==================== trdb_trace_ctrl
Figure 1. Metal 1 (trdb_trace_ctrl).
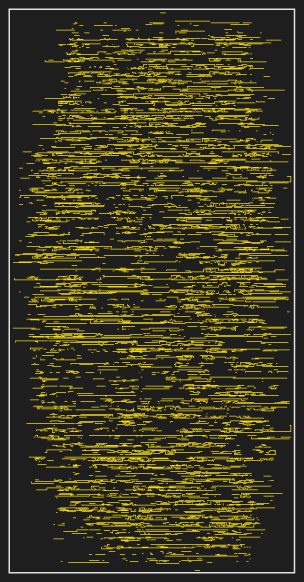

**config.mk**
```make
export PLATFORM = sky130hd
export DESIGN_NAME = trdb_trace_ctrl
export DESIGN_NICKNAME = d
export VERILOG_FILES = /design/src/rtl/trdb_pkg.sv /design/src/rtl/trdb_ctrl_regs.sv /design/src/rtl/trdb_trace_ctrl.sv
export SDC_FILE = /design/constraint.sdc
export NUM_CORES = 1
export LEC_CHECK = 0
export ABC_AREA = 1
export CAP_MARGIN = 30
export CORE_ASPECT_RATIO = 2
export CORE_UTILIZATION = 45
export DETAILED_ROUTE_END_ITERATION = 10
export GPL_TIMING_DRIVEN = 1
export HOLD_SLACK_MARGIN = 0.12
export PLACE_DENSITY = 0.79
export SETUP_SLACK_MARGIN = 0.02
export SKIP_CTS_REPAIR_TIMING = 1
export SLEW_MARGIN = 0
export SYNTH_ARGS = -nofsm -noshare
export SYNTH_HDL_FRONTEND = slang
export SYNTH_HIERARCHICAL = 1
export SYNTH_SLANG_ARGS = --single-unit
```
**constraint.sdc**
```tcl
create_clock -name clk_i -period 3.3 [get_ports clk_i]
set_input_delay 0.66 -clock clk_i [delete_from_list [all_inputs] [get_ports clk_i]]
set_output_delay 0.66 -clock clk_i [all_outputs]
set_load 0.02 [all_outputs]
```
**src/rtl/trdb_pkg.sv**
```systemverilog
// trdb_pkg: register map, CTRL bit positions and controller states for the trace controller
package trdb_pkg;
    localparam logic [4:0] OFF_CTRL       = 5'h00;
    localparam logic [4:0] OFF_STATUS     = 5'h04;
    localparam logic [4:0] OFF_START      = 5'h08;
    localparam logic [4:0] OFF_STOP       = 5'h0C;
    localparam logic [4:0] OFF_WORD_CNT   = 5'h10;
    localparam logic [4:0] OFF_WORD_LIMIT = 5'h14;

    localparam int unsigned CTRL_EN      = 0;
    localparam int unsigned CTRL_FILTER  = 1;
    localparam int unsigned CTRL_CLR_CNT = 2;

    typedef enum logic [1:0] {
        ST_IDLE    = 2'd0,
        ST_ARMED   = 2'd1,
        ST_TRACING = 2'd2,
        ST_DRAIN   = 2'd3
    } trdb_ctrl_state_t;
endpackage

```
**src/rtl/trdb_ctrl_regs.sv**
```systemverilog
// trdb_ctrl_regs: APB decode and register file of the trace controller
module trdb_ctrl_regs
    import trdb_pkg::*;
#(
    parameter int unsigned XLEN           = 32,
    parameter int unsigned APB_ADDR_WIDTH = 12
) (
    input  logic                      clk_i,
    input  logic                      rst_ni,
    input  logic [APB_ADDR_WIDTH-1:0] paddr_i,
    input  logic [XLEN-1:0]           pwdata_i,
    input  logic                      pwrite_i,
    input  logic                      psel_i,
    input  logic                      penable_i,
    output logic [XLEN-1:0]           prdata_o,
    output logic                      pslverr_o,
    input  logic [1:0]                state_i,
    input  logic                      done_i,
    input  logic [XLEN-1:0]           word_cnt_i,
    input  logic                      hw_clr_en_i,
    output logic                      ctrl_we_o,
    output logic                      wr_en_o,
    output logic                      wr_filter_o,
    output logic                      clr_cnt_o,
    output logic                      filter_o,
    output logic [XLEN-1:0]           start_o,
    output logic [XLEN-1:0]           stop_o,
    output logic [XLEN-1:0]           limit_o
);
    logic [4:0]      off;
    logic            acc, wr, unused;
    logic            en_q, en_d, filter_q, filter_d;
    logic [XLEN-1:0] start_q, start_d, stop_q, stop_d, limit_q, limit_d, rdata;

    // only bits [4:2] select a register; the rest of the address is ignored
    assign off         = {paddr_i[4:2], 2'b00};
    assign unused      = ^{paddr_i[APB_ADDR_WIDTH-1:5], paddr_i[1:0]};
    assign acc         = psel_i & penable_i;
    assign wr          = acc & pwrite_i;
    assign ctrl_we_o   = wr & (off == OFF_CTRL);
    assign wr_en_o     = pwdata_i[CTRL_EN];
    assign wr_filter_o = pwdata_i[CTRL_FILTER];
    assign clr_cnt_o   = ctrl_we_o & pwdata_i[CTRL_CLR_CNT];
    assign filter_o    = filter_q;
    assign start_o     = start_q;
    assign stop_o      = stop_q;
    assign limit_o     = limit_q;
    assign pslverr_o   = acc & (off > OFF_WORD_LIMIT);
    assign prdata_o    = (acc & ~pwrite_i) ? rdata : '0;

    always_comb begin
        en_d     = hw_clr_en_i ? 1'b0 : ctrl_we_o ? wr_en_o : en_q;
        filter_d = ctrl_we_o ? wr_filter_o : filter_q;
        start_d  = (wr & (off == OFF_START)) ? pwdata_i : start_q;
        stop_d   = (wr & (off == OFF_STOP)) ? pwdata_i : stop_q;
        limit_d  = (wr & (off == OFF_WORD_LIMIT)) ? pwdata_i : limit_q;
        rdata    = '0;
        case (off)
            OFF_CTRL:       rdata = {{(XLEN-2){1'b0}}, filter_q, en_q};
            OFF_STATUS:     rdata = {{(XLEN-5){1'b0}}, done_i, 2'b00, state_i};
            OFF_START:      rdata = start_q;
            OFF_STOP:       rdata = stop_q;
            OFF_WORD_CNT:   rdata = word_cnt_i;
            OFF_WORD_LIMIT: rdata = limit_q;
            default:        rdata = '0;
        endcase
    end

    always_ff @(posedge clk_i or negedge rst_ni) begin
        if (!rst_ni) begin
            en_q     <= 1'b0;
            filter_q <= 1'b0;
            start_q  <= '0;
            stop_q   <= '0;
            limit_q  <= '0;
        end else begin
            en_q     <= en_d;
            filter_q <= filter_d;
            start_q  <= start_d;
            stop_q   <= stop_d;
            limit_q  <= limit_d;
        end
    end
endmodule

```
**src/rtl/trdb_trace_ctrl.sv**
```systemverilog
// trdb_trace_ctrl: trace session sequencer (arm/qualify/flush) with packet word counter
module trdb_trace_ctrl
    import trdb_pkg::*;
#(
    parameter int unsigned XLEN           = 32,
    parameter int unsigned APB_ADDR_WIDTH = 12
) (
    input  logic                      clk_i,
    input  logic                      rst_ni,
    input  logic [APB_ADDR_WIDTH-1:0] paddr_i,
    input  logic [XLEN-1:0]           pwdata_i,
    input  logic                      pwrite_i,
    input  logic                      psel_i,
    input  logic                      penable_i,
    output logic [XLEN-1:0]           prdata_o,
    output logic                      pready_o,
    output logic                      pslverr_o,
    input  logic                      ivalid_i,
    input  logic [XLEN-1:0]           iaddr_i,
    input  logic                      packet_word_valid_i,
    input  logic                      flush_done_i,
    output logic                      trace_enable_o,
    output logic                      qualified_o,
    output logic                      flush_o,
    output logic                      irq_o
);
    trdb_ctrl_state_t state_q, state_d;
    logic [XLEN-1:0]  cnt_q, cnt_d, start, stop, limit;
    logic [XLEN:0]    cnt_sum;
    logic             done_q, done_d, irq_q, irq_d;
    logic             ctrl_we, wr_en, wr_filter, clr_cnt, filter, hw_clr_en;
    logic             en_off, start_hit, stop_hit, limit_hit, active;

    trdb_ctrl_regs #(.XLEN(XLEN), .APB_ADDR_WIDTH(APB_ADDR_WIDTH)) u_regs (
        .clk_i       (clk_i),
        .rst_ni      (rst_ni),
        .paddr_i     (paddr_i),
        .pwdata_i    (pwdata_i),
        .pwrite_i    (pwrite_i),
        .psel_i      (psel_i),
        .penable_i   (penable_i),
        .prdata_o    (prdata_o),
        .pslverr_o   (pslverr_o),
        .state_i     (state_q),
        .done_i      (done_q),
        .word_cnt_i  (cnt_q),
        .hw_clr_en_i (hw_clr_en),
        .ctrl_we_o   (ctrl_we),
        .wr_en_o     (wr_en),
        .wr_filter_o (wr_filter),
        .clr_cnt_o   (clr_cnt),
        .filter_o    (filter),
        .start_o     (start),
        .stop_o      (stop),
        .limit_o     (limit)
    );

    assign en_off    = ctrl_we & ~wr_en;
    assign start_hit = ivalid_i & (iaddr_i == start);
    assign stop_hit  = filter & ivalid_i & (iaddr_i == stop);
    // the word arriving this cycle already counts toward the budget
    assign cnt_sum   = {1'b0, cnt_q} + {{XLEN{1'b0}}, packet_word_valid_i};
    assign limit_hit = (limit != '0) & (cnt_sum >= {1'b0, limit});
    assign active    = (state_q == ST_TRACING) | (state_q == ST_DRAIN);
    assign hw_clr_en = (state_q == ST_TRACING) & (state_d == ST_DRAIN);

    assign pready_o       = 1'b1;
    assign trace_enable_o = active;
    assign flush_o        = state_q == ST_DRAIN;
    assign irq_o          = irq_q;
    assign qualified_o    = ivalid_i & ((state_q == ST_TRACING) | ((state_q == ST_ARMED) & (iaddr_i == start)));

    always_comb begin
        state_d = state_q;
        done_d  = done_q;
        irq_d   = 1'b0;
        case (state_q)
            ST_IDLE: if (ctrl_we & wr_en) begin
                state_d = wr_filter ? ST_ARMED : ST_TRACING;
                done_d  = 1'b0;
            end
            ST_ARMED:   state_d = en_off ? ST_IDLE : start_hit ? ST_TRACING : ST_ARMED;
            ST_TRACING: state_d = (en_off | stop_hit | limit_hit) ? ST_DRAIN : ST_TRACING;
            default: if (flush_done_i) begin
                state_d = ST_IDLE;
                done_d  = 1'b1;
                irq_d   = 1'b1;
            end
        endcase
        cnt_d = clr_cnt ? '0 : (active & packet_word_valid_i & ~&cnt_q) ? cnt_q + XLEN'(1) : cnt_q;
    end

    always_ff @(posedge clk_i or negedge rst_ni) begin
        if (!rst_ni) begin
            state_q <= ST_IDLE;
            cnt_q   <= '0;
            done_q  <= 1'b0;
            irq_q   <= 1'b0;
        end else begin
            state_q <= state_d;
            cnt_q   <= cnt_d;
            done_q  <= done_d;
            irq_q   <= irq_d;
        end
    end
endmodule

```
==================== ecc_scrub_secded
$ cat src/rtl/ecc_scrub_secded.sv
// rtl/ecc_scrub_secded.sv - background SECDED scrubber for a 13-bit {p, c[3:0], d[7:0]} RAM
// Optional feature macro: SCRUB_AUTO_EN (start a sweep after INTERVAL idle cycles).
module ecc_scrub_secded #(
  parameter int ADDR_WIDTH = 4,
  parameter int CNT_WIDTH  = 8,
  parameter int INTERVAL   = 1024
) (
  input  logic                  clk,
  input  logic                  rst,
  input  logic                  start,
  output logic                  mem_req,
  input  logic                  mem_gnt,
  output logic [ADDR_WIDTH-1:0] mem_addr,
  output logic                  mem_rd,
  input  logic [12:0]           mem_rdata,
  output logic                  mem_wr,
  output logic [12:0]           mem_wdata,
  output logic                  busy,
  output logic                  done,
  output logic [CNT_WIDTH-1:0]  corr_cnt,
  output logic [CNT_WIDTH-1:0]  uncorr_cnt,
  output logic [ADDR_WIDTH-1:0] last_err_addr,
  output logic                  irq
);
  typedef enum logic [2:0] {IDLE, REQ, RD, WAIT, CHK, WR, NXT} state_e;

  state_e                state_q, state_d;
  logic [ADDR_WIDTH-1:0] addr_q, addr_d;
  logic [12:0]           rdata_q, wdata_q, wdata_d;
  logic [CNT_WIDTH-1:0]  corr_q, uncorr_q;
  logic [ADDR_WIDTH-1:0] last_err_q;
  logic                  irq_q;
  logic                  sweep_start;

`ifdef SCRUB_AUTO_EN
  localparam int IW = (INTERVAL > 1) ? $clog2(INTERVAL) : 1;
  logic [IW-1:0] idle_cnt_q;
  logic          auto_fire;

  assign auto_fire   = (state_q == IDLE) && (idle_cnt_q == IW'(INTERVAL - 1));
  assign sweep_start = start || auto_fire;

  always_ff @(posedge clk) begin
    if (rst || (state_q != IDLE) || sweep_start) idle_cnt_q <= '0;
    else                                         idle_cnt_q <= idle_cnt_q + 1'b1;
  end
`else
  logic [31:0] unused_interval;
  assign unused_interval = INTERVAL;
  assign sweep_start     = start;
`endif

  logic [7:0]  d;
  logic [3:0]  c_calc, syn;
  logic        par, clean, correctable, uncorrectable;
  logic [12:0] flip, fixed;

  assign d      = rdata_q[7:0];
  assign c_calc = {d[4] ^ d[5] ^ d[6] ^ d[7],
                   d[1] ^ d[2] ^ d[3] ^ d[7],
                   d[0] ^ d[2] ^ d[3] ^ d[5] ^ d[6],
                   d[0] ^ d[1] ^ d[3] ^ d[4] ^ d[6]};
  assign syn           = c_calc ^ rdata_q[11:8];
  assign par           = ^rdata_q;
  assign clean         = (syn == 4'd0) && !par;
  assign correctable   = par && (syn <= 4'd12);
  assign uncorrectable = !clean && !correctable;

  // Hamming position -> stored bit; syndrome 0 with odd parity means p itself flipped
  always_comb begin
    flip = '0;
    case (syn)
      4'd0:    flip[12] = 1'b1;
      4'd1:    flip[8]  = 1'b1;
      4'd2:    flip[9]  = 1'b1;
      4'd3:    flip[0]  = 1'b1;
      4'd4:    flip[10] = 1'b1;
      4'd5:    flip[1]  = 1'b1;
      4'd6:    flip[2]  = 1'b1;
      4'd7:    flip[3]  = 1'b1;
      4'd8:    flip[11] = 1'b1;
      4'd9:    flip[4]  = 1'b1;
      4'd10:   flip[5]  = 1'b1;
      4'd11:   flip[6]  = 1'b1;
      4'd12:   flip[7]  = 1'b1;
      default: flip     = '0;
    endcase
  end
  assign fixed = rdata_q ^ flip;

  always_comb begin
    state_d = state_q;
    addr_d  = addr_q;
    wdata_d = wdata_q;
    done    = 1'b0;
    case (state_q)
      IDLE: if (sweep_start) begin
        addr_d  = '0;
        state_d = REQ;
      end
      REQ:  if (mem_gnt) state_d = RD;
      RD:   state_d = WAIT;
      WAIT: state_d = CHK;
      CHK: begin
        if (correctable) begin
          wdata_d = fixed;
          state_d = WR;
        end else begin
          state_d = NXT;
        end
      end
      WR:   state_d = NXT;
      NXT: begin
        done    = &addr_q;
        addr_d  = addr_q + 1'b1;
        state_d = (&addr_q) ? IDLE : REQ;
      end
      default: state_d = IDLE;
    endcase
  end

  always_ff @(posedge clk) begin
    if (rst) begin
      state_q    <= IDLE;
      addr_q     <= '0;
      rdata_q    <= '0;
      wdata_q    <= '0;
      corr_q     <= '0;
      uncorr_q   <= '0;
      last_err_q <= '0;
      irq_q      <= 1'b0;
    end else begin
      state_q <= state_d;
      addr_q  <= addr_d;
      wdata_q <= wdata_d;
      if (state_q == WAIT) rdata_q <= mem_rdata;
      if ((state_q == IDLE) && sweep_start) irq_q <= 1'b0;
      if (state_q == CHK) begin
        if (correctable && !(&corr_q)) corr_q <= corr_q + 1'b1;
        if (uncorrectable) begin
          if (!(&uncorr_q)) uncorr_q <= uncorr_q + 1'b1;
          last_err_q <= addr_q;
          irq_q      <= 1'b1;
        end
      end
    end
  end

  assign mem_req       = (state_q == REQ) || (state_q == RD) || (state_q == WAIT) ||
                         (state_q == CHK) || (state_q == WR);
  assign mem_rd        = (state_q == RD);
  assign mem_wr        = (state_q == WR);
  assign mem_addr      = addr_q;
  assign mem_wdata     = wdata_q;
  assign busy          = (state_q != IDLE);
  assign corr_cnt      = corr_q;
  assign uncorr_cnt    = uncorr_q;
  assign last_err_addr = last_err_q;
  assign irq           = irq_q;
endmodule
$ cat config.mk
export PLATFORM = sky130hd
export DESIGN_NAME = ecc_scrub_secded
export DESIGN_NICKNAME = d
export VERILOG_FILES = /design/src/rtl/ecc_scrub_secded.sv
export SDC_FILE = /design/constraint.sdc
export NUM_CORES = 1
export LEC_CHECK = 0
export CORE_MARGIN = 2
export CORE_UTILIZATION = 40
export DETAILED_ROUTE_END_ITERATION = 8
export GPL_TIMING_DRIVEN = 0
export SLEW_MARGIN = 20
export SYNTH_ARGS = -nofsm -noshare
export SYNTH_HDL_FRONTEND = slang
export SYNTH_SLANG_ARGS = --single-unit
export TNS_END_PERCENT = 20
$ cat constraint.sdc
create_clock -name clk -period 4.2 [get_ports clk]
set_input_delay 0.84 -clock clk [delete_from_list [all_inputs] [get_ports clk]]
set_output_delay 0.84 -clock clk [all_outputs]
set_load 0.01 [all_outputs]
==================== fetch_stage
$ cat src/rtl/fetch_stage_pkg.sv
// Shared definitions for the IF stage: redirect select codes, instruction
// field ranges, the NOP encoding and the default reset PC.
package fetch_stage_pkg;

  // Decode redirect select codes
  localparam logic [1:0] PC_SEL_PC4  = 2'd0;
  localparam logic [1:0] PC_SEL_NPC  = 2'd1;
  localparam logic [1:0] PC_SEL_JRPC = 2'd2;

  // Instruction field ranges
  localparam int OP_MSB    = 31;
  localparam int OP_LSB    = 26;
  localparam int IMM16_MSB = 15;
  localparam int IMM16_LSB = 0;
  localparam int INDEX_MSB = 25;
  localparam int INDEX_LSB = 0;

  localparam logic [31:0] NOP_INSTR        = 32'h0000_0000;
  localparam logic [31:0] RESET_PC_DEFAULT = 32'h0000_3000;

  // Sign-extend a 16-bit immediate to 32 bits
  function automatic logic [31:0] sext_imm16(input logic [15:0] imm);
    return {{16{imm[15]}}, imm};
  endfunction

endpackage

$ cat src/rtl/fetch_stage_npc_calc.sv
// npc_calc: combinational redirect decision and target for the instruction
// currently in decode. Only the low 26 instruction bits matter here (jump
// index, which also contains the branch offset).
module npc_calc
  import fetch_stage_pkg::*;
(
  input  logic        d_valid,
  input  logic [1:0]  pc_sel,
  input  logic        is_j,
  input  logic        is_b,
  input  logic [25:0] instr_index,
  input  logic [31:0] d_pc,
  input  logic [31:0] rs_val,
  output logic [31:0] target,
  output logic        redir
);

  logic [31:0] pc4_s;

  // Select the redirect target; a bubble in decode never redirects
  always_comb begin
    pc4_s  = d_pc + 32'd4;
    target = pc4_s;
    redir  = 1'b0;
    case (pc_sel)
      PC_SEL_JRPC: begin
        target = rs_val;
        redir  = d_valid;
      end
      PC_SEL_NPC: begin
        if (is_j) begin
          // Region (upper nibble) comes from the delay-slot address
          target = {pc4_s[31:28], instr_index[INDEX_MSB:INDEX_LSB], 2'b00};
          redir  = d_valid;
        end else if (is_b) begin
          target = pc4_s + (sext_imm16(instr_index[IMM16_MSB:IMM16_LSB]) << 5'd2);
          redir  = d_valid;
        end else begin
          // Branch not taken: sequential fetch continues
          target = pc4_s;
          redir  = 1'b0;
        end
      end
      default: begin
        target = pc4_s;
        redir  = 1'b0;
      end
    endcase
  end

endmodule

$ cat src/rtl/fetch_stage.sv
// fetch_stage: MIPS IF stage with PC register, next-PC selection, imem
// request and F/D pipeline register. Redirects take effect after the delay
// slot; a redirect seen while imem is waiting is held in a pending register.
// Optional fetch address-error check is compiled in with FETCH_ADEL_EN.
module fetch_stage
  import fetch_stage_pkg::*;
#(
  parameter logic [31:0] RESET_PC = RESET_PC_DEFAULT,
  parameter int unsigned IM_BYTES = 16384
) (
  input  logic        clk,
  input  logic        reset,
  input  logic        stall,
  input  logic [1:0]  pc_sel,
  input  logic        is_j,
  input  logic        is_b,
  input  logic [31:0] rs_val,
  input  logic        imem_ready,
  input  logic [31:0] imem_rdata,
  output logic [31:0] imem_addr,
  output logic [31:0] D_IR,
  output logic [31:0] D_PC,
  output logic [31:0] D_PC8,
  output logic        D_valid,
  output logic        D_exc_adel
);

  logic [31:0] pc_r, pc_nxt_s;
  logic [31:0] d_ir_r, d_ir_nxt_s;
  logic [31:0] d_pc_r, d_pc_nxt_s;
  logic        d_valid_r, d_valid_nxt_s;
  logic        d_exc_r, d_exc_nxt_s;
  logic        pend_valid_r, pend_valid_nxt_s;
  logic [31:0] pend_pc_r, pend_pc_nxt_s;
  logic [31:0] target_s;
  logic        redir_s;
  logic        fault_s;

  npc_calc u_npc_calc (
    .d_valid     (d_valid_r),
    .pc_sel      (pc_sel),
    .is_j        (is_j),
    .is_b        (is_b),
    .instr_index (d_ir_r[INDEX_MSB:INDEX_LSB]),
    .d_pc        (d_pc_r),
    .rs_val      (rs_val),
    .target      (target_s),
    .redir       (redir_s)
  );

`ifdef FETCH_ADEL_EN
  localparam logic [32:0] IM_LIMIT = {1'b0, RESET_PC} + 33'(IM_BYTES);

  // Misaligned or out-of-image fetch address
  always_comb begin
    fault_s = (pc_r[1:0] != 2'b00) | (pc_r < RESET_PC) | ({1'b0, pc_r} >= IM_LIMIT);
  end
`else
  // Image size only matters for the address check, which is not built here
  logic [31:0] unused_im_bytes_s;
  assign unused_im_bytes_s = IM_BYTES;
  assign fault_s           = 1'b0;
`endif

  // Next PC, F/D contents and pending redirect: stall > fire > wait
  always_comb begin
    pc_nxt_s         = pc_r;
    d_ir_nxt_s       = d_ir_r;
    d_pc_nxt_s       = d_pc_r;
    d_valid_nxt_s    = d_valid_r;
    d_exc_nxt_s      = d_exc_r;
    pend_valid_nxt_s = pend_valid_r;
    pend_pc_nxt_s    = pend_pc_r;
    if (stall) begin
      pc_nxt_s = pc_r;
    end else if (imem_ready) begin
      d_ir_nxt_s       = fault_s ? NOP_INSTR : imem_rdata;
      d_pc_nxt_s       = pc_r;
      d_valid_nxt_s    = 1'b1;
      d_exc_nxt_s      = fault_s;
      pend_valid_nxt_s = 1'b0;
      if (redir_s) begin
        pc_nxt_s = target_s;
      end else if (pend_valid_r) begin
        pc_nxt_s = pend_pc_r;
      end else begin
        pc_nxt_s = pc_r + 32'd4;
      end
    end else begin
      d_ir_nxt_s    = NOP_INSTR;
      d_pc_nxt_s    = 32'h0000_0000;
      d_valid_nxt_s = 1'b0;
      d_exc_nxt_s   = 1'b0;
      if (redir_s) begin
        pend_pc_nxt_s    = target_s;
        pend_valid_nxt_s = 1'b1;
      end else begin
        pend_pc_nxt_s    = pend_pc_r;
        pend_valid_nxt_s = pend_valid_r;
      end
    end
  end

  // State registers with asynchronous active-low reset
  always_ff @(posedge clk or negedge reset) begin
    if (!reset) begin
      pc_r         <= RESET_PC;
      d_ir_r       <= 32'h0000_0000;
      d_pc_r       <= 32'h0000_0000;
      d_valid_r    <= 1'b0;
      d_exc_r      <= 1'b0;
      pend_valid_r <= 1'b0;
      pend_pc_r    <= 32'h0000_0000;
    end else begin
      pc_r         <= pc_nxt_s;
      d_ir_r       <= d_ir_nxt_s;
      d_pc_r       <= d_pc_nxt_s;
      d_valid_r    <= d_valid_nxt_s;
      d_exc_r      <= d_exc_nxt_s;
      pend_valid_r <= pend_valid_nxt_s;
      pend_pc_r    <= pend_pc_nxt_s;
    end
  end

  assign imem_addr  = pc_r;
  assign D_IR       = d_ir_r;
  assign D_PC       = d_pc_r;
  assign D_PC8      = d_pc_r + 32'd8;
  assign D_valid    = d_valid_r;
  assign D_exc_adel = d_exc_r;

endmodule
$ cat config.mk
export PLATFORM = sky130hd
export DESIGN_NAME = fetch_stage
export DESIGN_NICKNAME = d
export VERILOG_FILES = /design/src/rtl/fetch_stage_pkg.sv /design/src/rtl/fetch_stage_npc_calc.sv /design/src/rtl/fetch_stage.sv
export SDC_FILE = /design/constraint.sdc
export NUM_CORES = 1
export LEC_CHECK = 0
export CAP_MARGIN = 10
export CORE_MARGIN = 2
export CORE_UTILIZATION = 45
export CTS_CLUSTER_DIAMETER = 30
export DETAILED_ROUTE_END_ITERATION = 8
export GPL_TIMING_DRIVEN = 0
export PLACE_DENSITY = 0.75
export SLEW_MARGIN = 0
export SYNTH_ARGS = -nofsm -noshare
export SYNTH_HDL_FRONTEND = slang
export SYNTH_SLANG_ARGS = --single-unit
$ cat constraint.sdc
create_clock -name clk -period 3.8 [get_ports clk]
set_input_delay 0.76 -clock clk [delete_from_list [all_inputs] [get_ports clk]]
set_output_delay 0.76 -clock clk [all_outputs]
set_load 0.02 [all_outputs]
==================== regfile_wb_arbiter
===== config.mk =====
export PLATFORM = sky130hd
export DESIGN_NAME = regfile_wb_arbiter
export DESIGN_NICKNAME = d
export VERILOG_FILES = /design/src/rtl/regfile_wb_arbiter.sv
export SDC_FILE = /design/constraint.sdc
export NUM_CORES = 1
export LEC_CHECK = 0
export CAP_MARGIN = 20
export CORE_MARGIN = 4
export CORE_UTILIZATION = 40
export DETAILED_ROUTE_END_ITERATION = 7
export PLACE_DENSITY_LB_ADDON = 0.1
export SLEW_MARGIN = 20
export SYNTH_ARGS = -nofsm -noshare
export SYNTH_HDL_FRONTEND = slang
export SYNTH_SLANG_ARGS = --single-unit

===== constraint.sdc =====
create_clock -name clk -period 2.4 [get_ports clk]
set_input_delay 0.6 -clock clk [delete_from_list [all_inputs] [get_ports clk]]
set_output_delay 0.6 -clock clk [all_outputs]
set_load 0.1 [all_outputs]

===== src/rtl/regfile_wb_arbiter.sv =====
// Two-requester round-robin writeback arbiter driving a registered register-file write port.
// Define REGWB_SCOREBOARD_EN to build the 32-entry pending-write scoreboard and read-hazard stalls.
module regfile_wb_arbiter (
  input  logic        clk,
  input  logic        rst_n,
  input  logic        a_req,
  input  logic [4:0]  a_addr,
  input  logic [31:0] a_data,
  output logic        a_ack,
  input  logic        b_req,
  input  logic [4:0]  b_addr,
  input  logic [31:0] b_data,
  output logic        b_ack,
  input  logic        hold,
  output logic        RegWEn,
  output logic [4:0]  AddrD,
  output logic [31:0] DataD,
  input  logic        sb_set,
  input  logic [4:0]  sb_addr,
  input  logic [4:0]  AddrA,
  input  logic [4:0]  AddrB,
  output logic        stall_a,
  output logic        stall_b
);

  logic        last_b_r;
  logic        grant_a_s;
  logic        grant_b_s;
  logic        grant_any_s;
  logic [4:0]  wr_addr_s;
  logic [31:0] wr_data_s;
  logic        wr_en_s;

  // Round-robin decision; reset and hold suppress every grant.
  always_comb begin
    grant_a_s = 1'b0;
    grant_b_s = 1'b0;
    if (!rst_n || hold) begin
      grant_a_s = 1'b0;
      grant_b_s = 1'b0;
    end else begin
      case ({a_req, b_req})
        2'b10: grant_a_s = 1'b1;
        2'b01: grant_b_s = 1'b1;
        2'b11: begin
          if (last_b_r) begin
            grant_a_s = 1'b1;
          end else begin
            grant_b_s = 1'b1;
          end
        end
        default: begin
          grant_a_s = 1'b0;
          grant_b_s = 1'b0;
        end
      endcase
    end
  end

  assign a_ack       = grant_a_s;
  assign b_ack       = grant_b_s;
  assign grant_any_s = grant_a_s | grant_b_s;

  // Select the winner's write payload; x0 is acked but never written.
  always_comb begin
    wr_addr_s = a_addr;
    wr_data_s = a_data;
    if (grant_b_s) begin
      wr_addr_s = b_addr;
      wr_data_s = b_data;
    end else begin
      wr_addr_s = a_addr;
      wr_data_s = a_data;
    end
    wr_en_s = grant_any_s && (wr_addr_s != 5'd0);
  end

  // Registered write port and last-granted pointer; pointer starts at B so A wins the first tie.
  always_ff @(posedge clk or negedge rst_n) begin
    if (!rst_n) begin
      last_b_r <= 1'b1;
      RegWEn   <= 1'b0;
      AddrD    <= 5'd0;
      DataD    <= 32'd0;
    end else begin
      RegWEn <= wr_en_s;
      if (grant_any_s) begin
        last_b_r <= grant_b_s;
        AddrD    <= wr_addr_s;
        DataD    <= wr_data_s;
      end
    end
  end

`ifdef REGWB_SCOREBOARD_EN
  logic [31:0] pending_r;
  logic [31:0] set_mask_s;
  logic [31:0] clr_mask_s;

  // A read sees a hazard only if pending and not covered by the write currently in flight.
  function automatic logic read_hazard(input logic [31:0] pend, input logic [4:0] raddr,
                                       input logic wen, input logic [4:0] waddr);
    read_hazard = pend[raddr] && (raddr != 5'd0) && !(wen && (waddr == raddr));
  endfunction

  // One-hot set/clear masks for this edge.
  always_comb begin
    set_mask_s = 32'd0;
    clr_mask_s = 32'd0;
    if (sb_set && (sb_addr != 5'd0)) begin
      set_mask_s[sb_addr] = 1'b1;
    end else begin
      set_mask_s = 32'd0;
    end
    if (RegWEn) begin
      clr_mask_s[AddrD] = 1'b1;
    end else begin
      clr_mask_s = 32'd0;
    end
  end

  // Set wins over a same-edge clear so a re-issued destination stays pending.
  always_ff @(posedge clk or negedge rst_n) begin
    if (!rst_n) begin
      pending_r <= 32'd0;
    end else begin
      pending_r <= (pending_r & ~clr_mask_s) | set_mask_s;
    end
  end

  assign stall_a = read_hazard(pending_r, AddrA, RegWEn, AddrD);
  assign stall_b = read_hazard(pending_r, AddrB, RegWEn, AddrD);
`else
  logic sb_unused_s;
  assign sb_unused_s = ^{sb_set, sb_addr, AddrA, AddrB};
  assign stall_a     = 1'b0;
  assign stall_b     = 1'b0;
`endif

endmodule


Figure 2. Routing congestion map (ecc_scrub_secded).
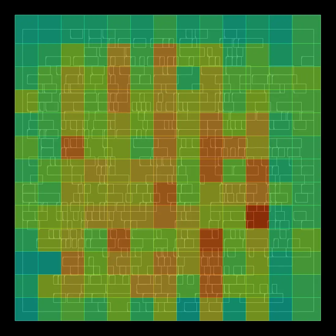
met3 GRT Util: 0.02573
final core occ: 0.5282

==> impl_metrics.yaml, ecc_scrub_secded <==
# physical design summary
sta:
  setup_viol: 0
  fin_crit_ns: 3.036
power_and_ir_drop:
  finalPower_w: 0.001207
  comb_power_share: 0.270
  p_clk_w: 0.000347
  power_switching_w: 0.0003713
yosys:
  synthesis.area_mm2: 0.003049
  synth-seq-cells: 54
  yosys-top-cells-count: "dfxtp_1, nand2_1, a21oi_1, nor2_1, xnor2_1"
outcome:
  status: "finished, final reports clean"
layout:
  drive_gt1_frac: 0.08831
route:
  drtAntennaViolNets: 0
hold_path:
  hold_class: "reg2reg"
worst_setup_path:
  r2r_start: "rdata_q[8]$_SDFFE_PP0P_"
place:
  placed_area_mm2: 0.003764
-- ecc_scrub_secded: routing by layer --
metal / vias up / share of wire / global-route usage
met2: 51 / 0.45 / 0.2685
met1: 1268 / 0.51 / 0.2601
met3: 5 / 0.031 / 0.02573
met4: 0 / 0.0086 / 0.04167
li1: 1356 / - / -
met5: - / 0 / 0
-- ecc_scrub_secded: cell type report --
type / count / area, um2
fill: 702 / 3458
multi-input combinational: 275 / 1856
sequential: 54 / 1081
timing repair buffer: 59 / 590.6
tap: 99 / 123.9
buffer: 17 / 90.09
clock buffer: 5 / 68.82
clock inverter: 3 / 40.04
inverter: 6 / 22.52
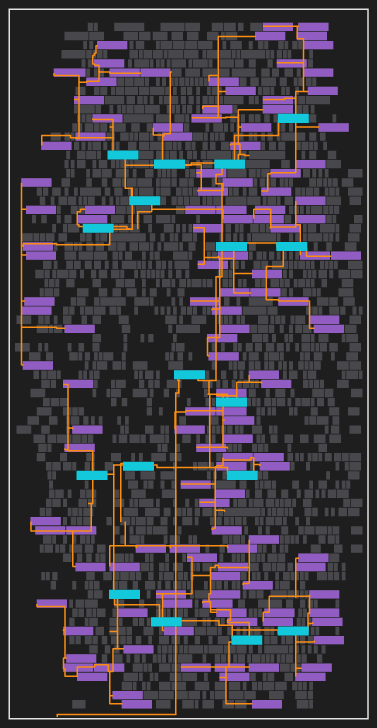
Figure 3: trdb_trace_ctrl, clock distribution.
[cyan] clock-net drivers | count: 17
[purple] flip-flops | count: 134
[orange] clock wires | length: 1890 um
routed clock nets	18
clock power share: 0.299
Clk. pwr: 0.00203 W
skew final: 0.006784 ns
Late-Pin Clk Latency: 0.44 ns

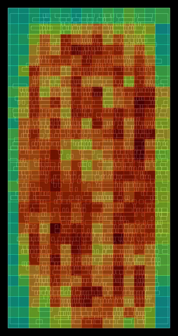
Figure 4: trdb_trace_ctrl, routing congestion map.
final core occ: 0.6192
DR WL/cell: 19.70 um

Notes on Figure 1 above:
longest straight run	43.2 um
share of all routed wire	33%
via count: 10520
detailed-route wire length: 37730 um
GRT met1 Usage: 0.3359

==> impl_metrics.yaml, trdb_trace_ctrl <==
# physical design summary
die:
  die_h_um: 210.4
layout:
  layout.area.comb_mm2: 0.005350
  inv_count: 225
  mostFrequentLayoutCells: "nand2_1, inv_1, buf_4"
  logic_gates: 987
  buffers: 269
sta:
  timing.final.ws_setup_ns: 0.06799
  fin_crit_ns: 3.232
route:
  dr_wl_met3_um: 1837
yosys:
  synth_cell_types: 47
  synthFlopType: "dfrtp_1"
  logic_family: "simple AND/OR/NAND/NOR gates"
  synthXorXnorAreaFrac: 0.04573
  yosys-top-cells-count: "nand2_1, inv_1, nor2_1"
worst_setup_path:
  cp_max_fo: 3
power_and_ir_drop:
  powerComb_w: 0.00241
  power.density_mw_per_mm2: 519.0
  seqPwrFrac: 0.346
  vdd_drop_max_v: 0.0002845
clock_tree:
  cts.sinks: 134
  cts_buffers: 17
place:
  gp_congestion: 1.009
outcome:
  status: "finished, final reports clean"
trdb_trace_ctrl: through the flow:
| stage | hold WS (ns) | std cells | cell area (um2) |
|---|---|---|---|
| 2_1_floorplan | 0.3644 | 1399 | 9819 |
| 3_3_place_gp | 0.4943 | 1883 | 12340 |
| 3_5_place_dp | 0.4964 | 1883 | 12340 |
| 4_1_cts | 0.2726 | 1914 | 12960 |
| 5_1_grt | 0.2994 | 1915 | 13070 |
| 6_report | 0.2407 | 1915 | 13070 |
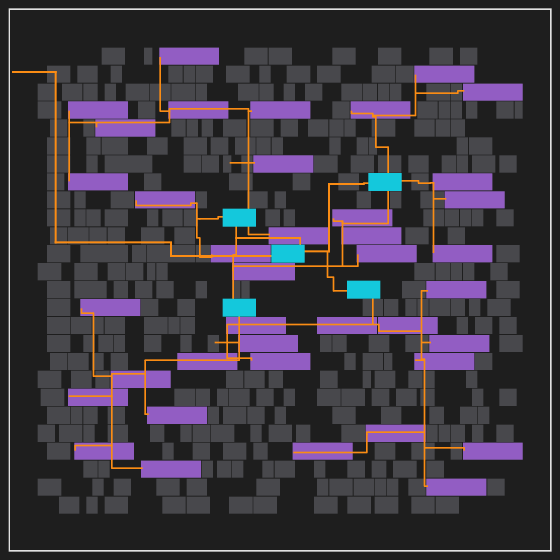
Figure 5: regfile_wb_arbiter, clock distribution.
[cyan] clock-net drivers | count: 5
[orange] clock wires | length: 525 um
[purple] flip-flops | count: 39
flops lie	widely spread
clock power share: 0.134
Clk. pwr: 0.000430 W
skew final: 0.004763 ns

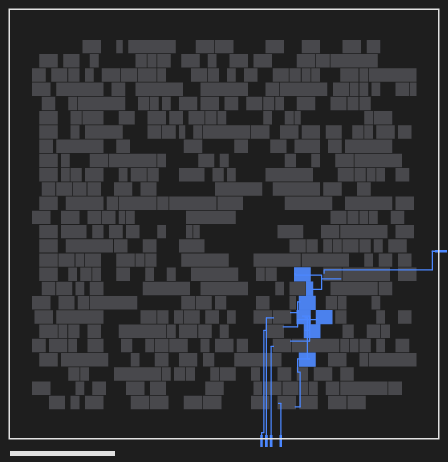
Figure 6: regfile_wb_arbiter, I/O nets highlighted.
Bar = 20 um.
colour	port	bits	direction	end cells	buffers	wire
blue	a_addr	5	input	7	5	153 um

==> impl_metrics.yaml, regfile_wb_arbiter <==
# physical design summary
route:
  drt-met1-wl_um: 2666
  via_count: 2225
worst_setup_path:
  critPathLaunch: "hold"
  worstRegToRegCells: 4
  cp-end-kind: "primary output"
  cp.depth: 5
  crit_type: "in2out"
yosys:
  yosys.area.top_type: "dfrtp_1"
  synth-seq-cells: 39
  yosys-stat-area_mm2: 0.002178
  synth-adder-area-share: 0
  yosys.area.top_type_share: 0.4365
layout:
  n_fill_cell: 481
  largest-register: "DataD"
  inv_count: 1
  buffer_area_frac: 0.3526
global_route:
  antenna_found_initial: 0
outcome:
  status: "finished, final reports clean"
## regfile_wb_arbiter: through the flow
| step | instance area [um2] | power (W) | utilization | worst slack [ns] |
|---|---|---|---|---|
| after floorplan | 2190 | 0.002321 | - | 0.2446 |
| after global placement | 3297 | 0.002794 | 0.6334 | 0.1322 |
| after detailed placement | 3297 | 0.002809 | 0.6334 | 0.1159 |
| after CTS | 3378 | 0.003243 | 0.6490 | 0.1159 |
| after global routing | 3378 | 0.003354 | 0.6490 | 0.06747 |
| final | 3378 | 0.003217 | 0.6490 | 0.1217 |
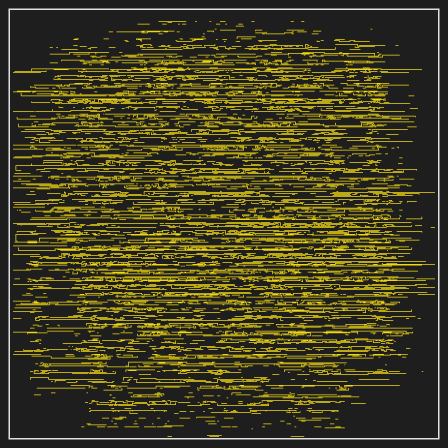
Figure 7: fetch_stage, metal 1.
share of all routed wire	40%
wire length on this layer	15900 um
main direction	horizontal
longest straight run	42.1 um
nets with wire on the layer	1465
GRT met1 Usage: 0.4682
detailed-route wire length: 39820 um
via count: 11150

==> impl_metrics.yaml, fetch_stage <==
# physical design summary
outcome:
  status: "complete, but fails checks"
  violations: "setup timing"
sta:
  timing.final.ws_setup_ns: -0.1079
  setup_viol: 6
  slew_viol_final: 0
  fin_skew_ns: 0.009696
route:
  first_pass_iters: 6
  drt-met1-wl_um: 15900
layout:
  stdcell_area_mm2: 0.01399
  flops: 130
yosys:
  mux_share: 0.008828
  yosys-top-cells-count: "nand2_1, o21ai_0, dfrtp_1"
  synth_seq_share: 0.3378
power_and_ir_drop:
  comb_power_share: 0.409
die:
  core_area_mm2: 0.02102
worst_setup_path:
  crit_slowest_cell: "dfrtp_2"
  cp_max_fo: 4
hold_path:
  hold_class: "in2async"
global_route:
  grt-busiest-layer: "met2"
  grt.total_usage: 0.3465
==> fetch_stage: worst reg2reg max path, delay by kind of cell, from the launching register on <==
family | cells | cell delay [ns]
fa+ha+maj | 2 | 0.58
buf+inv | 1 | 0.14
xor+xnor | 2 | 0.49
compound gates | 7 | 1.94
simple gates | 1 | 0.17
flops | 1 | 0.48
==> fetch_stage: registers in the layout, indices dropped and copies added (netlist names) <==
register and count:
D_valid 1, D_IR 32, D_PC 32, imem_addr 32, pend_pc_r 32, pend_valid_r 1

==================== demux1by2_8bit_stream
$ cat config.mk
export PLATFORM = sky130hd
export DESIGN_NAME = demux1by2_8bit_stream
export DESIGN_NICKNAME = d
export VERILOG_FILES = /design/src/rtl/demux_pkg.sv /design/src/rtl/out_reg_8bit.sv /design/src/rtl/demux1by2_8bit_stream.sv
export SDC_FILE = /design/constraint.sdc
export NUM_CORES = 1
export LEC_CHECK = 0
export ABC_CLOCK_PERIOD_IN_PS = 3300
export CORE_MARGIN = 2
export CORE_UTILIZATION = 45
export CTS_BUF_LIST = sky130_fd_sc_hd__clkbuf_4 sky130_fd_sc_hd__clkbuf_8
export CTS_CLUSTER_DIAMETER = 60
export DETAILED_ROUTE_END_ITERATION = 8
export GPL_TIMING_DRIVEN = 0
export MAX_ROUTING_LAYER = met4
export PLACE_DENSITY = 0.77
export SYNTH_ARGS = -nofsm -noshare
export SYNTH_HDL_FRONTEND = slang
export SYNTH_SLANG_ARGS = --single-unit
export TNS_END_PERCENT = 5
$ cat constraint.sdc
create_clock -name clk -period 3.3 [get_ports clk]
set_input_delay 0.99 -clock clk [delete_from_list [all_inputs] [get_ports clk]]
set_output_delay 0.99 -clock clk [all_outputs]
set_load 0.005 [all_outputs]
$ cat src/rtl/demux_pkg.sv
// rtl/demux_pkg.sv - shared state encoding and default counter width for the 1:2 byte stream demux
package demux_pkg;

  localparam int DEFAULT_CNT_W = 8;

  typedef enum logic [1:0] {
    ST_IDLE  = 2'd0,
    ST_LOCK0 = 2'd1,
    ST_LOCK1 = 2'd2
  } state_e;

endpackage

$ cat src/rtl/out_reg_8bit.sv
// rtl/out_reg_8bit.sv - one-entry byte+last register with valid/ready on both sides
module out_reg_8bit (
  input  logic       clk,
  input  logic       rst_n,
  input  logic [7:0] s_tdata,
  input  logic       s_tlast,
  input  logic       s_tvalid,
  output logic       s_tready,
  output logic [7:0] m_tdata,
  output logic       m_tlast,
  output logic       m_tvalid,
  input  logic       m_tready
);

  logic [7:0] data_q, data_d;
  logic       last_q, last_d;
  logic       valid_q, valid_d;

  // Draining and refilling in the same cycle keeps a full-rate stream flowing.
  assign s_tready = !valid_q || m_tready;

  always_comb begin
    data_d  = data_q;
    last_d  = last_q;
    valid_d = valid_q;
    if (s_tvalid && s_tready) begin
      data_d  = s_tdata;
      last_d  = s_tlast;
      valid_d = 1'b1;
    end else if (m_tready) begin
      valid_d = 1'b0;
    end
  end

  always_ff @(posedge clk) begin
    if (!rst_n) begin
      data_q  <= 8'd0;
      last_q  <= 1'b0;
      valid_q <= 1'b0;
    end else begin
      data_q  <= data_d;
      last_q  <= last_d;
      valid_q <= valid_d;
    end
  end

  assign m_tdata  = data_q;
  assign m_tlast  = last_q;
  assign m_tvalid = valid_q;

endmodule

$ cat src/rtl/demux1by2_8bit_stream.sv
// rtl/demux1by2_8bit_stream.sv - packet-locked 1:2 byte stream demux with per-port packet counters
module demux1by2_8bit_stream
  import demux_pkg::*;
#(
  parameter int CNT_W = DEFAULT_CNT_W
) (
  input  logic             clk,
  input  logic             rst_n,
  input  logic [7:0]       in_data,
  input  logic             in_valid,
  input  logic             in_last,
  input  logic             in_sel,
  output logic             in_ready,
  output logic [7:0]       out0_data,
  output logic             out0_valid,
  output logic             out0_last,
  input  logic             out0_ready,
  output logic [7:0]       out1_data,
  output logic             out1_valid,
  output logic             out1_last,
  input  logic             out1_ready,
  output logic [CNT_W-1:0] pkt_cnt0,
  output logic [CNT_W-1:0] pkt_cnt1,
  output logic             busy
);

  state_e           state_q, state_d;
  logic [CNT_W-1:0] cnt0_q, cnt0_d;
  logic [CNT_W-1:0] cnt1_q, cnt1_d;
  logic             target;
  logic             rdy0, rdy1;
  logic             accept;
  logic             load0, load1;

  // in_sel only matters on the first beat; a locked packet keeps its port.
  always_comb begin
    target = in_sel;
    if (state_q == ST_LOCK0) target = 1'b0;
    else if (state_q == ST_LOCK1) target = 1'b1;
  end

  assign in_ready = rst_n && (target ? rdy1 : rdy0);
  assign accept   = in_valid && in_ready;
  assign load0    = accept && !target;
  assign load1    = accept && target;

  always_comb begin
    state_d = state_q;
    cnt0_d  = cnt0_q;
    cnt1_d  = cnt1_q;
    if (accept) begin
      if (in_last) begin
        state_d = ST_IDLE;
        if (target) cnt1_d = cnt1_q + CNT_W'(1);
        else        cnt0_d = cnt0_q + CNT_W'(1);
      end else if (state_q == ST_IDLE) begin
        state_d = target ? ST_LOCK1 : ST_LOCK0;
      end
    end
  end

  always_ff @(posedge clk) begin
    if (!rst_n) begin
      state_q <= ST_IDLE;
      cnt0_q  <= '0;
      cnt1_q  <= '0;
    end else begin
      state_q <= state_d;
      cnt0_q  <= cnt0_d;
      cnt1_q  <= cnt1_d;
    end
  end

  out_reg_8bit u_out0 (
    .clk      (clk),
    .rst_n    (rst_n),
    .s_tdata  (in_data),
    .s_tlast  (in_last),
    .s_tvalid (load0),
    .s_tready (rdy0),
    .m_tdata  (out0_data),
    .m_tlast  (out0_last),
    .m_tvalid (out0_valid),
    .m_tready (out0_ready)
  );

  out_reg_8bit u_out1 (
    .clk      (clk),
    .rst_n    (rst_n),
    .s_tdata  (in_data),
    .s_tlast  (in_last),
    .s_tvalid (load1),
    .s_tready (rdy1),
    .m_tdata  (out1_data),
    .m_tlast  (out1_last),
    .m_tvalid (out1_valid),
    .m_tready (out1_ready)
  );

  assign pkt_cnt0 = cnt0_q;
  assign pkt_cnt1 = cnt1_q;
  assign busy     = (state_q != ST_IDLE) || out0_valid || out1_valid;

endmodule

==================== vga_frame_scanner
**config.mk**
```make
export PLATFORM = sky130hd
export DESIGN_NAME = vga_frame_scanner
export DESIGN_NICKNAME = d
export VERILOG_FILES = /design/src/rtl/vga_frame_scanner.sv
export SDC_FILE = /design/constraint.sdc
export NUM_CORES = 1
export LEC_CHECK = 0
export CAP_MARGIN = 15
export CORE_MARGIN = 2
export CORE_UTILIZATION = 40
export CTS_CLUSTER_DIAMETER = 50
export DETAILED_ROUTE_END_ITERATION = 6
export GPL_ROUTABILITY_DRIVEN = 0
export SLEW_MARGIN = 20
export SYNTH_ARGS = -nofsm -noshare
export SYNTH_HDL_FRONTEND = slang
export SYNTH_SLANG_ARGS = --single-unit
```
**constraint.sdc**
```tcl
create_clock -name i_clk -period 4.7 [get_ports i_clk]
set_clock_uncertainty 0.2 [all_clocks]
set_input_delay 0.47 -clock i_clk [delete_from_list [all_inputs] [get_ports i_clk]]
set_output_delay 0.47 -clock i_clk [all_outputs]
set_load 0.01 [all_outputs]
```
**src/rtl/vga_frame_scanner.sv**
```systemverilog
// vga_frame_scanner
// Raster timing generator and pixel fetch path for the VRAM read port.
// Scans a full VGA frame, emits a row-major address stream for the pixels
// that fall inside a centred image window, and turns the returned VRAM byte
// into a grayscale pixel with matching sync and blanking.
// The window is centred in the visible area: X0 = (H_VIS-DIM)/2 and
// Y0 = (V_VIS-DIM)/2, where DIM is selected once per frame.

module vga_frame_scanner #(
    parameter int         H_VIS    = 640,
    parameter int         H_FP     = 16,
    parameter int         H_SYNC   = 96,
    parameter int         H_BP     = 48,
    parameter int         V_VIS    = 480,
    parameter int         V_FP     = 10,
    parameter int         V_SYNC   = 2,
    parameter int         V_BP     = 33,
    parameter int         ORIG_DIM = 400,
    parameter int         ZOOM_DIM = 300,
    parameter int         VRAM_LAT = 1,
    parameter logic [7:0] BORDER   = 8'h00
) (
    input  logic        i_clk,
    input  logic        i_reset,
    input  logic        i_image_select,
    input  logic [7:0]  i_vram_out,
    output logic [31:0] o_gpu_address,
    output logic [7:0]  o_rgb_out,
    output logic        o_hsync,
    output logic        o_vsync,
    output logic        o_blank_n,
    output logic        o_frame_start
);

    localparam int H_TOTAL = H_VIS + H_FP + H_SYNC + H_BP;
    localparam int V_TOTAL = V_VIS + V_FP + V_SYNC + V_BP;
    localparam int HW      = $clog2(H_TOTAL);
    localparam int VW      = $clog2(V_TOTAL);

    localparam logic [HW-1:0] H_LAST    = HW'(H_TOTAL - 1);
    localparam logic [VW-1:0] V_LAST    = VW'(V_TOTAL - 1);
    localparam logic [HW-1:0] H_VIS_END = HW'(H_VIS);
    localparam logic [VW-1:0] V_VIS_END = VW'(V_VIS);
    localparam logic [HW-1:0] HS_FIRST  = HW'(H_VIS + H_FP);
    localparam logic [HW-1:0] HS_LAST   = HW'(H_VIS + H_FP + H_SYNC - 1);
    localparam logic [VW-1:0] VS_FIRST  = VW'(V_VIS + V_FP);
    localparam logic [VW-1:0] VS_LAST   = VW'(V_VIS + V_FP + V_SYNC - 1);

    // Window corners; *_LO is inclusive, *_HI is exclusive.
    localparam logic [HW-1:0] OX_LO = HW'((H_VIS - ORIG_DIM) / 2);
    localparam logic [HW-1:0] OX_HI = HW'((H_VIS - ORIG_DIM) / 2 + ORIG_DIM);
    localparam logic [VW-1:0] OY_LO = VW'((V_VIS - ORIG_DIM) / 2);
    localparam logic [VW-1:0] OY_HI = VW'((V_VIS - ORIG_DIM) / 2 + ORIG_DIM);
    localparam logic [HW-1:0] ZX_LO = HW'((H_VIS - ZOOM_DIM) / 2);
    localparam logic [HW-1:0] ZX_HI = HW'((H_VIS - ZOOM_DIM) / 2 + ZOOM_DIM);
    localparam logic [VW-1:0] ZY_LO = VW'((V_VIS - ZOOM_DIM) / 2);
    localparam logic [VW-1:0] ZY_HI = VW'((V_VIS - ZOOM_DIM) / 2 + ZOOM_DIM);

    // Per-pixel control bits that travel alongside the VRAM fetch.
    typedef struct packed {
        logic win;
        logic vis;
        logic hs;
        logic vs;
        logic fs;
    } ctl_t;

    localparam ctl_t CTL_IDLE = '{win: 1'b0, vis: 1'b0, hs: 1'b1, vs: 1'b1, fs: 1'b0};

    logic [HW-1:0] r_h_cnt;
    logic [VW-1:0] r_v_cnt;
    logic          r_sel_q;
    logic [31:0]   r_addr_cnt;
    logic [31:0]   r_gpu_address;
    ctl_t          r_pipe [0:VRAM_LAT];

    logic          w_h_last;
    logic          w_v_last;
    logic          w_frame_origin;
    logic          w_visible;
    logic          w_in_win;
    logic [HW-1:0] w_x_lo;
    logic [HW-1:0] w_x_hi;
    logic [VW-1:0] w_y_lo;
    logic [VW-1:0] w_y_hi;
    logic [31:0]   w_addr_base;
    ctl_t          w_ctl;
    ctl_t          w_tail;

    assign w_h_last       = (r_h_cnt == H_LAST);
    assign w_v_last       = (r_v_cnt == V_LAST);
    assign w_frame_origin = (r_h_cnt == '0) && (r_v_cnt == '0);
    assign w_visible      = (r_h_cnt < H_VIS_END) && (r_v_cnt < V_VIS_END);

    // Raster counters: h wraps at end of line, v advances on every h wrap.
    always_ff @(posedge i_clk) begin
        if (i_reset) begin
            r_h_cnt <= '0;
            r_v_cnt <= '0;
        end else if (w_h_last) begin
            r_h_cnt <= '0;
            r_v_cnt <= w_v_last ? '0 : r_v_cnt + VW'(1);
        end else begin
            r_h_cnt <= r_h_cnt + HW'(1);
        end
    end

    // Image selection is frozen for the whole frame, sampled at the origin.
    always_ff @(posedge i_clk) begin
        if (i_reset) begin
            r_sel_q <= 1'b0;
        end else if (w_frame_origin) begin
            r_sel_q <= i_image_select;
        end
    end

    // Window bounds for the image currently being scanned.
    always_comb begin
        w_x_lo = OX_LO;
        w_x_hi = OX_HI;
        w_y_lo = OY_LO;
        w_y_hi = OY_HI;
        if (r_sel_q) begin
            w_x_lo = ZX_LO;
            w_x_hi = ZX_HI;
            w_y_lo = ZY_LO;
            w_y_hi = ZY_HI;
        end
    end

    assign w_in_win = (r_h_cnt >= w_x_lo) && (r_h_cnt < w_x_hi) &&
                      (r_v_cnt >= w_y_lo) && (r_v_cnt < w_y_hi);

    // The origin restarts the address count even if it lies inside the window.
    assign w_addr_base = w_frame_origin ? 32'd0 : r_addr_cnt;

    // Row-major address stream: one step per window pixel, held elsewhere.
    always_ff @(posedge i_clk) begin
        if (i_reset) begin
            r_addr_cnt    <= 32'd0;
            r_gpu_address <= 32'd0;
        end else if (w_in_win) begin
            r_gpu_address <= w_addr_base;
            r_addr_cnt    <= w_addr_base + 32'd1;
        end else if (w_frame_origin) begin
            r_addr_cnt    <= 32'd0;
        end
    end

    assign o_gpu_address = r_gpu_address;

    // Control bits for the pixel the counters show this cycle.
    always_comb begin
        w_ctl     = CTL_IDLE;
        w_ctl.win = w_in_win;
        w_ctl.vis = w_visible;
        w_ctl.hs  = !((r_h_cnt >= HS_FIRST) && (r_h_cnt <= HS_LAST));
        w_ctl.vs  = !((r_v_cnt >= VS_FIRST) && (r_v_cnt <= VS_LAST));
        w_ctl.fs  = w_frame_origin;
    end

    // Delay control to the cycle the fetched byte is valid at i_vram_out.
    always_ff @(posedge i_clk) begin
        if (i_reset) begin
            for (int k = 0; k <= VRAM_LAT; k++) begin
                r_pipe[k] <= CTL_IDLE;
            end
        end else begin
            r_pipe[0] <= w_ctl;
            for (int k = 1; k <= VRAM_LAT; k++) begin
                r_pipe[k] <= r_pipe[k-1];
            end
        end
    end

    assign w_tail = r_pipe[VRAM_LAT];

    // Output register: image byte, border colour or black, plus aligned syncs.
    always_ff @(posedge i_clk) begin
        if (i_reset) begin
            o_rgb_out     <= 8'h00;
            o_hsync       <= 1'b1;
            o_vsync       <= 1'b1;
            o_blank_n     <= 1'b0;
            o_frame_start <= 1'b0;
        end else begin
            if (w_tail.win) begin
                o_rgb_out <= i_vram_out;
            end else if (w_tail.vis) begin
                o_rgb_out <= BORDER;
            end else begin
                o_rgb_out <= 8'h00;
            end
            o_hsync       <= w_tail.hs;
            o_vsync       <= w_tail.vs;
            o_blank_n     <= w_tail.vis;
            o_frame_start <= w_tail.fs;
        end
    end

endmodule

```
==================== axi_lite_master
<file path="src/rtl/axi_lite_master.sv">
// axi_lite_master: single-outstanding AXI4-Lite master behind a cmd/rsp handshake port,
// with an optional B/R response timeout.
module axi_lite_master #(
  parameter int TIMEOUT_CYC = 256
) (
  input  logic        clk,
  input  logic        reset_n,
  input  logic        cmd_valid,
  output logic        cmd_ready,
  input  logic        cmd_write,
  input  logic [31:0] cmd_addr,
  input  logic [31:0] cmd_wdata,
  input  logic [3:0]  cmd_wstrb,
  output logic        rsp_valid,
  input  logic        rsp_ready,
  output logic [31:0] rsp_rdata,
  output logic [1:0]  rsp_resp,
  output logic        rsp_timeout,
  output logic [31:0] awaddr,
  output logic [2:0]  awprot,
  output logic        awvalid,
  input  logic        awready,
  output logic [31:0] wdata,
  output logic [3:0]  wstrb,
  output logic        wvalid,
  input  logic        wready,
  input  logic [1:0]  bresp,
  input  logic        bvalid,
  output logic        bready,
  output logic [31:0] araddr,
  output logic [2:0]  arprot,
  output logic        arvalid,
  input  logic        arready,
  input  logic [31:0] rdata,
  input  logic [1:0]  rresp,
  input  logic        rvalid,
  output logic        rready
);
  localparam int CW = (TIMEOUT_CYC > 0) ? $clog2(TIMEOUT_CYC + 1) : 1;
  localparam logic [CW-1:0] LAST = CW'((TIMEOUT_CYC > 0) ? TIMEOUT_CYC - 1 : 0);
  typedef enum logic [2:0] {IDLE, WR_REQ, WR_RESP, RD_REQ, RD_DATA, RSP} state_t;
  state_t r_state;
  logic r_cmd_ready, r_rsp_valid, r_timeout;
  logic r_awvalid, r_wvalid, r_bready, r_arvalid, r_rready;
  logic [31:0] r_rdata, r_addr, r_wdata;
  logic [1:0] r_resp;
  logic [3:0] r_wstrb;
  logic [CW-1:0] r_cnt;
  logic w_aw_ok, w_w_ok, w_hs, w_expire;
  assign w_aw_ok = !r_awvalid || awready;
  assign w_w_ok = !r_wvalid || wready;
  assign w_hs = (bvalid && r_bready) || (rvalid && r_rready);
  // The last counted cycle is TIMEOUT_CYC-1, so ready is high for exactly TIMEOUT_CYC cycles
  assign w_expire = (TIMEOUT_CYC != 0) && (r_cnt == LAST);
  always_ff @(posedge clk or negedge reset_n)
    if (!reset_n) begin
      r_state <= IDLE;
      r_cmd_ready <= 1'b0;
      r_rsp_valid <= 1'b0;
      r_timeout <= 1'b0;
      r_awvalid <= 1'b0;
      r_wvalid <= 1'b0;
      r_bready <= 1'b0;
      r_arvalid <= 1'b0;
      r_rready <= 1'b0;
      r_rdata <= '0;
      r_resp <= '0;
      r_addr <= '0;
      r_wdata <= '0;
      r_wstrb <= '0;
      r_cnt <= '0;
    end else
      case (r_state)
        IDLE:
          if (cmd_valid && r_cmd_ready) begin
            r_cmd_ready <= 1'b0;
            r_addr <= cmd_addr;
            r_wdata <= cmd_wdata;
            r_wstrb <= cmd_wstrb;
            r_awvalid <= cmd_write;
            r_wvalid <= cmd_write;
            r_arvalid <= !cmd_write;
            r_state <= cmd_write ? WR_REQ : RD_REQ;
          end else r_cmd_ready <= 1'b1;
        WR_REQ: begin
          if (awready) r_awvalid <= 1'b0;
          if (wready) r_wvalid <= 1'b0;
          if (w_aw_ok && w_w_ok) begin
            r_bready <= 1'b1;
            r_cnt <= '0;
            r_state <= WR_RESP;
          end
        end
        RD_REQ:
          if (arready) begin
            r_arvalid <= 1'b0;
            r_rready <= 1'b1;
            r_cnt <= '0;
            r_state <= RD_DATA;
          end
        WR_RESP, RD_DATA:
          if (w_hs || w_expire) begin
            r_bready <= 1'b0;
            r_rready <= 1'b0;
            r_rsp_valid <= 1'b1;
            r_timeout <= !w_hs;
            r_resp <= !w_hs ? 2'b10 : r_rready ? rresp : bresp;
            r_rdata <= (w_hs && r_rready) ? rdata : '0;
            r_state <= RSP;
          end else r_cnt <= r_cnt + 1'b1;
        RSP:
          if (rsp_ready) begin
            r_rsp_valid <= 1'b0;
            r_cmd_ready <= 1'b1;
            r_state <= IDLE;
          end
        default: r_state <= IDLE;
      endcase
  assign cmd_ready = r_cmd_ready;
  assign rsp_valid = r_rsp_valid;
  assign rsp_rdata = r_rdata;
  assign rsp_resp = r_resp;
  assign rsp_timeout = r_timeout;
  assign awaddr = r_addr;
  assign araddr = r_addr;
  assign awprot = 3'b000;
  assign arprot = 3'b000;
  assign awvalid = r_awvalid;
  assign wvalid = r_wvalid;
  assign wdata = r_wdata;
  assign wstrb = r_wstrb;
  assign bready = r_bready;
  assign arvalid = r_arvalid;
  assign rready = r_rready;
endmodule

</file>
<file path="config.mk">
export PLATFORM = sky130hd
export DESIGN_NAME = axi_lite_master
export DESIGN_NICKNAME = d
export VERILOG_FILES = /design/src/rtl/axi_lite_master.sv
export SDC_FILE = /design/constraint.sdc
export NUM_CORES = 1
export LEC_CHECK = 0
export CAP_MARGIN = 20
export CORE_AREA = 2 2 114 116
export DETAILED_ROUTE_END_ITERATION = 10
export DIE_AREA = 0 0 116 118
export HOLD_SLACK_MARGIN = 0.02
export PLACE_DENSITY_LB_ADDON = 0.2
export SYNTH_ARGS = -nofsm -noshare
export SYNTH_HDL_FRONTEND = slang
export SYNTH_SLANG_ARGS = --single-unit
export TNS_END_PERCENT = 5
</file>
<file path="constraint.sdc">
create_clock -name clk -period 6.6 [get_ports clk]
set_clock_uncertainty 0.15 [all_clocks]
set_input_delay 1.65 -clock clk [delete_from_list [all_inputs] [get_ports clk]]
set_output_delay 1.65 -clock clk [all_outputs]
set_load 0.02 [all_outputs]
</file>
Figure 8. Routing congestion map (demux1by2_8bit_stream).
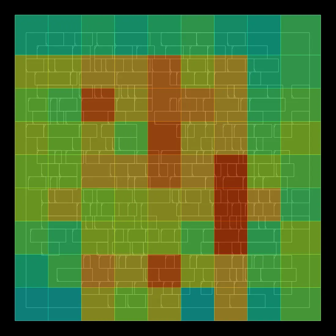
Total Routing Usage GR: 0.2156
GRT met1 Usage: 0.2469
grt peak-use layer: met2
met2 GRT Util: 0.3553
DR WL/cell: 14.51 um

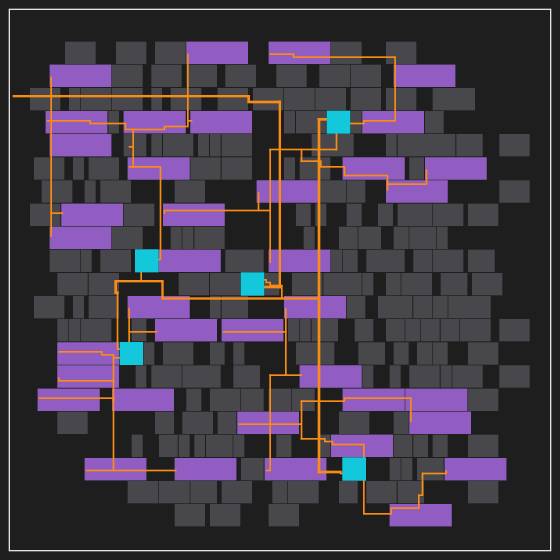
Figure 9: demux1by2_8bit_stream, clock distribution.
[cyan] clock-net drivers | count: 5
[orange] clock wires | length: 451 um
[purple] flip-flops | count: 38
routed clock nets	6
Clk. pwr: 0.000256 W
clock power share: 0.288
skew final: 0.01190 ns
Late-Pin Clk Latency: 0.34 ns

==> impl_metrics.yaml, demux1by2_8bit_stream <==
# physical design summary
die:
  fp.dieW_um: 63.52
yosys:
  synthXorXnorAreaFrac: 0.02198
  synth-seq-cells: 38
  synth_cell_types: 38
  mux_share: 0.1507
  synthesis.area_mm2: 0.001594
  synth_area_per_cell_um2: 9.661
worst_setup_path:
  crit_buf_inv: 4
  r2r_slack_ns: 1.58
  slowest_delay_ns: 0.50
sta:
  worstMarginPinSlew_ns: 0.5023
  fin_crit_sh: 0.9723
outcome:
  status: "finished, final reports clean"
power_and_ir_drop:
  seqPwrFrac: 0.551
route:
  drcViolationCount: 0
global_route:
  antenna_found_initial: 0
-- demux1by2_8bit_stream: cell families (layout without fill, tap and decap cells) --
| group | after synthesis | count (layout) |
|---|---|---|
| buf+inv | 8 | 68 |
| compound gates | 22 | 22 |
| mux | 24 | 24 |
| flops | 38 | 38 |
| xor+xnor | 4 | 4 |
| fa+ha+maj | 2 | 2 |
| simple gates | 67 | 67 |
-- demux1by2_8bit_stream: routing by layer --
metal,up-vias,share of wire,track usage
met2,40,0.49,0.3553
met4,0,0.019,0.08696
met3,7,0.061,0.06071
met1,693,0.43,0.2469
li1,709,-,-
met5,-,0,-
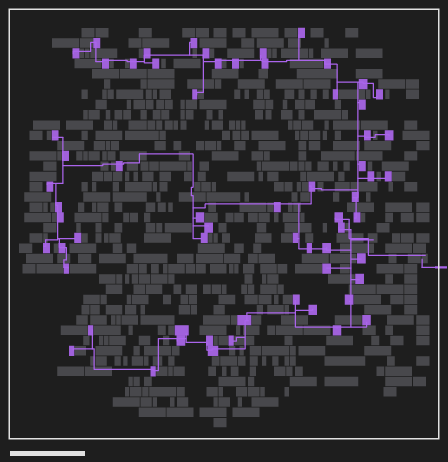
Figure 10: vga_frame_scanner, I/O nets highlighted.
Bar = 20 um.
colour	port	bits	direction	end cells	buffers	wire
purple	i_reset	1	input	63	2	610 um
I/O Pins: 55
I/O Buffers: 54

==> impl_metrics.yaml, vga_frame_scanner <==
# physical design summary
yosys:
  synth-async-reset-ratio: 0
  yosys-top-cells-count: "dfxtp_1, nand2_1, nor2_1"
  synthXorXnorAreaFrac: 0.07124
  ys_sh_simple: 0.3027
  yosys.area.top_type: "dfxtp_1"
  yosys.area.top_type_share: 0.4468
  synth_warnings: 0
  mux_share: 0.004175
global_route:
  grt.total_usage: 0.1695
worst_setup_path:
  cp_data_required_time_ns: 4.77
  r2r_slack_ns: 0.83
outcome:
  status: "finished, final reports clean"
power_and_ir_drop:
  powerComb_w: 0.0000882
  seqPwrFrac: 0.502
  intPower_w: 0.001425
sta:
  fin_crit_ns: 3.866
  fin_tns_setup_ns: 0
  slew_headroom: 0.5350
die:
  initCoreUtil: 0.4146
  die_h_um: 113.5
  fp.dieW_um: 113.5
clock_tree:
  clockRootBuffer: "clkbuf_16"
  worstSkewPairLatency_ns: 0.35
route:
  via_count: 3979
  drt_iter0_markers: 151
layout:
  mostFrequentLayoutCells: "dfxtp_1, nand2_1, nor2_1, clkdlybuf4s50_1, nand3_1"
  seq_area_mm2: 0.002142
place:
  dp_hpwl_um: 6934
[vga_frame_scanner: layer usage]
layer / part of all wire / vias to the layer above / wire length [um]
met5: 0 / - / 0
met4: 0.019 / 0 / 195
met3: 0.035 / 13 / 364
met2: 0.44 / 93 / 4655
met1: 0.50 / 1846 / 5267
li1: - / 2027 / -
[vga_frame_scanner: registers in the layout, summed over array words and instances, names as in the netlist]
name           flops
o_blank_n          1
o_frame_start      1
o_gpu_address     32
o_hsync            1
o_rgb_out          8
o_vsync            1
r_addr_cnt        32
r_h_cnt           10
r_pipe            10
r_sel_q            1
r_v_cnt           10
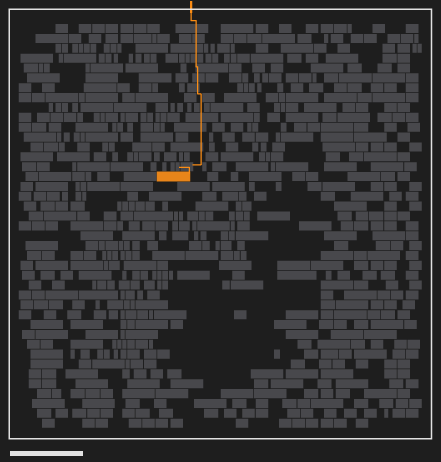
Figure 11: axi_lite_master, I/O nets highlighted.
Bar = 20 um.
colour	port	bits	direction	end cells	buffers	wire
orange	rsp_timeout	1	output	1	1	52.0 um

==> impl_metrics.yaml, axi_lite_master <==
# physical design summary
flow_run:
  max_cap_violations: 0
layout:
  logic_gates: 244
  clock_buffers: 23
  buffers: 259
  drive_gt1_frac: 0.1597
global_route:
  grt.total_usage: 0.2024
clock_tree:
  cts_tree: "yes"
  cts_max_path_buffers: 2
hold_path:
  hold_depth: 2
  whs_endpoint: "rsp_timeout$_DFFE_PN0P_"
route:
  via_per_inst: 4.871
  drcViolationCount: 0
worst_setup_path:
  cpLargestDelayFamily: "buffers and inverters"
  crit_buf_inv: 2
  crit_type: "in2reg"
  cp-end-kind: "register"
  crit_slowest_cell: "buf_4"
yosys:
  synthesis.area_mm2: 0.005355
  synth_area_per_cell_um2: 11.57
  synth_warnings: 0
  synth-async-reset-ratio: 1.000
power_and_ir_drop:
  seq_power_w: 0.00139
  vdd_drop_max_v: 0.0003032
  comb_power_share: 0.493
place:
  gp_congestion: 0.7830
  placed_area_mm2: 0.007774
sta:
  rsz0062_at_grt: "no"
outcome:
  status: "finished, final reports clean"
-- axi_lite_master: worst reg2reg max path: stages, from the launching register on --
cell and delay, ns:
dfrtp_1 0.41, ha_1 0.24, nand3_1 0.12, or2_2 0.14, nor2_1 0.05, ha_1 0.19, a221o_1 0.33, or3_1 0.47
o211a_1 0.29, a221o_1 0.39
-- axi_lite_master: per-stage QoR --
step	std cells	setup WS, ns
floorplan	468	3.280
global placement	834	2.640
detailed placement	835	2.551
CTS	867	2.978
global route	867	2.788
finish	867	2.944

==> gallery <==
Metal 1.
image #1
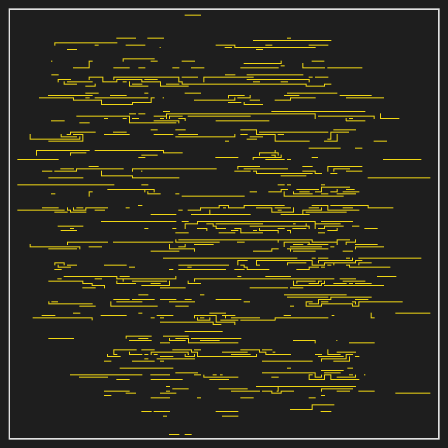
image #2
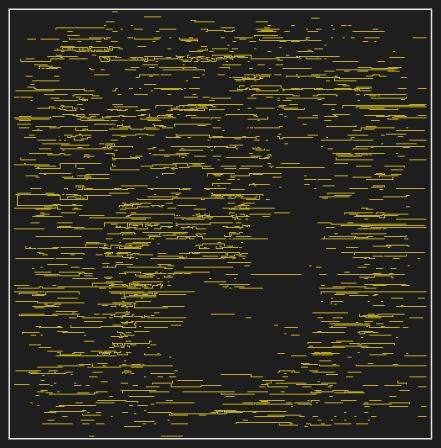
image #3
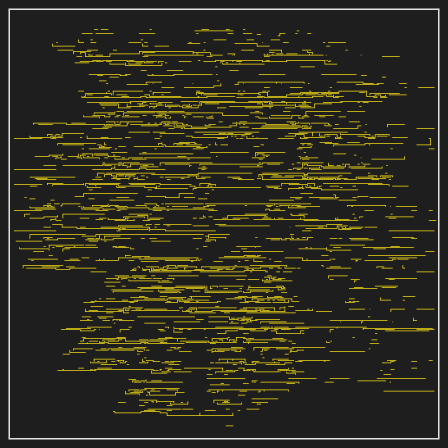
image #3: vga_frame_scanner
image #2: axi_lite_master
image #1: demux1by2_8bit_stream

Key to image #1:
longest straight run	22.1 um
main direction	horizontal


==================== piso_serializer
Figure 12. Metal 1 (piso_serializer).
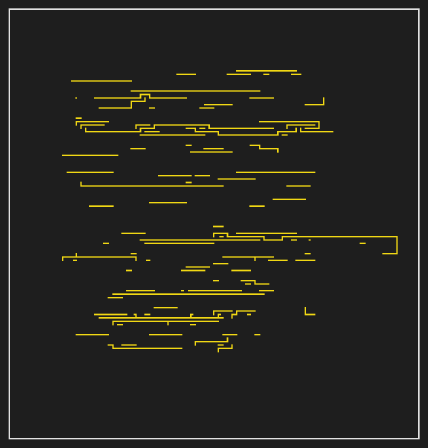

## config.mk

```make
export PLATFORM = sky130hd
export DESIGN_NAME = piso_serializer
export DESIGN_NICKNAME = d
export VERILOG_FILES = /design/src/rtl/piso_serializer_pkg.sv /design/src/rtl/piso_bit_counter.sv /design/src/rtl/piso_serializer.sv
export SDC_FILE = /design/constraint.sdc
export NUM_CORES = 1
export LEC_CHECK = 0
export ABC_AREA = 0
export CELL_PAD_IN_SITES_DETAIL_PLACEMENT = 0
export CELL_PAD_IN_SITES_GLOBAL_PLACEMENT = 1
export CORE_AREA = 2 2 39 41
export DETAILED_ROUTE_END_ITERATION = 16
export DIE_AREA = 0 0 41 43
export PLACE_DENSITY_LB_ADDON = 0.08
export SLEW_MARGIN = 20
export SYNTH_ARGS = -nofsm -noshare
export SYNTH_HDL_FRONTEND = slang
export SYNTH_SLANG_ARGS = --single-unit
```

## constraint.sdc

```tcl
create_clock -name clk -period 3.1 [get_ports clk]
set_input_delay 0.62 -clock clk [delete_from_list [all_inputs] [get_ports clk]]
set_output_delay 0.62 -clock clk [all_outputs]
set_load 0.005 [all_outputs]
```

## src/rtl/piso_serializer_pkg.sv

```systemverilog
// Shared types and constants for the PISO serializer.
package piso_pkg;

  // Word width that matches the 4-bit SISO shift register downstream.
  localparam int PISO_DEFAULT_WIDTH = 4;

  // PARITY is only reachable when the parity option is compiled in.
  typedef enum logic [1:0] {
    IDLE   = 2'd0,
    SHIFT  = 2'd1,
    PARITY = 2'd2
  } state_e;

  // Bit counter width: wide enough to hold WIDTH so it never wraps in a frame.
  function automatic int cnt_width(input int width);
    return $clog2(width + 1);
  endfunction

endpackage

```

## src/rtl/piso_bit_counter.sv

```systemverilog
// Frame bit counter: cleared on load, incremented per shifted bit,
// flags the last data bit (count == WIDTH-1).
module piso_bit_counter
  import piso_pkg::*;
#(
  parameter int WIDTH = PISO_DEFAULT_WIDTH
) (
  input  logic clk,
  input  logic rst,
  input  logic clr,
  input  logic inc,
  output logic tc
);

  localparam int CNT_W = cnt_width(WIDTH);

  logic [CNT_W-1:0] cnt_q;
  logic [CNT_W-1:0] cnt_d;

  // Next count: clear wins over increment.
  always_comb begin
    cnt_d = cnt_q;
    if (clr) begin
      cnt_d = '0;
    end else if (inc) begin
      cnt_d = cnt_q + CNT_W'(1);
    end
  end

  // Count register with synchronous reset.
  always_ff @(posedge clk) begin
    if (rst) begin
      cnt_q <= '0;
    end else begin
      cnt_q <= cnt_d;
    end
  end

  assign tc = (cnt_q == CNT_W'(WIDTH - 1));

endmodule

```

## src/rtl/piso_serializer.sv

```systemverilog
// Parallel-in/serial-out serializer feeding the SISO shift register's d input.
// Optional even-parity bit appended after the data when the macro
// PISO_SERIALIZER_PARITY_EN is defined.
module piso_serializer
  import piso_pkg::*;
#(
  parameter int WIDTH     = PISO_DEFAULT_WIDTH,
  parameter int MSB_FIRST = 1
) (
  input  logic             clk,
  input  logic             rst,
  input  logic [WIDTH-1:0] din,
  input  logic             load_valid,
  output logic             load_ready,
  output logic             sdo,
  output logic             sdo_valid,
  output logic             busy,
  output logic             done
);

  state_e           state_q, state_d;
  logic [WIDTH-1:0] shreg_q, shreg_d;
  logic             sdo_q, sdo_d;
  logic             sdo_valid_q, sdo_valid_d;
  logic             done_q, done_d;
  logic             cnt_clr, cnt_inc, cnt_tc;
`ifdef PISO_SERIALIZER_PARITY_EN
  logic             par_q, par_d;
`endif

  // Bit at the output end of a word.
  function automatic logic out_bit(input logic [WIDTH-1:0] v);
    return (MSB_FIRST != 0) ? v[WIDTH-1] : v[0];
  endfunction

  // Move a word one place toward the output end, zero filling behind.
  function automatic logic [WIDTH-1:0] shift_out(input logic [WIDTH-1:0] v);
    return (MSB_FIRST != 0) ? (v << 1) : (v >> 1);
  endfunction

  piso_bit_counter #(
    .WIDTH (WIDTH)
  ) u_bit_counter (
    .clk (clk),
    .rst (rst),
    .clr (cnt_clr),
    .inc (cnt_inc),
    .tc  (cnt_tc)
  );

  // Next-state and registered-output logic. The first bit is launched at the
  // load edge so sdo is already valid in the cycle after the handshake;
  // shreg therefore holds the bits still to be sent.
  always_comb begin
    state_d     = state_q;
    shreg_d     = shreg_q;
    sdo_d       = 1'b0;
    sdo_valid_d = 1'b0;
    done_d      = 1'b0;
    cnt_clr     = 1'b0;
    cnt_inc     = 1'b0;
`ifdef PISO_SERIALIZER_PARITY_EN
    par_d       = par_q;
`endif
    case (state_q)
      IDLE: begin
        if (load_valid) begin
          state_d     = SHIFT;
          shreg_d     = shift_out(din);
          sdo_d       = out_bit(din);
          sdo_valid_d = 1'b1;
          cnt_clr     = 1'b1;
`ifdef PISO_SERIALIZER_PARITY_EN
          par_d       = ^din;
`endif
        end
      end
      SHIFT: begin
        cnt_inc = 1'b1;
        shreg_d = shift_out(shreg_q);
        if (cnt_tc) begin
`ifdef PISO_SERIALIZER_PARITY_EN
          state_d     = PARITY;
          sdo_d       = par_q;
          sdo_valid_d = 1'b1;
`else
          state_d = IDLE;
          done_d  = 1'b1;
`endif
        end else begin
          sdo_d       = out_bit(shreg_q);
          sdo_valid_d = 1'b1;
        end
      end
`ifdef PISO_SERIALIZER_PARITY_EN
      PARITY: begin
        state_d = IDLE;
        done_d  = 1'b1;
      end
`endif
      default: begin
        state_d = IDLE;
      end
    endcase
  end

  // State, shift register and output registers; reset aborts any frame.
  always_ff @(posedge clk) begin
    if (rst) begin
      state_q     <= IDLE;
      shreg_q     <= '0;
      sdo_q       <= 1'b0;
      sdo_valid_q <= 1'b0;
      done_q      <= 1'b0;
    end else begin
      state_q     <= state_d;
      shreg_q     <= shreg_d;
      sdo_q       <= sdo_d;
      sdo_valid_q <= sdo_valid_d;
      done_q      <= done_d;
    end
  end

`ifdef PISO_SERIALIZER_PARITY_EN
  // Parity of the word captured at the load edge.
  always_ff @(posedge clk) begin
    if (rst) begin
      par_q <= 1'b0;
    end else begin
      par_q <= par_d;
    end
  end
`endif

  assign sdo        = sdo_q;
  assign sdo_valid  = sdo_valid_q;
  assign done       = done_q;
  assign load_ready = !rst && (state_q == IDLE);
  assign busy       = !rst && (state_q != IDLE);

endmodule

```

==================== flush_unit
`config.mk`:
```
export PLATFORM = sky130hd
export DESIGN_NAME = flush_unit
export DESIGN_NICKNAME = d
export VERILOG_FILES = /design/src/rtl/core_pkg.sv /design/src/rtl/flush_stat_counter.sv /design/src/rtl/flush_unit.sv
export SDC_FILE = /design/constraint.sdc
export NUM_CORES = 1
export LEC_CHECK = 0
export ABC_AREA = 1
export ABC_CLOCK_PERIOD_IN_PS = 1800
export CORE_MARGIN = 5
export CORE_UTILIZATION = 30
export CTS_CLUSTER_SIZE = 12
export DETAILED_ROUTE_END_ITERATION = 8
export GPL_ROUTABILITY_DRIVEN = 0
export PLACE_DENSITY = 0.7
export SYNTH_ARGS = -nofsm -noshare
export SYNTH_HDL_FRONTEND = slang
export SYNTH_SLANG_ARGS = --single-unit
```
`constraint.sdc`:
```
create_clock -name clk -period 1.8 [get_ports clk]
set_input_delay 0.36 -clock clk [delete_from_list [all_inputs] [get_ports clk]]
set_output_delay 0.36 -clock clk [all_outputs]
set_load 0.005 [all_outputs]
```
`src/rtl/core_pkg.sv`:
```
// rtl/core_pkg.sv - shared core types and widths used by the flush unit
package core_pkg;

  localparam int XLEN      = 32;
  localparam int ROB_IDX_W = 6;

  typedef enum logic {
    FLUSH_MISPREDICT = 1'b0,
    FLUSH_EXCEPTION  = 1'b1
  } flush_cause_t;

  typedef enum logic [2:0] {
    ST_IDLE     = 3'd0,
    ST_SQUASH   = 3'd1,
    ST_RESTORE  = 3'd2,
    ST_DRAIN    = 3'd3,
    ST_REDIRECT = 3'd4,
    ST_DONE     = 3'd5
  } flush_state_t;

  // Exceptions always restart at the trap vector; mispredicts at the ROB-supplied target.
  function automatic logic [XLEN-1:0] select_redirect_pc(
    input flush_cause_t    cause,
    input logic [XLEN-1:0] target_pc,
    input logic [XLEN-1:0] trap_vector
  );
    return (cause == FLUSH_EXCEPTION) ? trap_vector : target_pc;
  endfunction

endpackage

```
`src/rtl/flush_stat_counter.sv`:
```
// rtl/flush_stat_counter.sv - 32-bit saturating event counter
module flush_stat_counter (
  input  logic        clk,
  input  logic        rst,
  input  logic        inc,
  output logic [31:0] count
);

  logic [31:0] count_q;
  logic [31:0] count_d;

  // Advance on inc, sticking at all-ones instead of wrapping.
  always_comb begin
    count_d = count_q;
    if (inc && (count_q != 32'hFFFF_FFFF)) begin
      count_d = count_q + 32'd1;
    end
  end

  // Counter register with synchronous clear.
  always_ff @(posedge clk) begin
    if (rst) begin
      count_q <= 32'd0;
    end else begin
      count_q <= count_d;
    end
  end

  assign count = count_q;

endmodule

```
`src/rtl/flush_unit.sv`:
```
// rtl/flush_unit.sv - ROB flush responder: squash, RAT restore, drain, redirect, done (FLUSH_UNIT_STATS_EN adds counters)
module flush_unit
  import core_pkg::*;
#(
  parameter int              FLUSH_CYCLES = 2,
  parameter logic [XLEN-1:0] TRAP_VECTOR  = 32'h0000_0100,
  parameter int              ROB_IDX_W    = core_pkg::ROB_IDX_W
) (
  input  logic                 clk,
  input  logic                 rst,
  input  logic                 rob_flush_valid,
  output logic                 rob_flush_ready,
  input  flush_cause_t         rob_flush_cause,
  input  logic [XLEN-1:0]      rob_flush_pc,
  input  logic [ROB_IDX_W-1:0] rob_flush_idx,
  output logic                 rob_flush_done,
  output logic                 pipe_flush,
  output logic                 rat_restore,
  input  logic                 backend_idle,
  output logic                 fetch_redirect_valid,
  input  logic                 fetch_redirect_ready,
  output logic [XLEN-1:0]      fetch_redirect_pc
`ifdef FLUSH_UNIT_STATS_EN
  ,
  output logic [31:0]          stat_flush_count,
  output logic [31:0]          stat_busy_cycles
`endif
);

  localparam int CNT_W = (FLUSH_CYCLES > 1) ? $clog2(FLUSH_CYCLES) : 1;

  flush_state_t         state_q, state_d;
  logic [CNT_W-1:0]     cnt_q, cnt_d;
  flush_cause_t         cause_q, cause_d;
  logic [ROB_IDX_W-1:0] idx_q, idx_d;
  logic [XLEN-1:0]      pc_q, pc_d;

  // Cause and index are held for the duration of a flush for debug visibility only.
  logic ctx_unused;
  assign ctx_unused = ^{cause_q, idx_q};

  // Next-state and Moore outputs of the recovery sequence.
  always_comb begin
    state_d              = state_q;
    cnt_d                = cnt_q;
    cause_d              = cause_q;
    idx_d                = idx_q;
    pc_d                 = pc_q;
    rob_flush_ready      = 1'b0;
    pipe_flush           = 1'b0;
    rat_restore          = 1'b0;
    fetch_redirect_valid = 1'b0;
    rob_flush_done       = 1'b0;
    case (state_q)
      ST_IDLE: begin
        rob_flush_ready = 1'b1;
        if (rob_flush_valid) begin
          cause_d = rob_flush_cause;
          idx_d   = rob_flush_idx;
          pc_d    = select_redirect_pc(rob_flush_cause, rob_flush_pc, TRAP_VECTOR);
          cnt_d   = CNT_W'(FLUSH_CYCLES - 1);
          state_d = ST_SQUASH;
        end
      end
      ST_SQUASH: begin
        pipe_flush = 1'b1;
        if (cnt_q == '0) begin
          state_d = ST_RESTORE;
        end else begin
          cnt_d = cnt_q - CNT_W'(1);
        end
      end
      ST_RESTORE: begin
        rat_restore = 1'b1;
        state_d     = ST_DRAIN;
      end
      ST_DRAIN: begin
        if (backend_idle) begin
          state_d = ST_REDIRECT;
        end
      end
      ST_REDIRECT: begin
        fetch_redirect_valid = 1'b1;
        if (fetch_redirect_ready) begin
          state_d = ST_DONE;
        end
      end
      ST_DONE: begin
        rob_flush_done = 1'b1;
        state_d        = ST_IDLE;
      end
      default: begin
        state_d = ST_IDLE;
      end
    endcase
  end

  // State and latched request registers; reset abandons any flush without a done pulse.
  always_ff @(posedge clk) begin
    if (rst) begin
      state_q <= ST_IDLE;
      cnt_q   <= '0;
      cause_q <= FLUSH_MISPREDICT;
      idx_q   <= '0;
      pc_q    <= '0;
    end else begin
      state_q <= state_d;
      cnt_q   <= cnt_d;
      cause_q <= cause_d;
      idx_q   <= idx_d;
      pc_q    <= pc_d;
    end
  end

  assign fetch_redirect_pc = pc_q;

`ifdef FLUSH_UNIT_STATS_EN
  logic accept;
  logic busy;
  assign accept = rob_flush_valid && (state_q == ST_IDLE);
  assign busy   = (state_q != ST_IDLE);

  flush_stat_counter u_flush_count (
    .clk   (clk),
    .rst   (rst),
    .inc   (accept),
    .count (stat_flush_count)
  );

  flush_stat_counter u_busy_cycles (
    .clk   (clk),
    .rst   (rst),
    .inc   (busy),
    .count (stat_busy_cycles)
  );
`endif

endmodule

```
==================== inta_sequencer
===== config.mk =====
export PLATFORM = sky130hd
export DESIGN_NAME = inta_sequencer
export DESIGN_NICKNAME = d
export VERILOG_FILES = /design/src/rtl/inta_sequencer.sv
export SDC_FILE = /design/constraint.sdc
export NUM_CORES = 1
export LEC_CHECK = 0
export CAP_MARGIN = 20
export CORE_ASPECT_RATIO = 0.75
export CORE_UTILIZATION = 49
export DETAILED_ROUTE_END_ITERATION = 10
export PLACE_DENSITY = 0.84
export SLEW_MARGIN = 40
export SYNTH_ARGS = -nofsm -noshare
export SYNTH_HDL_FRONTEND = slang
export SYNTH_SLANG_ARGS = --single-unit

===== constraint.sdc =====
create_clock -name CLK -period 4.6 [get_ports CLK]
set_input_delay 0.69 -clock CLK [delete_from_list [all_inputs] [get_ports CLK]]
set_output_delay 0.69 -clock CLK [all_outputs]
set_load 0.01 [all_outputs]

===== src/rtl/inta_sequencer.sv =====
// inta_sequencer: CPU-side interrupt-acknowledge master for an 8259-compatible
// controller. Issues the two-pulse INTA sequence, captures the vector, hands it
// to the core over valid/ready, then writes the OCW2 end-of-interrupt command.
module inta_sequencer #(
    parameter int unsigned T_LOW = 4,
    parameter int unsigned T_GAP = 2
) (
    input  logic       CLK,
    input  logic       RST,
    input  logic       INT,
    input  logic       IEN,
    input  logic [7:0] DIN,
    output logic       INTA_n,
    output logic       WR_n,
    output logic       A0,
    output logic [7:0] DOUT,
    output logic       DOE,
    output logic [7:0] VEC,
    output logic       VEC_VALID,
    input  logic       VEC_READY,
    input  logic       EOI_REQ,
    input  logic       EOI_SPEC,
    input  logic [2:0] EOI_LVL,
    output logic       BUSY
);

    localparam int unsigned CMAX = (T_LOW > T_GAP) ? T_LOW : T_GAP;
    localparam int unsigned CW   = (CMAX > 1) ? $clog2(CMAX) : 1;
    localparam logic [CW-1:0] LOW_LD = CW'(T_LOW - 1);
    localparam logic [CW-1:0] GAP_LD = CW'(T_GAP - 1);

    typedef enum logic [2:0] {
        IDLE,
        A1_LO,
        A1_GAP,
        A2_LO,
        HOLD,
        SERVICE,
        E_WR,
        E_GAP
    } state_t;

    state_t        state;
    logic [CW-1:0] cnt;
    logic          int_meta;
    logic          int_s;
    logic [7:0]    cmd;

    // Command register select is always the OCW2 address.
    assign A0 = 1'b0;

    // OCW2 byte: non-specific EOI, or specific EOI for the given IR level.
    always_comb begin
        cmd = 8'h20;
        if (EOI_SPEC) cmd = 8'h60 | {5'b00000, EOI_LVL};
    end

    // Two-flop synchronizer for the asynchronous INT line.
    always_ff @(posedge CLK or posedge RST) begin
        if (RST) begin
            int_meta <= 1'b0;
            int_s    <= 1'b0;
        end else begin
            int_meta <= INT;
            int_s    <= int_meta;
        end
    end

    // Sequencer FSM with registered strobes, vector capture and a shared
    // down-counter reloaded on every state entry (expires at zero).
    always_ff @(posedge CLK or posedge RST) begin
        if (RST) begin
            state     <= IDLE;
            cnt       <= '0;
            INTA_n    <= 1'b1;
            WR_n      <= 1'b1;
            DOE       <= 1'b0;
            DOUT      <= '0;
            VEC       <= '0;
            VEC_VALID <= 1'b0;
            BUSY      <= 1'b0;
        end else begin
            case (state)
                IDLE: begin
                    if (int_s && IEN) begin
                        state  <= A1_LO;
                        cnt    <= LOW_LD;
                        INTA_n <= 1'b0;
                        BUSY   <= 1'b1;
                    end
                end
                A1_LO: begin
                    if (cnt == '0) begin
                        state  <= A1_GAP;
                        cnt    <= GAP_LD;
                        INTA_n <= 1'b1;
                    end else begin
                        cnt <= cnt - CW'(1);
                    end
                end
                A1_GAP: begin
                    if (cnt == '0) begin
                        state  <= A2_LO;
                        cnt    <= LOW_LD;
                        INTA_n <= 1'b0;
                    end else begin
                        cnt <= cnt - CW'(1);
                    end
                end
                A2_LO: begin
                    if (cnt == '0) begin
                        state     <= HOLD;
                        cnt       <= '0;
                        INTA_n    <= 1'b1;
                        VEC       <= DIN;
                        VEC_VALID <= 1'b1;
                    end else begin
                        cnt <= cnt - CW'(1);
                    end
                end
                HOLD: begin
                    if (VEC_READY) begin
                        state     <= SERVICE;
                        cnt       <= '0;
                        VEC_VALID <= 1'b0;
                    end
                end
                SERVICE: begin
                    if (EOI_REQ) begin
                        state <= E_WR;
                        cnt   <= LOW_LD;
                        WR_n  <= 1'b0;
                        DOE   <= 1'b1;
                        DOUT  <= cmd;
                    end
                end
                E_WR: begin
                    if (cnt == '0) begin
                        state <= E_GAP;
                        cnt   <= GAP_LD;
                        WR_n  <= 1'b1;
                        DOE   <= 1'b0;
                        DOUT  <= '0;
                    end else begin
                        cnt <= cnt - CW'(1);
                    end
                end
                E_GAP: begin
                    if (cnt == '0) begin
                        state <= IDLE;
                        cnt   <= '0;
                        BUSY  <= 1'b0;
                    end else begin
                        cnt <= cnt - CW'(1);
                    end
                end
                default: begin
                    state <= IDLE;
                end
            endcase
        end
    end

endmodule


==================== fft_frame_loader
**src/rtl/fft_frame_loader_pkg.sv**
```systemverilog
// Shared constants and types for the fft frame loader.
package fft_frame_loader_pkg;

    localparam int FFT_DATA_W = 16;
    localparam int FFT_N_PTS  = 8;

    // Q8.8 reference values
    localparam logic signed [FFT_DATA_W-1:0] FFT_Q88_ZERO    = 16'sh0000;
    localparam logic signed [FFT_DATA_W-1:0] FFT_Q88_ONE     = 16'sh0100;
    localparam logic signed [FFT_DATA_W-1:0] FFT_Q88_NEG_ONE = 16'shFF00;

    // Hand-off sequencer states
    typedef enum logic [1:0] {
        ST_IDLE  = 2'd0,
        ST_LOAD  = 2'd1,
        ST_START = 2'd2,
        ST_WAIT  = 2'd3
    } ho_state_t;

endpackage

```
**src/rtl/fft_frame_buffer.sv**
```systemverilog
// Fill side of the loader: gathers streamed samples into one 8-entry bank,
// realigns on start-of-frame and flags the bank full for hand-off.
module fft_frame_buffer
    import fft_frame_loader_pkg::*;
#(
    parameter int DATA_W = FFT_DATA_W,
    parameter int N_PTS  = FFT_N_PTS
) (
    input  logic                          CLK,
    input  logic                          RST,
    input  logic                          s_valid,
    input  logic                          s_sof,
    input  logic [DATA_W-1:0]             s_real,
    input  logic [DATA_W-1:0]             s_imag,
    input  logic                          clr_full,
    output logic                          s_ready,
    output logic                          full,
    output logic                          sof_err,
    output logic [N_PTS-1:0][DATA_W-1:0]  bank_real,
    output logic [N_PTS-1:0][DATA_W-1:0]  bank_imag
);

    localparam int CNT_W = $clog2(N_PTS);

    logic [CNT_W-1:0] cnt;
    logic [CNT_W-1:0] widx;
    logic             accept;

    // Held low during reset so upstream never sees a stale ready.
    assign s_ready = !full && !RST;
    assign accept  = s_valid && s_ready;
    // A start-of-frame sample always lands in slot 0.
    assign widx    = s_sof ? '0 : cnt;

    // Fill counter, full flag and mid-frame sof detection.
    always_ff @(posedge CLK) begin
        if (RST) begin
            cnt     <= '0;
            full    <= 1'b0;
            sof_err <= 1'b0;
        end else begin
            sof_err <= 1'b0;
            if (clr_full)
                full <= 1'b0;
            if (accept) begin
                if (s_sof) begin
                    cnt     <= CNT_W'(1);
                    sof_err <= (cnt != '0);
                end else if (cnt == CNT_W'(N_PTS - 1)) begin
                    cnt  <= '0;
                    full <= 1'b1;
                end else begin
                    cnt <= cnt + 1'b1;
                end
            end
        end
    end

    // Sample storage; only read once a complete frame has been written.
    always_ff @(posedge CLK) begin
        if (accept) begin
            bank_real[widx] <= s_real;
            bank_imag[widx] <= s_imag;
        end
    end

endmodule

```
**src/rtl/fft_frame_loader.sv**
```systemverilog
// Feeds complete 8-sample frames to the parallel fft: copies the fill bank into
// stable output registers, then sequences write/start and waits for fft ready.
module fft_frame_loader
    import fft_frame_loader_pkg::*;
#(
    parameter int DATA_W = FFT_DATA_W,
    parameter int N_PTS  = FFT_N_PTS
) (
    input  logic              CLK,
    input  logic              RST,
    input  logic              s_valid,
    output logic              s_ready,
    input  logic              s_sof,
    input  logic [DATA_W-1:0] s_real,
    input  logic [DATA_W-1:0] s_imag,
    output logic              fft_write,
    output logic              fft_start,
    input  logic              fft_ready,
    output logic [DATA_W-1:0] in0_real,
    output logic [DATA_W-1:0] in0_imag,
    output logic [DATA_W-1:0] in1_real,
    output logic [DATA_W-1:0] in1_imag,
    output logic [DATA_W-1:0] in2_real,
    output logic [DATA_W-1:0] in2_imag,
    output logic [DATA_W-1:0] in3_real,
    output logic [DATA_W-1:0] in3_imag,
    output logic [DATA_W-1:0] in4_real,
    output logic [DATA_W-1:0] in4_imag,
    output logic [DATA_W-1:0] in5_real,
    output logic [DATA_W-1:0] in5_imag,
    output logic [DATA_W-1:0] in6_real,
    output logic [DATA_W-1:0] in6_imag,
    output logic [DATA_W-1:0] in7_real,
    output logic [DATA_W-1:0] in7_imag,
    output logic              frame_done,
    output logic              sof_err,
    output logic [15:0]       frame_cnt
);

    logic                         full;
    logic                         load_out;
    logic                         done_evt;
    logic                         ready_q;
    logic [N_PTS-1:0][DATA_W-1:0] bank_real;
    logic [N_PTS-1:0][DATA_W-1:0] bank_imag;
    logic [N_PTS-1:0][DATA_W-1:0] out_re;
    logic [N_PTS-1:0][DATA_W-1:0] out_im;
    ho_state_t                    state;
    ho_state_t                    state_nxt;

    fft_frame_buffer #(
        .DATA_W (DATA_W),
        .N_PTS  (N_PTS)
    ) u_buf (
        .CLK       (CLK),
        .RST       (RST),
        .s_valid   (s_valid),
        .s_sof     (s_sof),
        .s_real    (s_real),
        .s_imag    (s_imag),
        .clr_full  (load_out),
        .s_ready   (s_ready),
        .full      (full),
        .sof_err   (sof_err),
        .bank_real (bank_real),
        .bank_imag (bank_imag)
    );

    // Hand-off state register.
    always_ff @(posedge CLK) begin
        if (RST)
            state <= ST_IDLE;
        else
            state <= state_nxt;
    end

    // Next state and fft controls; write is held for the whole hand-off so the
    // fft sees stable inputs, and is forced low while reset is asserted.
    always_comb begin
        state_nxt = state;
        load_out  = 1'b0;
        done_evt  = 1'b0;
        fft_write = 1'b0;
        fft_start = 1'b0;
        if (!RST) begin
            case (state)
                ST_IDLE: begin
                    if (full) begin
                        load_out  = 1'b1;
                        state_nxt = ST_LOAD;
                    end
                end
                ST_LOAD: begin
                    fft_write = 1'b1;
                    state_nxt = ST_START;
                end
                ST_START: begin
                    fft_write = 1'b1;
                    fft_start = 1'b1;
                    state_nxt = ST_WAIT;
                end
                ST_WAIT: begin
                    fft_write = 1'b1;
                    if (fft_ready && !ready_q) begin
                        done_evt  = 1'b1;
                        state_nxt = ST_IDLE;
                    end
                end
                default: state_nxt = ST_IDLE;
            endcase
        end
    end

    // Output frame registers, ready edge tracking and completion counting.
    always_ff @(posedge CLK) begin
        if (RST) begin
            out_re     <= '0;
            out_im     <= '0;
            ready_q    <= 1'b0;
            frame_done <= 1'b0;
            frame_cnt  <= '0;
        end else begin
            ready_q    <= fft_ready;
            frame_done <= done_evt;
            if (done_evt)
                frame_cnt <= frame_cnt + 16'd1;
            if (load_out) begin
                out_re <= bank_real;
                out_im <= bank_imag;
            end
        end
    end

    assign in0_real = out_re[0];
    assign in0_imag = out_im[0];
    assign in1_real = out_re[1];
    assign in1_imag = out_im[1];
    assign in2_real = out_re[2];
    assign in2_imag = out_im[2];
    assign in3_real = out_re[3];
    assign in3_imag = out_im[3];
    assign in4_real = out_re[4];
    assign in4_imag = out_im[4];
    assign in5_real = out_re[5];
    assign in5_imag = out_im[5];
    assign in6_real = out_re[6];
    assign in6_imag = out_im[6];
    assign in7_real = out_re[7];
    assign in7_imag = out_im[7];

endmodule

```
**config.mk**
```make
export PLATFORM = sky130hd
export DESIGN_NAME = fft_frame_loader
export DESIGN_NICKNAME = d
export VERILOG_FILES = /design/src/rtl/fft_frame_loader_pkg.sv /design/src/rtl/fft_frame_buffer.sv /design/src/rtl/fft_frame_loader.sv
export SDC_FILE = /design/constraint.sdc
export NUM_CORES = 1
export LEC_CHECK = 0
export CAP_MARGIN = 10
export CORE_MARGIN = 5
export CORE_UTILIZATION = 50
export CTS_CLUSTER_DIAMETER = 80
export DETAILED_ROUTE_END_ITERATION = 8
export GPL_TIMING_DRIVEN = 0
export PLACE_DENSITY_LB_ADDON = 0.08
export SKIP_CTS_REPAIR_TIMING = 1
export SYNTH_ARGS = -nofsm -noshare
export SYNTH_HDL_FRONTEND = slang
export SYNTH_HIERARCHICAL = 1
export SYNTH_SLANG_ARGS = --single-unit
```
**constraint.sdc**
```tcl
create_clock -name CLK -period 7.35 [get_ports CLK]
set_clock_uncertainty 0.2 [all_clocks]
set_input_delay 1.47 -clock CLK [delete_from_list [all_inputs] [get_ports CLK]]
set_output_delay 1.47 -clock CLK [all_outputs]
set_load 0.005 [all_outputs]
```
Figure 13. Where the registers sit (inta_sequencer).
Other sequential cells in the stronger grey, the rest of the logic in the fainter grey.
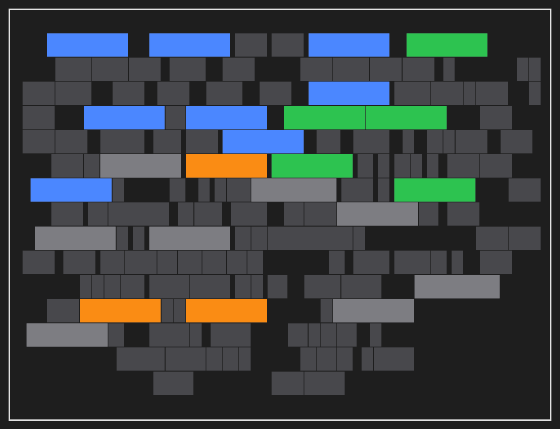
colour	name in the netlist	sequential cells
blue	VEC	8
orange	state	3
green	DOUT	5
not coloured	8
sequential power: 0.000375 W
flop share of the area: 0.3640
final core occ: 0.6950

==> impl_metrics.yaml, inta_sequencer <==
# physical design summary
layout:
  flops: 24
  drive_gt1_frac: 0.1589
  reg_top3: "VEC: 8 flops, DOUT: 5 flops, state: 3 flops"
  diodes: 0
  inv_count: 6
global_route:
  gr-usage-met3: 0.05899
clock_tree:
  worstSkewPairLatency_ns: 0.32
  cts.sinks: 24
  cts_tree: "yes"
yosys:
  top_cells_by_area: "dfrtp_1, mux2_2, ha_1"
sta:
  fin_tns_setup_ns: 0
  timing.final.ws_setup_ns: 2.464
outcome:
  status: "finished, final reports clean"
worst_setup_path:
  cp-end-kind: "primary output"
  worstRegToRegCells: 6
  r2r_start: "state[0]$_DFFE_PP0P_"
  cp.depth: 1
die:
  core.rowCount: 15
  die_area_mm2: 0.002804
hold_path:
  hold_depth: 0
route:
  top_layer: "met4"
  drcViolationCount: 0
  via_per_inst: 5.114
  via_count: 946
power_and_ir_drop:
  p_leak_nw: 0.7104
  vdd_drop_max_v: 0.0003912
-- inta_sequencer: worst max-delay path by stage --
stage                         startpoint              endpoint  slack [ns]
floorplan           state[0]$_DFFE_PP0P_  state[1]$_DFFE_PP0P_        2.85
global placement                     IEN  state[1]$_DFFE_PP0P_        2.42
detailed placement               EOI_REQ  state[1]$_DFFE_PP0P_        2.38
CTS                   INTA_n$_DFFE_PP1P_                INTA_n        2.46
global route          INTA_n$_DFFE_PP1P_                INTA_n        2.43
finish                INTA_n$_DFFE_PP1P_                INTA_n        2.46
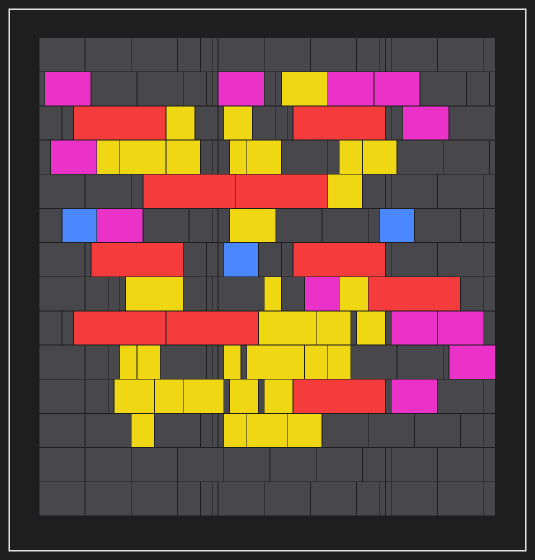
Figure 14: piso_serializer, placed cells, one colour a class.
Fill, decap, tap and diode cells in grey.
colour	class	cells	share of their area
yellow	remaining logic cells	33	41%
magenta	remaining buffers and delay cells	12	21%
blue	clock-net drivers	3	3.9%
red	registers	10	35%

About Figure 12:
main direction	horizontal
longest straight run	15.2 um
wire length on this layer	357 um
nets with wire on the layer	59
share of all routed wire	46%
via count: 340
GRT met1 Usage: 0.1466

==> impl_metrics.yaml, piso_serializer <==
# physical design summary
outcome:
  status: "finished, final reports clean"
yosys:
  logic_family: "simple AND/OR/NAND/NOR gates"
  edf_count: 0
  synthFlopType: "dfxtp_1"
  synthesis.area_um2: 452.9
  mux_share: 0.06630
  top_cells_by_area: "dfxtp_1, ha_1, a21oi_1"
layout:
  area_delta_synth_final_pct: 30.94
  final_util: 0.4286
  drive_gt1_frac: 0.06897
  mostFrequentLayoutCells: "clkdlybuf4s50_1, dfxtp_1, a21oi_1"
power_and_ir_drop:
  maxPowerGroup: "registers"
  powerComb_w: 0.0000363
  intPower_w: 0.0002039
  vdd_drop_max_v: 0.0002451
  finalPower_w: 0.0002611
  power_switching_w: 0.00005720
route:
  drtAntennaViolNets: 0
sta:
  whs_ns: 0.4806
  fin_crit_ns: 2.345
  fin_skew_ns: 0.006705
place:
  pre_cts_slack_ns: 0.7517
worst_setup_path:
  crit_end: "busy"
  cp-end-kind: "primary output"
  cp_data_required_time_ns: 2.48
[piso_serializer: routing by layer]
| layer | vias up | part of all wire | global-route usage |
|---|---|---|---|
| li1 | 180 | - | - |
| met1 | 148 | 0.46 | 0.1466 |
| met2 | 12 | 0.44 | 0.1344 |
| met3 | 0 | 0.097 | 0.09424 |
| met4 | 0 | 0 | 0 |
| met5 | - | 0 | 0 |
[piso_serializer: final cells by class]
cell class                 instances  share of cell area
multi-input combinational         31              0.3797
tap                               16             0.03376
clock buffer                       3             0.03797
sequential                        10              0.3376
timing repair buffer              12              0.1983
inverter                           2             0.01266
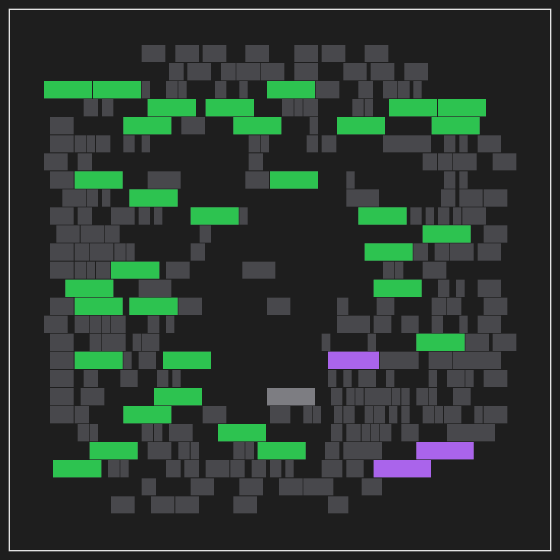
Figure 15: flush_unit, where the registers sit.
Other sequential cells in the stronger grey, the rest of the logic in the fainter grey.
colour	name in the netlist	sequential cells
purple	state_q	3
green	fetch_redirect_pc	32
not coloured	1

==> impl_metrics.yaml, flush_unit <==
# physical design summary
outcome:
  status: "finished, final reports clean"
sta:
  fin_crit_sh: 0.9578
  worstMarginPinSlew_ns: 0.3764
  fin_crit_ns: 1.724
power_and_ir_drop:
  comb_power_share: 0.342
  p_clk_w: 0.000533
yosys:
  edf_count: 0
  aoi_share: 0.1286
route:
  drt-met1-wl_um: 1940
  via_per_inst: 4.703
layout:
  logic_gates: 125
  layout.area.comb_um2: 661.9
  mostFrequentLayoutCells: "clkdlybuf4s50_1, nand2_1, a21oi_1"
  n_fill_cell: 527
worst_setup_path:
  crit_buf_inv: 2
  slowest_delay_ns: 0.49
die:
  initCoreUtil: 0.3030
  core_area_mm2: 0.005042
hold_path:
  hold_class: "reg2reg"
==> flush_unit: per-layer routing <==
| layer | up-vias | GRT usage |
|---|---|---|
| met5 | - | 0 |
| met4 | 0 | 0.04054 |
| met3 | 8 | 0.06098 |
| met2 | 55 | 0.2207 |
| li1 | 797 | - |
| met1 | 706 | 0.1672 |
==> flush_unit: cell usage after synthesis (2+ instances only) <==
master	count
nand4_1	32
dfxtp_1	36
clkbuf_1	3
inv_1	9
buf_6	7
nand2_1	42
o21ai_0	2
nor2_1	5
buf_4	2
nor3_1	3
buf_2	6
a21oi_1	34
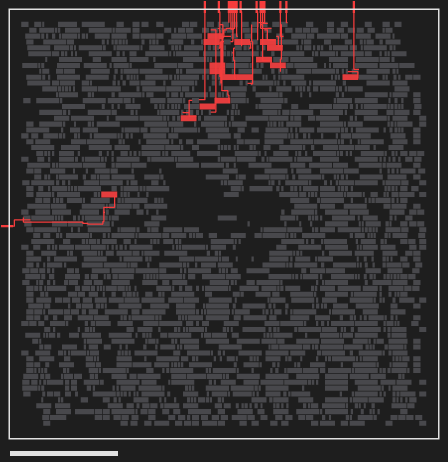
Figure 16: fft_frame_loader, I/O nets highlighted.
Bar = 50 um.
colour	port	bits	direction	end cells	buffers	wire
red	in5_imag	16	output	16	16	576 um
I/O Pins: 314
I/O Buffers: 313

==> impl_metrics.yaml, fft_frame_loader <==
# physical design summary
outcome:
  status: "finished, final reports clean"
power_and_ir_drop:
  maxPowerGroup: "registers"
  comb_power_share: 0.023
  vdd_drop_max_v: 0.0001651
  power_switching_w: 0.001163
worst_setup_path:
  crit_slowest_cell: "clkdlybuf4s50_1"
  worstRegToRegCells: 4
  cp_data_required_time_ns: 5.68
  cp_max_fo: 12
die:
  fp.dieW_um: 198.4
yosys:
  synthCells: 1518
  yosys-top-cells-count: "nand2_1, dfxtp_1, a21oi_1"
  yosys.area.top_type_share: 0.4331
  synth_area_per_cell_um2: 11.69
global_route:
  grt_pass1_wl_um: 70550
layout:
  drive_gt1_frac: 0.07191
clock_tree:
  cts_tree: "yes"
## fft_frame_loader: worst register-to-register path: stages (launching register included)
cell and delay (ns):
dfxtp_1 0.58, nand4bb_1 0.36, nor4_2 0.68, buf_4 0.34, buf_4 0.22
## fft_frame_loader: kinds of logic after synthesis
kind of cell    after synthesis  synth area share
buf+inv                      98           0.02319
simple gates                589            0.1357
flops                       537            0.7500
mux                           6          0.003806
compound gates              272           0.07775
fa+ha+maj                     8          0.005639
xor+xnor                      8          0.003947

==================== csi2_video_crop
Figure 17. Where the registers sit (csi2_video_crop).
Other sequential cells in the stronger grey, the rest of the logic in the fainter grey.
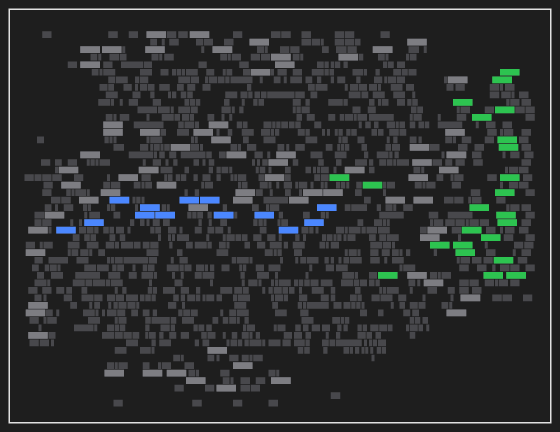

===== src/rtl/csi2_video_crop_pkg.sv =====
// ---------------------------------------------------------------------------
// csi2_video_crop_pkg
// Shared defaults for the CSI-2 pixel-stream crop block.
//   TDATA_WIDTH_DEF : default pixel beat width in bits
//   CNT_WIDTH_DEF   : default width of the x/y counters and window inputs
//   byte_lanes()    : number of tstrb/tkeep lanes for a given tdata width
// ---------------------------------------------------------------------------
package csi2_video_crop_pkg;

    localparam int TDATA_WIDTH_DEF = 16;
    localparam int CNT_WIDTH_DEF   = 13;

    // Number of byte lanes covering a beat of the given width.
    function automatic int byte_lanes(input int width);
        return (width + 7) / 8;
    endfunction

endpackage


===== src/rtl/axi4_stream_out_reg.sv =====
// ---------------------------------------------------------------------------
// axi4_stream_out_reg
// Single-stage AXI4-Stream output register with full throughput.
//   clk         : clock
//   srst        : synchronous active-high reset, drops any held beat
//   in_valid    : load request for in_payload
//   in_payload  : beat to be registered
//   in_ready    : register can take a beat this cycle
//   out_valid   : registered beat present
//   out_payload : registered beat, stable while out_valid && !out_ready
//   out_ready   : downstream accepts the registered beat
// ---------------------------------------------------------------------------
module axi4_stream_out_reg #(
    parameter int PW = 8
) (
    input  logic          clk,
    input  logic          srst,
    input  logic          in_valid,
    input  logic [PW-1:0] in_payload,
    output logic          in_ready,
    output logic          out_valid,
    output logic [PW-1:0] out_payload,
    input  logic          out_ready
);

    logic          valid_r;
    logic [PW-1:0] payload_r;

    // Free when empty or when the held beat leaves this cycle.
    assign in_ready    = !valid_r || out_ready;
    assign out_valid   = valid_r;
    assign out_payload = payload_r;

    // Beat holding register: reload on accept, empty after handshake.
    always_ff @(posedge clk) begin
        if (srst) begin
            valid_r   <= 1'b0;
            payload_r <= '0;
        end else if (in_valid && in_ready) begin
            valid_r   <= 1'b1;
            payload_r <= in_payload;
        end else if (out_ready) begin
            valid_r   <= 1'b0;
        end
    end

endmodule


===== src/rtl/csi2_video_crop.sv =====
// ---------------------------------------------------------------------------
// csi2_video_crop
// Crops a rectangular window out of the pixel stream from the CSI-2 receiver.
// Window offset/size are latched at start-of-frame; out-of-window pixels are
// dropped, in-window pixels are re-framed (new SOF/EOL) and sent downstream.
//   clk_i, srst_i          : pixel clock, synchronous active-high reset
//   crop_x_i / crop_y_i    : window first column / first row (sampled at SOF)
//   crop_w_i / crop_h_i    : window width / height (sampled at SOF)
//   line_short_o           : pulse, input EOL before window right edge in window rows
//   frame_done_o           : pulse, last window beat accepted downstream
//   video_i_*              : input stream, tuser=SOF, tlast=EOL, one pixel/beat
//   video_o_*              : cropped output stream, same framing
// ---------------------------------------------------------------------------
module csi2_video_crop
    import csi2_video_crop_pkg::*;
#(
    parameter int TDATA_WIDTH = TDATA_WIDTH_DEF,
    parameter int CNT_WIDTH   = CNT_WIDTH_DEF,
    localparam int KW         = byte_lanes(TDATA_WIDTH)
) (
    input  logic                   clk_i,
    input  logic                   srst_i,
    input  logic [CNT_WIDTH-1:0]   crop_x_i,
    input  logic [CNT_WIDTH-1:0]   crop_y_i,
    input  logic [CNT_WIDTH-1:0]   crop_w_i,
    input  logic [CNT_WIDTH-1:0]   crop_h_i,
    output logic                   line_short_o,
    output logic                   frame_done_o,
    input  logic [TDATA_WIDTH-1:0] video_i_tdata,
    input  logic [KW-1:0]          video_i_tstrb,
    input  logic [KW-1:0]          video_i_tkeep,
    input  logic                   video_i_tuser,
    input  logic                   video_i_tlast,
    input  logic                   video_i_tvalid,
    output logic                   video_i_tready,
    output logic [TDATA_WIDTH-1:0] video_o_tdata,
    output logic [KW-1:0]          video_o_tstrb,
    output logic [KW-1:0]          video_o_tkeep,
    output logic                   video_o_tuser,
    output logic                   video_o_tlast,
    output logic                   video_o_tvalid,
    input  logic                   video_o_tready
);

    localparam int PW = TDATA_WIDTH + 2 * KW + 3;
    localparam logic [CNT_WIDTH-1:0] CNT_ONE = {{(CNT_WIDTH-1){1'b0}}, 1'b1};
    localparam logic [CNT_WIDTH:0]   EXT_ONE = {{CNT_WIDTH{1'b0}}, 1'b1};

    logic [CNT_WIDTH-1:0] x_cnt_r, y_cnt_r;
    logic [CNT_WIDTH-1:0] x0_r, y0_r, w_r, h_r;
    logic                 sof_seen_r;
    logic                 line_short_r;
    logic                 frame_done_r;

    logic                 accept_s, sof_s, sof_seen_s;
    logic [CNT_WIDTH-1:0] x_s, y_s, x0_s, y0_s, w_s, h_s;
    logic [CNT_WIDTH-1:0] x_inc_s, y_inc_s;
    logic [CNT_WIDTH:0]   x_e_s, y_e_s, x0_e_s, y0_e_s, w_e_s, h_e_s;
    logic [CNT_WIDTH:0]   dx_s, dy_s;
    logic                 col_in_s, row_in_s, inside_s;
    logic                 last_col_s, last_row_s, short_s;
    logic                 out_tuser_s, out_tlast_s, load_s;
    logic [PW-1:0]        in_payload_s, out_payload_s;
    logic                 out_last_row_s;

    assign accept_s   = video_i_tvalid && video_i_tready;
    assign sof_s      = video_i_tuser;
    assign sof_seen_s = sof_seen_r || sof_s;

    // A SOF beat is position (0,0) and uses the window inputs directly,
    // since the shadows only take them at the end of this cycle.
    assign x_s  = sof_s ? '0 : x_cnt_r;
    assign y_s  = sof_s ? '0 : y_cnt_r;
    assign x0_s = sof_s ? crop_x_i : x0_r;
    assign y0_s = sof_s ? crop_y_i : y0_r;
    assign w_s  = sof_s ? crop_w_i : w_r;
    assign h_s  = sof_s ? crop_h_i : h_r;

    // One extra bit so offset+size never overflows.
    assign x_e_s  = {1'b0, x_s};
    assign y_e_s  = {1'b0, y_s};
    assign x0_e_s = {1'b0, x0_s};
    assign y0_e_s = {1'b0, y0_s};
    assign w_e_s  = {1'b0, w_s};
    assign h_e_s  = {1'b0, h_s};
    assign dx_s   = x_e_s - x0_e_s;
    assign dy_s   = y_e_s - y0_e_s;

    assign col_in_s   = (x_e_s >= x0_e_s) && (dx_s < w_e_s);
    assign row_in_s   = (y_e_s >= y0_e_s) && (dy_s < h_e_s);
    assign inside_s   = sof_seen_s && col_in_s && row_in_s;
    // "+1 ==" form avoids an underflowing "W-1" when W is zero.
    assign last_col_s = (dx_s + EXT_ONE) == w_e_s;
    assign last_row_s = (dy_s + EXT_ONE) == h_e_s;
    // x < X0+W-1 rewritten as x+1 < X0+W, also covers x < X0.
    assign short_s    = (x_e_s + EXT_ONE) < (x0_e_s + w_e_s);

    assign out_tuser_s = (x_s == x0_s) && (y_s == y0_s);
    assign out_tlast_s = last_col_s || video_i_tlast;
    assign load_s      = accept_s && inside_s;

    // Saturating increments: counters stick at all-ones on oversized frames.
    assign x_inc_s = (x_s == {CNT_WIDTH{1'b1}}) ? x_s : x_s + CNT_ONE;
    assign y_inc_s = (y_s == {CNT_WIDTH{1'b1}}) ? y_s : y_s + CNT_ONE;

    // The last-row flag travels with the beat so frame_done_o can be tied
    // to the downstream handshake rather than to input acceptance.
    assign in_payload_s = {last_row_s, video_i_tkeep, video_i_tstrb,
                           out_tuser_s, out_tlast_s, video_i_tdata};

    axi4_stream_out_reg #(
        .PW (PW)
    ) u_out_reg (
        .clk         (clk_i),
        .srst        (srst_i),
        .in_valid    (load_s),
        .in_payload  (in_payload_s),
        .in_ready    (video_i_tready),
        .out_valid   (video_o_tvalid),
        .out_payload (out_payload_s),
        .out_ready   (video_o_tready)
    );

    assign {out_last_row_s, video_o_tkeep, video_o_tstrb,
            video_o_tuser, video_o_tlast, video_o_tdata} = out_payload_s;

    assign line_short_o = line_short_r;
    assign frame_done_o = frame_done_r;

    // Position counters, window shadows and status pulses.
    always_ff @(posedge clk_i) begin
        if (srst_i) begin
            x_cnt_r      <= '0;
            y_cnt_r      <= '0;
            x0_r         <= '0;
            y0_r         <= '0;
            w_r          <= '0;
            h_r          <= '0;
            sof_seen_r   <= 1'b0;
            line_short_r <= 1'b0;
            frame_done_r <= 1'b0;
        end else begin
            if (accept_s) begin
                if (video_i_tlast) begin
                    x_cnt_r <= '0;
                    y_cnt_r <= y_inc_s;
                end else begin
                    x_cnt_r <= x_inc_s;
                    y_cnt_r <= y_s;
                end
                if (sof_s) begin
                    x0_r       <= crop_x_i;
                    y0_r       <= crop_y_i;
                    w_r        <= crop_w_i;
                    h_r        <= crop_h_i;
                    sof_seen_r <= 1'b1;
                end
            end
            line_short_r <= accept_s && video_i_tlast && sof_seen_s && row_in_s && short_s;
            frame_done_r <= video_o_tvalid && video_o_tready && video_o_tlast && out_last_row_s;
        end
    end

endmodule

===== config.mk =====
export PLATFORM = sky130hd
export DESIGN_NAME = csi2_video_crop
export DESIGN_NICKNAME = d
export VERILOG_FILES = /design/src/rtl/csi2_video_crop_pkg.sv /design/src/rtl/axi4_stream_out_reg.sv /design/src/rtl/csi2_video_crop.sv
export SDC_FILE = /design/constraint.sdc
export NUM_CORES = 1
export LEC_CHECK = 0
export CAP_MARGIN = 20
export CORE_ASPECT_RATIO = 0.75
export CORE_MARGIN = 5
export CORE_UTILIZATION = 35
export CTS_BUF_LIST = sky130_fd_sc_hd__clkbuf_16
export CTS_CLUSTER_DIAMETER = 200
export DETAILED_ROUTE_END_ITERATION = 8
export PLACE_DENSITY = 0.54
export SETUP_SLACK_MARGIN = 0.05
export SLEW_MARGIN = 20
export SYNTH_ARGS = -nofsm -noshare
export SYNTH_HDL_FRONTEND = slang
export SYNTH_SLANG_ARGS = --single-unit

===== constraint.sdc =====
create_clock -name clk_i -period 11.78 [get_ports clk_i]
set_clock_uncertainty 0.15 [all_clocks]
set_input_delay 1.178 -clock clk_i [delete_from_list [all_inputs] [get_ports clk_i]]
set_output_delay 1.178 -clock clk_i [all_outputs]
set_load 0.05 [all_outputs]

==================== decode_stage
[src/rtl/decode_stage.sv]
// decode_stage: instruction-decode pipeline stage of the 64-bit RISC-V core.
//
// Drives the register-file read addresses straight from the fetched
// instruction, picks up the returned operands (bypassing a same-cycle
// writeback), decodes the immediate and control bits, and captures everything
// in the ID/EX pipeline register. A load-use dependency on the instruction
// held in ID/EX inserts a single bubble.
//
// Ports:
//   clk, reset                   clock, asynchronous active-high reset
//   if_valid, if_instr, if_pc    instruction presented by fetch
//   id_ready                     decode consumes if_instr this cycle
//   readRegister1/2              register-file read indices (combinational)
//   readData1/2                  register-file read data
//   wb_regWrite, wb_rd, wb_data  writeback port currently writing registers
//   flush                        kill the ID/EX entry and the fetched instr
//   ex_ready                     execute accepts the ID/EX register
//   ex_*                         ID/EX pipeline register contents
module decode_stage (
    input  logic        clk,
    input  logic        reset,
    input  logic        if_valid,
    input  logic [31:0] if_instr,
    input  logic [63:0] if_pc,
    output logic        id_ready,
    output logic [4:0]  readRegister1,
    output logic [4:0]  readRegister2,
    input  logic [63:0] readData1,
    input  logic [63:0] readData2,
    input  logic        wb_regWrite,
    input  logic [4:0]  wb_rd,
    input  logic [63:0] wb_data,
    input  logic        flush,
    input  logic        ex_ready,
    output logic        ex_valid,
    output logic [63:0] ex_pc,
    output logic [63:0] ex_rs1_data,
    output logic [63:0] ex_rs2_data,
    output logic [63:0] ex_imm,
    output logic [4:0]  ex_rd,
    output logic [6:0]  ex_opcode,
    output logic [2:0]  ex_funct3,
    output logic [6:0]  ex_funct7,
    output logic        ex_regWrite,
    output logic        ex_memRead,
    output logic        ex_memWrite,
    output logic        ex_illegal
);

    typedef enum logic [6:0] {
        OPC_LOAD      = 7'b0000011,
        OPC_OP_IMM    = 7'b0010011,
        OPC_AUIPC     = 7'b0010111,
        OPC_OP_IMM_32 = 7'b0011011,
        OPC_STORE     = 7'b0100011,
        OPC_OP        = 7'b0110011,
        OPC_LUI       = 7'b0110111,
        OPC_OP_32     = 7'b0111011,
        OPC_BRANCH    = 7'b1100011,
        OPC_JALR      = 7'b1100111,
        OPC_JAL       = 7'b1101111
    } opcode_t;

    logic [6:0]  w_opcode;
    logic [4:0]  w_rs1;
    logic [4:0]  w_rs2;
    logic [4:0]  w_rd;
    logic [63:0] w_imm;
    logic        w_rs1_used;
    logic        w_rs2_used;
    logic        w_writes_rd;
    logic        w_mem_read;
    logic        w_mem_write;
    logic        w_illegal;
    logic [63:0] w_op1;
    logic [63:0] w_op2;
    logic        w_hazard;
    logic        w_advance;

    assign w_opcode = if_instr[6:0];
    assign w_rd     = if_instr[11:7];
    assign w_rs1    = if_instr[19:15];
    assign w_rs2    = if_instr[24:20];

    assign readRegister1 = w_rs1;
    assign readRegister2 = w_rs2;

    // Immediate format, register usage and control bits by opcode.
    always_comb begin
        w_imm       = '0;
        w_rs1_used  = 1'b1;
        w_rs2_used  = 1'b0;
        w_writes_rd = 1'b0;
        w_mem_read  = 1'b0;
        w_mem_write = 1'b0;
        w_illegal   = 1'b0;
        case (w_opcode)
            OPC_LOAD: begin
                w_imm       = {{52{if_instr[31]}}, if_instr[31:20]};
                w_writes_rd = 1'b1;
                w_mem_read  = 1'b1;
            end
            OPC_OP_IMM, OPC_OP_IMM_32, OPC_JALR: begin
                w_imm       = {{52{if_instr[31]}}, if_instr[31:20]};
                w_writes_rd = 1'b1;
            end
            OPC_STORE: begin
                w_imm       = {{52{if_instr[31]}}, if_instr[31:25], if_instr[11:7]};
                w_rs2_used  = 1'b1;
                w_mem_write = 1'b1;
            end
            OPC_BRANCH: begin
                w_imm      = {{52{if_instr[31]}}, if_instr[7], if_instr[30:25],
                              if_instr[11:8], 1'b0};
                w_rs2_used = 1'b1;
            end
            OPC_LUI, OPC_AUIPC: begin
                w_imm       = {{32{if_instr[31]}}, if_instr[31:12], 12'h000};
                w_rs1_used  = 1'b0;
                w_writes_rd = 1'b1;
            end
            OPC_JAL: begin
                w_imm       = {{44{if_instr[31]}}, if_instr[19:12], if_instr[20],
                               if_instr[30:21], 1'b0};
                w_rs1_used  = 1'b0;
                w_writes_rd = 1'b1;
            end
            OPC_OP, OPC_OP_32: begin
                w_rs2_used  = 1'b1;
                w_writes_rd = 1'b1;
            end
            default: begin
                w_illegal = 1'b1;
            end
        endcase
    end

    // Operand select: x0 reads as zero; a write landing this very cycle
    // is not yet visible through the register file, so bypass it.
    always_comb begin
        if (w_rs1 == 5'd0)
            w_op1 = '0;
        else if (wb_regWrite && (wb_rd == w_rs1))
            w_op1 = wb_data;
        else
            w_op1 = readData1;

        if (w_rs2 == 5'd0)
            w_op2 = '0;
        else if (wb_regWrite && (wb_rd == w_rs2))
            w_op2 = wb_data;
        else
            w_op2 = readData2;
    end

    assign w_hazard = ex_valid && ex_memRead && (ex_rd != 5'd0) &&
                      (((ex_rd == w_rs1) && w_rs1_used) ||
                       ((ex_rd == w_rs2) && w_rs2_used));

    assign w_advance = !ex_valid || ex_ready;
    assign id_ready  = flush || (w_advance && !w_hazard);

    // Flush and bubble only clear ex_valid; the payload is left as is.
    always_ff @(posedge clk or posedge reset) begin
        if (reset) begin
            ex_valid    <= 1'b0;
            ex_pc       <= '0;
            ex_rs1_data <= '0;
            ex_rs2_data <= '0;
            ex_imm      <= '0;
            ex_rd       <= '0;
            ex_opcode   <= '0;
            ex_funct3   <= '0;
            ex_funct7   <= '0;
            ex_regWrite <= 1'b0;
            ex_memRead  <= 1'b0;
            ex_memWrite <= 1'b0;
            ex_illegal  <= 1'b0;
        end else if (flush) begin
            ex_valid <= 1'b0;
        end else if (w_advance) begin
            if (if_valid && !w_hazard) begin
                ex_valid    <= 1'b1;
                ex_pc       <= if_pc;
                ex_rs1_data <= w_op1;
                ex_rs2_data <= w_op2;
                ex_imm      <= w_imm;
                ex_rd       <= w_rd;
                ex_opcode   <= w_opcode;
                ex_funct3   <= if_instr[14:12];
                ex_funct7   <= if_instr[31:25];
                ex_regWrite <= w_writes_rd && (w_rd != 5'd0);
                ex_memRead  <= w_mem_read;
                ex_memWrite <= w_mem_write;
                ex_illegal  <= w_illegal;
            end else begin
                ex_valid <= 1'b0;
            end
        end
    end

endmodule

[config.mk]
export PLATFORM = sky130hd
export DESIGN_NAME = decode_stage
export DESIGN_NICKNAME = d
export VERILOG_FILES = /design/src/rtl/decode_stage.sv
export SDC_FILE = /design/constraint.sdc
export NUM_CORES = 1
export LEC_CHECK = 0
export CELL_PAD_IN_SITES_DETAIL_PLACEMENT = 1
export CELL_PAD_IN_SITES_GLOBAL_PLACEMENT = 1
export CORE_AREA = 2 2 231 233
export CTS_CLUSTER_SIZE = 28
export DETAILED_ROUTE_END_ITERATION = 6
export DIE_AREA = 0 0 233 235
export GPL_TIMING_DRIVEN = 0
export PLACE_DENSITY = 0.7
export SYNTH_ARGS = -nofsm -noshare
export SYNTH_HDL_FRONTEND = slang
export SYNTH_SLANG_ARGS = --single-unit
[constraint.sdc]
create_clock -name clk -period 23.5 [get_ports clk]
set_input_delay 4.7 -clock clk [delete_from_list [all_inputs] [get_ports clk]]
set_output_delay 4.7 -clock clk [all_outputs]
set_load 0.1 [all_outputs]

==> screenshots <==
I/O nets highlighted.
Bar = 50 um.
picture 1
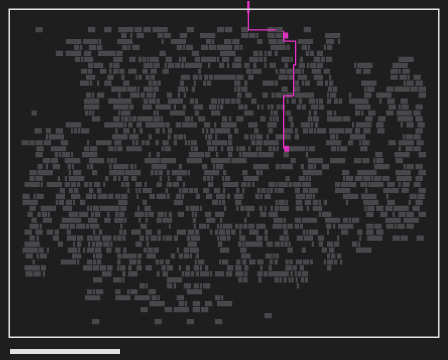
picture 2
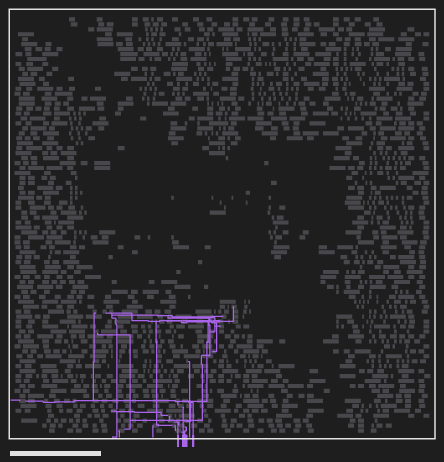
- decode_stage = picture 2
- csi2_video_crop = picture 1
Of these, most cells: picture 2
Of these, largest die: picture 2

Key to picture 2:
colour	port	bits	direction	end cells	buffers	wire
purple	readRegister2	5	output	0	14	940 um

Figure 18. Clock distribution (decode_stage).
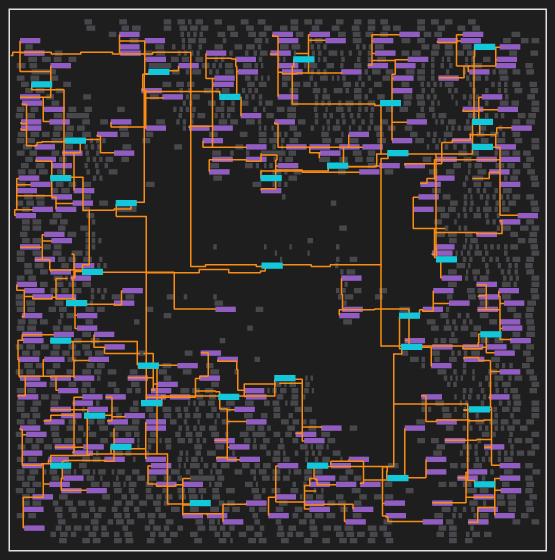
[orange] clock wires | length: 4430 um
[cyan] clock-net drivers | count: 34
[purple] flip-flops | count: 251
routed clock nets	35
clock power share: 0.267
Clk. pwr: 0.000549 W
skew final: 0.01813 ns

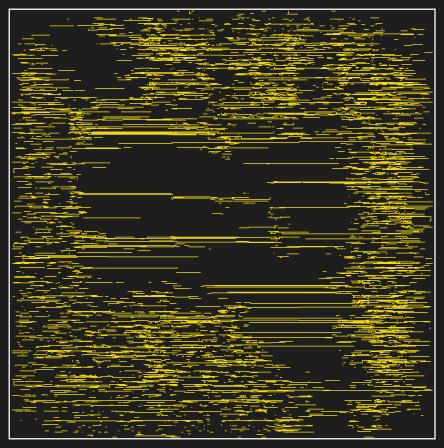
Figure 19: decode_stage, metal 1.
main direction	horizontal
nets with wire on the layer	1860
share of all routed wire	37%
wire length on this layer	21.8 mm

==> impl_metrics.yaml, decode_stage <==
# physical design summary
clock_tree:
  clockRootBuffer: "clkbuf_16"
power_and_ir_drop:
  switching_share: 0.4718
  seqPwrFrac: 0.267
  power_switching_w: 0.0009710
yosys:
  aoi_share: 0.1244
  logic_family: "multiplexers"
  synth-seq-cells: 251
worst_setup_path:
  crit_chain: "clkdlybuf4s50_1, clkbuf_1, nand4b_1, a21oi_2, nor4_1, nor2_1, a21o_1, clkdlybuf4s50_1"
  crit_arrival_ns: 7.74
  crit_type: "in2out"
sta:
  rsz0062_at_grt: "no"
  fin_crit_ns: 12.44
place:
  pre_cts_slack_ns: 11.07
layout:
  area_delta_synth_final_pct: 63.28
outcome:
  status: "finished, final reports clean"
route:
  post_drt_wl_per_cell_um: 23.34
==> decode_stage: flip-flops by register name, indices dropped and copies added (netlist names), 3 cells and up <==
signal and cells:
ex_funct7 7, ex_rs1_data 64, ex_imm 32, ex_funct3 3, ex_rd 5, ex_opcode 7, ex_rs2_data 64, ex_pc 64
==> decode_stage: layer usage <==
layer	wire, um	global-route usage
met5	35	0
met4	2634	0.09979
met3	5106	0.06990
met2	28890	0.3647
met1	21780	0.2251
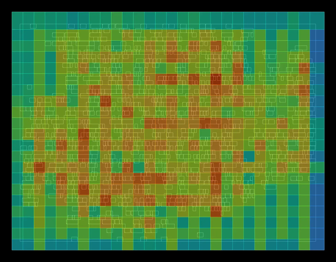
Figure 20: csi2_video_crop, routing congestion map.
grt peak-use layer: met1
met3 GRT Util: 0.03409
GRT met1 Usage: 0.2864

About Figure 17:
colour	name in the netlist	sequential cells
green	u_out_reg.out_payload	23
blue	x_cnt_r	13
not coloured	69

==> impl_metrics.yaml, csi2_video_crop <==
# physical design summary
worst_setup_path:
  worstRegToRegCells: 19
  r2r_start: "x0_r[0]$_SDFFE_PP0P_"
  reg2reg_to: "u_out_reg.out_payload[16]$_SDFFE_PP0P_"
  crit_arrival_ns: 6.55
layout:
  stdcell_area_mm2: 0.01043
  area_delta_synth_final_pct: 15.67
  mostFrequentLayoutCell: "nor2_1"
  final_util: 0.4147
global_route:
  grt.total_usage: 0.1725
yosys:
  yosysCellCount: 1116
  yosys.area.top_type_share: 0.2331
  synth-async-reset-ratio: 0
  edf_count: 0
  synth_seq_share: 0.2331
route:
  top_layer: "met4"
  drt-met1-wl_um: 14630
  drt_iter0_markers: 613
power_and_ir_drop:
  power.density_mw_per_mm2: 97.75
outcome:
  status: "finished, final reports clean"
die:
  io-pin-count: 104
  core.rowCount: 50
sta:
  hold_violations: 0
hold_path:
  hold_class: "reg2reg"
place:
  placed_area_mm2: 0.01013
csi2_video_crop: registers in the layout (all words and copies together) (netlist names):
name	flops
sof_seen_r	1
u_out_reg.out_payload	23
h_r	13
line_short_o	1
x0_r	13
y0_r	13
frame_done_o	1
y_cnt_r	13
w_r	13
x_cnt_r	13
u_out_reg.out_valid	1
csi2_video_crop: cell type report:
class / instances / area (um2)
fillers: 2578 / 14720
multi-input cells: 871 / 6277
flip-flops and latches: 105 / 2102
repair buffers: 109 / 1071
well taps: 338 / 422.9
inverters: 69 / 259.0
clock buffers: 9 / 225.2
clock inverters: 7 / 71.32

==================== range_gate_framer
Figure 21. Routing congestion map (range_gate_framer).
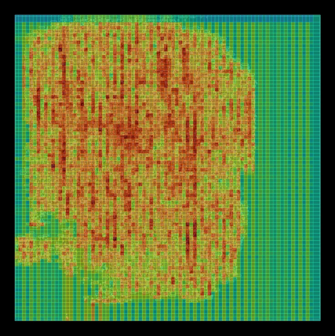

`config.mk`:
```
export PLATFORM = sky130hd
export DESIGN_NAME = range_gate_framer
export DESIGN_NICKNAME = d
export VERILOG_FILES = /design/src/rtl/rgf_pkg.sv /design/src/rtl/rgf_sync_fifo.sv /design/src/rtl/range_gate_framer.sv
export SDC_FILE = /design/constraint.sdc
export NUM_CORES = 2
export LEC_CHECK = 0
export ABC_AREA = 1
export CORE_MARGIN = 1
export CORE_UTILIZATION = 35
export CTS_CLUSTER_SIZE = 30
export DETAILED_ROUTE_END_ITERATION = 12
export DONT_BUFFER_PORTS = 1
export SYNTH_ARGS = -nofsm -noshare
export SYNTH_HDL_FRONTEND = slang
export SYNTH_SLANG_ARGS = --single-unit
```
`constraint.sdc`:
```
create_clock -name clk_i -period 5.9 [get_ports clk_i]
set_input_delay 1.18 -clock clk_i [delete_from_list [all_inputs] [get_ports clk_i]]
set_output_delay 1.18 -clock clk_i [all_outputs]
set_load 0.02 [all_outputs]
```
`src/rtl/rgf_pkg.sv`:
```
// Shared types and widths for the range-gate framer: FSM states, sample and
// gate-index widths, and the word layout carried through the output buffer.
package rgf_pkg;

  localparam int SAMPLE_W = 16;
  localparam int GIDX_W   = 8;
  localparam int DELAY_W  = 16;

  typedef enum logic [1:0] {
    ST_IDLE    = 2'd0,
    ST_DELAY   = 2'd1,
    ST_CAPTURE = 2'd2
  } state_e;

  typedef struct packed {
    logic [SAMPLE_W-1:0] x0;
    logic [SAMPLE_W-1:0] x0z;
    logic                sof;
    logic                eof;
    logic [GIDX_W-1:0]   gidx;
  } pair_t;

  localparam int WORD_W = $bits(pair_t);

  // A shot always covers at least one gate.
  function automatic logic [GIDX_W-1:0] eff_gates(input logic [GIDX_W-1:0] n);
    return (n == '0) ? GIDX_W'(1) : n;
  endfunction

endpackage

```
`src/rtl/rgf_sync_fifo.sv`:
```
// Single-clock FIFO with show-ahead read: the head word is visible on rd_data_o
// whenever the FIFO is non-empty, and reads as zero when empty.
module rgf_sync_fifo #(
  parameter int WIDTH = 42,
  parameter int DEPTH = 64
) (
  input  logic             clk_i,
  input  logic             rst_n_i,
  input  logic             wr_en_i,
  input  logic [WIDTH-1:0] wr_data_i,
  input  logic             rd_en_i,
  output logic [WIDTH-1:0] rd_data_o,
  output logic             full_o,
  output logic             empty_o
);

  localparam int PTR_W = $clog2(DEPTH);
  localparam int CNT_W = PTR_W + 1;

  logic [WIDTH-1:0] r_mem [DEPTH];
  logic [PTR_W-1:0] r_wr_ptr;
  logic [PTR_W-1:0] r_rd_ptr;
  logic [CNT_W-1:0] r_count;
  logic             w_do_wr;
  logic             w_do_rd;

  assign empty_o   = (r_count == '0);
  assign full_o    = (r_count == CNT_W'(DEPTH));
  assign w_do_rd   = rd_en_i && !empty_o;
  // A read in the same cycle frees the slot, so a full FIFO still accepts.
  assign w_do_wr   = wr_en_i && (!full_o || w_do_rd);
  assign rd_data_o = empty_o ? '0 : r_mem[r_rd_ptr];

  // NOTE: storage has no reset; emptiness is tracked by r_count and the read
  // port is masked while empty, so stale contents are never observed.
  always_ff @(posedge clk_i) begin
    if (w_do_wr) begin
      r_mem[r_wr_ptr] <= wr_data_i;
    end
  end

  // NOTE: state registers use non-blocking assignments so every flop samples
  // pre-edge values regardless of statement order.
  always_ff @(posedge clk_i or negedge rst_n_i) begin
    if (!rst_n_i) begin
      r_wr_ptr <= '0;
      r_rd_ptr <= '0;
      r_count  <= '0;
    end else begin
      if (w_do_wr) begin
        r_wr_ptr <= r_wr_ptr + PTR_W'(1);
      end
      if (w_do_rd) begin
        r_rd_ptr <= r_rd_ptr + PTR_W'(1);
      end
      unique case ({w_do_wr, w_do_rd})
        2'b10:   r_count <= r_count + CNT_W'(1);
        2'b01:   r_count <= r_count - CNT_W'(1);
        default: r_count <= r_count;
      endcase
    end
  end

endmodule

```
`src/rtl/range_gate_framer.sv`:
```
// Cuts a triggered ADC pair stream into fixed-length range gates after a
// programmable delay, tags gate boundaries and buffers pairs behind valid/ready.
module range_gate_framer
  import rgf_pkg::*;
#(
  parameter int GATE_PAIRS = 512,
  parameter int FIFO_DEPTH = 64
) (
  input  logic                clk_i,
  input  logic                rst_n_i,
  input  logic [SAMPLE_W-1:0] x0_i,
  input  logic [SAMPLE_W-1:0] x0z_i,
  input  logic                trigger_i,
  input  logic [DELAY_W-1:0]  delay_i,
  input  logic [GIDX_W-1:0]   gate_num_i,
  output logic [SAMPLE_W-1:0] dout0_o,
  output logic [SAMPLE_W-1:0] dout1_o,
  output logic                dout_valid_o,
  input  logic                dout_ready_i,
  output logic                sof_o,
  output logic                eof_o,
  output logic [GIDX_W-1:0]   gate_idx_o,
  output logic                busy_o,
  output logic                overflow_o,
  output logic                trig_miss_o
);

  localparam int                PAIR_W    = (GATE_PAIRS > 1) ? $clog2(GATE_PAIRS) : 1;
  localparam logic [PAIR_W-1:0] LAST_PAIR = PAIR_W'(GATE_PAIRS - 1);

  state_e              r_state;
  state_e              w_state_nxt;
  logic [DELAY_W-1:0]  r_dly_cnt;
  logic [GIDX_W-1:0]   r_gate_num;
  logic [PAIR_W-1:0]   r_pair_cnt;
  logic [GIDX_W-1:0]   r_gate_cnt;
  logic                w_capture;
  logic                w_last;

  pair_t               w_cap_word;
  pair_t               r_cap;
  logic                r_cap_vld;
  pair_t               w_rd_word;
  logic                w_full;
  logic                w_empty;
  logic                w_rd_en;
  logic                w_drop;
  logic                r_overflow;
  logic                r_trig_miss;

  assign w_last = (r_pair_cnt == LAST_PAIR) && (r_gate_cnt == (r_gate_num - GIDX_W'(1)));

  // NOTE: every signal driven here gets a default first, so no path through
  // the case statement can leave a value unassigned and infer a latch.
  always_comb begin
    w_state_nxt = r_state;
    w_capture   = 1'b0;
    unique case (r_state)
      ST_IDLE: begin
        if (trigger_i) begin
          w_state_nxt = (delay_i == '0) ? ST_CAPTURE : ST_DELAY;
        end
      end
      ST_DELAY: begin
        if (r_dly_cnt == DELAY_W'(1)) begin
          w_state_nxt = ST_CAPTURE;
        end
      end
      ST_CAPTURE: begin
        w_capture = 1'b1;
        if (w_last) begin
          w_state_nxt = ST_IDLE;
        end
      end
      default: w_state_nxt = ST_IDLE;
    endcase
  end

  // Shot parameters are latched only on an accepted trigger.
  always_ff @(posedge clk_i or negedge rst_n_i) begin
    if (!rst_n_i) begin
      r_state    <= ST_IDLE;
      r_dly_cnt  <= '0;
      r_gate_num <= '0;
      r_pair_cnt <= '0;
      r_gate_cnt <= '0;
    end else begin
      r_state <= w_state_nxt;
      unique case (r_state)
        ST_IDLE: begin
          if (trigger_i) begin
            r_dly_cnt  <= delay_i;
            r_gate_num <= eff_gates(gate_num_i);
            r_pair_cnt <= '0;
            r_gate_cnt <= '0;
          end
        end
        ST_DELAY: r_dly_cnt <= r_dly_cnt - DELAY_W'(1);
        ST_CAPTURE: begin
          if (r_pair_cnt == LAST_PAIR) begin
            r_pair_cnt <= '0;
            r_gate_cnt <= r_gate_cnt + GIDX_W'(1);
          end else begin
            r_pair_cnt <= r_pair_cnt + PAIR_W'(1);
          end
        end
        default: ;
      endcase
    end
  end

  assign w_cap_word = '{x0:   x0_i,
                        x0z:  x0z_i,
                        sof:  (r_pair_cnt == '0),
                        eof:  (r_pair_cnt == LAST_PAIR),
                        gidx: r_gate_cnt};

  // Counters keep running when the FIFO drops a pair, so tags stay aligned.
  assign w_rd_en = dout_ready_i && !w_empty;
  assign w_drop  = r_cap_vld && w_full && !w_rd_en;

  always_ff @(posedge clk_i or negedge rst_n_i) begin
    if (!rst_n_i) begin
      r_cap       <= '0;
      r_cap_vld   <= 1'b0;
      r_overflow  <= 1'b0;
      r_trig_miss <= 1'b0;
    end else begin
      if (w_capture) begin
        r_cap <= w_cap_word;
      end
      r_cap_vld   <= w_capture;
      r_overflow  <= r_overflow | w_drop;
      r_trig_miss <= r_trig_miss | (trigger_i && (r_state != ST_IDLE));
    end
  end

  rgf_sync_fifo #(
    .WIDTH (WORD_W),
    .DEPTH (FIFO_DEPTH)
  ) u_fifo (
    .clk_i     (clk_i),
    .rst_n_i   (rst_n_i),
    .wr_en_i   (r_cap_vld),
    .wr_data_i (r_cap),
    .rd_en_i   (w_rd_en),
    .rd_data_o (w_rd_word),
    .full_o    (w_full),
    .empty_o   (w_empty)
  );

  assign dout0_o      = w_rd_word.x0;
  assign dout1_o      = w_rd_word.x0z;
  assign sof_o        = w_rd_word.sof;
  assign eof_o        = w_rd_word.eof;
  assign gate_idx_o   = w_rd_word.gidx;
  assign dout_valid_o = !w_empty;
  assign busy_o       = (r_state != ST_IDLE);
  assign overflow_o   = r_overflow;
  assign trig_miss_o  = r_trig_miss;

endmodule

```
==================== sync_fifo_ctrl
<file path="config.mk">
export PLATFORM = sky130hd
export DESIGN_NAME = sync_fifo_ctrl
export DESIGN_NICKNAME = d
export VERILOG_FILES = /design/src/rtl/sync_fifo_ctrl.sv
export SDC_FILE = /design/constraint.sdc
export NUM_CORES = 1
export LEC_CHECK = 0
export ABC_AREA = 1
export CAP_MARGIN = 30
export CORE_ASPECT_RATIO = 1.75
export CORE_MARGIN = 3
export CORE_UTILIZATION = 51
export CTS_CLUSTER_DIAMETER = 40
export DETAILED_ROUTE_END_ITERATION = 10
export PLACE_DENSITY = 0.91
export REMOVE_ABC_BUFFERS = 1
export SLEW_MARGIN = 20
export SYNTH_ARGS = -nofsm -noshare
export SYNTH_HDL_FRONTEND = slang
export SYNTH_SLANG_ARGS = --single-unit
</file>
<file path="constraint.sdc">
create_clock -name clk -period 2.9 [get_ports clk]
set_clock_uncertainty 0.2 [all_clocks]
set_input_delay 0.58 -clock clk [delete_from_list [all_inputs] [get_ports clk]]
set_output_delay 0.58 -clock clk [all_outputs]
set_load 0.1 [all_outputs]
</file>
<file path="src/rtl/sync_fifo_ctrl.sv">
// sync_fifo_ctrl: single-clock FIFO controller producing RAM addresses, accept strobes, level and flags.
// Build option FIFO_CTRL_ERR_FLAGS_EN adds sticky overflow/underflow outputs.
module sync_fifo_ctrl #(
  parameter int ADDR_SIZE = 8,
  parameter int AF_THRESH = (1 << ADDR_SIZE) - 4,
  parameter int AE_THRESH = 4
) (
  input  logic                 clk,
  input  logic                 reset_n,
  input  logic                 clr,
  input  logic                 wr,
  input  logic                 rd,
  output logic [ADDR_SIZE-1:0] addr_w,
  output logic [ADDR_SIZE-1:0] addr_r,
  output logic                 we_enable,
  output logic                 rd_enable,
  output logic                 full,
  output logic                 empty,
  output logic                 almost_full,
  output logic                 almost_empty,
  output logic [ADDR_SIZE:0]   level
`ifdef FIFO_CTRL_ERR_FLAGS_EN
  ,
  output logic                 overflow,
  output logic                 underflow
`endif
);

  localparam int DEPTH = 1 << ADDR_SIZE;

  typedef logic [ADDR_SIZE:0] cnt_t;

  localparam cnt_t DEPTH_L = cnt_t'(DEPTH);
  localparam cnt_t AF_L    = cnt_t'(AF_THRESH);
  localparam cnt_t AE_L    = cnt_t'(AE_THRESH);
  localparam cnt_t ONE_L   = cnt_t'(1);

  cnt_t ptr_w_q, ptr_w_d;
  cnt_t ptr_r_q, ptr_r_d;
  cnt_t level_q, level_d;

  // Handshake: wr/rd are requests that may be held at will; we_enable/rd_enable are the
  // accept strobes, and a transfer happens on each rising edge where its strobe is high.
  always_comb begin
    full         = (level_q == DEPTH_L);
    empty        = (level_q == '0);
    almost_full  = (level_q >= AF_L);
    almost_empty = (level_q <= AE_L);
    we_enable    = wr & ~full & ~clr;
    rd_enable    = rd & ~empty & ~clr;
  end

  always_comb begin
    ptr_w_d = ptr_w_q;
    ptr_r_d = ptr_r_q;
    level_d = level_q;
    if (clr) begin
      ptr_w_d = '0;
      ptr_r_d = '0;
      level_d = '0;
    end else begin
      if (we_enable) ptr_w_d = ptr_w_q + ONE_L;
      if (rd_enable) ptr_r_d = ptr_r_q + ONE_L;
      // A simultaneous accepted read and write leaves the occupancy unchanged.
      case ({we_enable, rd_enable})
        2'b10:   level_d = level_q + ONE_L;
        2'b01:   level_d = level_q - ONE_L;
        default: level_d = level_q;
      endcase
    end
  end

  always_ff @(posedge clk or negedge reset_n) begin
    if (!reset_n) begin
      ptr_w_q <= '0;
      ptr_r_q <= '0;
      level_q <= '0;
    end else begin
      ptr_w_q <= ptr_w_d;
      ptr_r_q <= ptr_r_d;
      level_q <= level_d;
    end
  end

  assign addr_w = ptr_w_q[ADDR_SIZE-1:0];
  assign addr_r = ptr_r_q[ADDR_SIZE-1:0];
  assign level  = level_q;

`ifdef FIFO_CTRL_ERR_FLAGS_EN
  logic overflow_q, overflow_d;
  logic underflow_q, underflow_d;

  // Sticky until reset_n; a flush deliberately leaves the error history intact.
  always_comb begin
    overflow_d  = overflow_q | (wr & full & ~clr);
    underflow_d = underflow_q | (rd & empty & ~clr);
  end

  always_ff @(posedge clk or negedge reset_n) begin
    if (!reset_n) begin
      overflow_q  <= 1'b0;
      underflow_q <= 1'b0;
    end else begin
      overflow_q  <= overflow_d;
      underflow_q <= underflow_d;
    end
  end

  assign overflow  = overflow_q;
  assign underflow = underflow_q;
`endif

endmodule

</file>
Figure 22. Where the registers sit (range_gate_framer).
Other sequential cells in the stronger grey, the rest of the logic in the fainter grey.
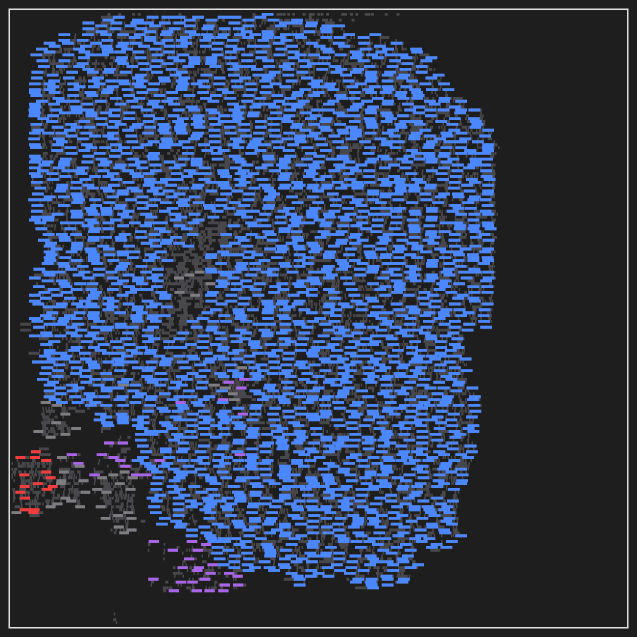
colour	name in the netlist	sequential cells
red	r_dly_cnt	16
blue	u_fifo.r_mem	2688
purple	r_cap	42

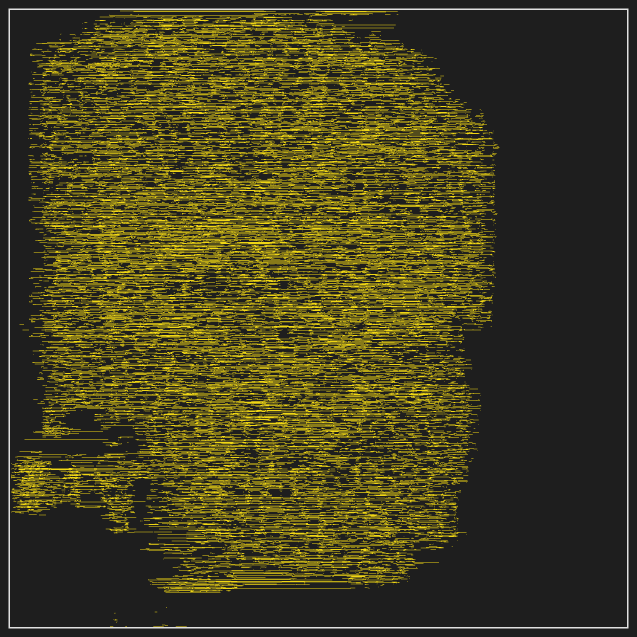
Figure 23: range_gate_framer, metal 1.
longest straight run	144 um
main direction	horizontal
share of all routed wire	40%
nets with wire on the layer	10077
GRT met1 Usage: 0.2741
via count: 78330
detailed-route wire length: 356700 um

## Picture notes: Figure 21
final core occ: 0.3995
grt peak-use layer: met2
met3 GRT Util: 0.02732
Total Routing Usage GR: 0.2087
met2 GRT Util: 0.3497

==> impl_metrics.yaml, range_gate_framer <==
# physical design summary
sta:
  timing.final.ws_setup_ns: 0.2994
  slew_headroom: 0.1525
  fin_crit_ns: 5.601
hold_path:
  hold_class: "in2async"
worst_setup_path:
  crit_arrival_ns: 4.42
  r2r_slack_ns: 2.62
  crit_path_frequent_cell: "nand2_1"
  crit_slowest_cell: "a21oi_1"
  cp_data_required_time_ns: 4.72
route:
  drcViolationCount: 0
  drt-met1-wl_um: 143700
  via_per_inst: 5.111
layout:
  mostFrequentLayoutCell: "nand2_1"
  finalNonFillerCells: 15330
  layout.area.comb_mm2: 0.02814
  logic_gates: 6561
  diodes: 2
clock_tree:
  clockRootBuffer: "clkbuf_16"
outcome:
  status: "finished, final reports clean"
place:
  placed_area_mm2: 0.1233
yosys:
  synth_nets: 10790
flow_run:
  max_cap_violations: 0
## range_gate_framer: registers in the layout (all words and copies together), names as in the netlist
| signal | count |
|---|---|
| r_gate_num | 8 |
| trig_miss_o | 1 |
| r_cap | 42 |
| r_state | 2 |
| u_fifo.r_mem | 2688 |
| u_fifo.r_wr_ptr | 6 |
| u_fifo.r_rd_ptr | 6 |
| r_gate_cnt | 8 |
| u_fifo.r_count | 7 |
| r_cap_vld | 1 |
| r_pair_cnt | 9 |
| overflow_o | 1 |
| r_dly_cnt | 16 |
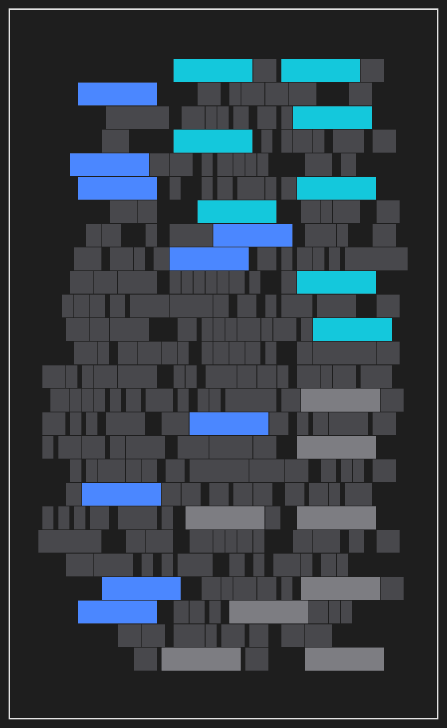
Figure 24: sync_fifo_ctrl, where the registers sit.
Other sequential cells in the stronger grey, the rest of the logic in the fainter grey.
colour	name in the netlist	sequential cells
blue	level	9
cyan	ptr_r_q	8

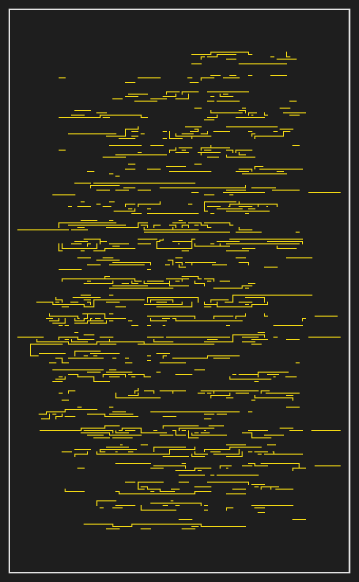
Figure 25: sync_fifo_ctrl, metal 1.
share of all routed wire	38%
nets with wire on the layer	245
longest straight run	14.7 um
GRT met1 Usage: 0.2114
detailed-route wire length: 3813 um
via count: 1538

==> impl_metrics.yaml, sync_fifo_ctrl <==
# physical design summary
worst_setup_path:
  critPathLaunch: "level[1]$_DFFE_PN0P_"
  crit_type: "reg2reg"
global_route:
  grt_pass1_wl_um: 6727
  grt.total_usage: 0.2117
route:
  drt_iter0_markers: 20
clock_tree:
  cts.sinks: 25
  cts_resized: 0
  post_cts.repair.setup_buffers: 0
layout:
  seq_area_um2: 625.6
  stdcell_area_mm2: 0.002167
  fin_nets: 270
sta:
  setup_viol: 0
  whs_ns: 0.3448
hold_path:
  hold_depth: 2
  worstHoldStart: "ptr_w_q[7]$_DFFE_PN0P_"
outcome:
  status: "finished, final reports clean"
place:
  gp_congestion: 0.8401
yosys:
  yosys-stat-area_mm2: 0.001674
  synth-adder-area-share: 0.07922
  synthesis.area_mm2: 0.001674
flow_run:
  warnings: 25
sync_fifo_ctrl: per-layer routing:
metal,share of wire,GRT usage
met5,0,0
met4,0.020,0.1111
met3,0.029,0.02359
met2,0.57,0.4194
met1,0.38,0.2114
sync_fifo_ctrl: flip-flops by register name, indices dropped and copies added, names as in the netlist:
register / count
level: 9
ptr_r_q: 8
ptr_w_q: 8

==================== uart_rx_deframer
Figure 26. I/O nets highlighted (uart_rx_deframer).
Bar = 20 um.
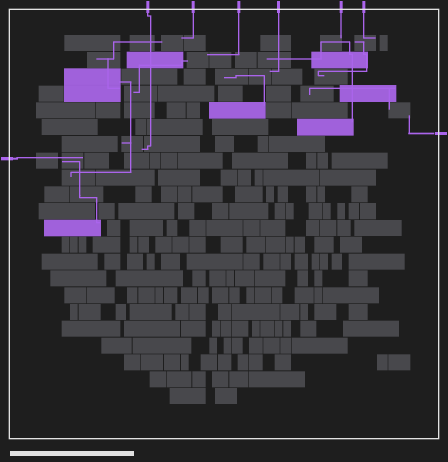

**config.mk**
```make
export PLATFORM = sky130hd
export DESIGN_NAME = uart_rx_deframer
export DESIGN_NICKNAME = d
export VERILOG_FILES = /design/src/rtl/uart_pkg.sv /design/src/rtl/rx_synchronizer.sv /design/src/rtl/uart_rx_deframer.sv
export SDC_FILE = /design/constraint.sdc
export NUM_CORES = 1
export LEC_CHECK = 0
export CORE_MARGIN = 4
export CORE_UTILIZATION = 51
export CTS_CLUSTER_DIAMETER = 80
export DETAILED_ROUTE_END_ITERATION = 8
export PLACE_DENSITY = 0.75
export SKIP_CTS_REPAIR_TIMING = 1
export SYNTH_ARGS = -nofsm -noshare
export SYNTH_HDL_FRONTEND = slang
export SYNTH_SLANG_ARGS = --single-unit
export TNS_END_PERCENT = 20
```
**constraint.sdc**
```tcl
create_clock -name clk -period 2 [get_ports clk]
set_clock_uncertainty 0.15 [all_clocks]
set_input_delay 0.2 -clock clk [delete_from_list [all_inputs] [get_ports clk]]
set_output_delay 0.2 -clock clk [all_outputs]
set_load 0.005 [all_outputs]
```
**src/rtl/uart_pkg.sv**
```systemverilog
// Shared definitions for the UART receive path: FSM state encoding, default
// bit timing and the frame data width. Also holds the parity helper so that
// RX and a future TX side agree on the parity sense.
package uart_pkg;

  // Receiver FSM states. PARITY is only reachable when parity is enabled.
  typedef enum logic [2:0] {
    IDLE,
    START,
    DATA,
    PARITY,
    STOP
  } rx_state_e;

  // 100 MHz / 115200 baud, rounded down.
  localparam int unsigned DEFAULT_CLKS_PER_BIT = 868;

  // Data bits per frame (8N1, LSB first).
  localparam int unsigned DATA_BITS = 8;

  // Expected parity bit for a data byte: even parity is the XOR of the data
  // bits, odd parity is its inverse.
  function automatic logic parity_of(input logic [DATA_BITS-1:0] d, input logic odd);
    return (^d) ^ odd;
  endfunction

endpackage

```
**src/rtl/rx_synchronizer.sv**
```systemverilog
// Two-flop synchronizer for asynchronous level inputs. Resets to all ones so
// an idle-high serial line (or a deasserted active-low handshake) looks idle
// while the design comes out of reset.
module rx_synchronizer #(
  parameter int unsigned WIDTH = 1
) (
  input  logic             clk,
  input  logic             rst_n,
  input  logic [WIDTH-1:0] d,
  output logic [WIDTH-1:0] q
);

  logic [WIDTH-1:0] meta;

  // First stage may go metastable; second stage gives it a full cycle to settle.
  always_ff @(posedge clk or negedge rst_n) begin
    if (!rst_n) begin
      meta <= '1;
      q    <= '1;
    end else begin
      meta <= d;
      q    <= meta;
    end
  end

endmodule

```
**src/rtl/uart_rx_deframer.sv**
```systemverilog
// UART receiver for the USB->serial link: deframes 8N1 (LSB first) characters
// from the raw rx pin and hands complete bytes out over a valid/ready pair.
// Stop-bit and overrun problems are reported as single-cycle pulses.
//
// Build option: define UART_RX_PARITY_EN to insert a parity bit between the
// data bits and the stop bit (sense chosen by PARITY_ODD). Without it the
// receiver is plain 8N1 and parity_err stays low.
module uart_rx_deframer
  import uart_pkg::*;
#(
  parameter int unsigned CLKS_PER_BIT = DEFAULT_CLKS_PER_BIT,  // must be >= 16
  parameter int unsigned PARITY_ODD   = 0
) (
  input  logic       clk,
  input  logic       rst_n,
  input  logic       rx,
  output logic [7:0] data,
  output logic       valid,
  input  logic       ready,
  output logic       busy,
  output logic       frame_err,
  output logic       overrun,
  output logic       parity_err
);

`ifdef UART_RX_PARITY_EN
  localparam bit PARITY_EN = 1'b1;
`else
  localparam bit PARITY_EN = 1'b0;
`endif

  localparam int unsigned CNT_W = $clog2(CLKS_PER_BIT);
  localparam int unsigned IDX_W = $clog2(DATA_BITS);

  // Half a bit from the falling edge lands the start-bit sample mid-bit; every
  // later sample is one full bit after the previous one.
  localparam logic [CNT_W-1:0] HALF_LOAD = CNT_W'(CLKS_PER_BIT / 2 - 1);
  localparam logic [CNT_W-1:0] BIT_LOAD  = CNT_W'(CLKS_PER_BIT - 1);
  localparam logic [IDX_W-1:0] LAST_BIT  = IDX_W'(DATA_BITS - 1);

  logic                 rx_s;
  rx_state_e            state_q;
  logic [CNT_W-1:0]     cnt_q;
  logic [IDX_W-1:0]     bit_idx_q;
  logic [DATA_BITS-1:0] shift_q;
  logic                 par_bit_q;
  logic                 frame_err_q;
  logic                 parity_err_q;
  logic [7:0]           data_q;
  logic                 valid_q;
  logic                 overrun_q;

  logic cnt_zero;
  logic stop_sample;
  logic par_bad;
  logic byte_done;

  rx_synchronizer #(
    .WIDTH (1)
  ) u_rx_sync (
    .clk   (clk),
    .rst_n (rst_n),
    .d     (rx),
    .q     (rx_s)
  );

  // Sample-point decode shared by the FSM and the output register.
  always_comb begin
    cnt_zero    = (cnt_q == '0);
    stop_sample = (state_q == STOP) && cnt_zero;
    par_bad     = PARITY_EN && (parity_of(shift_q, PARITY_ODD != 0) != par_bit_q);
    // A good stop bit delivers the byte unless parity already condemned it.
    byte_done   = stop_sample && rx_s && !par_bad;
  end

  // Frame FSM: bit timing, data shifting and the registered error pulses.
  always_ff @(posedge clk or negedge rst_n) begin
    if (!rst_n) begin
      state_q      <= IDLE;
      cnt_q        <= '0;
      bit_idx_q    <= '0;
      shift_q      <= '0;
      par_bit_q    <= 1'b0;
      frame_err_q  <= 1'b0;
      parity_err_q <= 1'b0;
    end else begin
      frame_err_q  <= 1'b0;
      parity_err_q <= 1'b0;
      unique case (state_q)
        IDLE: begin
          if (!rx_s) begin
            cnt_q   <= HALF_LOAD;
            state_q <= START;
          end
        end
        START: begin
          if (!cnt_zero) begin
            cnt_q <= cnt_q - 1'b1;
          end else if (!rx_s) begin
            cnt_q     <= BIT_LOAD;
            bit_idx_q <= '0;
            state_q   <= DATA;
          end else begin
            // Line back high mid start bit: a glitch, not a frame.
            state_q <= IDLE;
          end
        end
        DATA: begin
          if (!cnt_zero) begin
            cnt_q <= cnt_q - 1'b1;
          end else begin
            shift_q <= {rx_s, shift_q[DATA_BITS-1:1]};
            cnt_q   <= BIT_LOAD;
            if (bit_idx_q == LAST_BIT) begin
              state_q <= PARITY_EN ? PARITY : STOP;
            end else begin
              bit_idx_q <= bit_idx_q + 1'b1;
            end
          end
        end
        PARITY: begin
          if (!cnt_zero) begin
            cnt_q <= cnt_q - 1'b1;
          end else begin
            par_bit_q <= rx_s;
            cnt_q     <= BIT_LOAD;
            state_q   <= STOP;
          end
        end
        STOP: begin
          if (!cnt_zero) begin
            cnt_q <= cnt_q - 1'b1;
          end else begin
            // Leave at mid stop bit so a back-to-back start edge is not missed.
            // A bad stop bit outranks a parity mismatch.
            frame_err_q  <= !rx_s;
            parity_err_q <= rx_s && par_bad;
            state_q      <= IDLE;
          end
        end
        default: state_q <= IDLE;
      endcase
    end
  end

  // Output holding register: a byte stays put until consumed; a new byte that
  // finds it still full is dropped and flagged, unless it is being drained now.
  always_ff @(posedge clk or negedge rst_n) begin
    if (!rst_n) begin
      data_q    <= '0;
      valid_q   <= 1'b0;
      overrun_q <= 1'b0;
    end else begin
      overrun_q <= 1'b0;
      if (byte_done) begin
        if (!valid_q || ready) begin
          data_q  <= shift_q;
          valid_q <= 1'b1;
        end else begin
          overrun_q <= 1'b1;
        end
      end else if (valid_q && ready) begin
        valid_q <= 1'b0;
      end
    end
  end

  assign data       = data_q;
  assign valid      = valid_q;
  assign busy       = (state_q != IDLE);
  assign frame_err  = frame_err_q;
  assign overrun    = overrun_q;
  assign parity_err = PARITY_EN & parity_err_q;

endmodule

```
==================== dcim_psum_accumulator_flat
<file path="config.mk">
export PLATFORM = sky130hd
export DESIGN_NAME = dcim_psum_accumulator_flat
export DESIGN_NICKNAME = d
export VERILOG_FILES = /design/src/rtl/dcim_pkg.sv /design/src/rtl/dcim_psum_accumulator_if.sv /design/src/rtl/dcim_sum_fifo.sv /design/src/rtl/dcim_psum_accumulator.sv /design/src/flat_wrapper.sv
export SDC_FILE = /design/constraint.sdc
export NUM_CORES = 1
export LEC_CHECK = 0
export ABC_AREA = 1
export CAP_MARGIN = 0
export CORE_UTILIZATION = 58
export CTS_CLUSTER_SIZE = 10
export DETAILED_ROUTE_END_ITERATION = 6
export PLACE_DENSITY = 0.88
export SETUP_SLACK_MARGIN = 0.3
export SYNTH_ARGS = -nofsm -noshare
export SYNTH_HDL_FRONTEND = slang
export SYNTH_SLANG_ARGS = --single-unit
</file>
<file path="constraint.sdc">
create_clock -name clk -period 3 [get_ports clk]
set_clock_uncertainty 0.1 [all_clocks]
set_input_delay 0.6 -clock clk [delete_from_list [all_inputs] [get_ports clk]]
set_output_delay 0.6 -clock clk [all_outputs]
set_load 0.005 [all_outputs]
</file>
<file path="src/rtl/dcim_pkg.sv">
// Shared definitions for the DCIM partial-sum accumulator slice.
// Latency: n/a (types and default parameters only).
// Backpressure: n/a.
package dcim_pkg;

    localparam int PROD_WIDTH_DEF = 32;
    localparam int ACC_WIDTH_DEF  = 40;
    localparam int LEN_WIDTH_DEF  = 6;
    localparam int MAX_LEN_DEF    = 32;

    // IDLE: no partial window open; ACCUM: partial window open.
    typedef enum logic {
        ST_IDLE  = 1'b0,
        ST_ACCUM = 1'b1
    } acc_state_t;

endpackage : dcim_pkg

</file>
<file path="src/rtl/dcim_psum_accumulator_if.sv">
// Product-in / sum-out bundle between the multiplier array, the accumulator and its consumer.
// Latency: n/a (wiring only).
// Backpressure: sum_valid/sum_ready handshake on the output side; input side has no ready.
// Ports (slave view): pe_ce, init_done, valid_in, product_in, acc_len, acc_clear, sum_ready in;
//                     sum_valid, sum_out, overrun, win_count out.
interface dcim_psum_accumulator_if
    import dcim_pkg::*;
#(
    parameter int PROD_WIDTH = PROD_WIDTH_DEF,
    parameter int ACC_WIDTH  = ACC_WIDTH_DEF,
    parameter int LEN_WIDTH  = LEN_WIDTH_DEF
);
    logic                  pe_ce;
    logic                  init_done;
    logic                  valid_in;
    logic [PROD_WIDTH-1:0] product_in;
    logic [LEN_WIDTH-1:0]  acc_len;
    logic                  acc_clear;
    logic                  sum_valid;
    logic                  sum_ready;
    logic [ACC_WIDTH-1:0]  sum_out;
    logic                  overrun;
    logic [15:0]           win_count;

    // Upstream/consumer side.
    modport master (
        output pe_ce, init_done, valid_in, product_in, acc_len, acc_clear, sum_ready,
        input  sum_valid, sum_out, overrun, win_count
    );

    // Accumulator side.
    modport slave (
        input  pe_ce, init_done, valid_in, product_in, acc_len, acc_clear, sum_ready,
        output sum_valid, sum_out, overrun, win_count
    );

endinterface : dcim_psum_accumulator_if

</file>
<file path="src/rtl/dcim_sum_fifo.sv">
// Two-entry output FIFO holding completed window sums.
// Latency: one cycle push-to-visible; head shown combinationally (zero when empty).
// Backpressure: push while full is taken only together with a pop, otherwise dropped.
// Ports: clk, rst_n, i_flush, i_push, i_pop, i_data in; o_data, o_full, o_empty out.
module dcim_sum_fifo #(
    parameter int WIDTH = 40
) (
    input  logic             clk,
    input  logic             rst_n,
    input  logic             i_flush,
    input  logic             i_push,
    input  logic             i_pop,
    input  logic [WIDTH-1:0] i_data,
    output logic [WIDTH-1:0] o_data,
    output logic             o_full,
    output logic             o_empty
);
    logic [WIDTH-1:0] r_mem [2];
    logic             r_rd_ptr;
    logic             r_wr_ptr;
    logic [1:0]       r_cnt;
    logic             w_pop;
    logic             w_push;

    assign o_empty = (r_cnt == 2'd0);
    assign o_full  = (r_cnt == 2'd2);
    assign w_pop   = i_pop & ~o_empty;
    // When full, the write slot is the head being popped this cycle, so the
    // simultaneous case overwrites the departing entry and stays full.
    assign w_push  = i_push & (~o_full | w_pop);
    assign o_data  = o_empty ? '0 : r_mem[r_rd_ptr];

    always_ff @(posedge clk or negedge rst_n) begin
        if (!rst_n) begin
            r_mem[0] <= '0;
            r_mem[1] <= '0;
            r_rd_ptr <= 1'b0;
            r_wr_ptr <= 1'b0;
            r_cnt    <= 2'd0;
        end else if (i_flush) begin
            r_rd_ptr <= 1'b0;
            r_wr_ptr <= 1'b0;
            r_cnt    <= 2'd0;
        end else begin
            if (w_push) begin
                r_mem[r_wr_ptr] <= i_data;
                r_wr_ptr        <= ~r_wr_ptr;
            end
            if (w_pop) begin
                r_rd_ptr <= ~r_rd_ptr;
            end
            r_cnt <= r_cnt + {1'b0, w_push} - {1'b0, w_pop};
        end
    end

endmodule : dcim_sum_fifo

</file>
<file path="src/rtl/dcim_psum_accumulator.sv">
// Accumulates acc_len unsigned products per window and queues each window sum.
// Latency: sum visible one cycle after the completing sample (FIFO empty).
// Backpressure: 2-entry sum FIFO; a sum arriving when full without a pop is dropped and sets overrun.
// Ports: clk, rst_n scalar; bus (slave modport) carries enables, products, window length,
//        clear, and the sum_valid/sum_ready/sum_out/overrun/win_count outputs.
module dcim_psum_accumulator
    import dcim_pkg::*;
#(
    parameter int PROD_WIDTH = PROD_WIDTH_DEF,
    parameter int ACC_WIDTH  = ACC_WIDTH_DEF,
    parameter int LEN_WIDTH  = LEN_WIDTH_DEF,
    parameter int MAX_LEN    = MAX_LEN_DEF
) (
    input  logic                     clk,
    input  logic                     rst_n,
    dcim_psum_accumulator_if.slave   bus
);
    localparam logic [LEN_WIDTH-1:0] LEN_ONE = LEN_WIDTH'(1);
    localparam logic [LEN_WIDTH-1:0] LEN_MAX = LEN_WIDTH'(MAX_LEN);

    acc_state_t           r_state, w_state_nxt;
    logic [ACC_WIDTH-1:0] r_acc, w_acc_nxt;
    logic [LEN_WIDTH-1:0] r_cnt, w_cnt_nxt;
    logic [LEN_WIDTH-1:0] r_len, w_len_nxt;
    logic                 r_overrun, w_overrun_nxt;
    logic [15:0]          r_win_count, w_win_count_nxt;

    logic                 w_accept;
    logic [LEN_WIDTH-1:0] w_eff_len;
    logic [LEN_WIDTH-1:0] w_cnt_inc;
    logic [ACC_WIDTH-1:0] w_sum;
    logic                 w_complete;
    logic                 w_pop;
    logic                 w_full;
    logic                 w_empty;
    logic [ACC_WIDTH-1:0] w_fifo_dat;

    assign w_accept  = bus.valid_in & bus.pe_ce & bus.init_done & ~bus.acc_clear;
    assign w_eff_len = (bus.acc_len == '0)     ? LEN_ONE :
                       (bus.acc_len > LEN_MAX) ? LEN_MAX : bus.acc_len;
    assign w_cnt_inc = r_cnt + LEN_ONE;
    // First sample of a window starts from zero rather than a stale accumulator.
    assign w_sum     = ((r_state == ST_ACCUM) ? r_acc : '0) + ACC_WIDTH'(bus.product_in);
    assign w_pop     = ~w_empty & bus.sum_ready;

    always_ff @(posedge clk or negedge rst_n) begin
        if (!rst_n) begin
            r_state     <= ST_IDLE;
            r_acc       <= '0;
            r_cnt       <= '0;
            r_len       <= '0;
            r_overrun   <= 1'b0;
            r_win_count <= '0;
        end else begin
            r_state     <= w_state_nxt;
            r_acc       <= w_acc_nxt;
            r_cnt       <= w_cnt_nxt;
            r_len       <= w_len_nxt;
            r_overrun   <= w_overrun_nxt;
            r_win_count <= w_win_count_nxt;
        end
    end

    always_comb begin
        w_state_nxt     = r_state;
        w_acc_nxt       = r_acc;
        w_cnt_nxt       = r_cnt;
        w_len_nxt       = r_len;
        w_overrun_nxt   = r_overrun;
        w_win_count_nxt = r_win_count;
        w_complete      = 1'b0;

        if (bus.acc_clear) begin
            // Flush wins over any same-cycle sample; win_count is left alone.
            w_state_nxt   = ST_IDLE;
            w_acc_nxt     = '0;
            w_cnt_nxt     = '0;
            w_len_nxt     = '0;
            w_overrun_nxt = 1'b0;
        end else if ((r_state == ST_ACCUM) && !bus.init_done) begin
            // Upstream dropped out mid-window: the partial sum is meaningless.
            w_state_nxt = ST_IDLE;
            w_acc_nxt   = '0;
            w_cnt_nxt   = '0;
            w_len_nxt   = '0;
        end else if (w_accept) begin
            unique case (r_state)
                ST_IDLE: begin
                    if (w_eff_len == LEN_ONE) begin
                        w_complete = 1'b1;
                    end else begin
                        w_state_nxt = ST_ACCUM;
                        w_acc_nxt   = w_sum;
                        w_cnt_nxt   = LEN_ONE;
                        w_len_nxt   = w_eff_len;
                    end
                end
                ST_ACCUM: begin
                    if (w_cnt_inc == r_len) begin
                        w_complete  = 1'b1;
                        w_state_nxt = ST_IDLE;
                        w_acc_nxt   = '0;
                        w_cnt_nxt   = '0;
                    end else begin
                        w_acc_nxt = w_sum;
                        w_cnt_nxt = w_cnt_inc;
                    end
                end
                default: w_state_nxt = ST_IDLE;
            endcase

            if (w_complete) begin
                w_win_count_nxt = r_win_count + 16'd1;
                if (w_full && !w_pop) begin
                    w_overrun_nxt = 1'b1;
                end
            end
        end
    end

    dcim_sum_fifo #(
        .WIDTH (ACC_WIDTH)
    ) u_sum_fifo (
        .clk     (clk),
        .rst_n   (rst_n),
        .i_flush (bus.acc_clear),
        .i_push  (w_complete),
        .i_pop   (w_pop),
        .i_data  (w_sum),
        .o_data  (w_fifo_dat),
        .o_full  (w_full),
        .o_empty (w_empty)
    );

    assign bus.sum_valid = ~w_empty;
    assign bus.sum_out   = w_fifo_dat;
    assign bus.overrun   = r_overrun;
    assign bus.win_count = r_win_count;

endmodule : dcim_psum_accumulator

</file>
<file path="src/flat_wrapper.sv">
// flat-port wrapper written by rule: the top's interface ports become plain ports
module dcim_psum_accumulator_flat import dcim_pkg::*;
#(
    parameter int PROD_WIDTH = PROD_WIDTH_DEF,
    parameter int ACC_WIDTH  = ACC_WIDTH_DEF,
    parameter int LEN_WIDTH  = LEN_WIDTH_DEF,
    parameter int MAX_LEN    = MAX_LEN_DEF
)
  (clk, rst_n, bus_pe_ce, bus_init_done, bus_valid_in, bus_product_in, bus_acc_len, bus_acc_clear, bus_sum_ready, bus_sum_valid, bus_sum_out, bus_overrun, bus_win_count);
  dcim_psum_accumulator_if #(.PROD_WIDTH(PROD_WIDTH), .ACC_WIDTH(ACC_WIDTH), .LEN_WIDTH(LEN_WIDTH)) bus_i ();
  input  logic clk;
  input  logic rst_n;
  input wire logic [$bits(bus_i.pe_ce)-1:0] bus_pe_ce;
  input wire logic [$bits(bus_i.init_done)-1:0] bus_init_done;
  input wire logic [$bits(bus_i.valid_in)-1:0] bus_valid_in;
  input wire logic [$bits(bus_i.product_in)-1:0] bus_product_in;
  input wire logic [$bits(bus_i.acc_len)-1:0] bus_acc_len;
  input wire logic [$bits(bus_i.acc_clear)-1:0] bus_acc_clear;
  input wire logic [$bits(bus_i.sum_ready)-1:0] bus_sum_ready;
  output wire logic [$bits(bus_i.sum_valid)-1:0] bus_sum_valid;
  output wire logic [$bits(bus_i.sum_out)-1:0] bus_sum_out;
  output wire logic [$bits(bus_i.overrun)-1:0] bus_overrun;
  output wire logic [$bits(bus_i.win_count)-1:0] bus_win_count;
  assign bus_i.pe_ce = bus_pe_ce;
  assign bus_i.init_done = bus_init_done;
  assign bus_i.valid_in = bus_valid_in;
  assign bus_i.product_in = bus_product_in;
  assign bus_i.acc_len = bus_acc_len;
  assign bus_i.acc_clear = bus_acc_clear;
  assign bus_i.sum_ready = bus_sum_ready;
  assign bus_sum_valid = bus_i.sum_valid;
  assign bus_sum_out = bus_i.sum_out;
  assign bus_overrun = bus_i.overrun;
  assign bus_win_count = bus_i.win_count;
  dcim_psum_accumulator #(.PROD_WIDTH(PROD_WIDTH), .ACC_WIDTH(ACC_WIDTH), .LEN_WIDTH(LEN_WIDTH), .MAX_LEN(MAX_LEN)) u_core (.clk(clk), .rst_n(rst_n), .bus(bus_i));
endmodule
</file>
==================== id_ex_stage
`src/rtl/id_ex_stage.sv`:
```
// ============================================================================
// Module   : id_ex_stage
// Purpose  : RV64I decode with write-back bypass, load-use detection and ID/EX register
// Revision : 1.0
// ============================================================================
`default_nettype none

module id_ex_stage #(
    parameter int XLEN = 64
) (
    input  logic            clk,
    input  logic            rst_n,
    input  logic            if_valid,
    input  logic [31:0]     if_instr,
    output logic [4:0]      rf_raddr1,
    output logic [4:0]      rf_raddr2,
    input  logic [XLEN-1:0] rf_rdata1,
    input  logic [XLEN-1:0] rf_rdata2,
    input  logic            wb_we,
    input  logic [4:0]      wb_rd,
    input  logic [XLEN-1:0] wb_data,
    input  logic            flush,
    output logic            stall_if,
    output logic            ex_valid,
    output logic [6:0]      ex_opcode,
    output logic [4:0]      ex_rs1,
    output logic [4:0]      ex_rs2,
    output logic [4:0]      ex_rd,
    output logic [2:0]      ex_funct3,
    output logic [6:0]      ex_funct7,
    output logic            ex_alusrc,
    output logic [XLEN-1:0] ex_imm,
    output logic [XLEN-1:0] ex_vala,
    output logic [XLEN-1:0] ex_valb,
    output logic            ex_memread,
    output logic            ex_memwrite,
    output logic            ex_regwrite,
    output logic            ex_branch,
    output logic            ex_illegal
);

    localparam logic [6:0] c_op_r      = 7'b0110011;
    localparam logic [6:0] c_op_imm    = 7'b0010011;
    localparam logic [6:0] c_op_load   = 7'b0000011;
    localparam logic [6:0] c_op_store  = 7'b0100011;
    localparam logic [6:0] c_op_branch = 7'b1100011;

    logic [6:0]      w_opcode;
    logic [4:0]      w_rd;
    logic [XLEN-1:0] w_imm_i, w_imm_s, w_imm_b;
    logic [XLEN-1:0] w_imm, w_vala, w_valb;
    logic            w_alusrc, w_memread, w_memwrite, w_regwrite, w_branch;
    logic            w_uses_rs2, w_illegal, w_hazard;

    assign w_opcode  = if_instr[6:0];
    assign w_rd      = if_instr[11:7];
    assign rf_raddr1 = if_instr[19:15];
    assign rf_raddr2 = if_instr[24:20];

    assign w_imm_i = {{(XLEN-12){if_instr[31]}}, if_instr[31:20]};
    assign w_imm_s = {{(XLEN-12){if_instr[31]}}, if_instr[31:25], if_instr[11:7]};
    assign w_imm_b = {{(XLEN-13){if_instr[31]}}, if_instr[31], if_instr[7],
                      if_instr[30:25], if_instr[11:8], 1'b0};

    always_comb begin
        w_alusrc   = 1'b0;
        w_memread  = 1'b0;
        w_memwrite = 1'b0;
        w_regwrite = 1'b0;
        w_branch   = 1'b0;
        w_uses_rs2 = 1'b0;
        w_illegal  = 1'b0;
        w_imm      = '0;
        case (w_opcode)
            c_op_r: begin
                w_regwrite = 1'b1;
                w_uses_rs2 = 1'b1;
            end
            c_op_imm: begin
                w_alusrc   = 1'b1;
                w_regwrite = 1'b1;
                w_imm      = w_imm_i;
            end
            c_op_load: begin
                w_alusrc   = 1'b1;
                w_memread  = 1'b1;
                w_regwrite = 1'b1;
                w_imm      = w_imm_i;
            end
            c_op_store: begin
                w_alusrc   = 1'b1;
                w_memwrite = 1'b1;
                w_uses_rs2 = 1'b1;
                w_imm      = w_imm_s;
            end
            c_op_branch: begin
                w_branch   = 1'b1;
                w_uses_rs2 = 1'b1;
                w_imm      = w_imm_b;
            end
            default: w_illegal = 1'b1;
        endcase
    end

    // x0 is hardwired; a same-cycle write-back overrides the stale register-file read.
    assign w_vala = (rf_raddr1 == 5'd0) ? '0 :
                    (wb_we && wb_rd != 5'd0 && wb_rd == rf_raddr1) ? wb_data : rf_rdata1;
    assign w_valb = (rf_raddr2 == 5'd0) ? '0 :
                    (wb_we && wb_rd != 5'd0 && wb_rd == rf_raddr2) ? wb_data : rf_rdata2;

    assign w_hazard = if_valid && ex_valid && ex_memread && (ex_rd != 5'd0) &&
                      ((ex_rd == rf_raddr1) || (w_uses_rs2 && ex_rd == rf_raddr2));
    assign stall_if = w_hazard && !flush;

    always_ff @(posedge clk or negedge rst_n) begin
        if (!rst_n) begin
            ex_valid    <= 1'b0;
            ex_opcode   <= '0;
            ex_rs1      <= '0;
            ex_rs2      <= '0;
            ex_rd       <= '0;
            ex_funct3   <= '0;
            ex_funct7   <= '0;
            ex_alusrc   <= 1'b0;
            ex_imm      <= '0;
            ex_vala     <= '0;
            ex_valb     <= '0;
            ex_memread  <= 1'b0;
            ex_memwrite <= 1'b0;
            ex_regwrite <= 1'b0;
            ex_branch   <= 1'b0;
            ex_illegal  <= 1'b0;
        end else begin
            // Bubble by default; only a legal, unblocked instruction overwrites it.
            ex_valid    <= 1'b0;
            ex_opcode   <= '0;
            ex_rs1      <= '0;
            ex_rs2      <= '0;
            ex_rd       <= '0;
            ex_funct3   <= '0;
            ex_funct7   <= '0;
            ex_alusrc   <= 1'b0;
            ex_imm      <= '0;
            ex_vala     <= '0;
            ex_valb     <= '0;
            ex_memread  <= 1'b0;
            ex_memwrite <= 1'b0;
            ex_regwrite <= 1'b0;
            ex_branch   <= 1'b0;
            ex_illegal  <= 1'b0;
            if (!flush && !w_hazard && if_valid) begin
                if (w_illegal) begin
                    ex_illegal <= 1'b1;
                end else begin
                    ex_valid    <= 1'b1;
                    ex_opcode   <= w_opcode;
                    ex_rs1      <= rf_raddr1;
                    ex_rs2      <= rf_raddr2;
                    ex_rd       <= w_rd;
                    ex_funct3   <= if_instr[14:12];
                    ex_funct7   <= if_instr[31:25];
                    ex_alusrc   <= w_alusrc;
                    ex_imm      <= w_imm;
                    ex_vala     <= w_vala;
                    ex_valb     <= w_valb;
                    ex_memread  <= w_memread;
                    ex_memwrite <= w_memwrite;
                    ex_regwrite <= w_regwrite;
                    ex_branch   <= w_branch;
                end
            end
        end
    end

endmodule

`default_nettype wire

```
`config.mk`:
```
export PLATFORM = sky130hd
export DESIGN_NAME = id_ex_stage
export DESIGN_NICKNAME = d
export VERILOG_FILES = /design/src/rtl/id_ex_stage.sv
export SDC_FILE = /design/constraint.sdc
export NUM_CORES = 1
export LEC_CHECK = 0
export ABC_AREA = 0
export CAP_MARGIN = 20
export CORE_AREA = 2 2 186 188
export CTS_BUF_LIST = sky130_fd_sc_hd__clkbuf_8 sky130_fd_sc_hd__clkbuf_16
export DETAILED_ROUTE_END_ITERATION = 10
export DIE_AREA = 0 0 188 190
export GPL_TIMING_DRIVEN = 0
export PLACE_DENSITY = 0.55
export SLEW_MARGIN = 5
export SYNTH_ARGS = -nofsm -noshare
export SYNTH_HDL_FRONTEND = slang
export SYNTH_SLANG_ARGS = --single-unit
```
`constraint.sdc`:
```
create_clock -name clk -period 2.4 [get_ports clk]
set_clock_uncertainty 0.15 [all_clocks]
set_input_delay 0.24 -clock clk [delete_from_list [all_inputs] [get_ports clk]]
set_output_delay 0.24 -clock clk [all_outputs]
set_load 0.01 [all_outputs]
```
Figure 27. Where the registers sit (dcim_psum_accumulator_flat).
Other sequential cells in the stronger grey, the rest of the logic in the fainter grey.
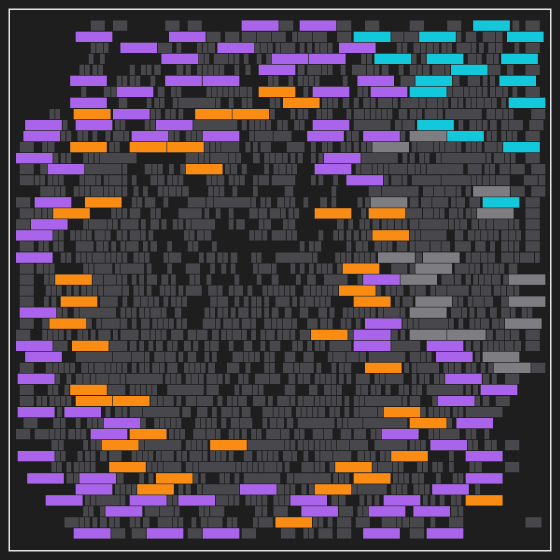
colour	name in the netlist	sequential cells
cyan	u_core.bus.win_count	16
purple	u_core.u_sum_fifo.r_mem	80
orange	u_core.r_acc	40
Storage cell area: 0.003855 mm2
final core occ: 0.7430
flop share of the area: 0.3106
sequential power: 0.00225 W

==> impl_metrics.yaml, dcim_psum_accumulator_flat <==
# physical design summary
place:
  pre_cts_slack_ns: -0.05342
  dp_hpwl_um: 19200
sta:
  slew_headroom: 0.5800
  fin_crit_sh: 0.8973
global_route:
  gr-usage-met2: 0.5529
yosys:
  mux_share: 0
  yosysCellCount: 1512
  ys_sh_simple: 0.3752
  synthesis.area_mm2: 0.009965
  yosys.area.top_type_share: 0.3867
  synth_warnings: 0
route:
  first_pass_iters: 7
layout:
  buffers: 156
  buffer_area_frac: 0.1217
  layout.area.comb_mm2: 0.005524
  comb_share: 0.4452
  mostFrequentLayoutCell: "nand2_1"
clock_tree:
  cts_tree: "yes"
  cts_max_path_buffers: 2
  cts_resized: 3
worst_setup_path:
  r2r_start: "u_core.r_cnt[1]$_DFFE_PN0P_"
  critPathLaunch: "u_core.u_sum_fifo.r_rd_ptr$_DFFE_PN0P_"
  cp.depth: 4
flow_run:
  max_cap_violations: 0
die:
  fp.dieW_um: 133.1
  initCoreUtil: 0.5966
power_and_ir_drop:
  intPower_w: 0.003951
outcome:
  status: "finished, final reports clean"
dcim_psum_accumulator_flat: flip-flops by register name, indices dropped and copies added (netlist names):
| register | cells |
|---|---|
| u_core.bus.overrun | 1 |
| u_core.u_sum_fifo.r_cnt | 2 |
| u_core.u_sum_fifo.r_mem | 80 |
| u_core.r_state | 1 |
| u_core.r_acc | 40 |
| u_core.r_len | 6 |
| u_core.r_cnt | 6 |
| u_core.u_sum_fifo.r_wr_ptr | 1 |
| u_core.u_sum_fifo.r_rd_ptr | 1 |
| u_core.bus.win_count | 16 |
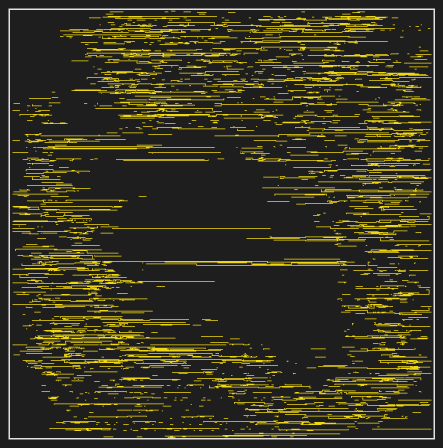
Figure 28: id_ex_stage, metal 1.
main direction	horizontal
share of all routed wire	42%

==> impl_metrics.yaml, id_ex_stage <==
# physical design summary
outcome:
  status: "complete, but fails checks"
  violations: "setup timing"
route:
  totalWireLength_um: 32760
  drt-met1-wl_um: 13690
  via_count: 6681
die:
  die_h_um: 190
  die_area_mm2: 0.03572
worst_setup_path:
  crit_type: "reg2out"
  cp.depth: 6
  worstRegToRegCells: 9
layout:
  n_fill_cell: 3186
  flops: 180
  drive_gt1_frac: 0.1549
yosys:
  synthCells: 654
  logic_family: "multiplexers"
  yosys-top-cells-count: "dfrtp_1, nor2_1, mux2i_1"
  yosys.area.top_type_share: 0.5879
  synth-seq-cells: 180
  synthFlopType: "dfrtp_1"
  yosys-stat-area_mm2: 0.007662
  mux_share: 0.1672
  edf_count: 0
sta:
  setup_viol: 19
  timing.final.ws_setup_ns: -0.08915
global_route:
  overflow: 0
  grt_pass1_wl_um: 46490
hold_path:
  worstHoldStart: "if_instr[23]"
  whs_endpoint: "ex_rs2[3]$_DFF_PN0_"
clock_tree:
  clockRootBuffer: "clkbuf_16"
  cts_max_path_buffers: 2
## id_ex_stage: power groups by stage
| stage | Sequential (W) | Combinational, W | Clock, W |
|---|---|---|---|
| 2_1_floorplan | 0.00312 | 0.000193 | 0 |
| 3_3_place_gp | 0.00311 | 0.000795 | 0 |
| 3_5_place_dp | 0.00311 | 0.000805 | 0 |
| 4_1_cts | 0.00305 | 0.000816 | 0.00306 |
| 5_1_grt | 0.00305 | 0.000893 | 0.00316 |
| 6_report | 0.00305 | 0.000828 | 0.00296 |
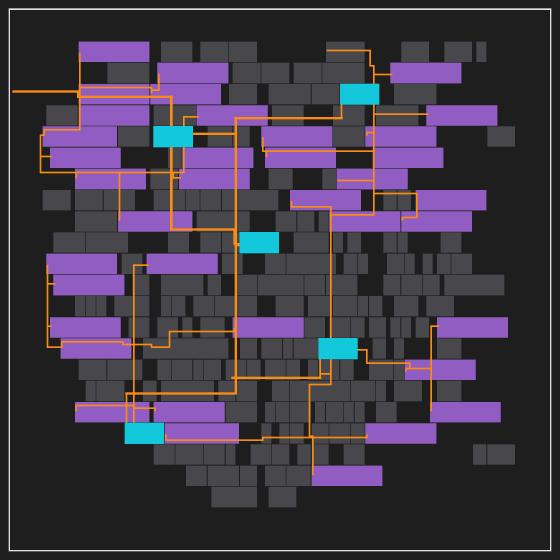
Figure 29: uart_rx_deframer, clock distribution.
[purple] flip-flops | count: 37
[orange] clock wires | length: 472 um
[cyan] clock-net drivers | count: 5
routed clock nets	6
Late-Pin Clk Latency: 0.30 ns
clock power share: 0.467

Notes on Figure 26 above:
colour	port	bits	direction	end cells	buffers	wire
purple	data	8	output	8	8	235 um

==> impl_metrics.yaml, uart_rx_deframer <==
# physical design summary
power_and_ir_drop:
  seq_power_w: 0.000754
  maxPowerGroup: "registers"
sta:
  fin_tns_setup_ns: 0
  setup_viol: 0
global_route:
  overflow: 0
  grt-busiest-layer: "met2"
  grt_pass1_vias: 1477
yosys:
  logic_family: "simple AND/OR/NAND/NOR gates"
  synth_warnings: 0
  mux_share: 0.1313
  yosys.area.top_type_share: 0.4572
  synthCells: 174
  synthFlopType: "dfrtp_1"
flow_run:
  max_cap_violations: 0
worst_setup_path:
  crit_slowest_cell: "dfrtp_2"
  crit_arrival_ns: 1.62
layout:
  final_util: 0.6804
  n_fill_cell: 266
place:
  placedCellCount: 249
outcome:
  status: "finished, final reports clean"
route:
  drt_iter0_markers: 106
## uart_rx_deframer: sequential cells by signal, summed over array words and instances (netlist names)
register and flops:
cnt_q 10, data 8, shift_q 8, bit_idx_q 3
state_q 3, frame_err 1, overrun 1, u_rx_sync.meta 1
u_rx_sync.q 1, valid 1
## uart_rx_deframer: through the flow
stage | cell area [um2] | power (W)
4_1_cts | 2376 | 0.001477
6_report | 2472 | 0.001468
3_3_place_gp | 2256 | 0.0007956
2_1_floorplan | 1922 | 0.0007745
5_1_grt | 2472 | 0.001514
3_5_place_dp | 2256 | 0.0007964

==================== fas_serial
Figure 30. Routing congestion map (fas_serial).
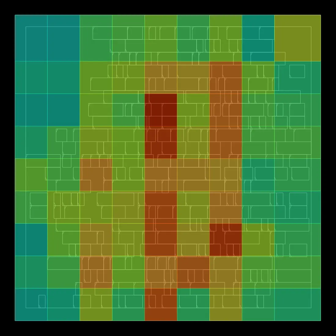

$ cat src/rtl/fas_pkg.sv
// Shared types for the fas_serial sequential adder/subtractor.
// FSM state encoding and add/subtract mode constants.
package fas_pkg;

  typedef enum logic [1:0] {
    IDLE = 2'd0,
    RUN  = 2'd1,
    DONE = 2'd2
  } fas_state_t;

  localparam logic FAS_ADD = 1'b1;
  localparam logic FAS_SUB = 1'b0;

endpackage

$ cat src/rtl/fas_slice.sv
// Combinational BITS_PER_CYCLE-bit ripple chain of full adder/subtractor cells.
// c is a carry when a_ns=FAS_ADD and a borrow of a-b when a_ns=FAS_SUB.
module fas_slice
  import fas_pkg::*;
#(
  parameter int BITS_PER_CYCLE = 1
) (
  input  logic [BITS_PER_CYCLE-1:0] a_slice,
  input  logic [BITS_PER_CYCLE-1:0] b_slice,
  input  logic                      c_in,
  input  logic                      a_ns,
  output logic [BITS_PER_CYCLE-1:0] s_slice,
  output logic                      c_out
);

  always_comb begin : chain
    logic c;
    c       = c_in;
    s_slice = '0;
    for (int i = 0; i < BITS_PER_CYCLE; i++) begin
      s_slice[i] = a_slice[i] ^ b_slice[i] ^ c;
      // a_i ~^ a_ns selects a_i for add and ~a_i for subtract
      c = ((a_slice[i] ~^ a_ns) & (b_slice[i] | c)) | (b_slice[i] & c);
    end
    c_out = c;
  end

endmodule

$ cat src/rtl/fas_serial.sv
// Sequential WIDTH-bit adder/subtractor, BITS_PER_CYCLE bits per RUN cycle, start/busy/done handshake.
// Optional signed overflow output enabled by defining FAS_SERIAL_OVF_EN.
//
// state | meaning
// IDLE  | waiting for start, result registers hold last result
// RUN   | one slice per cycle, LSB slice first, carry kept in carry register
// DONE  | one-cycle done pulse; start here is accepted back-to-back
module fas_serial
  import fas_pkg::*;
#(
  parameter int WIDTH          = 8,
  parameter int BITS_PER_CYCLE = 1
) (
  input  logic             clk,
  input  logic             rst,
  input  logic             start,
  input  logic [WIDTH-1:0] a,
  input  logic [WIDTH-1:0] b,
  input  logic             cin,
  input  logic             a_ns,
  output logic             busy,
  output logic             done,
  output logic [WIDTH-1:0] s,
  output logic             cout,
  output logic             ovf
);

  localparam int N     = WIDTH / BITS_PER_CYCLE;
  localparam int CNT_W = (N > 1) ? $clog2(N) : 1;
  localparam logic [CNT_W-1:0] LAST_SLICE = CNT_W'(N - 1);

  fas_state_t                state;
  logic [CNT_W-1:0]          cnt;
  logic                      carry;
  logic                      mode;
  logic [WIDTH-1:0]          a_sh;
  logic [WIDTH-1:0]          b_sh;
  logic [WIDTH-1:0]          s_acc;
  logic [BITS_PER_CYCLE-1:0] s_slice;
  logic                      c_next;
  logic [WIDTH-1:0]          s_next;

  fas_slice #(
    .BITS_PER_CYCLE(BITS_PER_CYCLE)
  ) u_slice (
    .a_slice(a_sh[BITS_PER_CYCLE-1:0]),
    .b_slice(b_sh[BITS_PER_CYCLE-1:0]),
    .c_in   (carry),
    .a_ns   (mode),
    .s_slice(s_slice),
    .c_out  (c_next)
  );

  // New slice enters at the top; after N cycles the sum is fully aligned.
  assign s_next = WIDTH'({s_slice, s_acc} >> BITS_PER_CYCLE);

`ifdef FAS_SERIAL_OVF_EN
  logic ovf_q;
  logic ovf_next;
  logic a_msb;
  logic b_msb;
  logic s_msb;

  // On the last slice the low slice of the shift registers is the MSB slice.
  assign a_msb = a_sh[BITS_PER_CYCLE-1];
  assign b_msb = b_sh[BITS_PER_CYCLE-1];
  assign s_msb = s_slice[BITS_PER_CYCLE-1];

  always_comb begin
    ovf_next = 1'b0;
    if (mode == FAS_ADD) ovf_next = (a_msb == b_msb) && (s_msb != a_msb);
    else                 ovf_next = (a_msb != b_msb) && (s_msb != a_msb);
  end

  always_ff @(posedge clk) begin
    if (rst) begin
      ovf_q <= 1'b0;
    end else if (state == RUN && cnt == LAST_SLICE) begin
      ovf_q <= ovf_next;
    end
  end

  assign ovf = ovf_q;
`else
  assign ovf = 1'b0;
`endif

  always_ff @(posedge clk) begin
    if (rst) begin
      state <= IDLE;
      busy  <= 1'b0;
      done  <= 1'b0;
      s     <= '0;
      cout  <= 1'b0;
      cnt   <= '0;
      carry <= 1'b0;
      mode  <= FAS_SUB;
      a_sh  <= '0;
      b_sh  <= '0;
      s_acc <= '0;
    end else begin
      case (state)
        IDLE, DONE: begin
          done <= 1'b0;
          if (start) begin
            state <= RUN;
            busy  <= 1'b1;
            a_sh  <= a;
            b_sh  <= b;
            carry <= cin;
            mode  <= a_ns;
            cnt   <= '0;
          end else begin
            state <= IDLE;
            busy  <= 1'b0;
          end
        end
        RUN: begin
          a_sh  <= a_sh >> BITS_PER_CYCLE;
          b_sh  <= b_sh >> BITS_PER_CYCLE;
          s_acc <= s_next;
          carry <= c_next;
          if (cnt == LAST_SLICE) begin
            state <= DONE;
            busy  <= 1'b0;
            done  <= 1'b1;
            s     <= s_next;
            cout  <= c_next;
            cnt   <= '0;
          end else begin
            cnt <= cnt + CNT_W'(1);
          end
        end
        default: begin
          state <= IDLE;
          busy  <= 1'b0;
          done  <= 1'b0;
        end
      endcase
    end
  end

endmodule

$ cat config.mk
export PLATFORM = sky130hd
export DESIGN_NAME = fas_serial
export DESIGN_NICKNAME = d
export VERILOG_FILES = /design/src/rtl/fas_pkg.sv /design/src/rtl/fas_slice.sv /design/src/rtl/fas_serial.sv
export SDC_FILE = /design/constraint.sdc
export NUM_CORES = 1
export LEC_CHECK = 0
export CAP_MARGIN = 0
export CORE_MARGIN = 2
export CORE_UTILIZATION = 46
export DETAILED_ROUTE_END_ITERATION = 12
export GPL_TIMING_DRIVEN = 1
export PLACE_DENSITY = 0.76
export SYNTH_ARGS = -nofsm -noshare
export SYNTH_HDL_FRONTEND = slang
export SYNTH_SLANG_ARGS = --single-unit
$ cat constraint.sdc
create_clock -name clk -period 1.21 [get_ports clk]
set_input_delay 0.121 -clock clk [delete_from_list [all_inputs] [get_ports clk]]
set_output_delay 0.121 -clock clk [all_outputs]
set_load 0.01 [all_outputs]
==================== mips_multicycle_core_flat
===== config.mk =====
export PLATFORM = sky130hd
export DESIGN_NAME = mips_multicycle_core_flat
export DESIGN_NICKNAME = d
export VERILOG_FILES = /design/src/rtl/mips_pkg.sv /design/src/rtl/mips_multicycle_core_if.sv /design/src/rtl/mc_alu.sv /design/src/rtl/mips_multicycle_core.sv /design/src/flat_wrapper.sv
export SDC_FILE = /design/constraint.sdc
export NUM_CORES = 2
export LEC_CHECK = 0
export CAP_MARGIN = 20
export CELL_PAD_IN_SITES_DETAIL_PLACEMENT = 0
export CELL_PAD_IN_SITES_GLOBAL_PLACEMENT = 2
export CORE_ASPECT_RATIO = 1.75
export CORE_MARGIN = 2
export CORE_UTILIZATION = 43
export DETAILED_ROUTE_END_ITERATION = 6
export PLACE_DENSITY = 0.88
export SETUP_SLACK_MARGIN = 0.15
export SYNTH_ARGS = -nofsm -noshare
export SYNTH_HDL_FRONTEND = slang
export SYNTH_HIERARCHICAL = 1
export SYNTH_SLANG_ARGS = --single-unit

===== constraint.sdc =====
create_clock -name clk -period 53.6 [get_ports clk]
set_input_delay 5.36 -clock clk [delete_from_list [all_inputs] [get_ports clk]]
set_output_delay 5.36 -clock clk [all_outputs]
set_load 0.05 [all_outputs]

===== src/rtl/mips_pkg.sv =====
// Shared definitions for the multi-cycle MIPS core: opcodes, functs, FSM states, ALU ops.
package mips_pkg;

    localparam logic [5:0] OP_RTYPE = 6'h00;
    localparam logic [5:0] OP_J     = 6'h02;
    localparam logic [5:0] OP_JAL   = 6'h03;
    localparam logic [5:0] OP_BEQ   = 6'h04;
    localparam logic [5:0] OP_ADDI  = 6'h08;
    localparam logic [5:0] OP_ORI   = 6'h0D;
    localparam logic [5:0] OP_LW    = 6'h23;
    localparam logic [5:0] OP_SW    = 6'h2B;

    localparam logic [5:0] F_SLL = 6'h00;
    localparam logic [5:0] F_ADD = 6'h20;
    localparam logic [5:0] F_SUB = 6'h22;
    localparam logic [5:0] F_AND = 6'h24;
    localparam logic [5:0] F_OR  = 6'h25;
    localparam logic [5:0] F_SLT = 6'h2A;

    typedef enum logic [2:0] {
        ST_FETCH,
        ST_DECODE,
        ST_EXEC,
        ST_MEM,
        ST_WB,
        ST_HALT
    } state_t;

    typedef enum logic [2:0] {
        ALU_ADD,
        ALU_SUB,
        ALU_AND,
        ALU_OR,
        ALU_SLT,
        ALU_SLL
    } alu_op_t;

    function automatic alu_op_t decode_alu(input logic [5:0] opcode, input logic [5:0] funct);
        alu_op_t op;
        op = ALU_ADD;
        case (opcode)
            OP_RTYPE: begin
                case (funct)
                    F_SUB:   op = ALU_SUB;
                    F_AND:   op = ALU_AND;
                    F_OR:    op = ALU_OR;
                    F_SLT:   op = ALU_SLT;
                    F_SLL:   op = ALU_SLL;
                    default: op = ALU_ADD;
                endcase
            end
            OP_ORI:  op = ALU_OR;
            OP_BEQ:  op = ALU_SUB;
            default: op = ALU_ADD;
        endcase
        return op;
    endfunction

endpackage


===== src/rtl/mips_multicycle_core_if.sv =====
// Shared instruction/data memory port with a req/ready handshake.
interface mips_multicycle_core_if #(
    parameter int unsigned ADDR_W = 32
);
    logic              mem_req;
    logic              mem_we;
    logic [ADDR_W-1:0] mem_addr;
    logic [31:0]       mem_wdata;
    logic [31:0]       mem_rdata;
    logic              mem_ready;

    modport master (
        output mem_req, mem_we, mem_addr, mem_wdata,
        input  mem_rdata, mem_ready
    );

    modport slave (
        input  mem_req, mem_we, mem_addr, mem_wdata,
        output mem_rdata, mem_ready
    );
endinterface


===== src/rtl/mc_alu.sv =====
// Combinational ALU for the multi-cycle core; wrapping arithmetic, signed slt.
module mc_alu
    import mips_pkg::*;
(
    input  logic [31:0] a,
    input  logic [31:0] b,
    input  alu_op_t     op,
    input  logic [4:0]  shamt,
    output logic [31:0] y,
    output logic        zero
);
    always_comb begin
        y = '0;
        case (op)
            ALU_ADD: y = a + b;
            ALU_SUB: y = a - b;
            ALU_AND: y = a & b;
            ALU_OR:  y = a | b;
            ALU_SLT: y = {31'd0, $signed(a) < $signed(b)};
            ALU_SLL: y = b << shamt;
            default: y = '0;
        endcase
        zero = (y == '0);
    end
endmodule


===== src/rtl/mips_multicycle_core.sv =====
// Multi-cycle MIPS subset core sharing one memory port for fetch and load/store.
module mips_multicycle_core
    import mips_pkg::*;
#(
    parameter int unsigned ADDR_W          = 32,
    parameter logic [31:0] RESET_PC        = 32'h0,
    parameter int unsigned NUM_REGS        = 32,
    parameter int unsigned HALT_ON_ILLEGAL = 1
) (
    input  logic                   clk,
    input  logic                   rst,
    mips_multicycle_core_if.master mem,
    output logic [ADDR_W-1:0]      pc_out,
    output logic                   retire,
    output logic                   halted
);
    localparam int unsigned RW = $clog2(NUM_REGS);
    localparam logic [RW-1:0] LINK_IDX = RW'(31);

    state_t            state, state_next;
    logic [ADDR_W-1:0] pc, pc_cur, br_target;
    logic [31:0]       ir, a, b, alu_out, mdr;
    logic [31:0]       regs [NUM_REGS];

    logic [5:0]        opcode, funct;
    logic [4:0]        rs_f, rt_f, rd_f, shamt;
    logic [RW-1:0]     rs_idx, rt_idx, rd_idx, wb_idx;
    logic [31:0]       imm_sext, imm_zext, alu_b, alu_y, br_off, jump32, pc_wide;
    logic              alu_zero, legal, complete;
    logic              is_rtype, is_jump, is_jal, is_beq, is_lw, is_sw;
    alu_op_t           alu_op;

    assign opcode   = ir[31:26];
    assign rs_f     = ir[25:21];
    assign rt_f     = ir[20:16];
    assign rd_f     = ir[15:11];
    assign shamt    = ir[10:6];
    assign funct    = ir[5:0];
    assign rs_idx   = rs_f[RW-1:0];
    assign rt_idx   = rt_f[RW-1:0];
    assign rd_idx   = rd_f[RW-1:0];
    assign imm_sext = {{16{ir[15]}}, ir[15:0]};
    assign imm_zext = {16'd0, ir[15:0]};
    assign br_off   = {imm_sext[29:0], 2'b00};
    assign pc_wide  = 32'(pc);
    assign jump32   = {pc_wide[31:28], ir[25:0], 2'b00};

    assign is_rtype = (opcode == OP_RTYPE);
    assign is_jal   = (opcode == OP_JAL);
    assign is_jump  = (opcode == OP_J) || is_jal;
    assign is_beq   = (opcode == OP_BEQ);
    assign is_lw    = (opcode == OP_LW);
    assign is_sw    = (opcode == OP_SW);
    assign wb_idx   = is_rtype ? rd_idx : rt_idx;
    assign alu_op   = decode_alu(opcode, funct);
    assign alu_b    = (is_rtype || is_beq) ? b : ((opcode == OP_ORI) ? imm_zext : imm_sext);

    always_comb begin
        case (opcode)
            OP_RTYPE: legal = funct inside {F_ADD, F_SUB, F_AND, F_OR, F_SLT, F_SLL};
            OP_ADDI, OP_ORI, OP_LW, OP_SW, OP_BEQ, OP_J, OP_JAL: legal = 1'b1;
            default:  legal = 1'b0;
        endcase
    end

    mc_alu u_alu (
        .a     (a),
        .b     (alu_b),
        .op    (alu_op),
        .shamt (shamt),
        .y     (alu_y),
        .zero  (alu_zero)
    );

    always_ff @(posedge clk or posedge rst) begin
        if (rst) state <= ST_FETCH;
        else     state <= state_next;
    end

    always_comb begin
        state_next = state;
        case (state)
            ST_FETCH:  if (mem.mem_ready) state_next = ST_DECODE;
            ST_DECODE: begin
                if (!legal)       state_next = (HALT_ON_ILLEGAL != 0) ? ST_HALT : ST_FETCH;
                else if (is_jump) state_next = ST_FETCH;
                else              state_next = ST_EXEC;
            end
            ST_EXEC: begin
                if (is_beq)              state_next = ST_FETCH;
                else if (is_lw || is_sw) state_next = ST_MEM;
                else                     state_next = ST_WB;
            end
            ST_MEM:    if (mem.mem_ready) state_next = is_sw ? ST_FETCH : ST_WB;
            ST_WB:     state_next = ST_FETCH;
            ST_HALT:   state_next = ST_HALT;
            default:   state_next = ST_FETCH;
        endcase
    end

    // FETCH is also the reset state, so the request is masked while rst is held.
    always_comb begin
        mem.mem_req   = 1'b0;
        mem.mem_we    = 1'b0;
        mem.mem_addr  = pc;
        mem.mem_wdata = b;
        complete      = 1'b0;
        case (state)
            ST_FETCH:  mem.mem_req = !rst;
            ST_DECODE: complete = is_jump || (!legal && (HALT_ON_ILLEGAL == 0));
            ST_EXEC:   complete = is_beq;
            ST_MEM: begin
                mem.mem_req  = !rst;
                mem.mem_we   = is_sw && !rst;
                mem.mem_addr = {alu_out[ADDR_W-1:2], 2'b00};
                complete     = is_sw && mem.mem_ready;
            end
            ST_WB:     complete = 1'b1;
            default:   ;
        endcase
    end

    assign halted = (state == ST_HALT);
    assign pc_out = (state == ST_FETCH) ? pc : pc_cur;

    always_ff @(posedge clk or posedge rst) begin
        if (rst) begin
            pc        <= RESET_PC[ADDR_W-1:0];
            pc_cur    <= RESET_PC[ADDR_W-1:0];
            br_target <= '0;
            ir        <= '0;
            a         <= '0;
            b         <= '0;
            alu_out   <= '0;
            mdr       <= '0;
            retire    <= 1'b0;
            for (int unsigned i = 0; i < NUM_REGS; i++) regs[i] <= '0;
        end else begin
            retire <= complete;
            case (state)
                ST_FETCH: begin
                    if (mem.mem_ready) begin
                        ir     <= mem.mem_rdata;
                        pc_cur <= pc;
                        pc     <= pc + ADDR_W'(4);
                    end
                end
                ST_DECODE: begin
                    a         <= regs[rs_idx];
                    b         <= regs[rt_idx];
                    br_target <= pc + br_off[ADDR_W-1:0];
                    if (is_jump) pc <= jump32[ADDR_W-1:0];
                    if (is_jal)  regs[LINK_IDX] <= pc_wide;
                end
                ST_EXEC: begin
                    alu_out <= alu_y;
                    if (is_beq && alu_zero) pc <= br_target;
                end
                ST_MEM: if (mem.mem_ready && is_lw) mdr <= mem.mem_rdata;
                ST_WB:  if (wb_idx != '0) regs[wb_idx] <= is_lw ? mdr : alu_out;
                default: ;
            endcase
        end
    end
endmodule


===== src/flat_wrapper.sv =====
// flat-port wrapper written by rule: the top's interface ports become plain ports
module mips_multicycle_core_flat import mips_pkg::*;
#(
    parameter int unsigned ADDR_W          = 32,
    parameter logic [31:0] RESET_PC        = 32'h0,
    parameter int unsigned NUM_REGS        = 32,
    parameter int unsigned HALT_ON_ILLEGAL = 1
)
  (clk, rst, pc_out, retire, halted, mem_mem_req, mem_mem_we, mem_mem_addr, mem_mem_wdata, mem_mem_rdata, mem_mem_ready);
  mips_multicycle_core_if #(.ADDR_W(ADDR_W)) mem_i ();
  input  logic clk;
  input  logic rst;
  output logic [ADDR_W-1:0] pc_out;
  output logic retire;
  output logic halted;
  output wire logic [$bits(mem_i.mem_req)-1:0] mem_mem_req;
  output wire logic [$bits(mem_i.mem_we)-1:0] mem_mem_we;
  output wire logic [$bits(mem_i.mem_addr)-1:0] mem_mem_addr;
  output wire logic [$bits(mem_i.mem_wdata)-1:0] mem_mem_wdata;
  input wire logic [$bits(mem_i.mem_rdata)-1:0] mem_mem_rdata;
  input wire logic [$bits(mem_i.mem_ready)-1:0] mem_mem_ready;
  assign mem_mem_req = mem_i.mem_req;
  assign mem_mem_we = mem_i.mem_we;
  assign mem_mem_addr = mem_i.mem_addr;
  assign mem_mem_wdata = mem_i.mem_wdata;
  assign mem_i.mem_rdata = mem_mem_rdata;
  assign mem_i.mem_ready = mem_mem_ready;
  mips_multicycle_core #(.ADDR_W(ADDR_W), .RESET_PC(RESET_PC), .NUM_REGS(NUM_REGS), .HALT_ON_ILLEGAL(HALT_ON_ILLEGAL)) u_core (.clk(clk), .rst(rst), .mem(mem_i), .pc_out(pc_out), .retire(retire), .halted(halted));
endmodule

==================== stage_execute_mc
===== config.mk =====
export PLATFORM = sky130hd
export DESIGN_NAME = stage_execute_mc
export DESIGN_NICKNAME = d
export VERILOG_FILES = /design/src/rtl/exec_pkg.sv /design/src/rtl/multdiv_iter.sv /design/src/rtl/stage_execute_mc.sv
export SDC_FILE = /design/constraint.sdc
export NUM_CORES = 2
export LEC_CHECK = 0
export ABC_AREA = 0
export CAP_MARGIN = 20
export CORE_MARGIN = 5
export CORE_UTILIZATION = 45
export DETAILED_ROUTE_END_ITERATION = 6
export MAX_ROUTING_LAYER = met4
export PLACE_DENSITY = 0.65
export SKIP_CTS_REPAIR_TIMING = 1
export SYNTH_ARGS = -nofsm -noshare
export SYNTH_HDL_FRONTEND = slang
export SYNTH_SLANG_ARGS = --single-unit

===== constraint.sdc =====
create_clock -name clock -period 6.6 [get_ports clock]
set_input_delay 0.99 -clock clock [delete_from_list [all_inputs] [get_ports clock]]
set_output_delay 0.99 -clock clock [all_outputs]
set_load 0.01 [all_outputs]

===== src/rtl/exec_pkg.sv =====
// Shared encodings for the multi-cycle execute stage: opcodes, ALU ops,
// exception codes written to $rstatus, and the mul/div sequencer states.
package exec_pkg;

  localparam logic [4:0] OPC_R    = 5'b00000;
  localparam logic [4:0] OPC_J    = 5'b00001;
  localparam logic [4:0] OPC_BNE  = 5'b00010;
  localparam logic [4:0] OPC_JAL  = 5'b00011;
  localparam logic [4:0] OPC_JR   = 5'b00100;
  localparam logic [4:0] OPC_ADDI = 5'b00101;
  localparam logic [4:0] OPC_BLT  = 5'b00110;
  localparam logic [4:0] OPC_SW   = 5'b00111;
  localparam logic [4:0] OPC_LW   = 5'b01000;
  localparam logic [4:0] OPC_SETX = 5'b10101;
  localparam logic [4:0] OPC_BEX  = 5'b10110;

  localparam logic [4:0] ALU_ADD = 5'b00000;
  localparam logic [4:0] ALU_SUB = 5'b00001;
  localparam logic [4:0] ALU_AND = 5'b00010;
  localparam logic [4:0] ALU_OR  = 5'b00011;
  localparam logic [4:0] ALU_SLL = 5'b00100;
  localparam logic [4:0] ALU_SRA = 5'b00101;
  localparam logic [4:0] ALU_MUL = 5'b00110;
  localparam logic [4:0] ALU_DIV = 5'b00111;

  localparam logic [2:0] EXC_ADD  = 3'd1;
  localparam logic [2:0] EXC_ADDI = 3'd2;
  localparam logic [2:0] EXC_SUB  = 3'd3;
  localparam logic [2:0] EXC_MUL  = 3'd4;
  localparam logic [2:0] EXC_DIV  = 3'd5;

  typedef enum logic [1:0] {
    ST_IDLE = 2'd0,
    ST_MUL  = 2'd1,
    ST_DIV  = 2'd2,
    ST_FIX  = 2'd3
  } mdu_state_e;

  function automatic logic [4:0] insn_opcode(input logic [31:0] insn);
    return insn[31:27];
  endfunction

endpackage


===== src/rtl/multdiv_iter.sv =====
// Iterative signed multiply/divide: one bit per cycle on operand magnitudes,
// followed by a single FIX cycle that restores the sign and flags overflow.
module multdiv_iter
  import exec_pkg::*;
#(
  parameter int WIDTH = 32
) (
  input  logic                    clk,
  input  logic                    rst_n,
  input  logic                    start,
  input  logic                    op_div,
  input  logic signed [WIDTH-1:0] a,
  input  logic signed [WIDTH-1:0] b,
  output logic                    busy,
  output logic                    done,
  output logic signed [WIDTH-1:0] result,
  output logic                    ovf
);

  localparam int CNT_W = $clog2(WIDTH + 1);
  localparam logic [CNT_W-1:0] LAST = CNT_W'(WIDTH - 1);
  localparam logic [2*WIDTH-1:0] MAG_LIM = (2*WIDTH)'(1) << (WIDTH - 1);

  mdu_state_e state_q, state_d;
  logic [CNT_W-1:0] cnt_q, cnt_d;
  logic [WIDTH-1:0] hi_q, hi_d;
  logic [WIDTH-1:0] lo_q, lo_d;
  logic [WIDTH-1:0] m_q, m_d;
  logic neg_q, neg_d;
  logic div_q, div_d;
  logic [WIDTH:0] mul_sum, div_sh, div_diff;
  logic [2*WIDTH-1:0] prod;

  function automatic logic [WIDTH-1:0] magnitude(input logic signed [WIDTH-1:0] x);
    return x[WIDTH-1] ? $unsigned(-x) : $unsigned(x);
  endfunction

  // hi:lo is the running product (mul) or remainder:quotient (div)
  always_comb begin
    mul_sum  = {1'b0, hi_q} + (lo_q[0] ? {1'b0, m_q} : '0);
    div_sh   = {hi_q, lo_q[WIDTH-1]};
    div_diff = div_sh - {1'b0, m_q};
    state_d  = state_q;
    cnt_d    = cnt_q;
    hi_d     = hi_q;
    lo_d     = lo_q;
    m_d      = m_q;
    neg_d    = neg_q;
    div_d    = div_q;
    case (state_q)
      ST_IDLE: begin
        if (start) begin
          state_d = op_div ? ST_DIV : ST_MUL;
          cnt_d   = '0;
          hi_d    = '0;
          lo_d    = magnitude(a);
          m_d     = magnitude(b);
          neg_d   = a[WIDTH-1] ^ b[WIDTH-1];
          div_d   = op_div;
        end
      end
      ST_MUL: begin
        hi_d  = mul_sum[WIDTH:1];
        lo_d  = {mul_sum[0], lo_q[WIDTH-1:1]};
        cnt_d = cnt_q + CNT_W'(1);
        if (cnt_q == LAST) state_d = ST_FIX;
      end
      ST_DIV: begin
        if (!div_diff[WIDTH]) begin
          hi_d = div_diff[WIDTH-1:0];
          lo_d = {lo_q[WIDTH-2:0], 1'b1};
        end else begin
          hi_d = div_sh[WIDTH-1:0];
          lo_d = {lo_q[WIDTH-2:0], 1'b0};
        end
        cnt_d = cnt_q + CNT_W'(1);
        if (cnt_q == LAST) state_d = ST_FIX;
      end
      default: state_d = ST_IDLE;
    endcase
  end

  always_ff @(posedge clk or negedge rst_n) begin
    if (!rst_n) begin
      state_q <= ST_IDLE;
      cnt_q   <= '0;
      hi_q    <= '0;
      lo_q    <= '0;
      m_q     <= '0;
      neg_q   <= 1'b0;
      div_q   <= 1'b0;
    end else begin
      state_q <= state_d;
      cnt_q   <= cnt_d;
      hi_q    <= hi_d;
      lo_q    <= lo_d;
      m_q     <= m_d;
      neg_q   <= neg_d;
      div_q   <= div_d;
    end
  end

  // Magnitude limit differs by sign: -2^(W-1) fits, +2^(W-1) does not.
  // MIN / -1 wraps back to MIN naturally through the negate.
  assign busy   = (state_q != ST_IDLE);
  assign done   = (state_q == ST_FIX);
  assign prod   = {hi_q, lo_q};
  assign result = neg_q ? -$signed(lo_q) : $signed(lo_q);
  assign ovf    = done && !div_q && (neg_q ? (prod > MAG_LIM) : (prod >= MAG_LIM));

endmodule


===== src/rtl/stage_execute_mc.sv =====
// Execute stage with operand bypass, single-cycle ALU, branch resolution and
// an iterative mul/div that stalls the front end through in_ready.
module stage_execute_mc
  import exec_pkg::*;
#(
  parameter int WIDTH      = 32,
  parameter bit USE_MULDIV = 1'b1
) (
  input  logic             clock,
  input  logic             reset_n,
  input  logic             in_valid,
  output logic             in_ready,
  input  logic [31:0]      insn,
  input  logic [WIDTH-1:0] regfile_operandA,
  input  logic [WIDTH-1:0] regfile_operandB,
  input  logic [WIDTH-1:0] pc_out,
  input  logic             mx_bypass_A,
  input  logic             wx_bypass_A,
  input  logic             mx_bypass_B,
  input  logic             wx_bypass_B,
  input  logic [WIDTH-1:0] o_xm_out,
  input  logic [WIDTH-1:0] data_writeReg,
  output logic [WIDTH-1:0] o_out,
  output logic [WIDTH-1:0] b_out,
  output logic [31:0]      insn_out,
  output logic             out_valid,
  output logic             write_exception,
  output logic             take_branch,
  output logic             j_took_branch,
  output logic [WIDTH-1:0] pc_in
);

  logic [4:0] opcode, alu_op, shamt;
  logic is_r, is_addi, is_mem, is_bex, is_j, is_jal, is_jr, is_bne, is_blt, is_setx;
  logic signed [WIDTH-1:0] op_a, op_b, alu_b, imm, sum, diff;
  logic [WIDTH-1:0] sc_res, j_target;
  logic sc_exc, issue, mdu_start, mdu_busy, mdu_done, mdu_ovf;
  logic signed [WIDTH-1:0] mdu_result;

  logic [WIDTH-1:0] o_out_q, o_out_d, b_out_q, b_out_d, pend_b_q, pend_b_d;
  logic [31:0] insn_out_q, insn_out_d, pend_insn_q, pend_insn_d;
  logic out_valid_q, out_valid_d, exc_q, exc_d;

  function automatic logic add_ovf(input logic signed [WIDTH-1:0] x, y, s);
    return (x[WIDTH-1] == y[WIDTH-1]) && (s[WIDTH-1] != x[WIDTH-1]);
  endfunction

  function automatic logic sub_ovf(input logic signed [WIDTH-1:0] x, y, d);
    return (x[WIDTH-1] != y[WIDTH-1]) && (d[WIDTH-1] != x[WIDTH-1]);
  endfunction

  function automatic logic [WIDTH-1:0] exc_word(input logic [2:0] code);
    return {{(WIDTH-3){1'b0}}, code};
  endfunction

  assign opcode  = insn_opcode(insn);
  assign shamt   = insn[11:7];
  assign is_r    = (opcode == OPC_R);
  assign is_addi = (opcode == OPC_ADDI);
  assign is_mem  = (opcode == OPC_SW) || (opcode == OPC_LW);
  assign is_bex  = (opcode == OPC_BEX);
  assign is_j    = (opcode == OPC_J);
  assign is_jal  = (opcode == OPC_JAL);
  assign is_jr   = (opcode == OPC_JR);
  assign is_bne  = (opcode == OPC_BNE);
  assign is_blt  = (opcode == OPC_BLT);
  assign is_setx = (opcode == OPC_SETX);

  // Bypass priority: MX beats WX beats the register file
  always_comb begin
    op_a = regfile_operandA;
    if (mx_bypass_A)      op_a = o_xm_out;
    else if (wx_bypass_A) op_a = data_writeReg;
    op_b = regfile_operandB;
    if (mx_bypass_B)      op_b = o_xm_out;
    else if (wx_bypass_B) op_b = data_writeReg;
  end

  assign imm      = {{(WIDTH-17){insn[16]}}, insn[16:0]};
  assign alu_b    = (is_addi || is_mem) ? imm : (is_bex ? '0 : op_b);
  assign alu_op   = is_r ? insn[6:2] : ALU_ADD;
  assign sum      = op_a + alu_b;
  assign diff     = op_a - alu_b;
  assign j_target = {pc_out[WIDTH-1:27], insn[26:0]};

  assign in_ready  = !mdu_busy;
  assign issue     = in_valid && in_ready;
  assign mdu_start = issue && is_r && USE_MULDIV &&
                     ((alu_op == ALU_MUL) || ((alu_op == ALU_DIV) && (op_b != '0)));

  always_comb begin
    sc_res = '0;
    sc_exc = 1'b0;
    case (alu_op)
      ALU_ADD: begin
        sc_res = sum;
        if ((is_r || is_addi) && add_ovf(op_a, alu_b, sum)) begin
          sc_exc = 1'b1;
          sc_res = exc_word(is_addi ? EXC_ADDI : EXC_ADD);
        end
      end
      ALU_SUB: begin
        sc_res = diff;
        if (sub_ovf(op_a, alu_b, diff)) begin
          sc_exc = 1'b1;
          sc_res = exc_word(EXC_SUB);
        end
      end
      ALU_AND: sc_res = op_a & alu_b;
      ALU_OR:  sc_res = op_a | alu_b;
      ALU_SLL: sc_res = op_a << shamt;
      ALU_SRA: sc_res = op_a >>> shamt;
      ALU_DIV: begin
        if (USE_MULDIV && (alu_b == '0)) begin
          sc_exc = 1'b1;
          sc_res = exc_word(EXC_DIV);
        end
      end
      default: sc_res = '0;
    endcase
    if (is_jal) begin
      sc_res = pc_out;
      sc_exc = 1'b0;
    end else if (is_setx) begin
      sc_res = {{(WIDTH-27){1'b0}}, insn[26:0]};
      sc_exc = 1'b0;
    end
  end

  // Redirects only fire on the issue cycle
  always_comb begin
    take_branch   = 1'b0;
    j_took_branch = 1'b0;
    pc_in         = '0;
    if (issue) begin
      if ((is_bne && (op_a != op_b)) || (is_blt && (op_a > op_b))) begin
        take_branch = 1'b1;
        pc_in       = pc_out + imm;
      end else if (is_bex && (op_a != '0)) begin
        take_branch = 1'b1;
        pc_in       = j_target;
      end else if (is_j || is_jal) begin
        pc_in = j_target;
      end else if (is_jr) begin
        pc_in = op_b;
      end
      j_took_branch = take_branch || is_j || is_jal || is_jr;
    end
  end

  multdiv_iter #(.WIDTH(WIDTH)) u_mdu (
    .clk    (clock),
    .rst_n  (reset_n),
    .start  (mdu_start),
    .op_div (alu_op == ALU_DIV),
    .a      (op_a),
    .b      (op_b),
    .busy   (mdu_busy),
    .done   (mdu_done),
    .result (mdu_result),
    .ovf    (mdu_ovf)
  );

  // X/M register update: mul/div completion, single-cycle issue, or bubble
  always_comb begin
    o_out_d     = o_out_q;
    b_out_d     = b_out_q;
    insn_out_d  = insn_out_q;
    exc_d       = exc_q;
    out_valid_d = 1'b0;
    pend_insn_d = pend_insn_q;
    pend_b_d    = pend_b_q;
    if (mdu_done) begin
      o_out_d     = mdu_ovf ? exc_word(EXC_MUL) : mdu_result;
      exc_d       = mdu_ovf;
      b_out_d     = pend_b_q;
      insn_out_d  = pend_insn_q;
      out_valid_d = 1'b1;
    end else if (issue) begin
      if (mdu_start) begin
        pend_insn_d = insn;
        pend_b_d    = op_b;
      end else begin
        o_out_d     = sc_res;
        exc_d       = sc_exc;
        b_out_d     = op_b;
        insn_out_d  = insn;
        out_valid_d = 1'b1;
      end
    end
  end

  always_ff @(posedge clock or negedge reset_n) begin
    if (!reset_n) begin
      o_out_q     <= '0;
      b_out_q     <= '0;
      insn_out_q  <= '0;
      exc_q       <= 1'b0;
      out_valid_q <= 1'b0;
      pend_insn_q <= '0;
      pend_b_q    <= '0;
    end else begin
      o_out_q     <= o_out_d;
      b_out_q     <= b_out_d;
      insn_out_q  <= insn_out_d;
      exc_q       <= exc_d;
      out_valid_q <= out_valid_d;
      pend_insn_q <= pend_insn_d;
      pend_b_q    <= pend_b_d;
    end
  end

  assign o_out           = o_out_q;
  assign b_out           = b_out_q;
  assign insn_out        = insn_out_q;
  assign out_valid       = out_valid_q;
  assign write_exception = exc_q;

endmodule


Figure 31. Routing congestion map (stage_execute_mc).
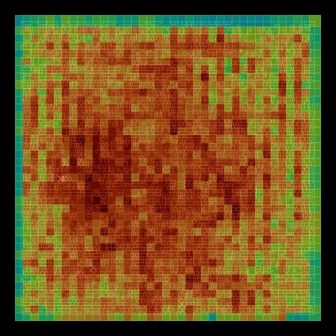
final core occ: 0.5789
GRT met1 Usage: 0.5995
grt peak-use layer: met2

==> impl_metrics.yaml, stage_execute_mc <==
# physical design summary
outcome:
  status: "complete, but fails checks"
  violations: "DRC"
flow_run:
  warnings: 104
layout:
  layout.area.comb_mm2: 0.02242
  buffers: 843
  stdcell_area_mm2: 0.03957
  mostFrequentLayoutCells: "buf_4, nor2_1, nand2_1"
place:
  pre_cts_slack_ns: -0.1194
  dp_hpwl_um: 140800
yosys:
  synth_warnings: 0
  yosys-stat-area_mm2: 0.03094
  synthXorXnorAreaFrac: 0.05491
  synth_area_per_cell_um2: 7.790
  mux_share: 0.1142
sta:
  slew_viol_final: 0
  slew_headroom: 0.1747
route:
  drcViolationCount: 24
  routed-wl-met2_um: 70490
global_route:
  gr-usage-met3: 0.1347
  antenna_found_initial: 12
worst_setup_path:
  critPathLaunch: "mx_bypass_A"
  cp-end-kind: "primary output"
  crit_type: "in2out"
  start_kind: "input pin"
  r2r_slack_ns: 1.62
clock_tree:
  cts_buffers: 36
die:
  fp.dieW_um: 272.2
-- stage_execute_mc: Yosys cell counts (all sizes together) (44+ instances only) --
library cell	number
a211oi	47
a21o	75
a21oi	313
a221oi	52
a22oi	55
buf	88
clkbuf	197
dfrtp	268
ha	239
inv	193
mux2	61
mux2i	188
nand2	386
nand3	62
nor2	400
nor3	66
o21ai	354
o31ai	46
xnor2	150
xor2	44
-- stage_execute_mc: registers in the layout (all words and copies together) (netlist names), 32 cells and up --
name and count:
u_mdu.m_q 32, insn_out 32, b_out 32, u_mdu.hi_q 32, pend_insn_q 32, u_mdu.lo_q 32, pend_b_q 32, o_out 32
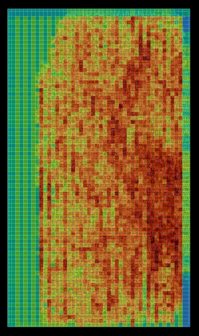
Figure 32: mips_multicycle_core_flat, routing congestion map.
GRT met1 Usage: 0.3695
grt peak-use layer: met2
met2 GRT Util: 0.5168

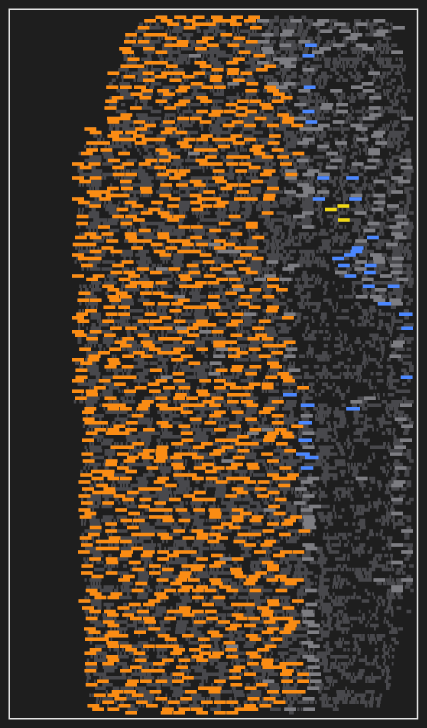
Figure 33: mips_multicycle_core_flat, where the registers sit.
Other sequential cells in the stronger grey, the rest of the logic in the fainter grey.
colour	name in the netlist	sequential cells
blue	u_core/ir	32
yellow	u_core/state	3
orange	u_core/regs	1024
not coloured	225

==> impl_metrics.yaml, mips_multicycle_core_flat <==
# physical design summary
route:
  routed-wl-met2_um: 132700
  post_drt_wl_per_cell_um: 30.32
power_and_ir_drop:
  maxPowerGroup: "combinational cells"
  p_leak_nw: 33.72
  finalPower_w: 0.005525
yosys:
  synth_cell_types: 100
  yosys-stat-area_mm2: 0.07352
  most_common_cell: "dfrtp_1"
  top_cells_by_area: "dfrtp_1, mux4_2, o21ai_0"
  yosysCellCount: 6764
  synth_nets: 6933
worst_setup_path:
  cp_data_required_time_ns: 48.24
  crit_end: "mem_mem_we"
layout:
  inv_count: 157
  stdcell_area_mm2: 0.08058
die:
  nWellTaps: 2222
  core_area_mm2: 0.1697
clock_tree:
  cts.sinks: 1284
  cts_resized: 0
outcome:
  status: "finished, final reports clean"
hold_path:
  worstHoldStart: "u_core/regs[998]$_DFFE_PP0P_"
==> mips_multicycle_core_flat: registers in the layout (all words and copies together), names as in the netlist <==
register / count
u_core/retire: 1
u_core/pc_cur: 32
u_core/state: 3
u_core/pc: 32
u_core/alu_out: 32
u_core/ir: 32
u_core/a: 32
u_core/regs: 1024
u_core/mdr: 32
u_core/br_target: 32
u_core/mem.mem_wdata: 32
==> mips_multicycle_core_flat: critical path, stage by stage <==
cell,delay [ns]
clkdlybuf4s50_1,0.53
nor4_1,0.34
clkdlybuf4s50_1,0.86
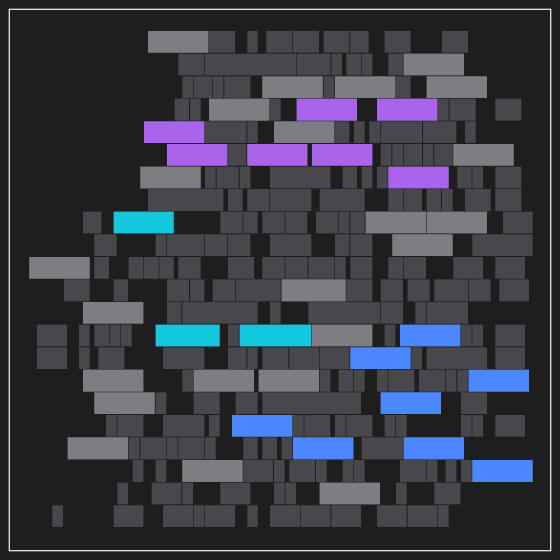
Figure 34: fas_serial, where the registers sit.
Other sequential cells in the stronger grey, the rest of the logic in the fainter grey.
colour	name in the netlist	sequential cells
purple	s_acc	7
blue	b_sh	8
cyan	cnt	3
Storage cell area: 827.0 um2
flop share of the area: 0.3475
final core occ: 0.6550

About Figure 30:
met2 GRT Util: 0.3144
met3 GRT Util: 0.05208
grt peak-use layer: met2
Total Routing Usage GR: 0.1910
GRT met1 Usage: 0.2337

==> impl_metrics.yaml, fas_serial <==
# physical design summary
place:
  gp_congestion: 0.8270
sta:
  setup_viol: 8
  fin_crit_sh: 1.056
  timing.final.ws_setup_ns: -0.06733
die:
  core.rowCount: 22
yosys:
  mux_share: 0.005839
  synth_nets: 230
  aoi_share: 0.1672
worst_setup_path:
  cpLargestDelayFamily: "flip-flops"
  cp_data_required_time_ns: 1.39
route:
  drtAntennaViolNets: 0
clock_tree:
  cts_buffers: 5
outcome:
  violations: "setup timing"
  status: "complete, but fails checks"
layout:
  finalNonFillerCells: 293
global_route:
  antenna_found_initial: 0
[fas_serial: path summary, 6_finish.rpt]
path                                           from                   end  slack [ns]  depth (start not counted)
worst max-delay path            cnt[0]$_SDFFE_PP0P_     s[0]$_SDFFE_PP0P_       -0.07                          6
worst min-delay path                           a[7]  a_sh[7]$_SDFFE_PP0P_        0.37                          3
worst max register to register  cnt[0]$_SDFFE_PP0P_     s[0]$_SDFFE_PP0P_       -0.07                          6
worst min register to register    s[5]$_SDFFE_PP0P_     s[5]$_SDFFE_PP0P_        0.45                          2

==> screenshots <==
Clock distribution.
Plate I
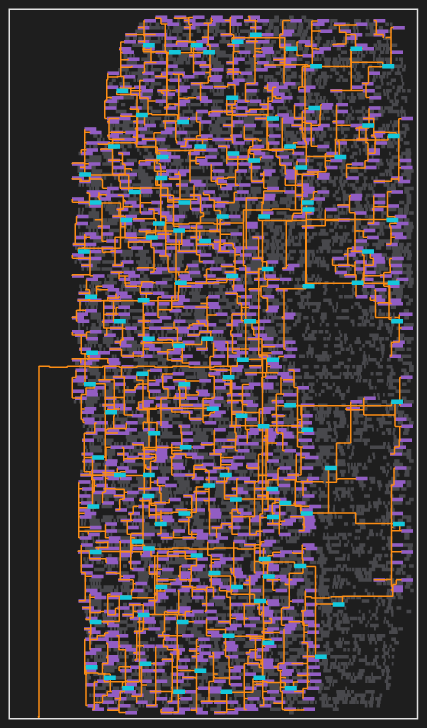
Plate II
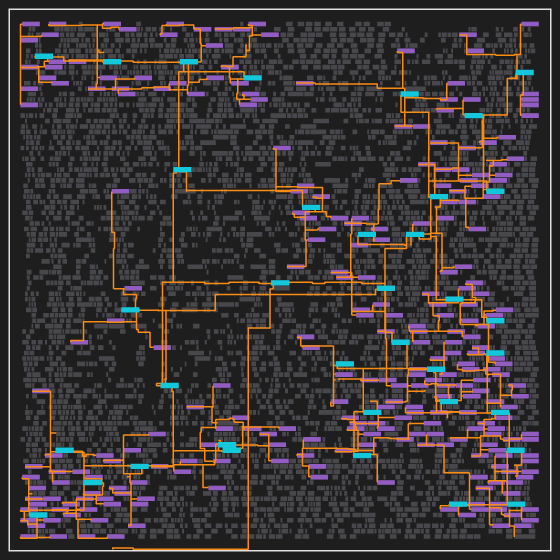
Plate III
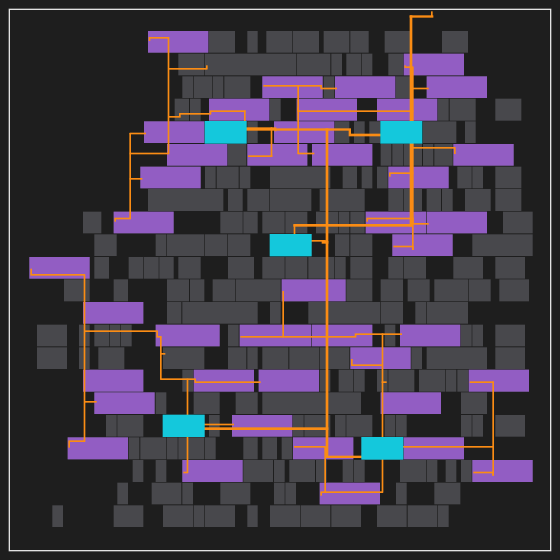
| picture | from |
|---|---|
| Plate II | stage_execute_mc |
| Plate III | fas_serial |
| Plate I | mips_multicycle_core_flat |
Of these, most sequential cells: Plate I
Of these, fewest sequential cells: Plate III



==> notes/layouts.md <==
Pictures saved along the way, in no particular order.

Where the registers sit.
Other sequential cells in the stronger grey, the rest of the logic in the fainter grey.
shot_01.png
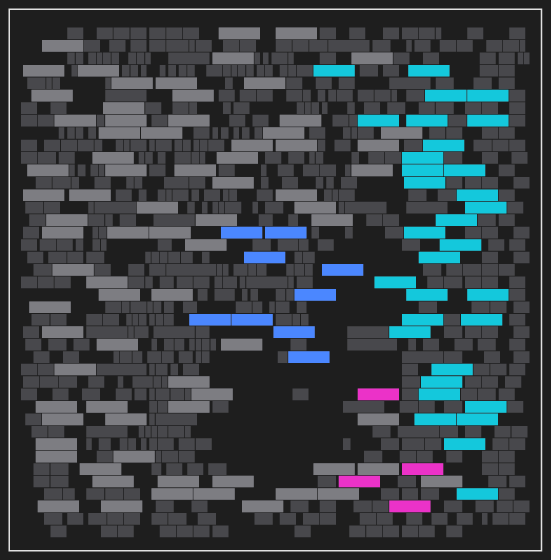
shot_02.png
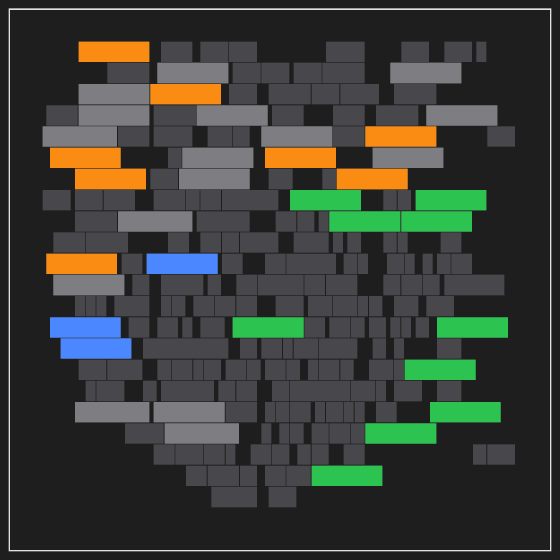
shot_03.png
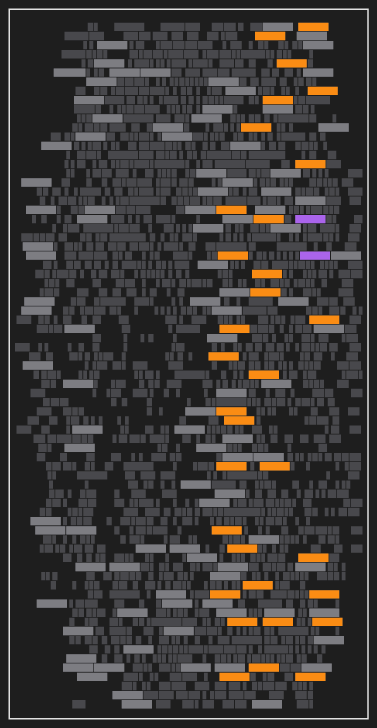
shot_04.png
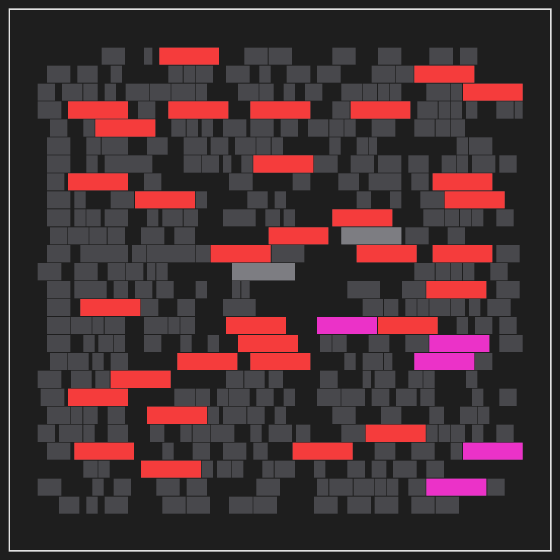
shot_05.png
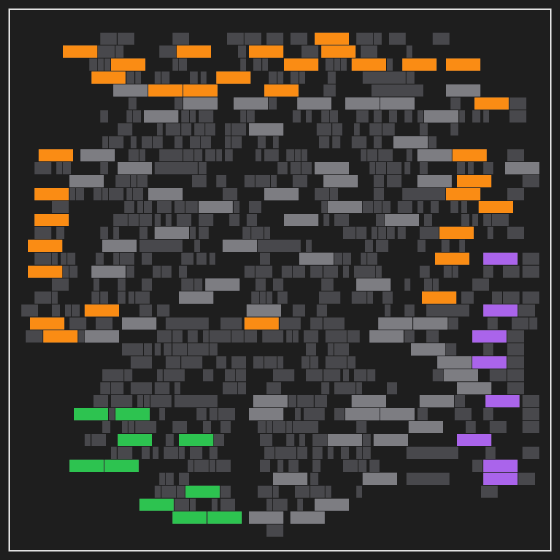
shot_06.png
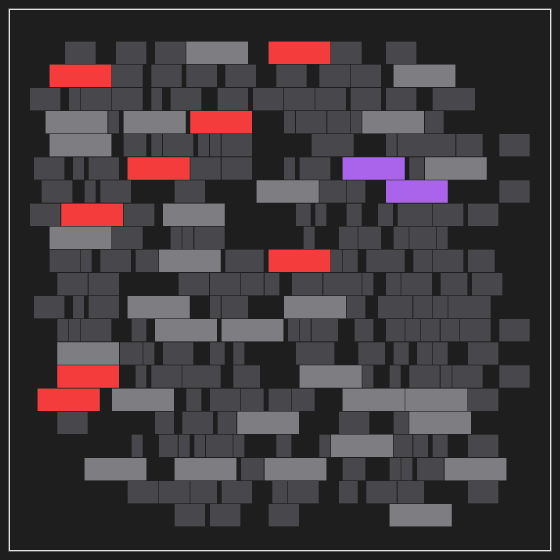
The one with the most cells is shot_03.png.
- trdb_trace_ctrl = shot_03.png
- axi_lite_master = shot_01.png
- demux1by2_8bit_stream = shot_06.png
- uart_rx_deframer = shot_02.png
- regfile_wb_arbiter = shot_04.png
- vga_frame_scanner = shot_05.png

Key to shot_01.png:
colour	name in the netlist	sequential cells
magenta	wstrb	4
cyan	araddr	32
blue	r_cnt	9


==> gallery <==
Clock distribution.
(a)
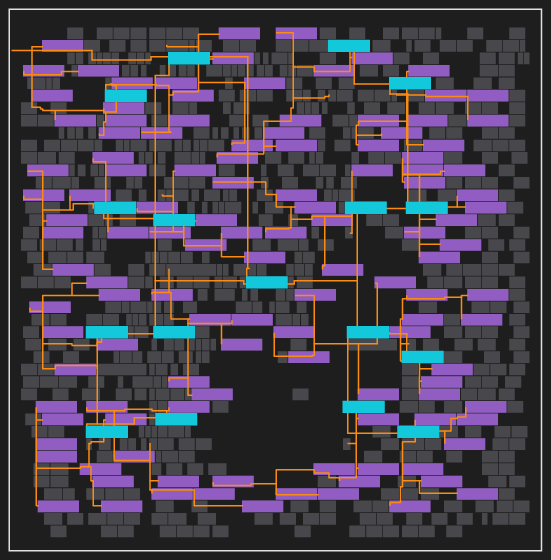
(b)
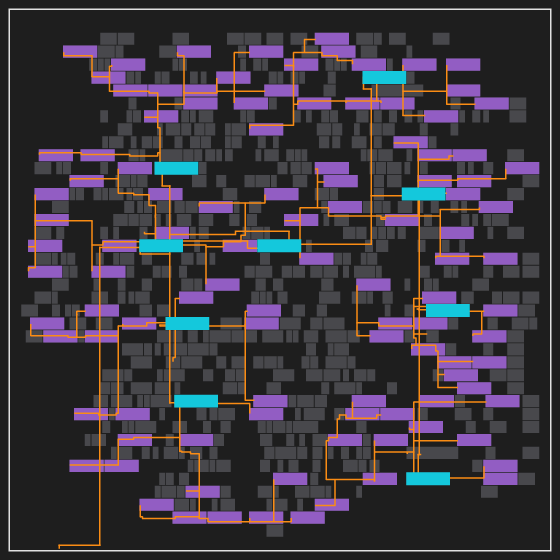
(c)
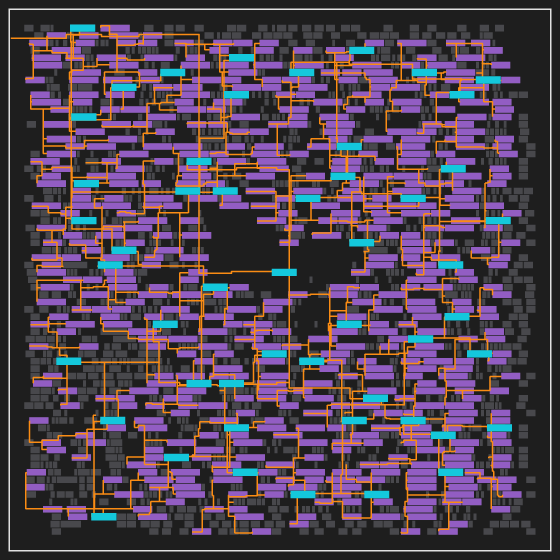
(d)
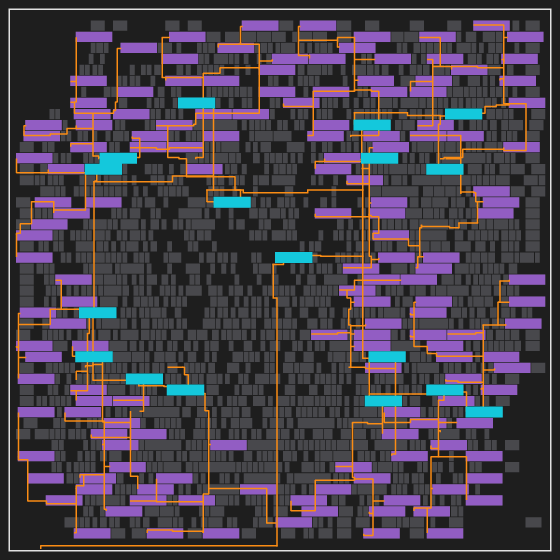
(e)
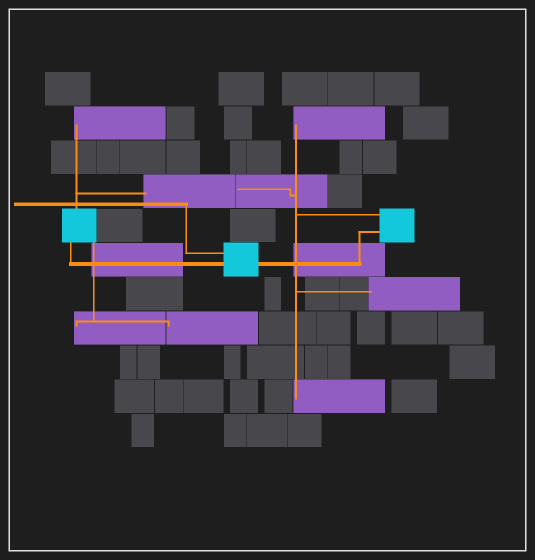
(f)
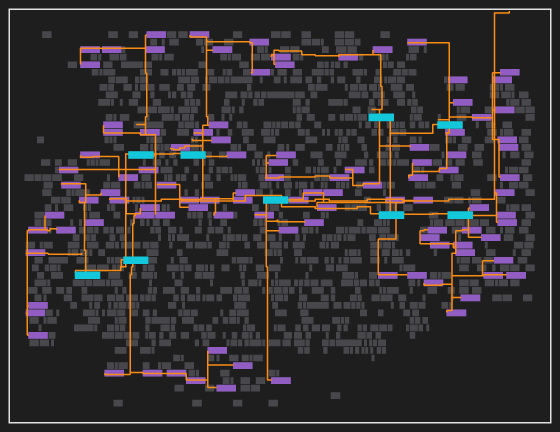
For csi2_video_crop, see (f).
For fft_frame_loader, see (c).
For vga_frame_scanner, see (b).
For dcim_psum_accumulator_flat, see (d).
For piso_serializer, see (e).
For axi_lite_master, see (a).

Key to (c):
[purple] flip-flops | count: 537
[orange] clock wires | length: 5420 um
[cyan] clock-net drivers | count: 51
routed clock nets	52
flops lie	widely spread

No activity file was given, so power comes from the tool's default toggle rates.
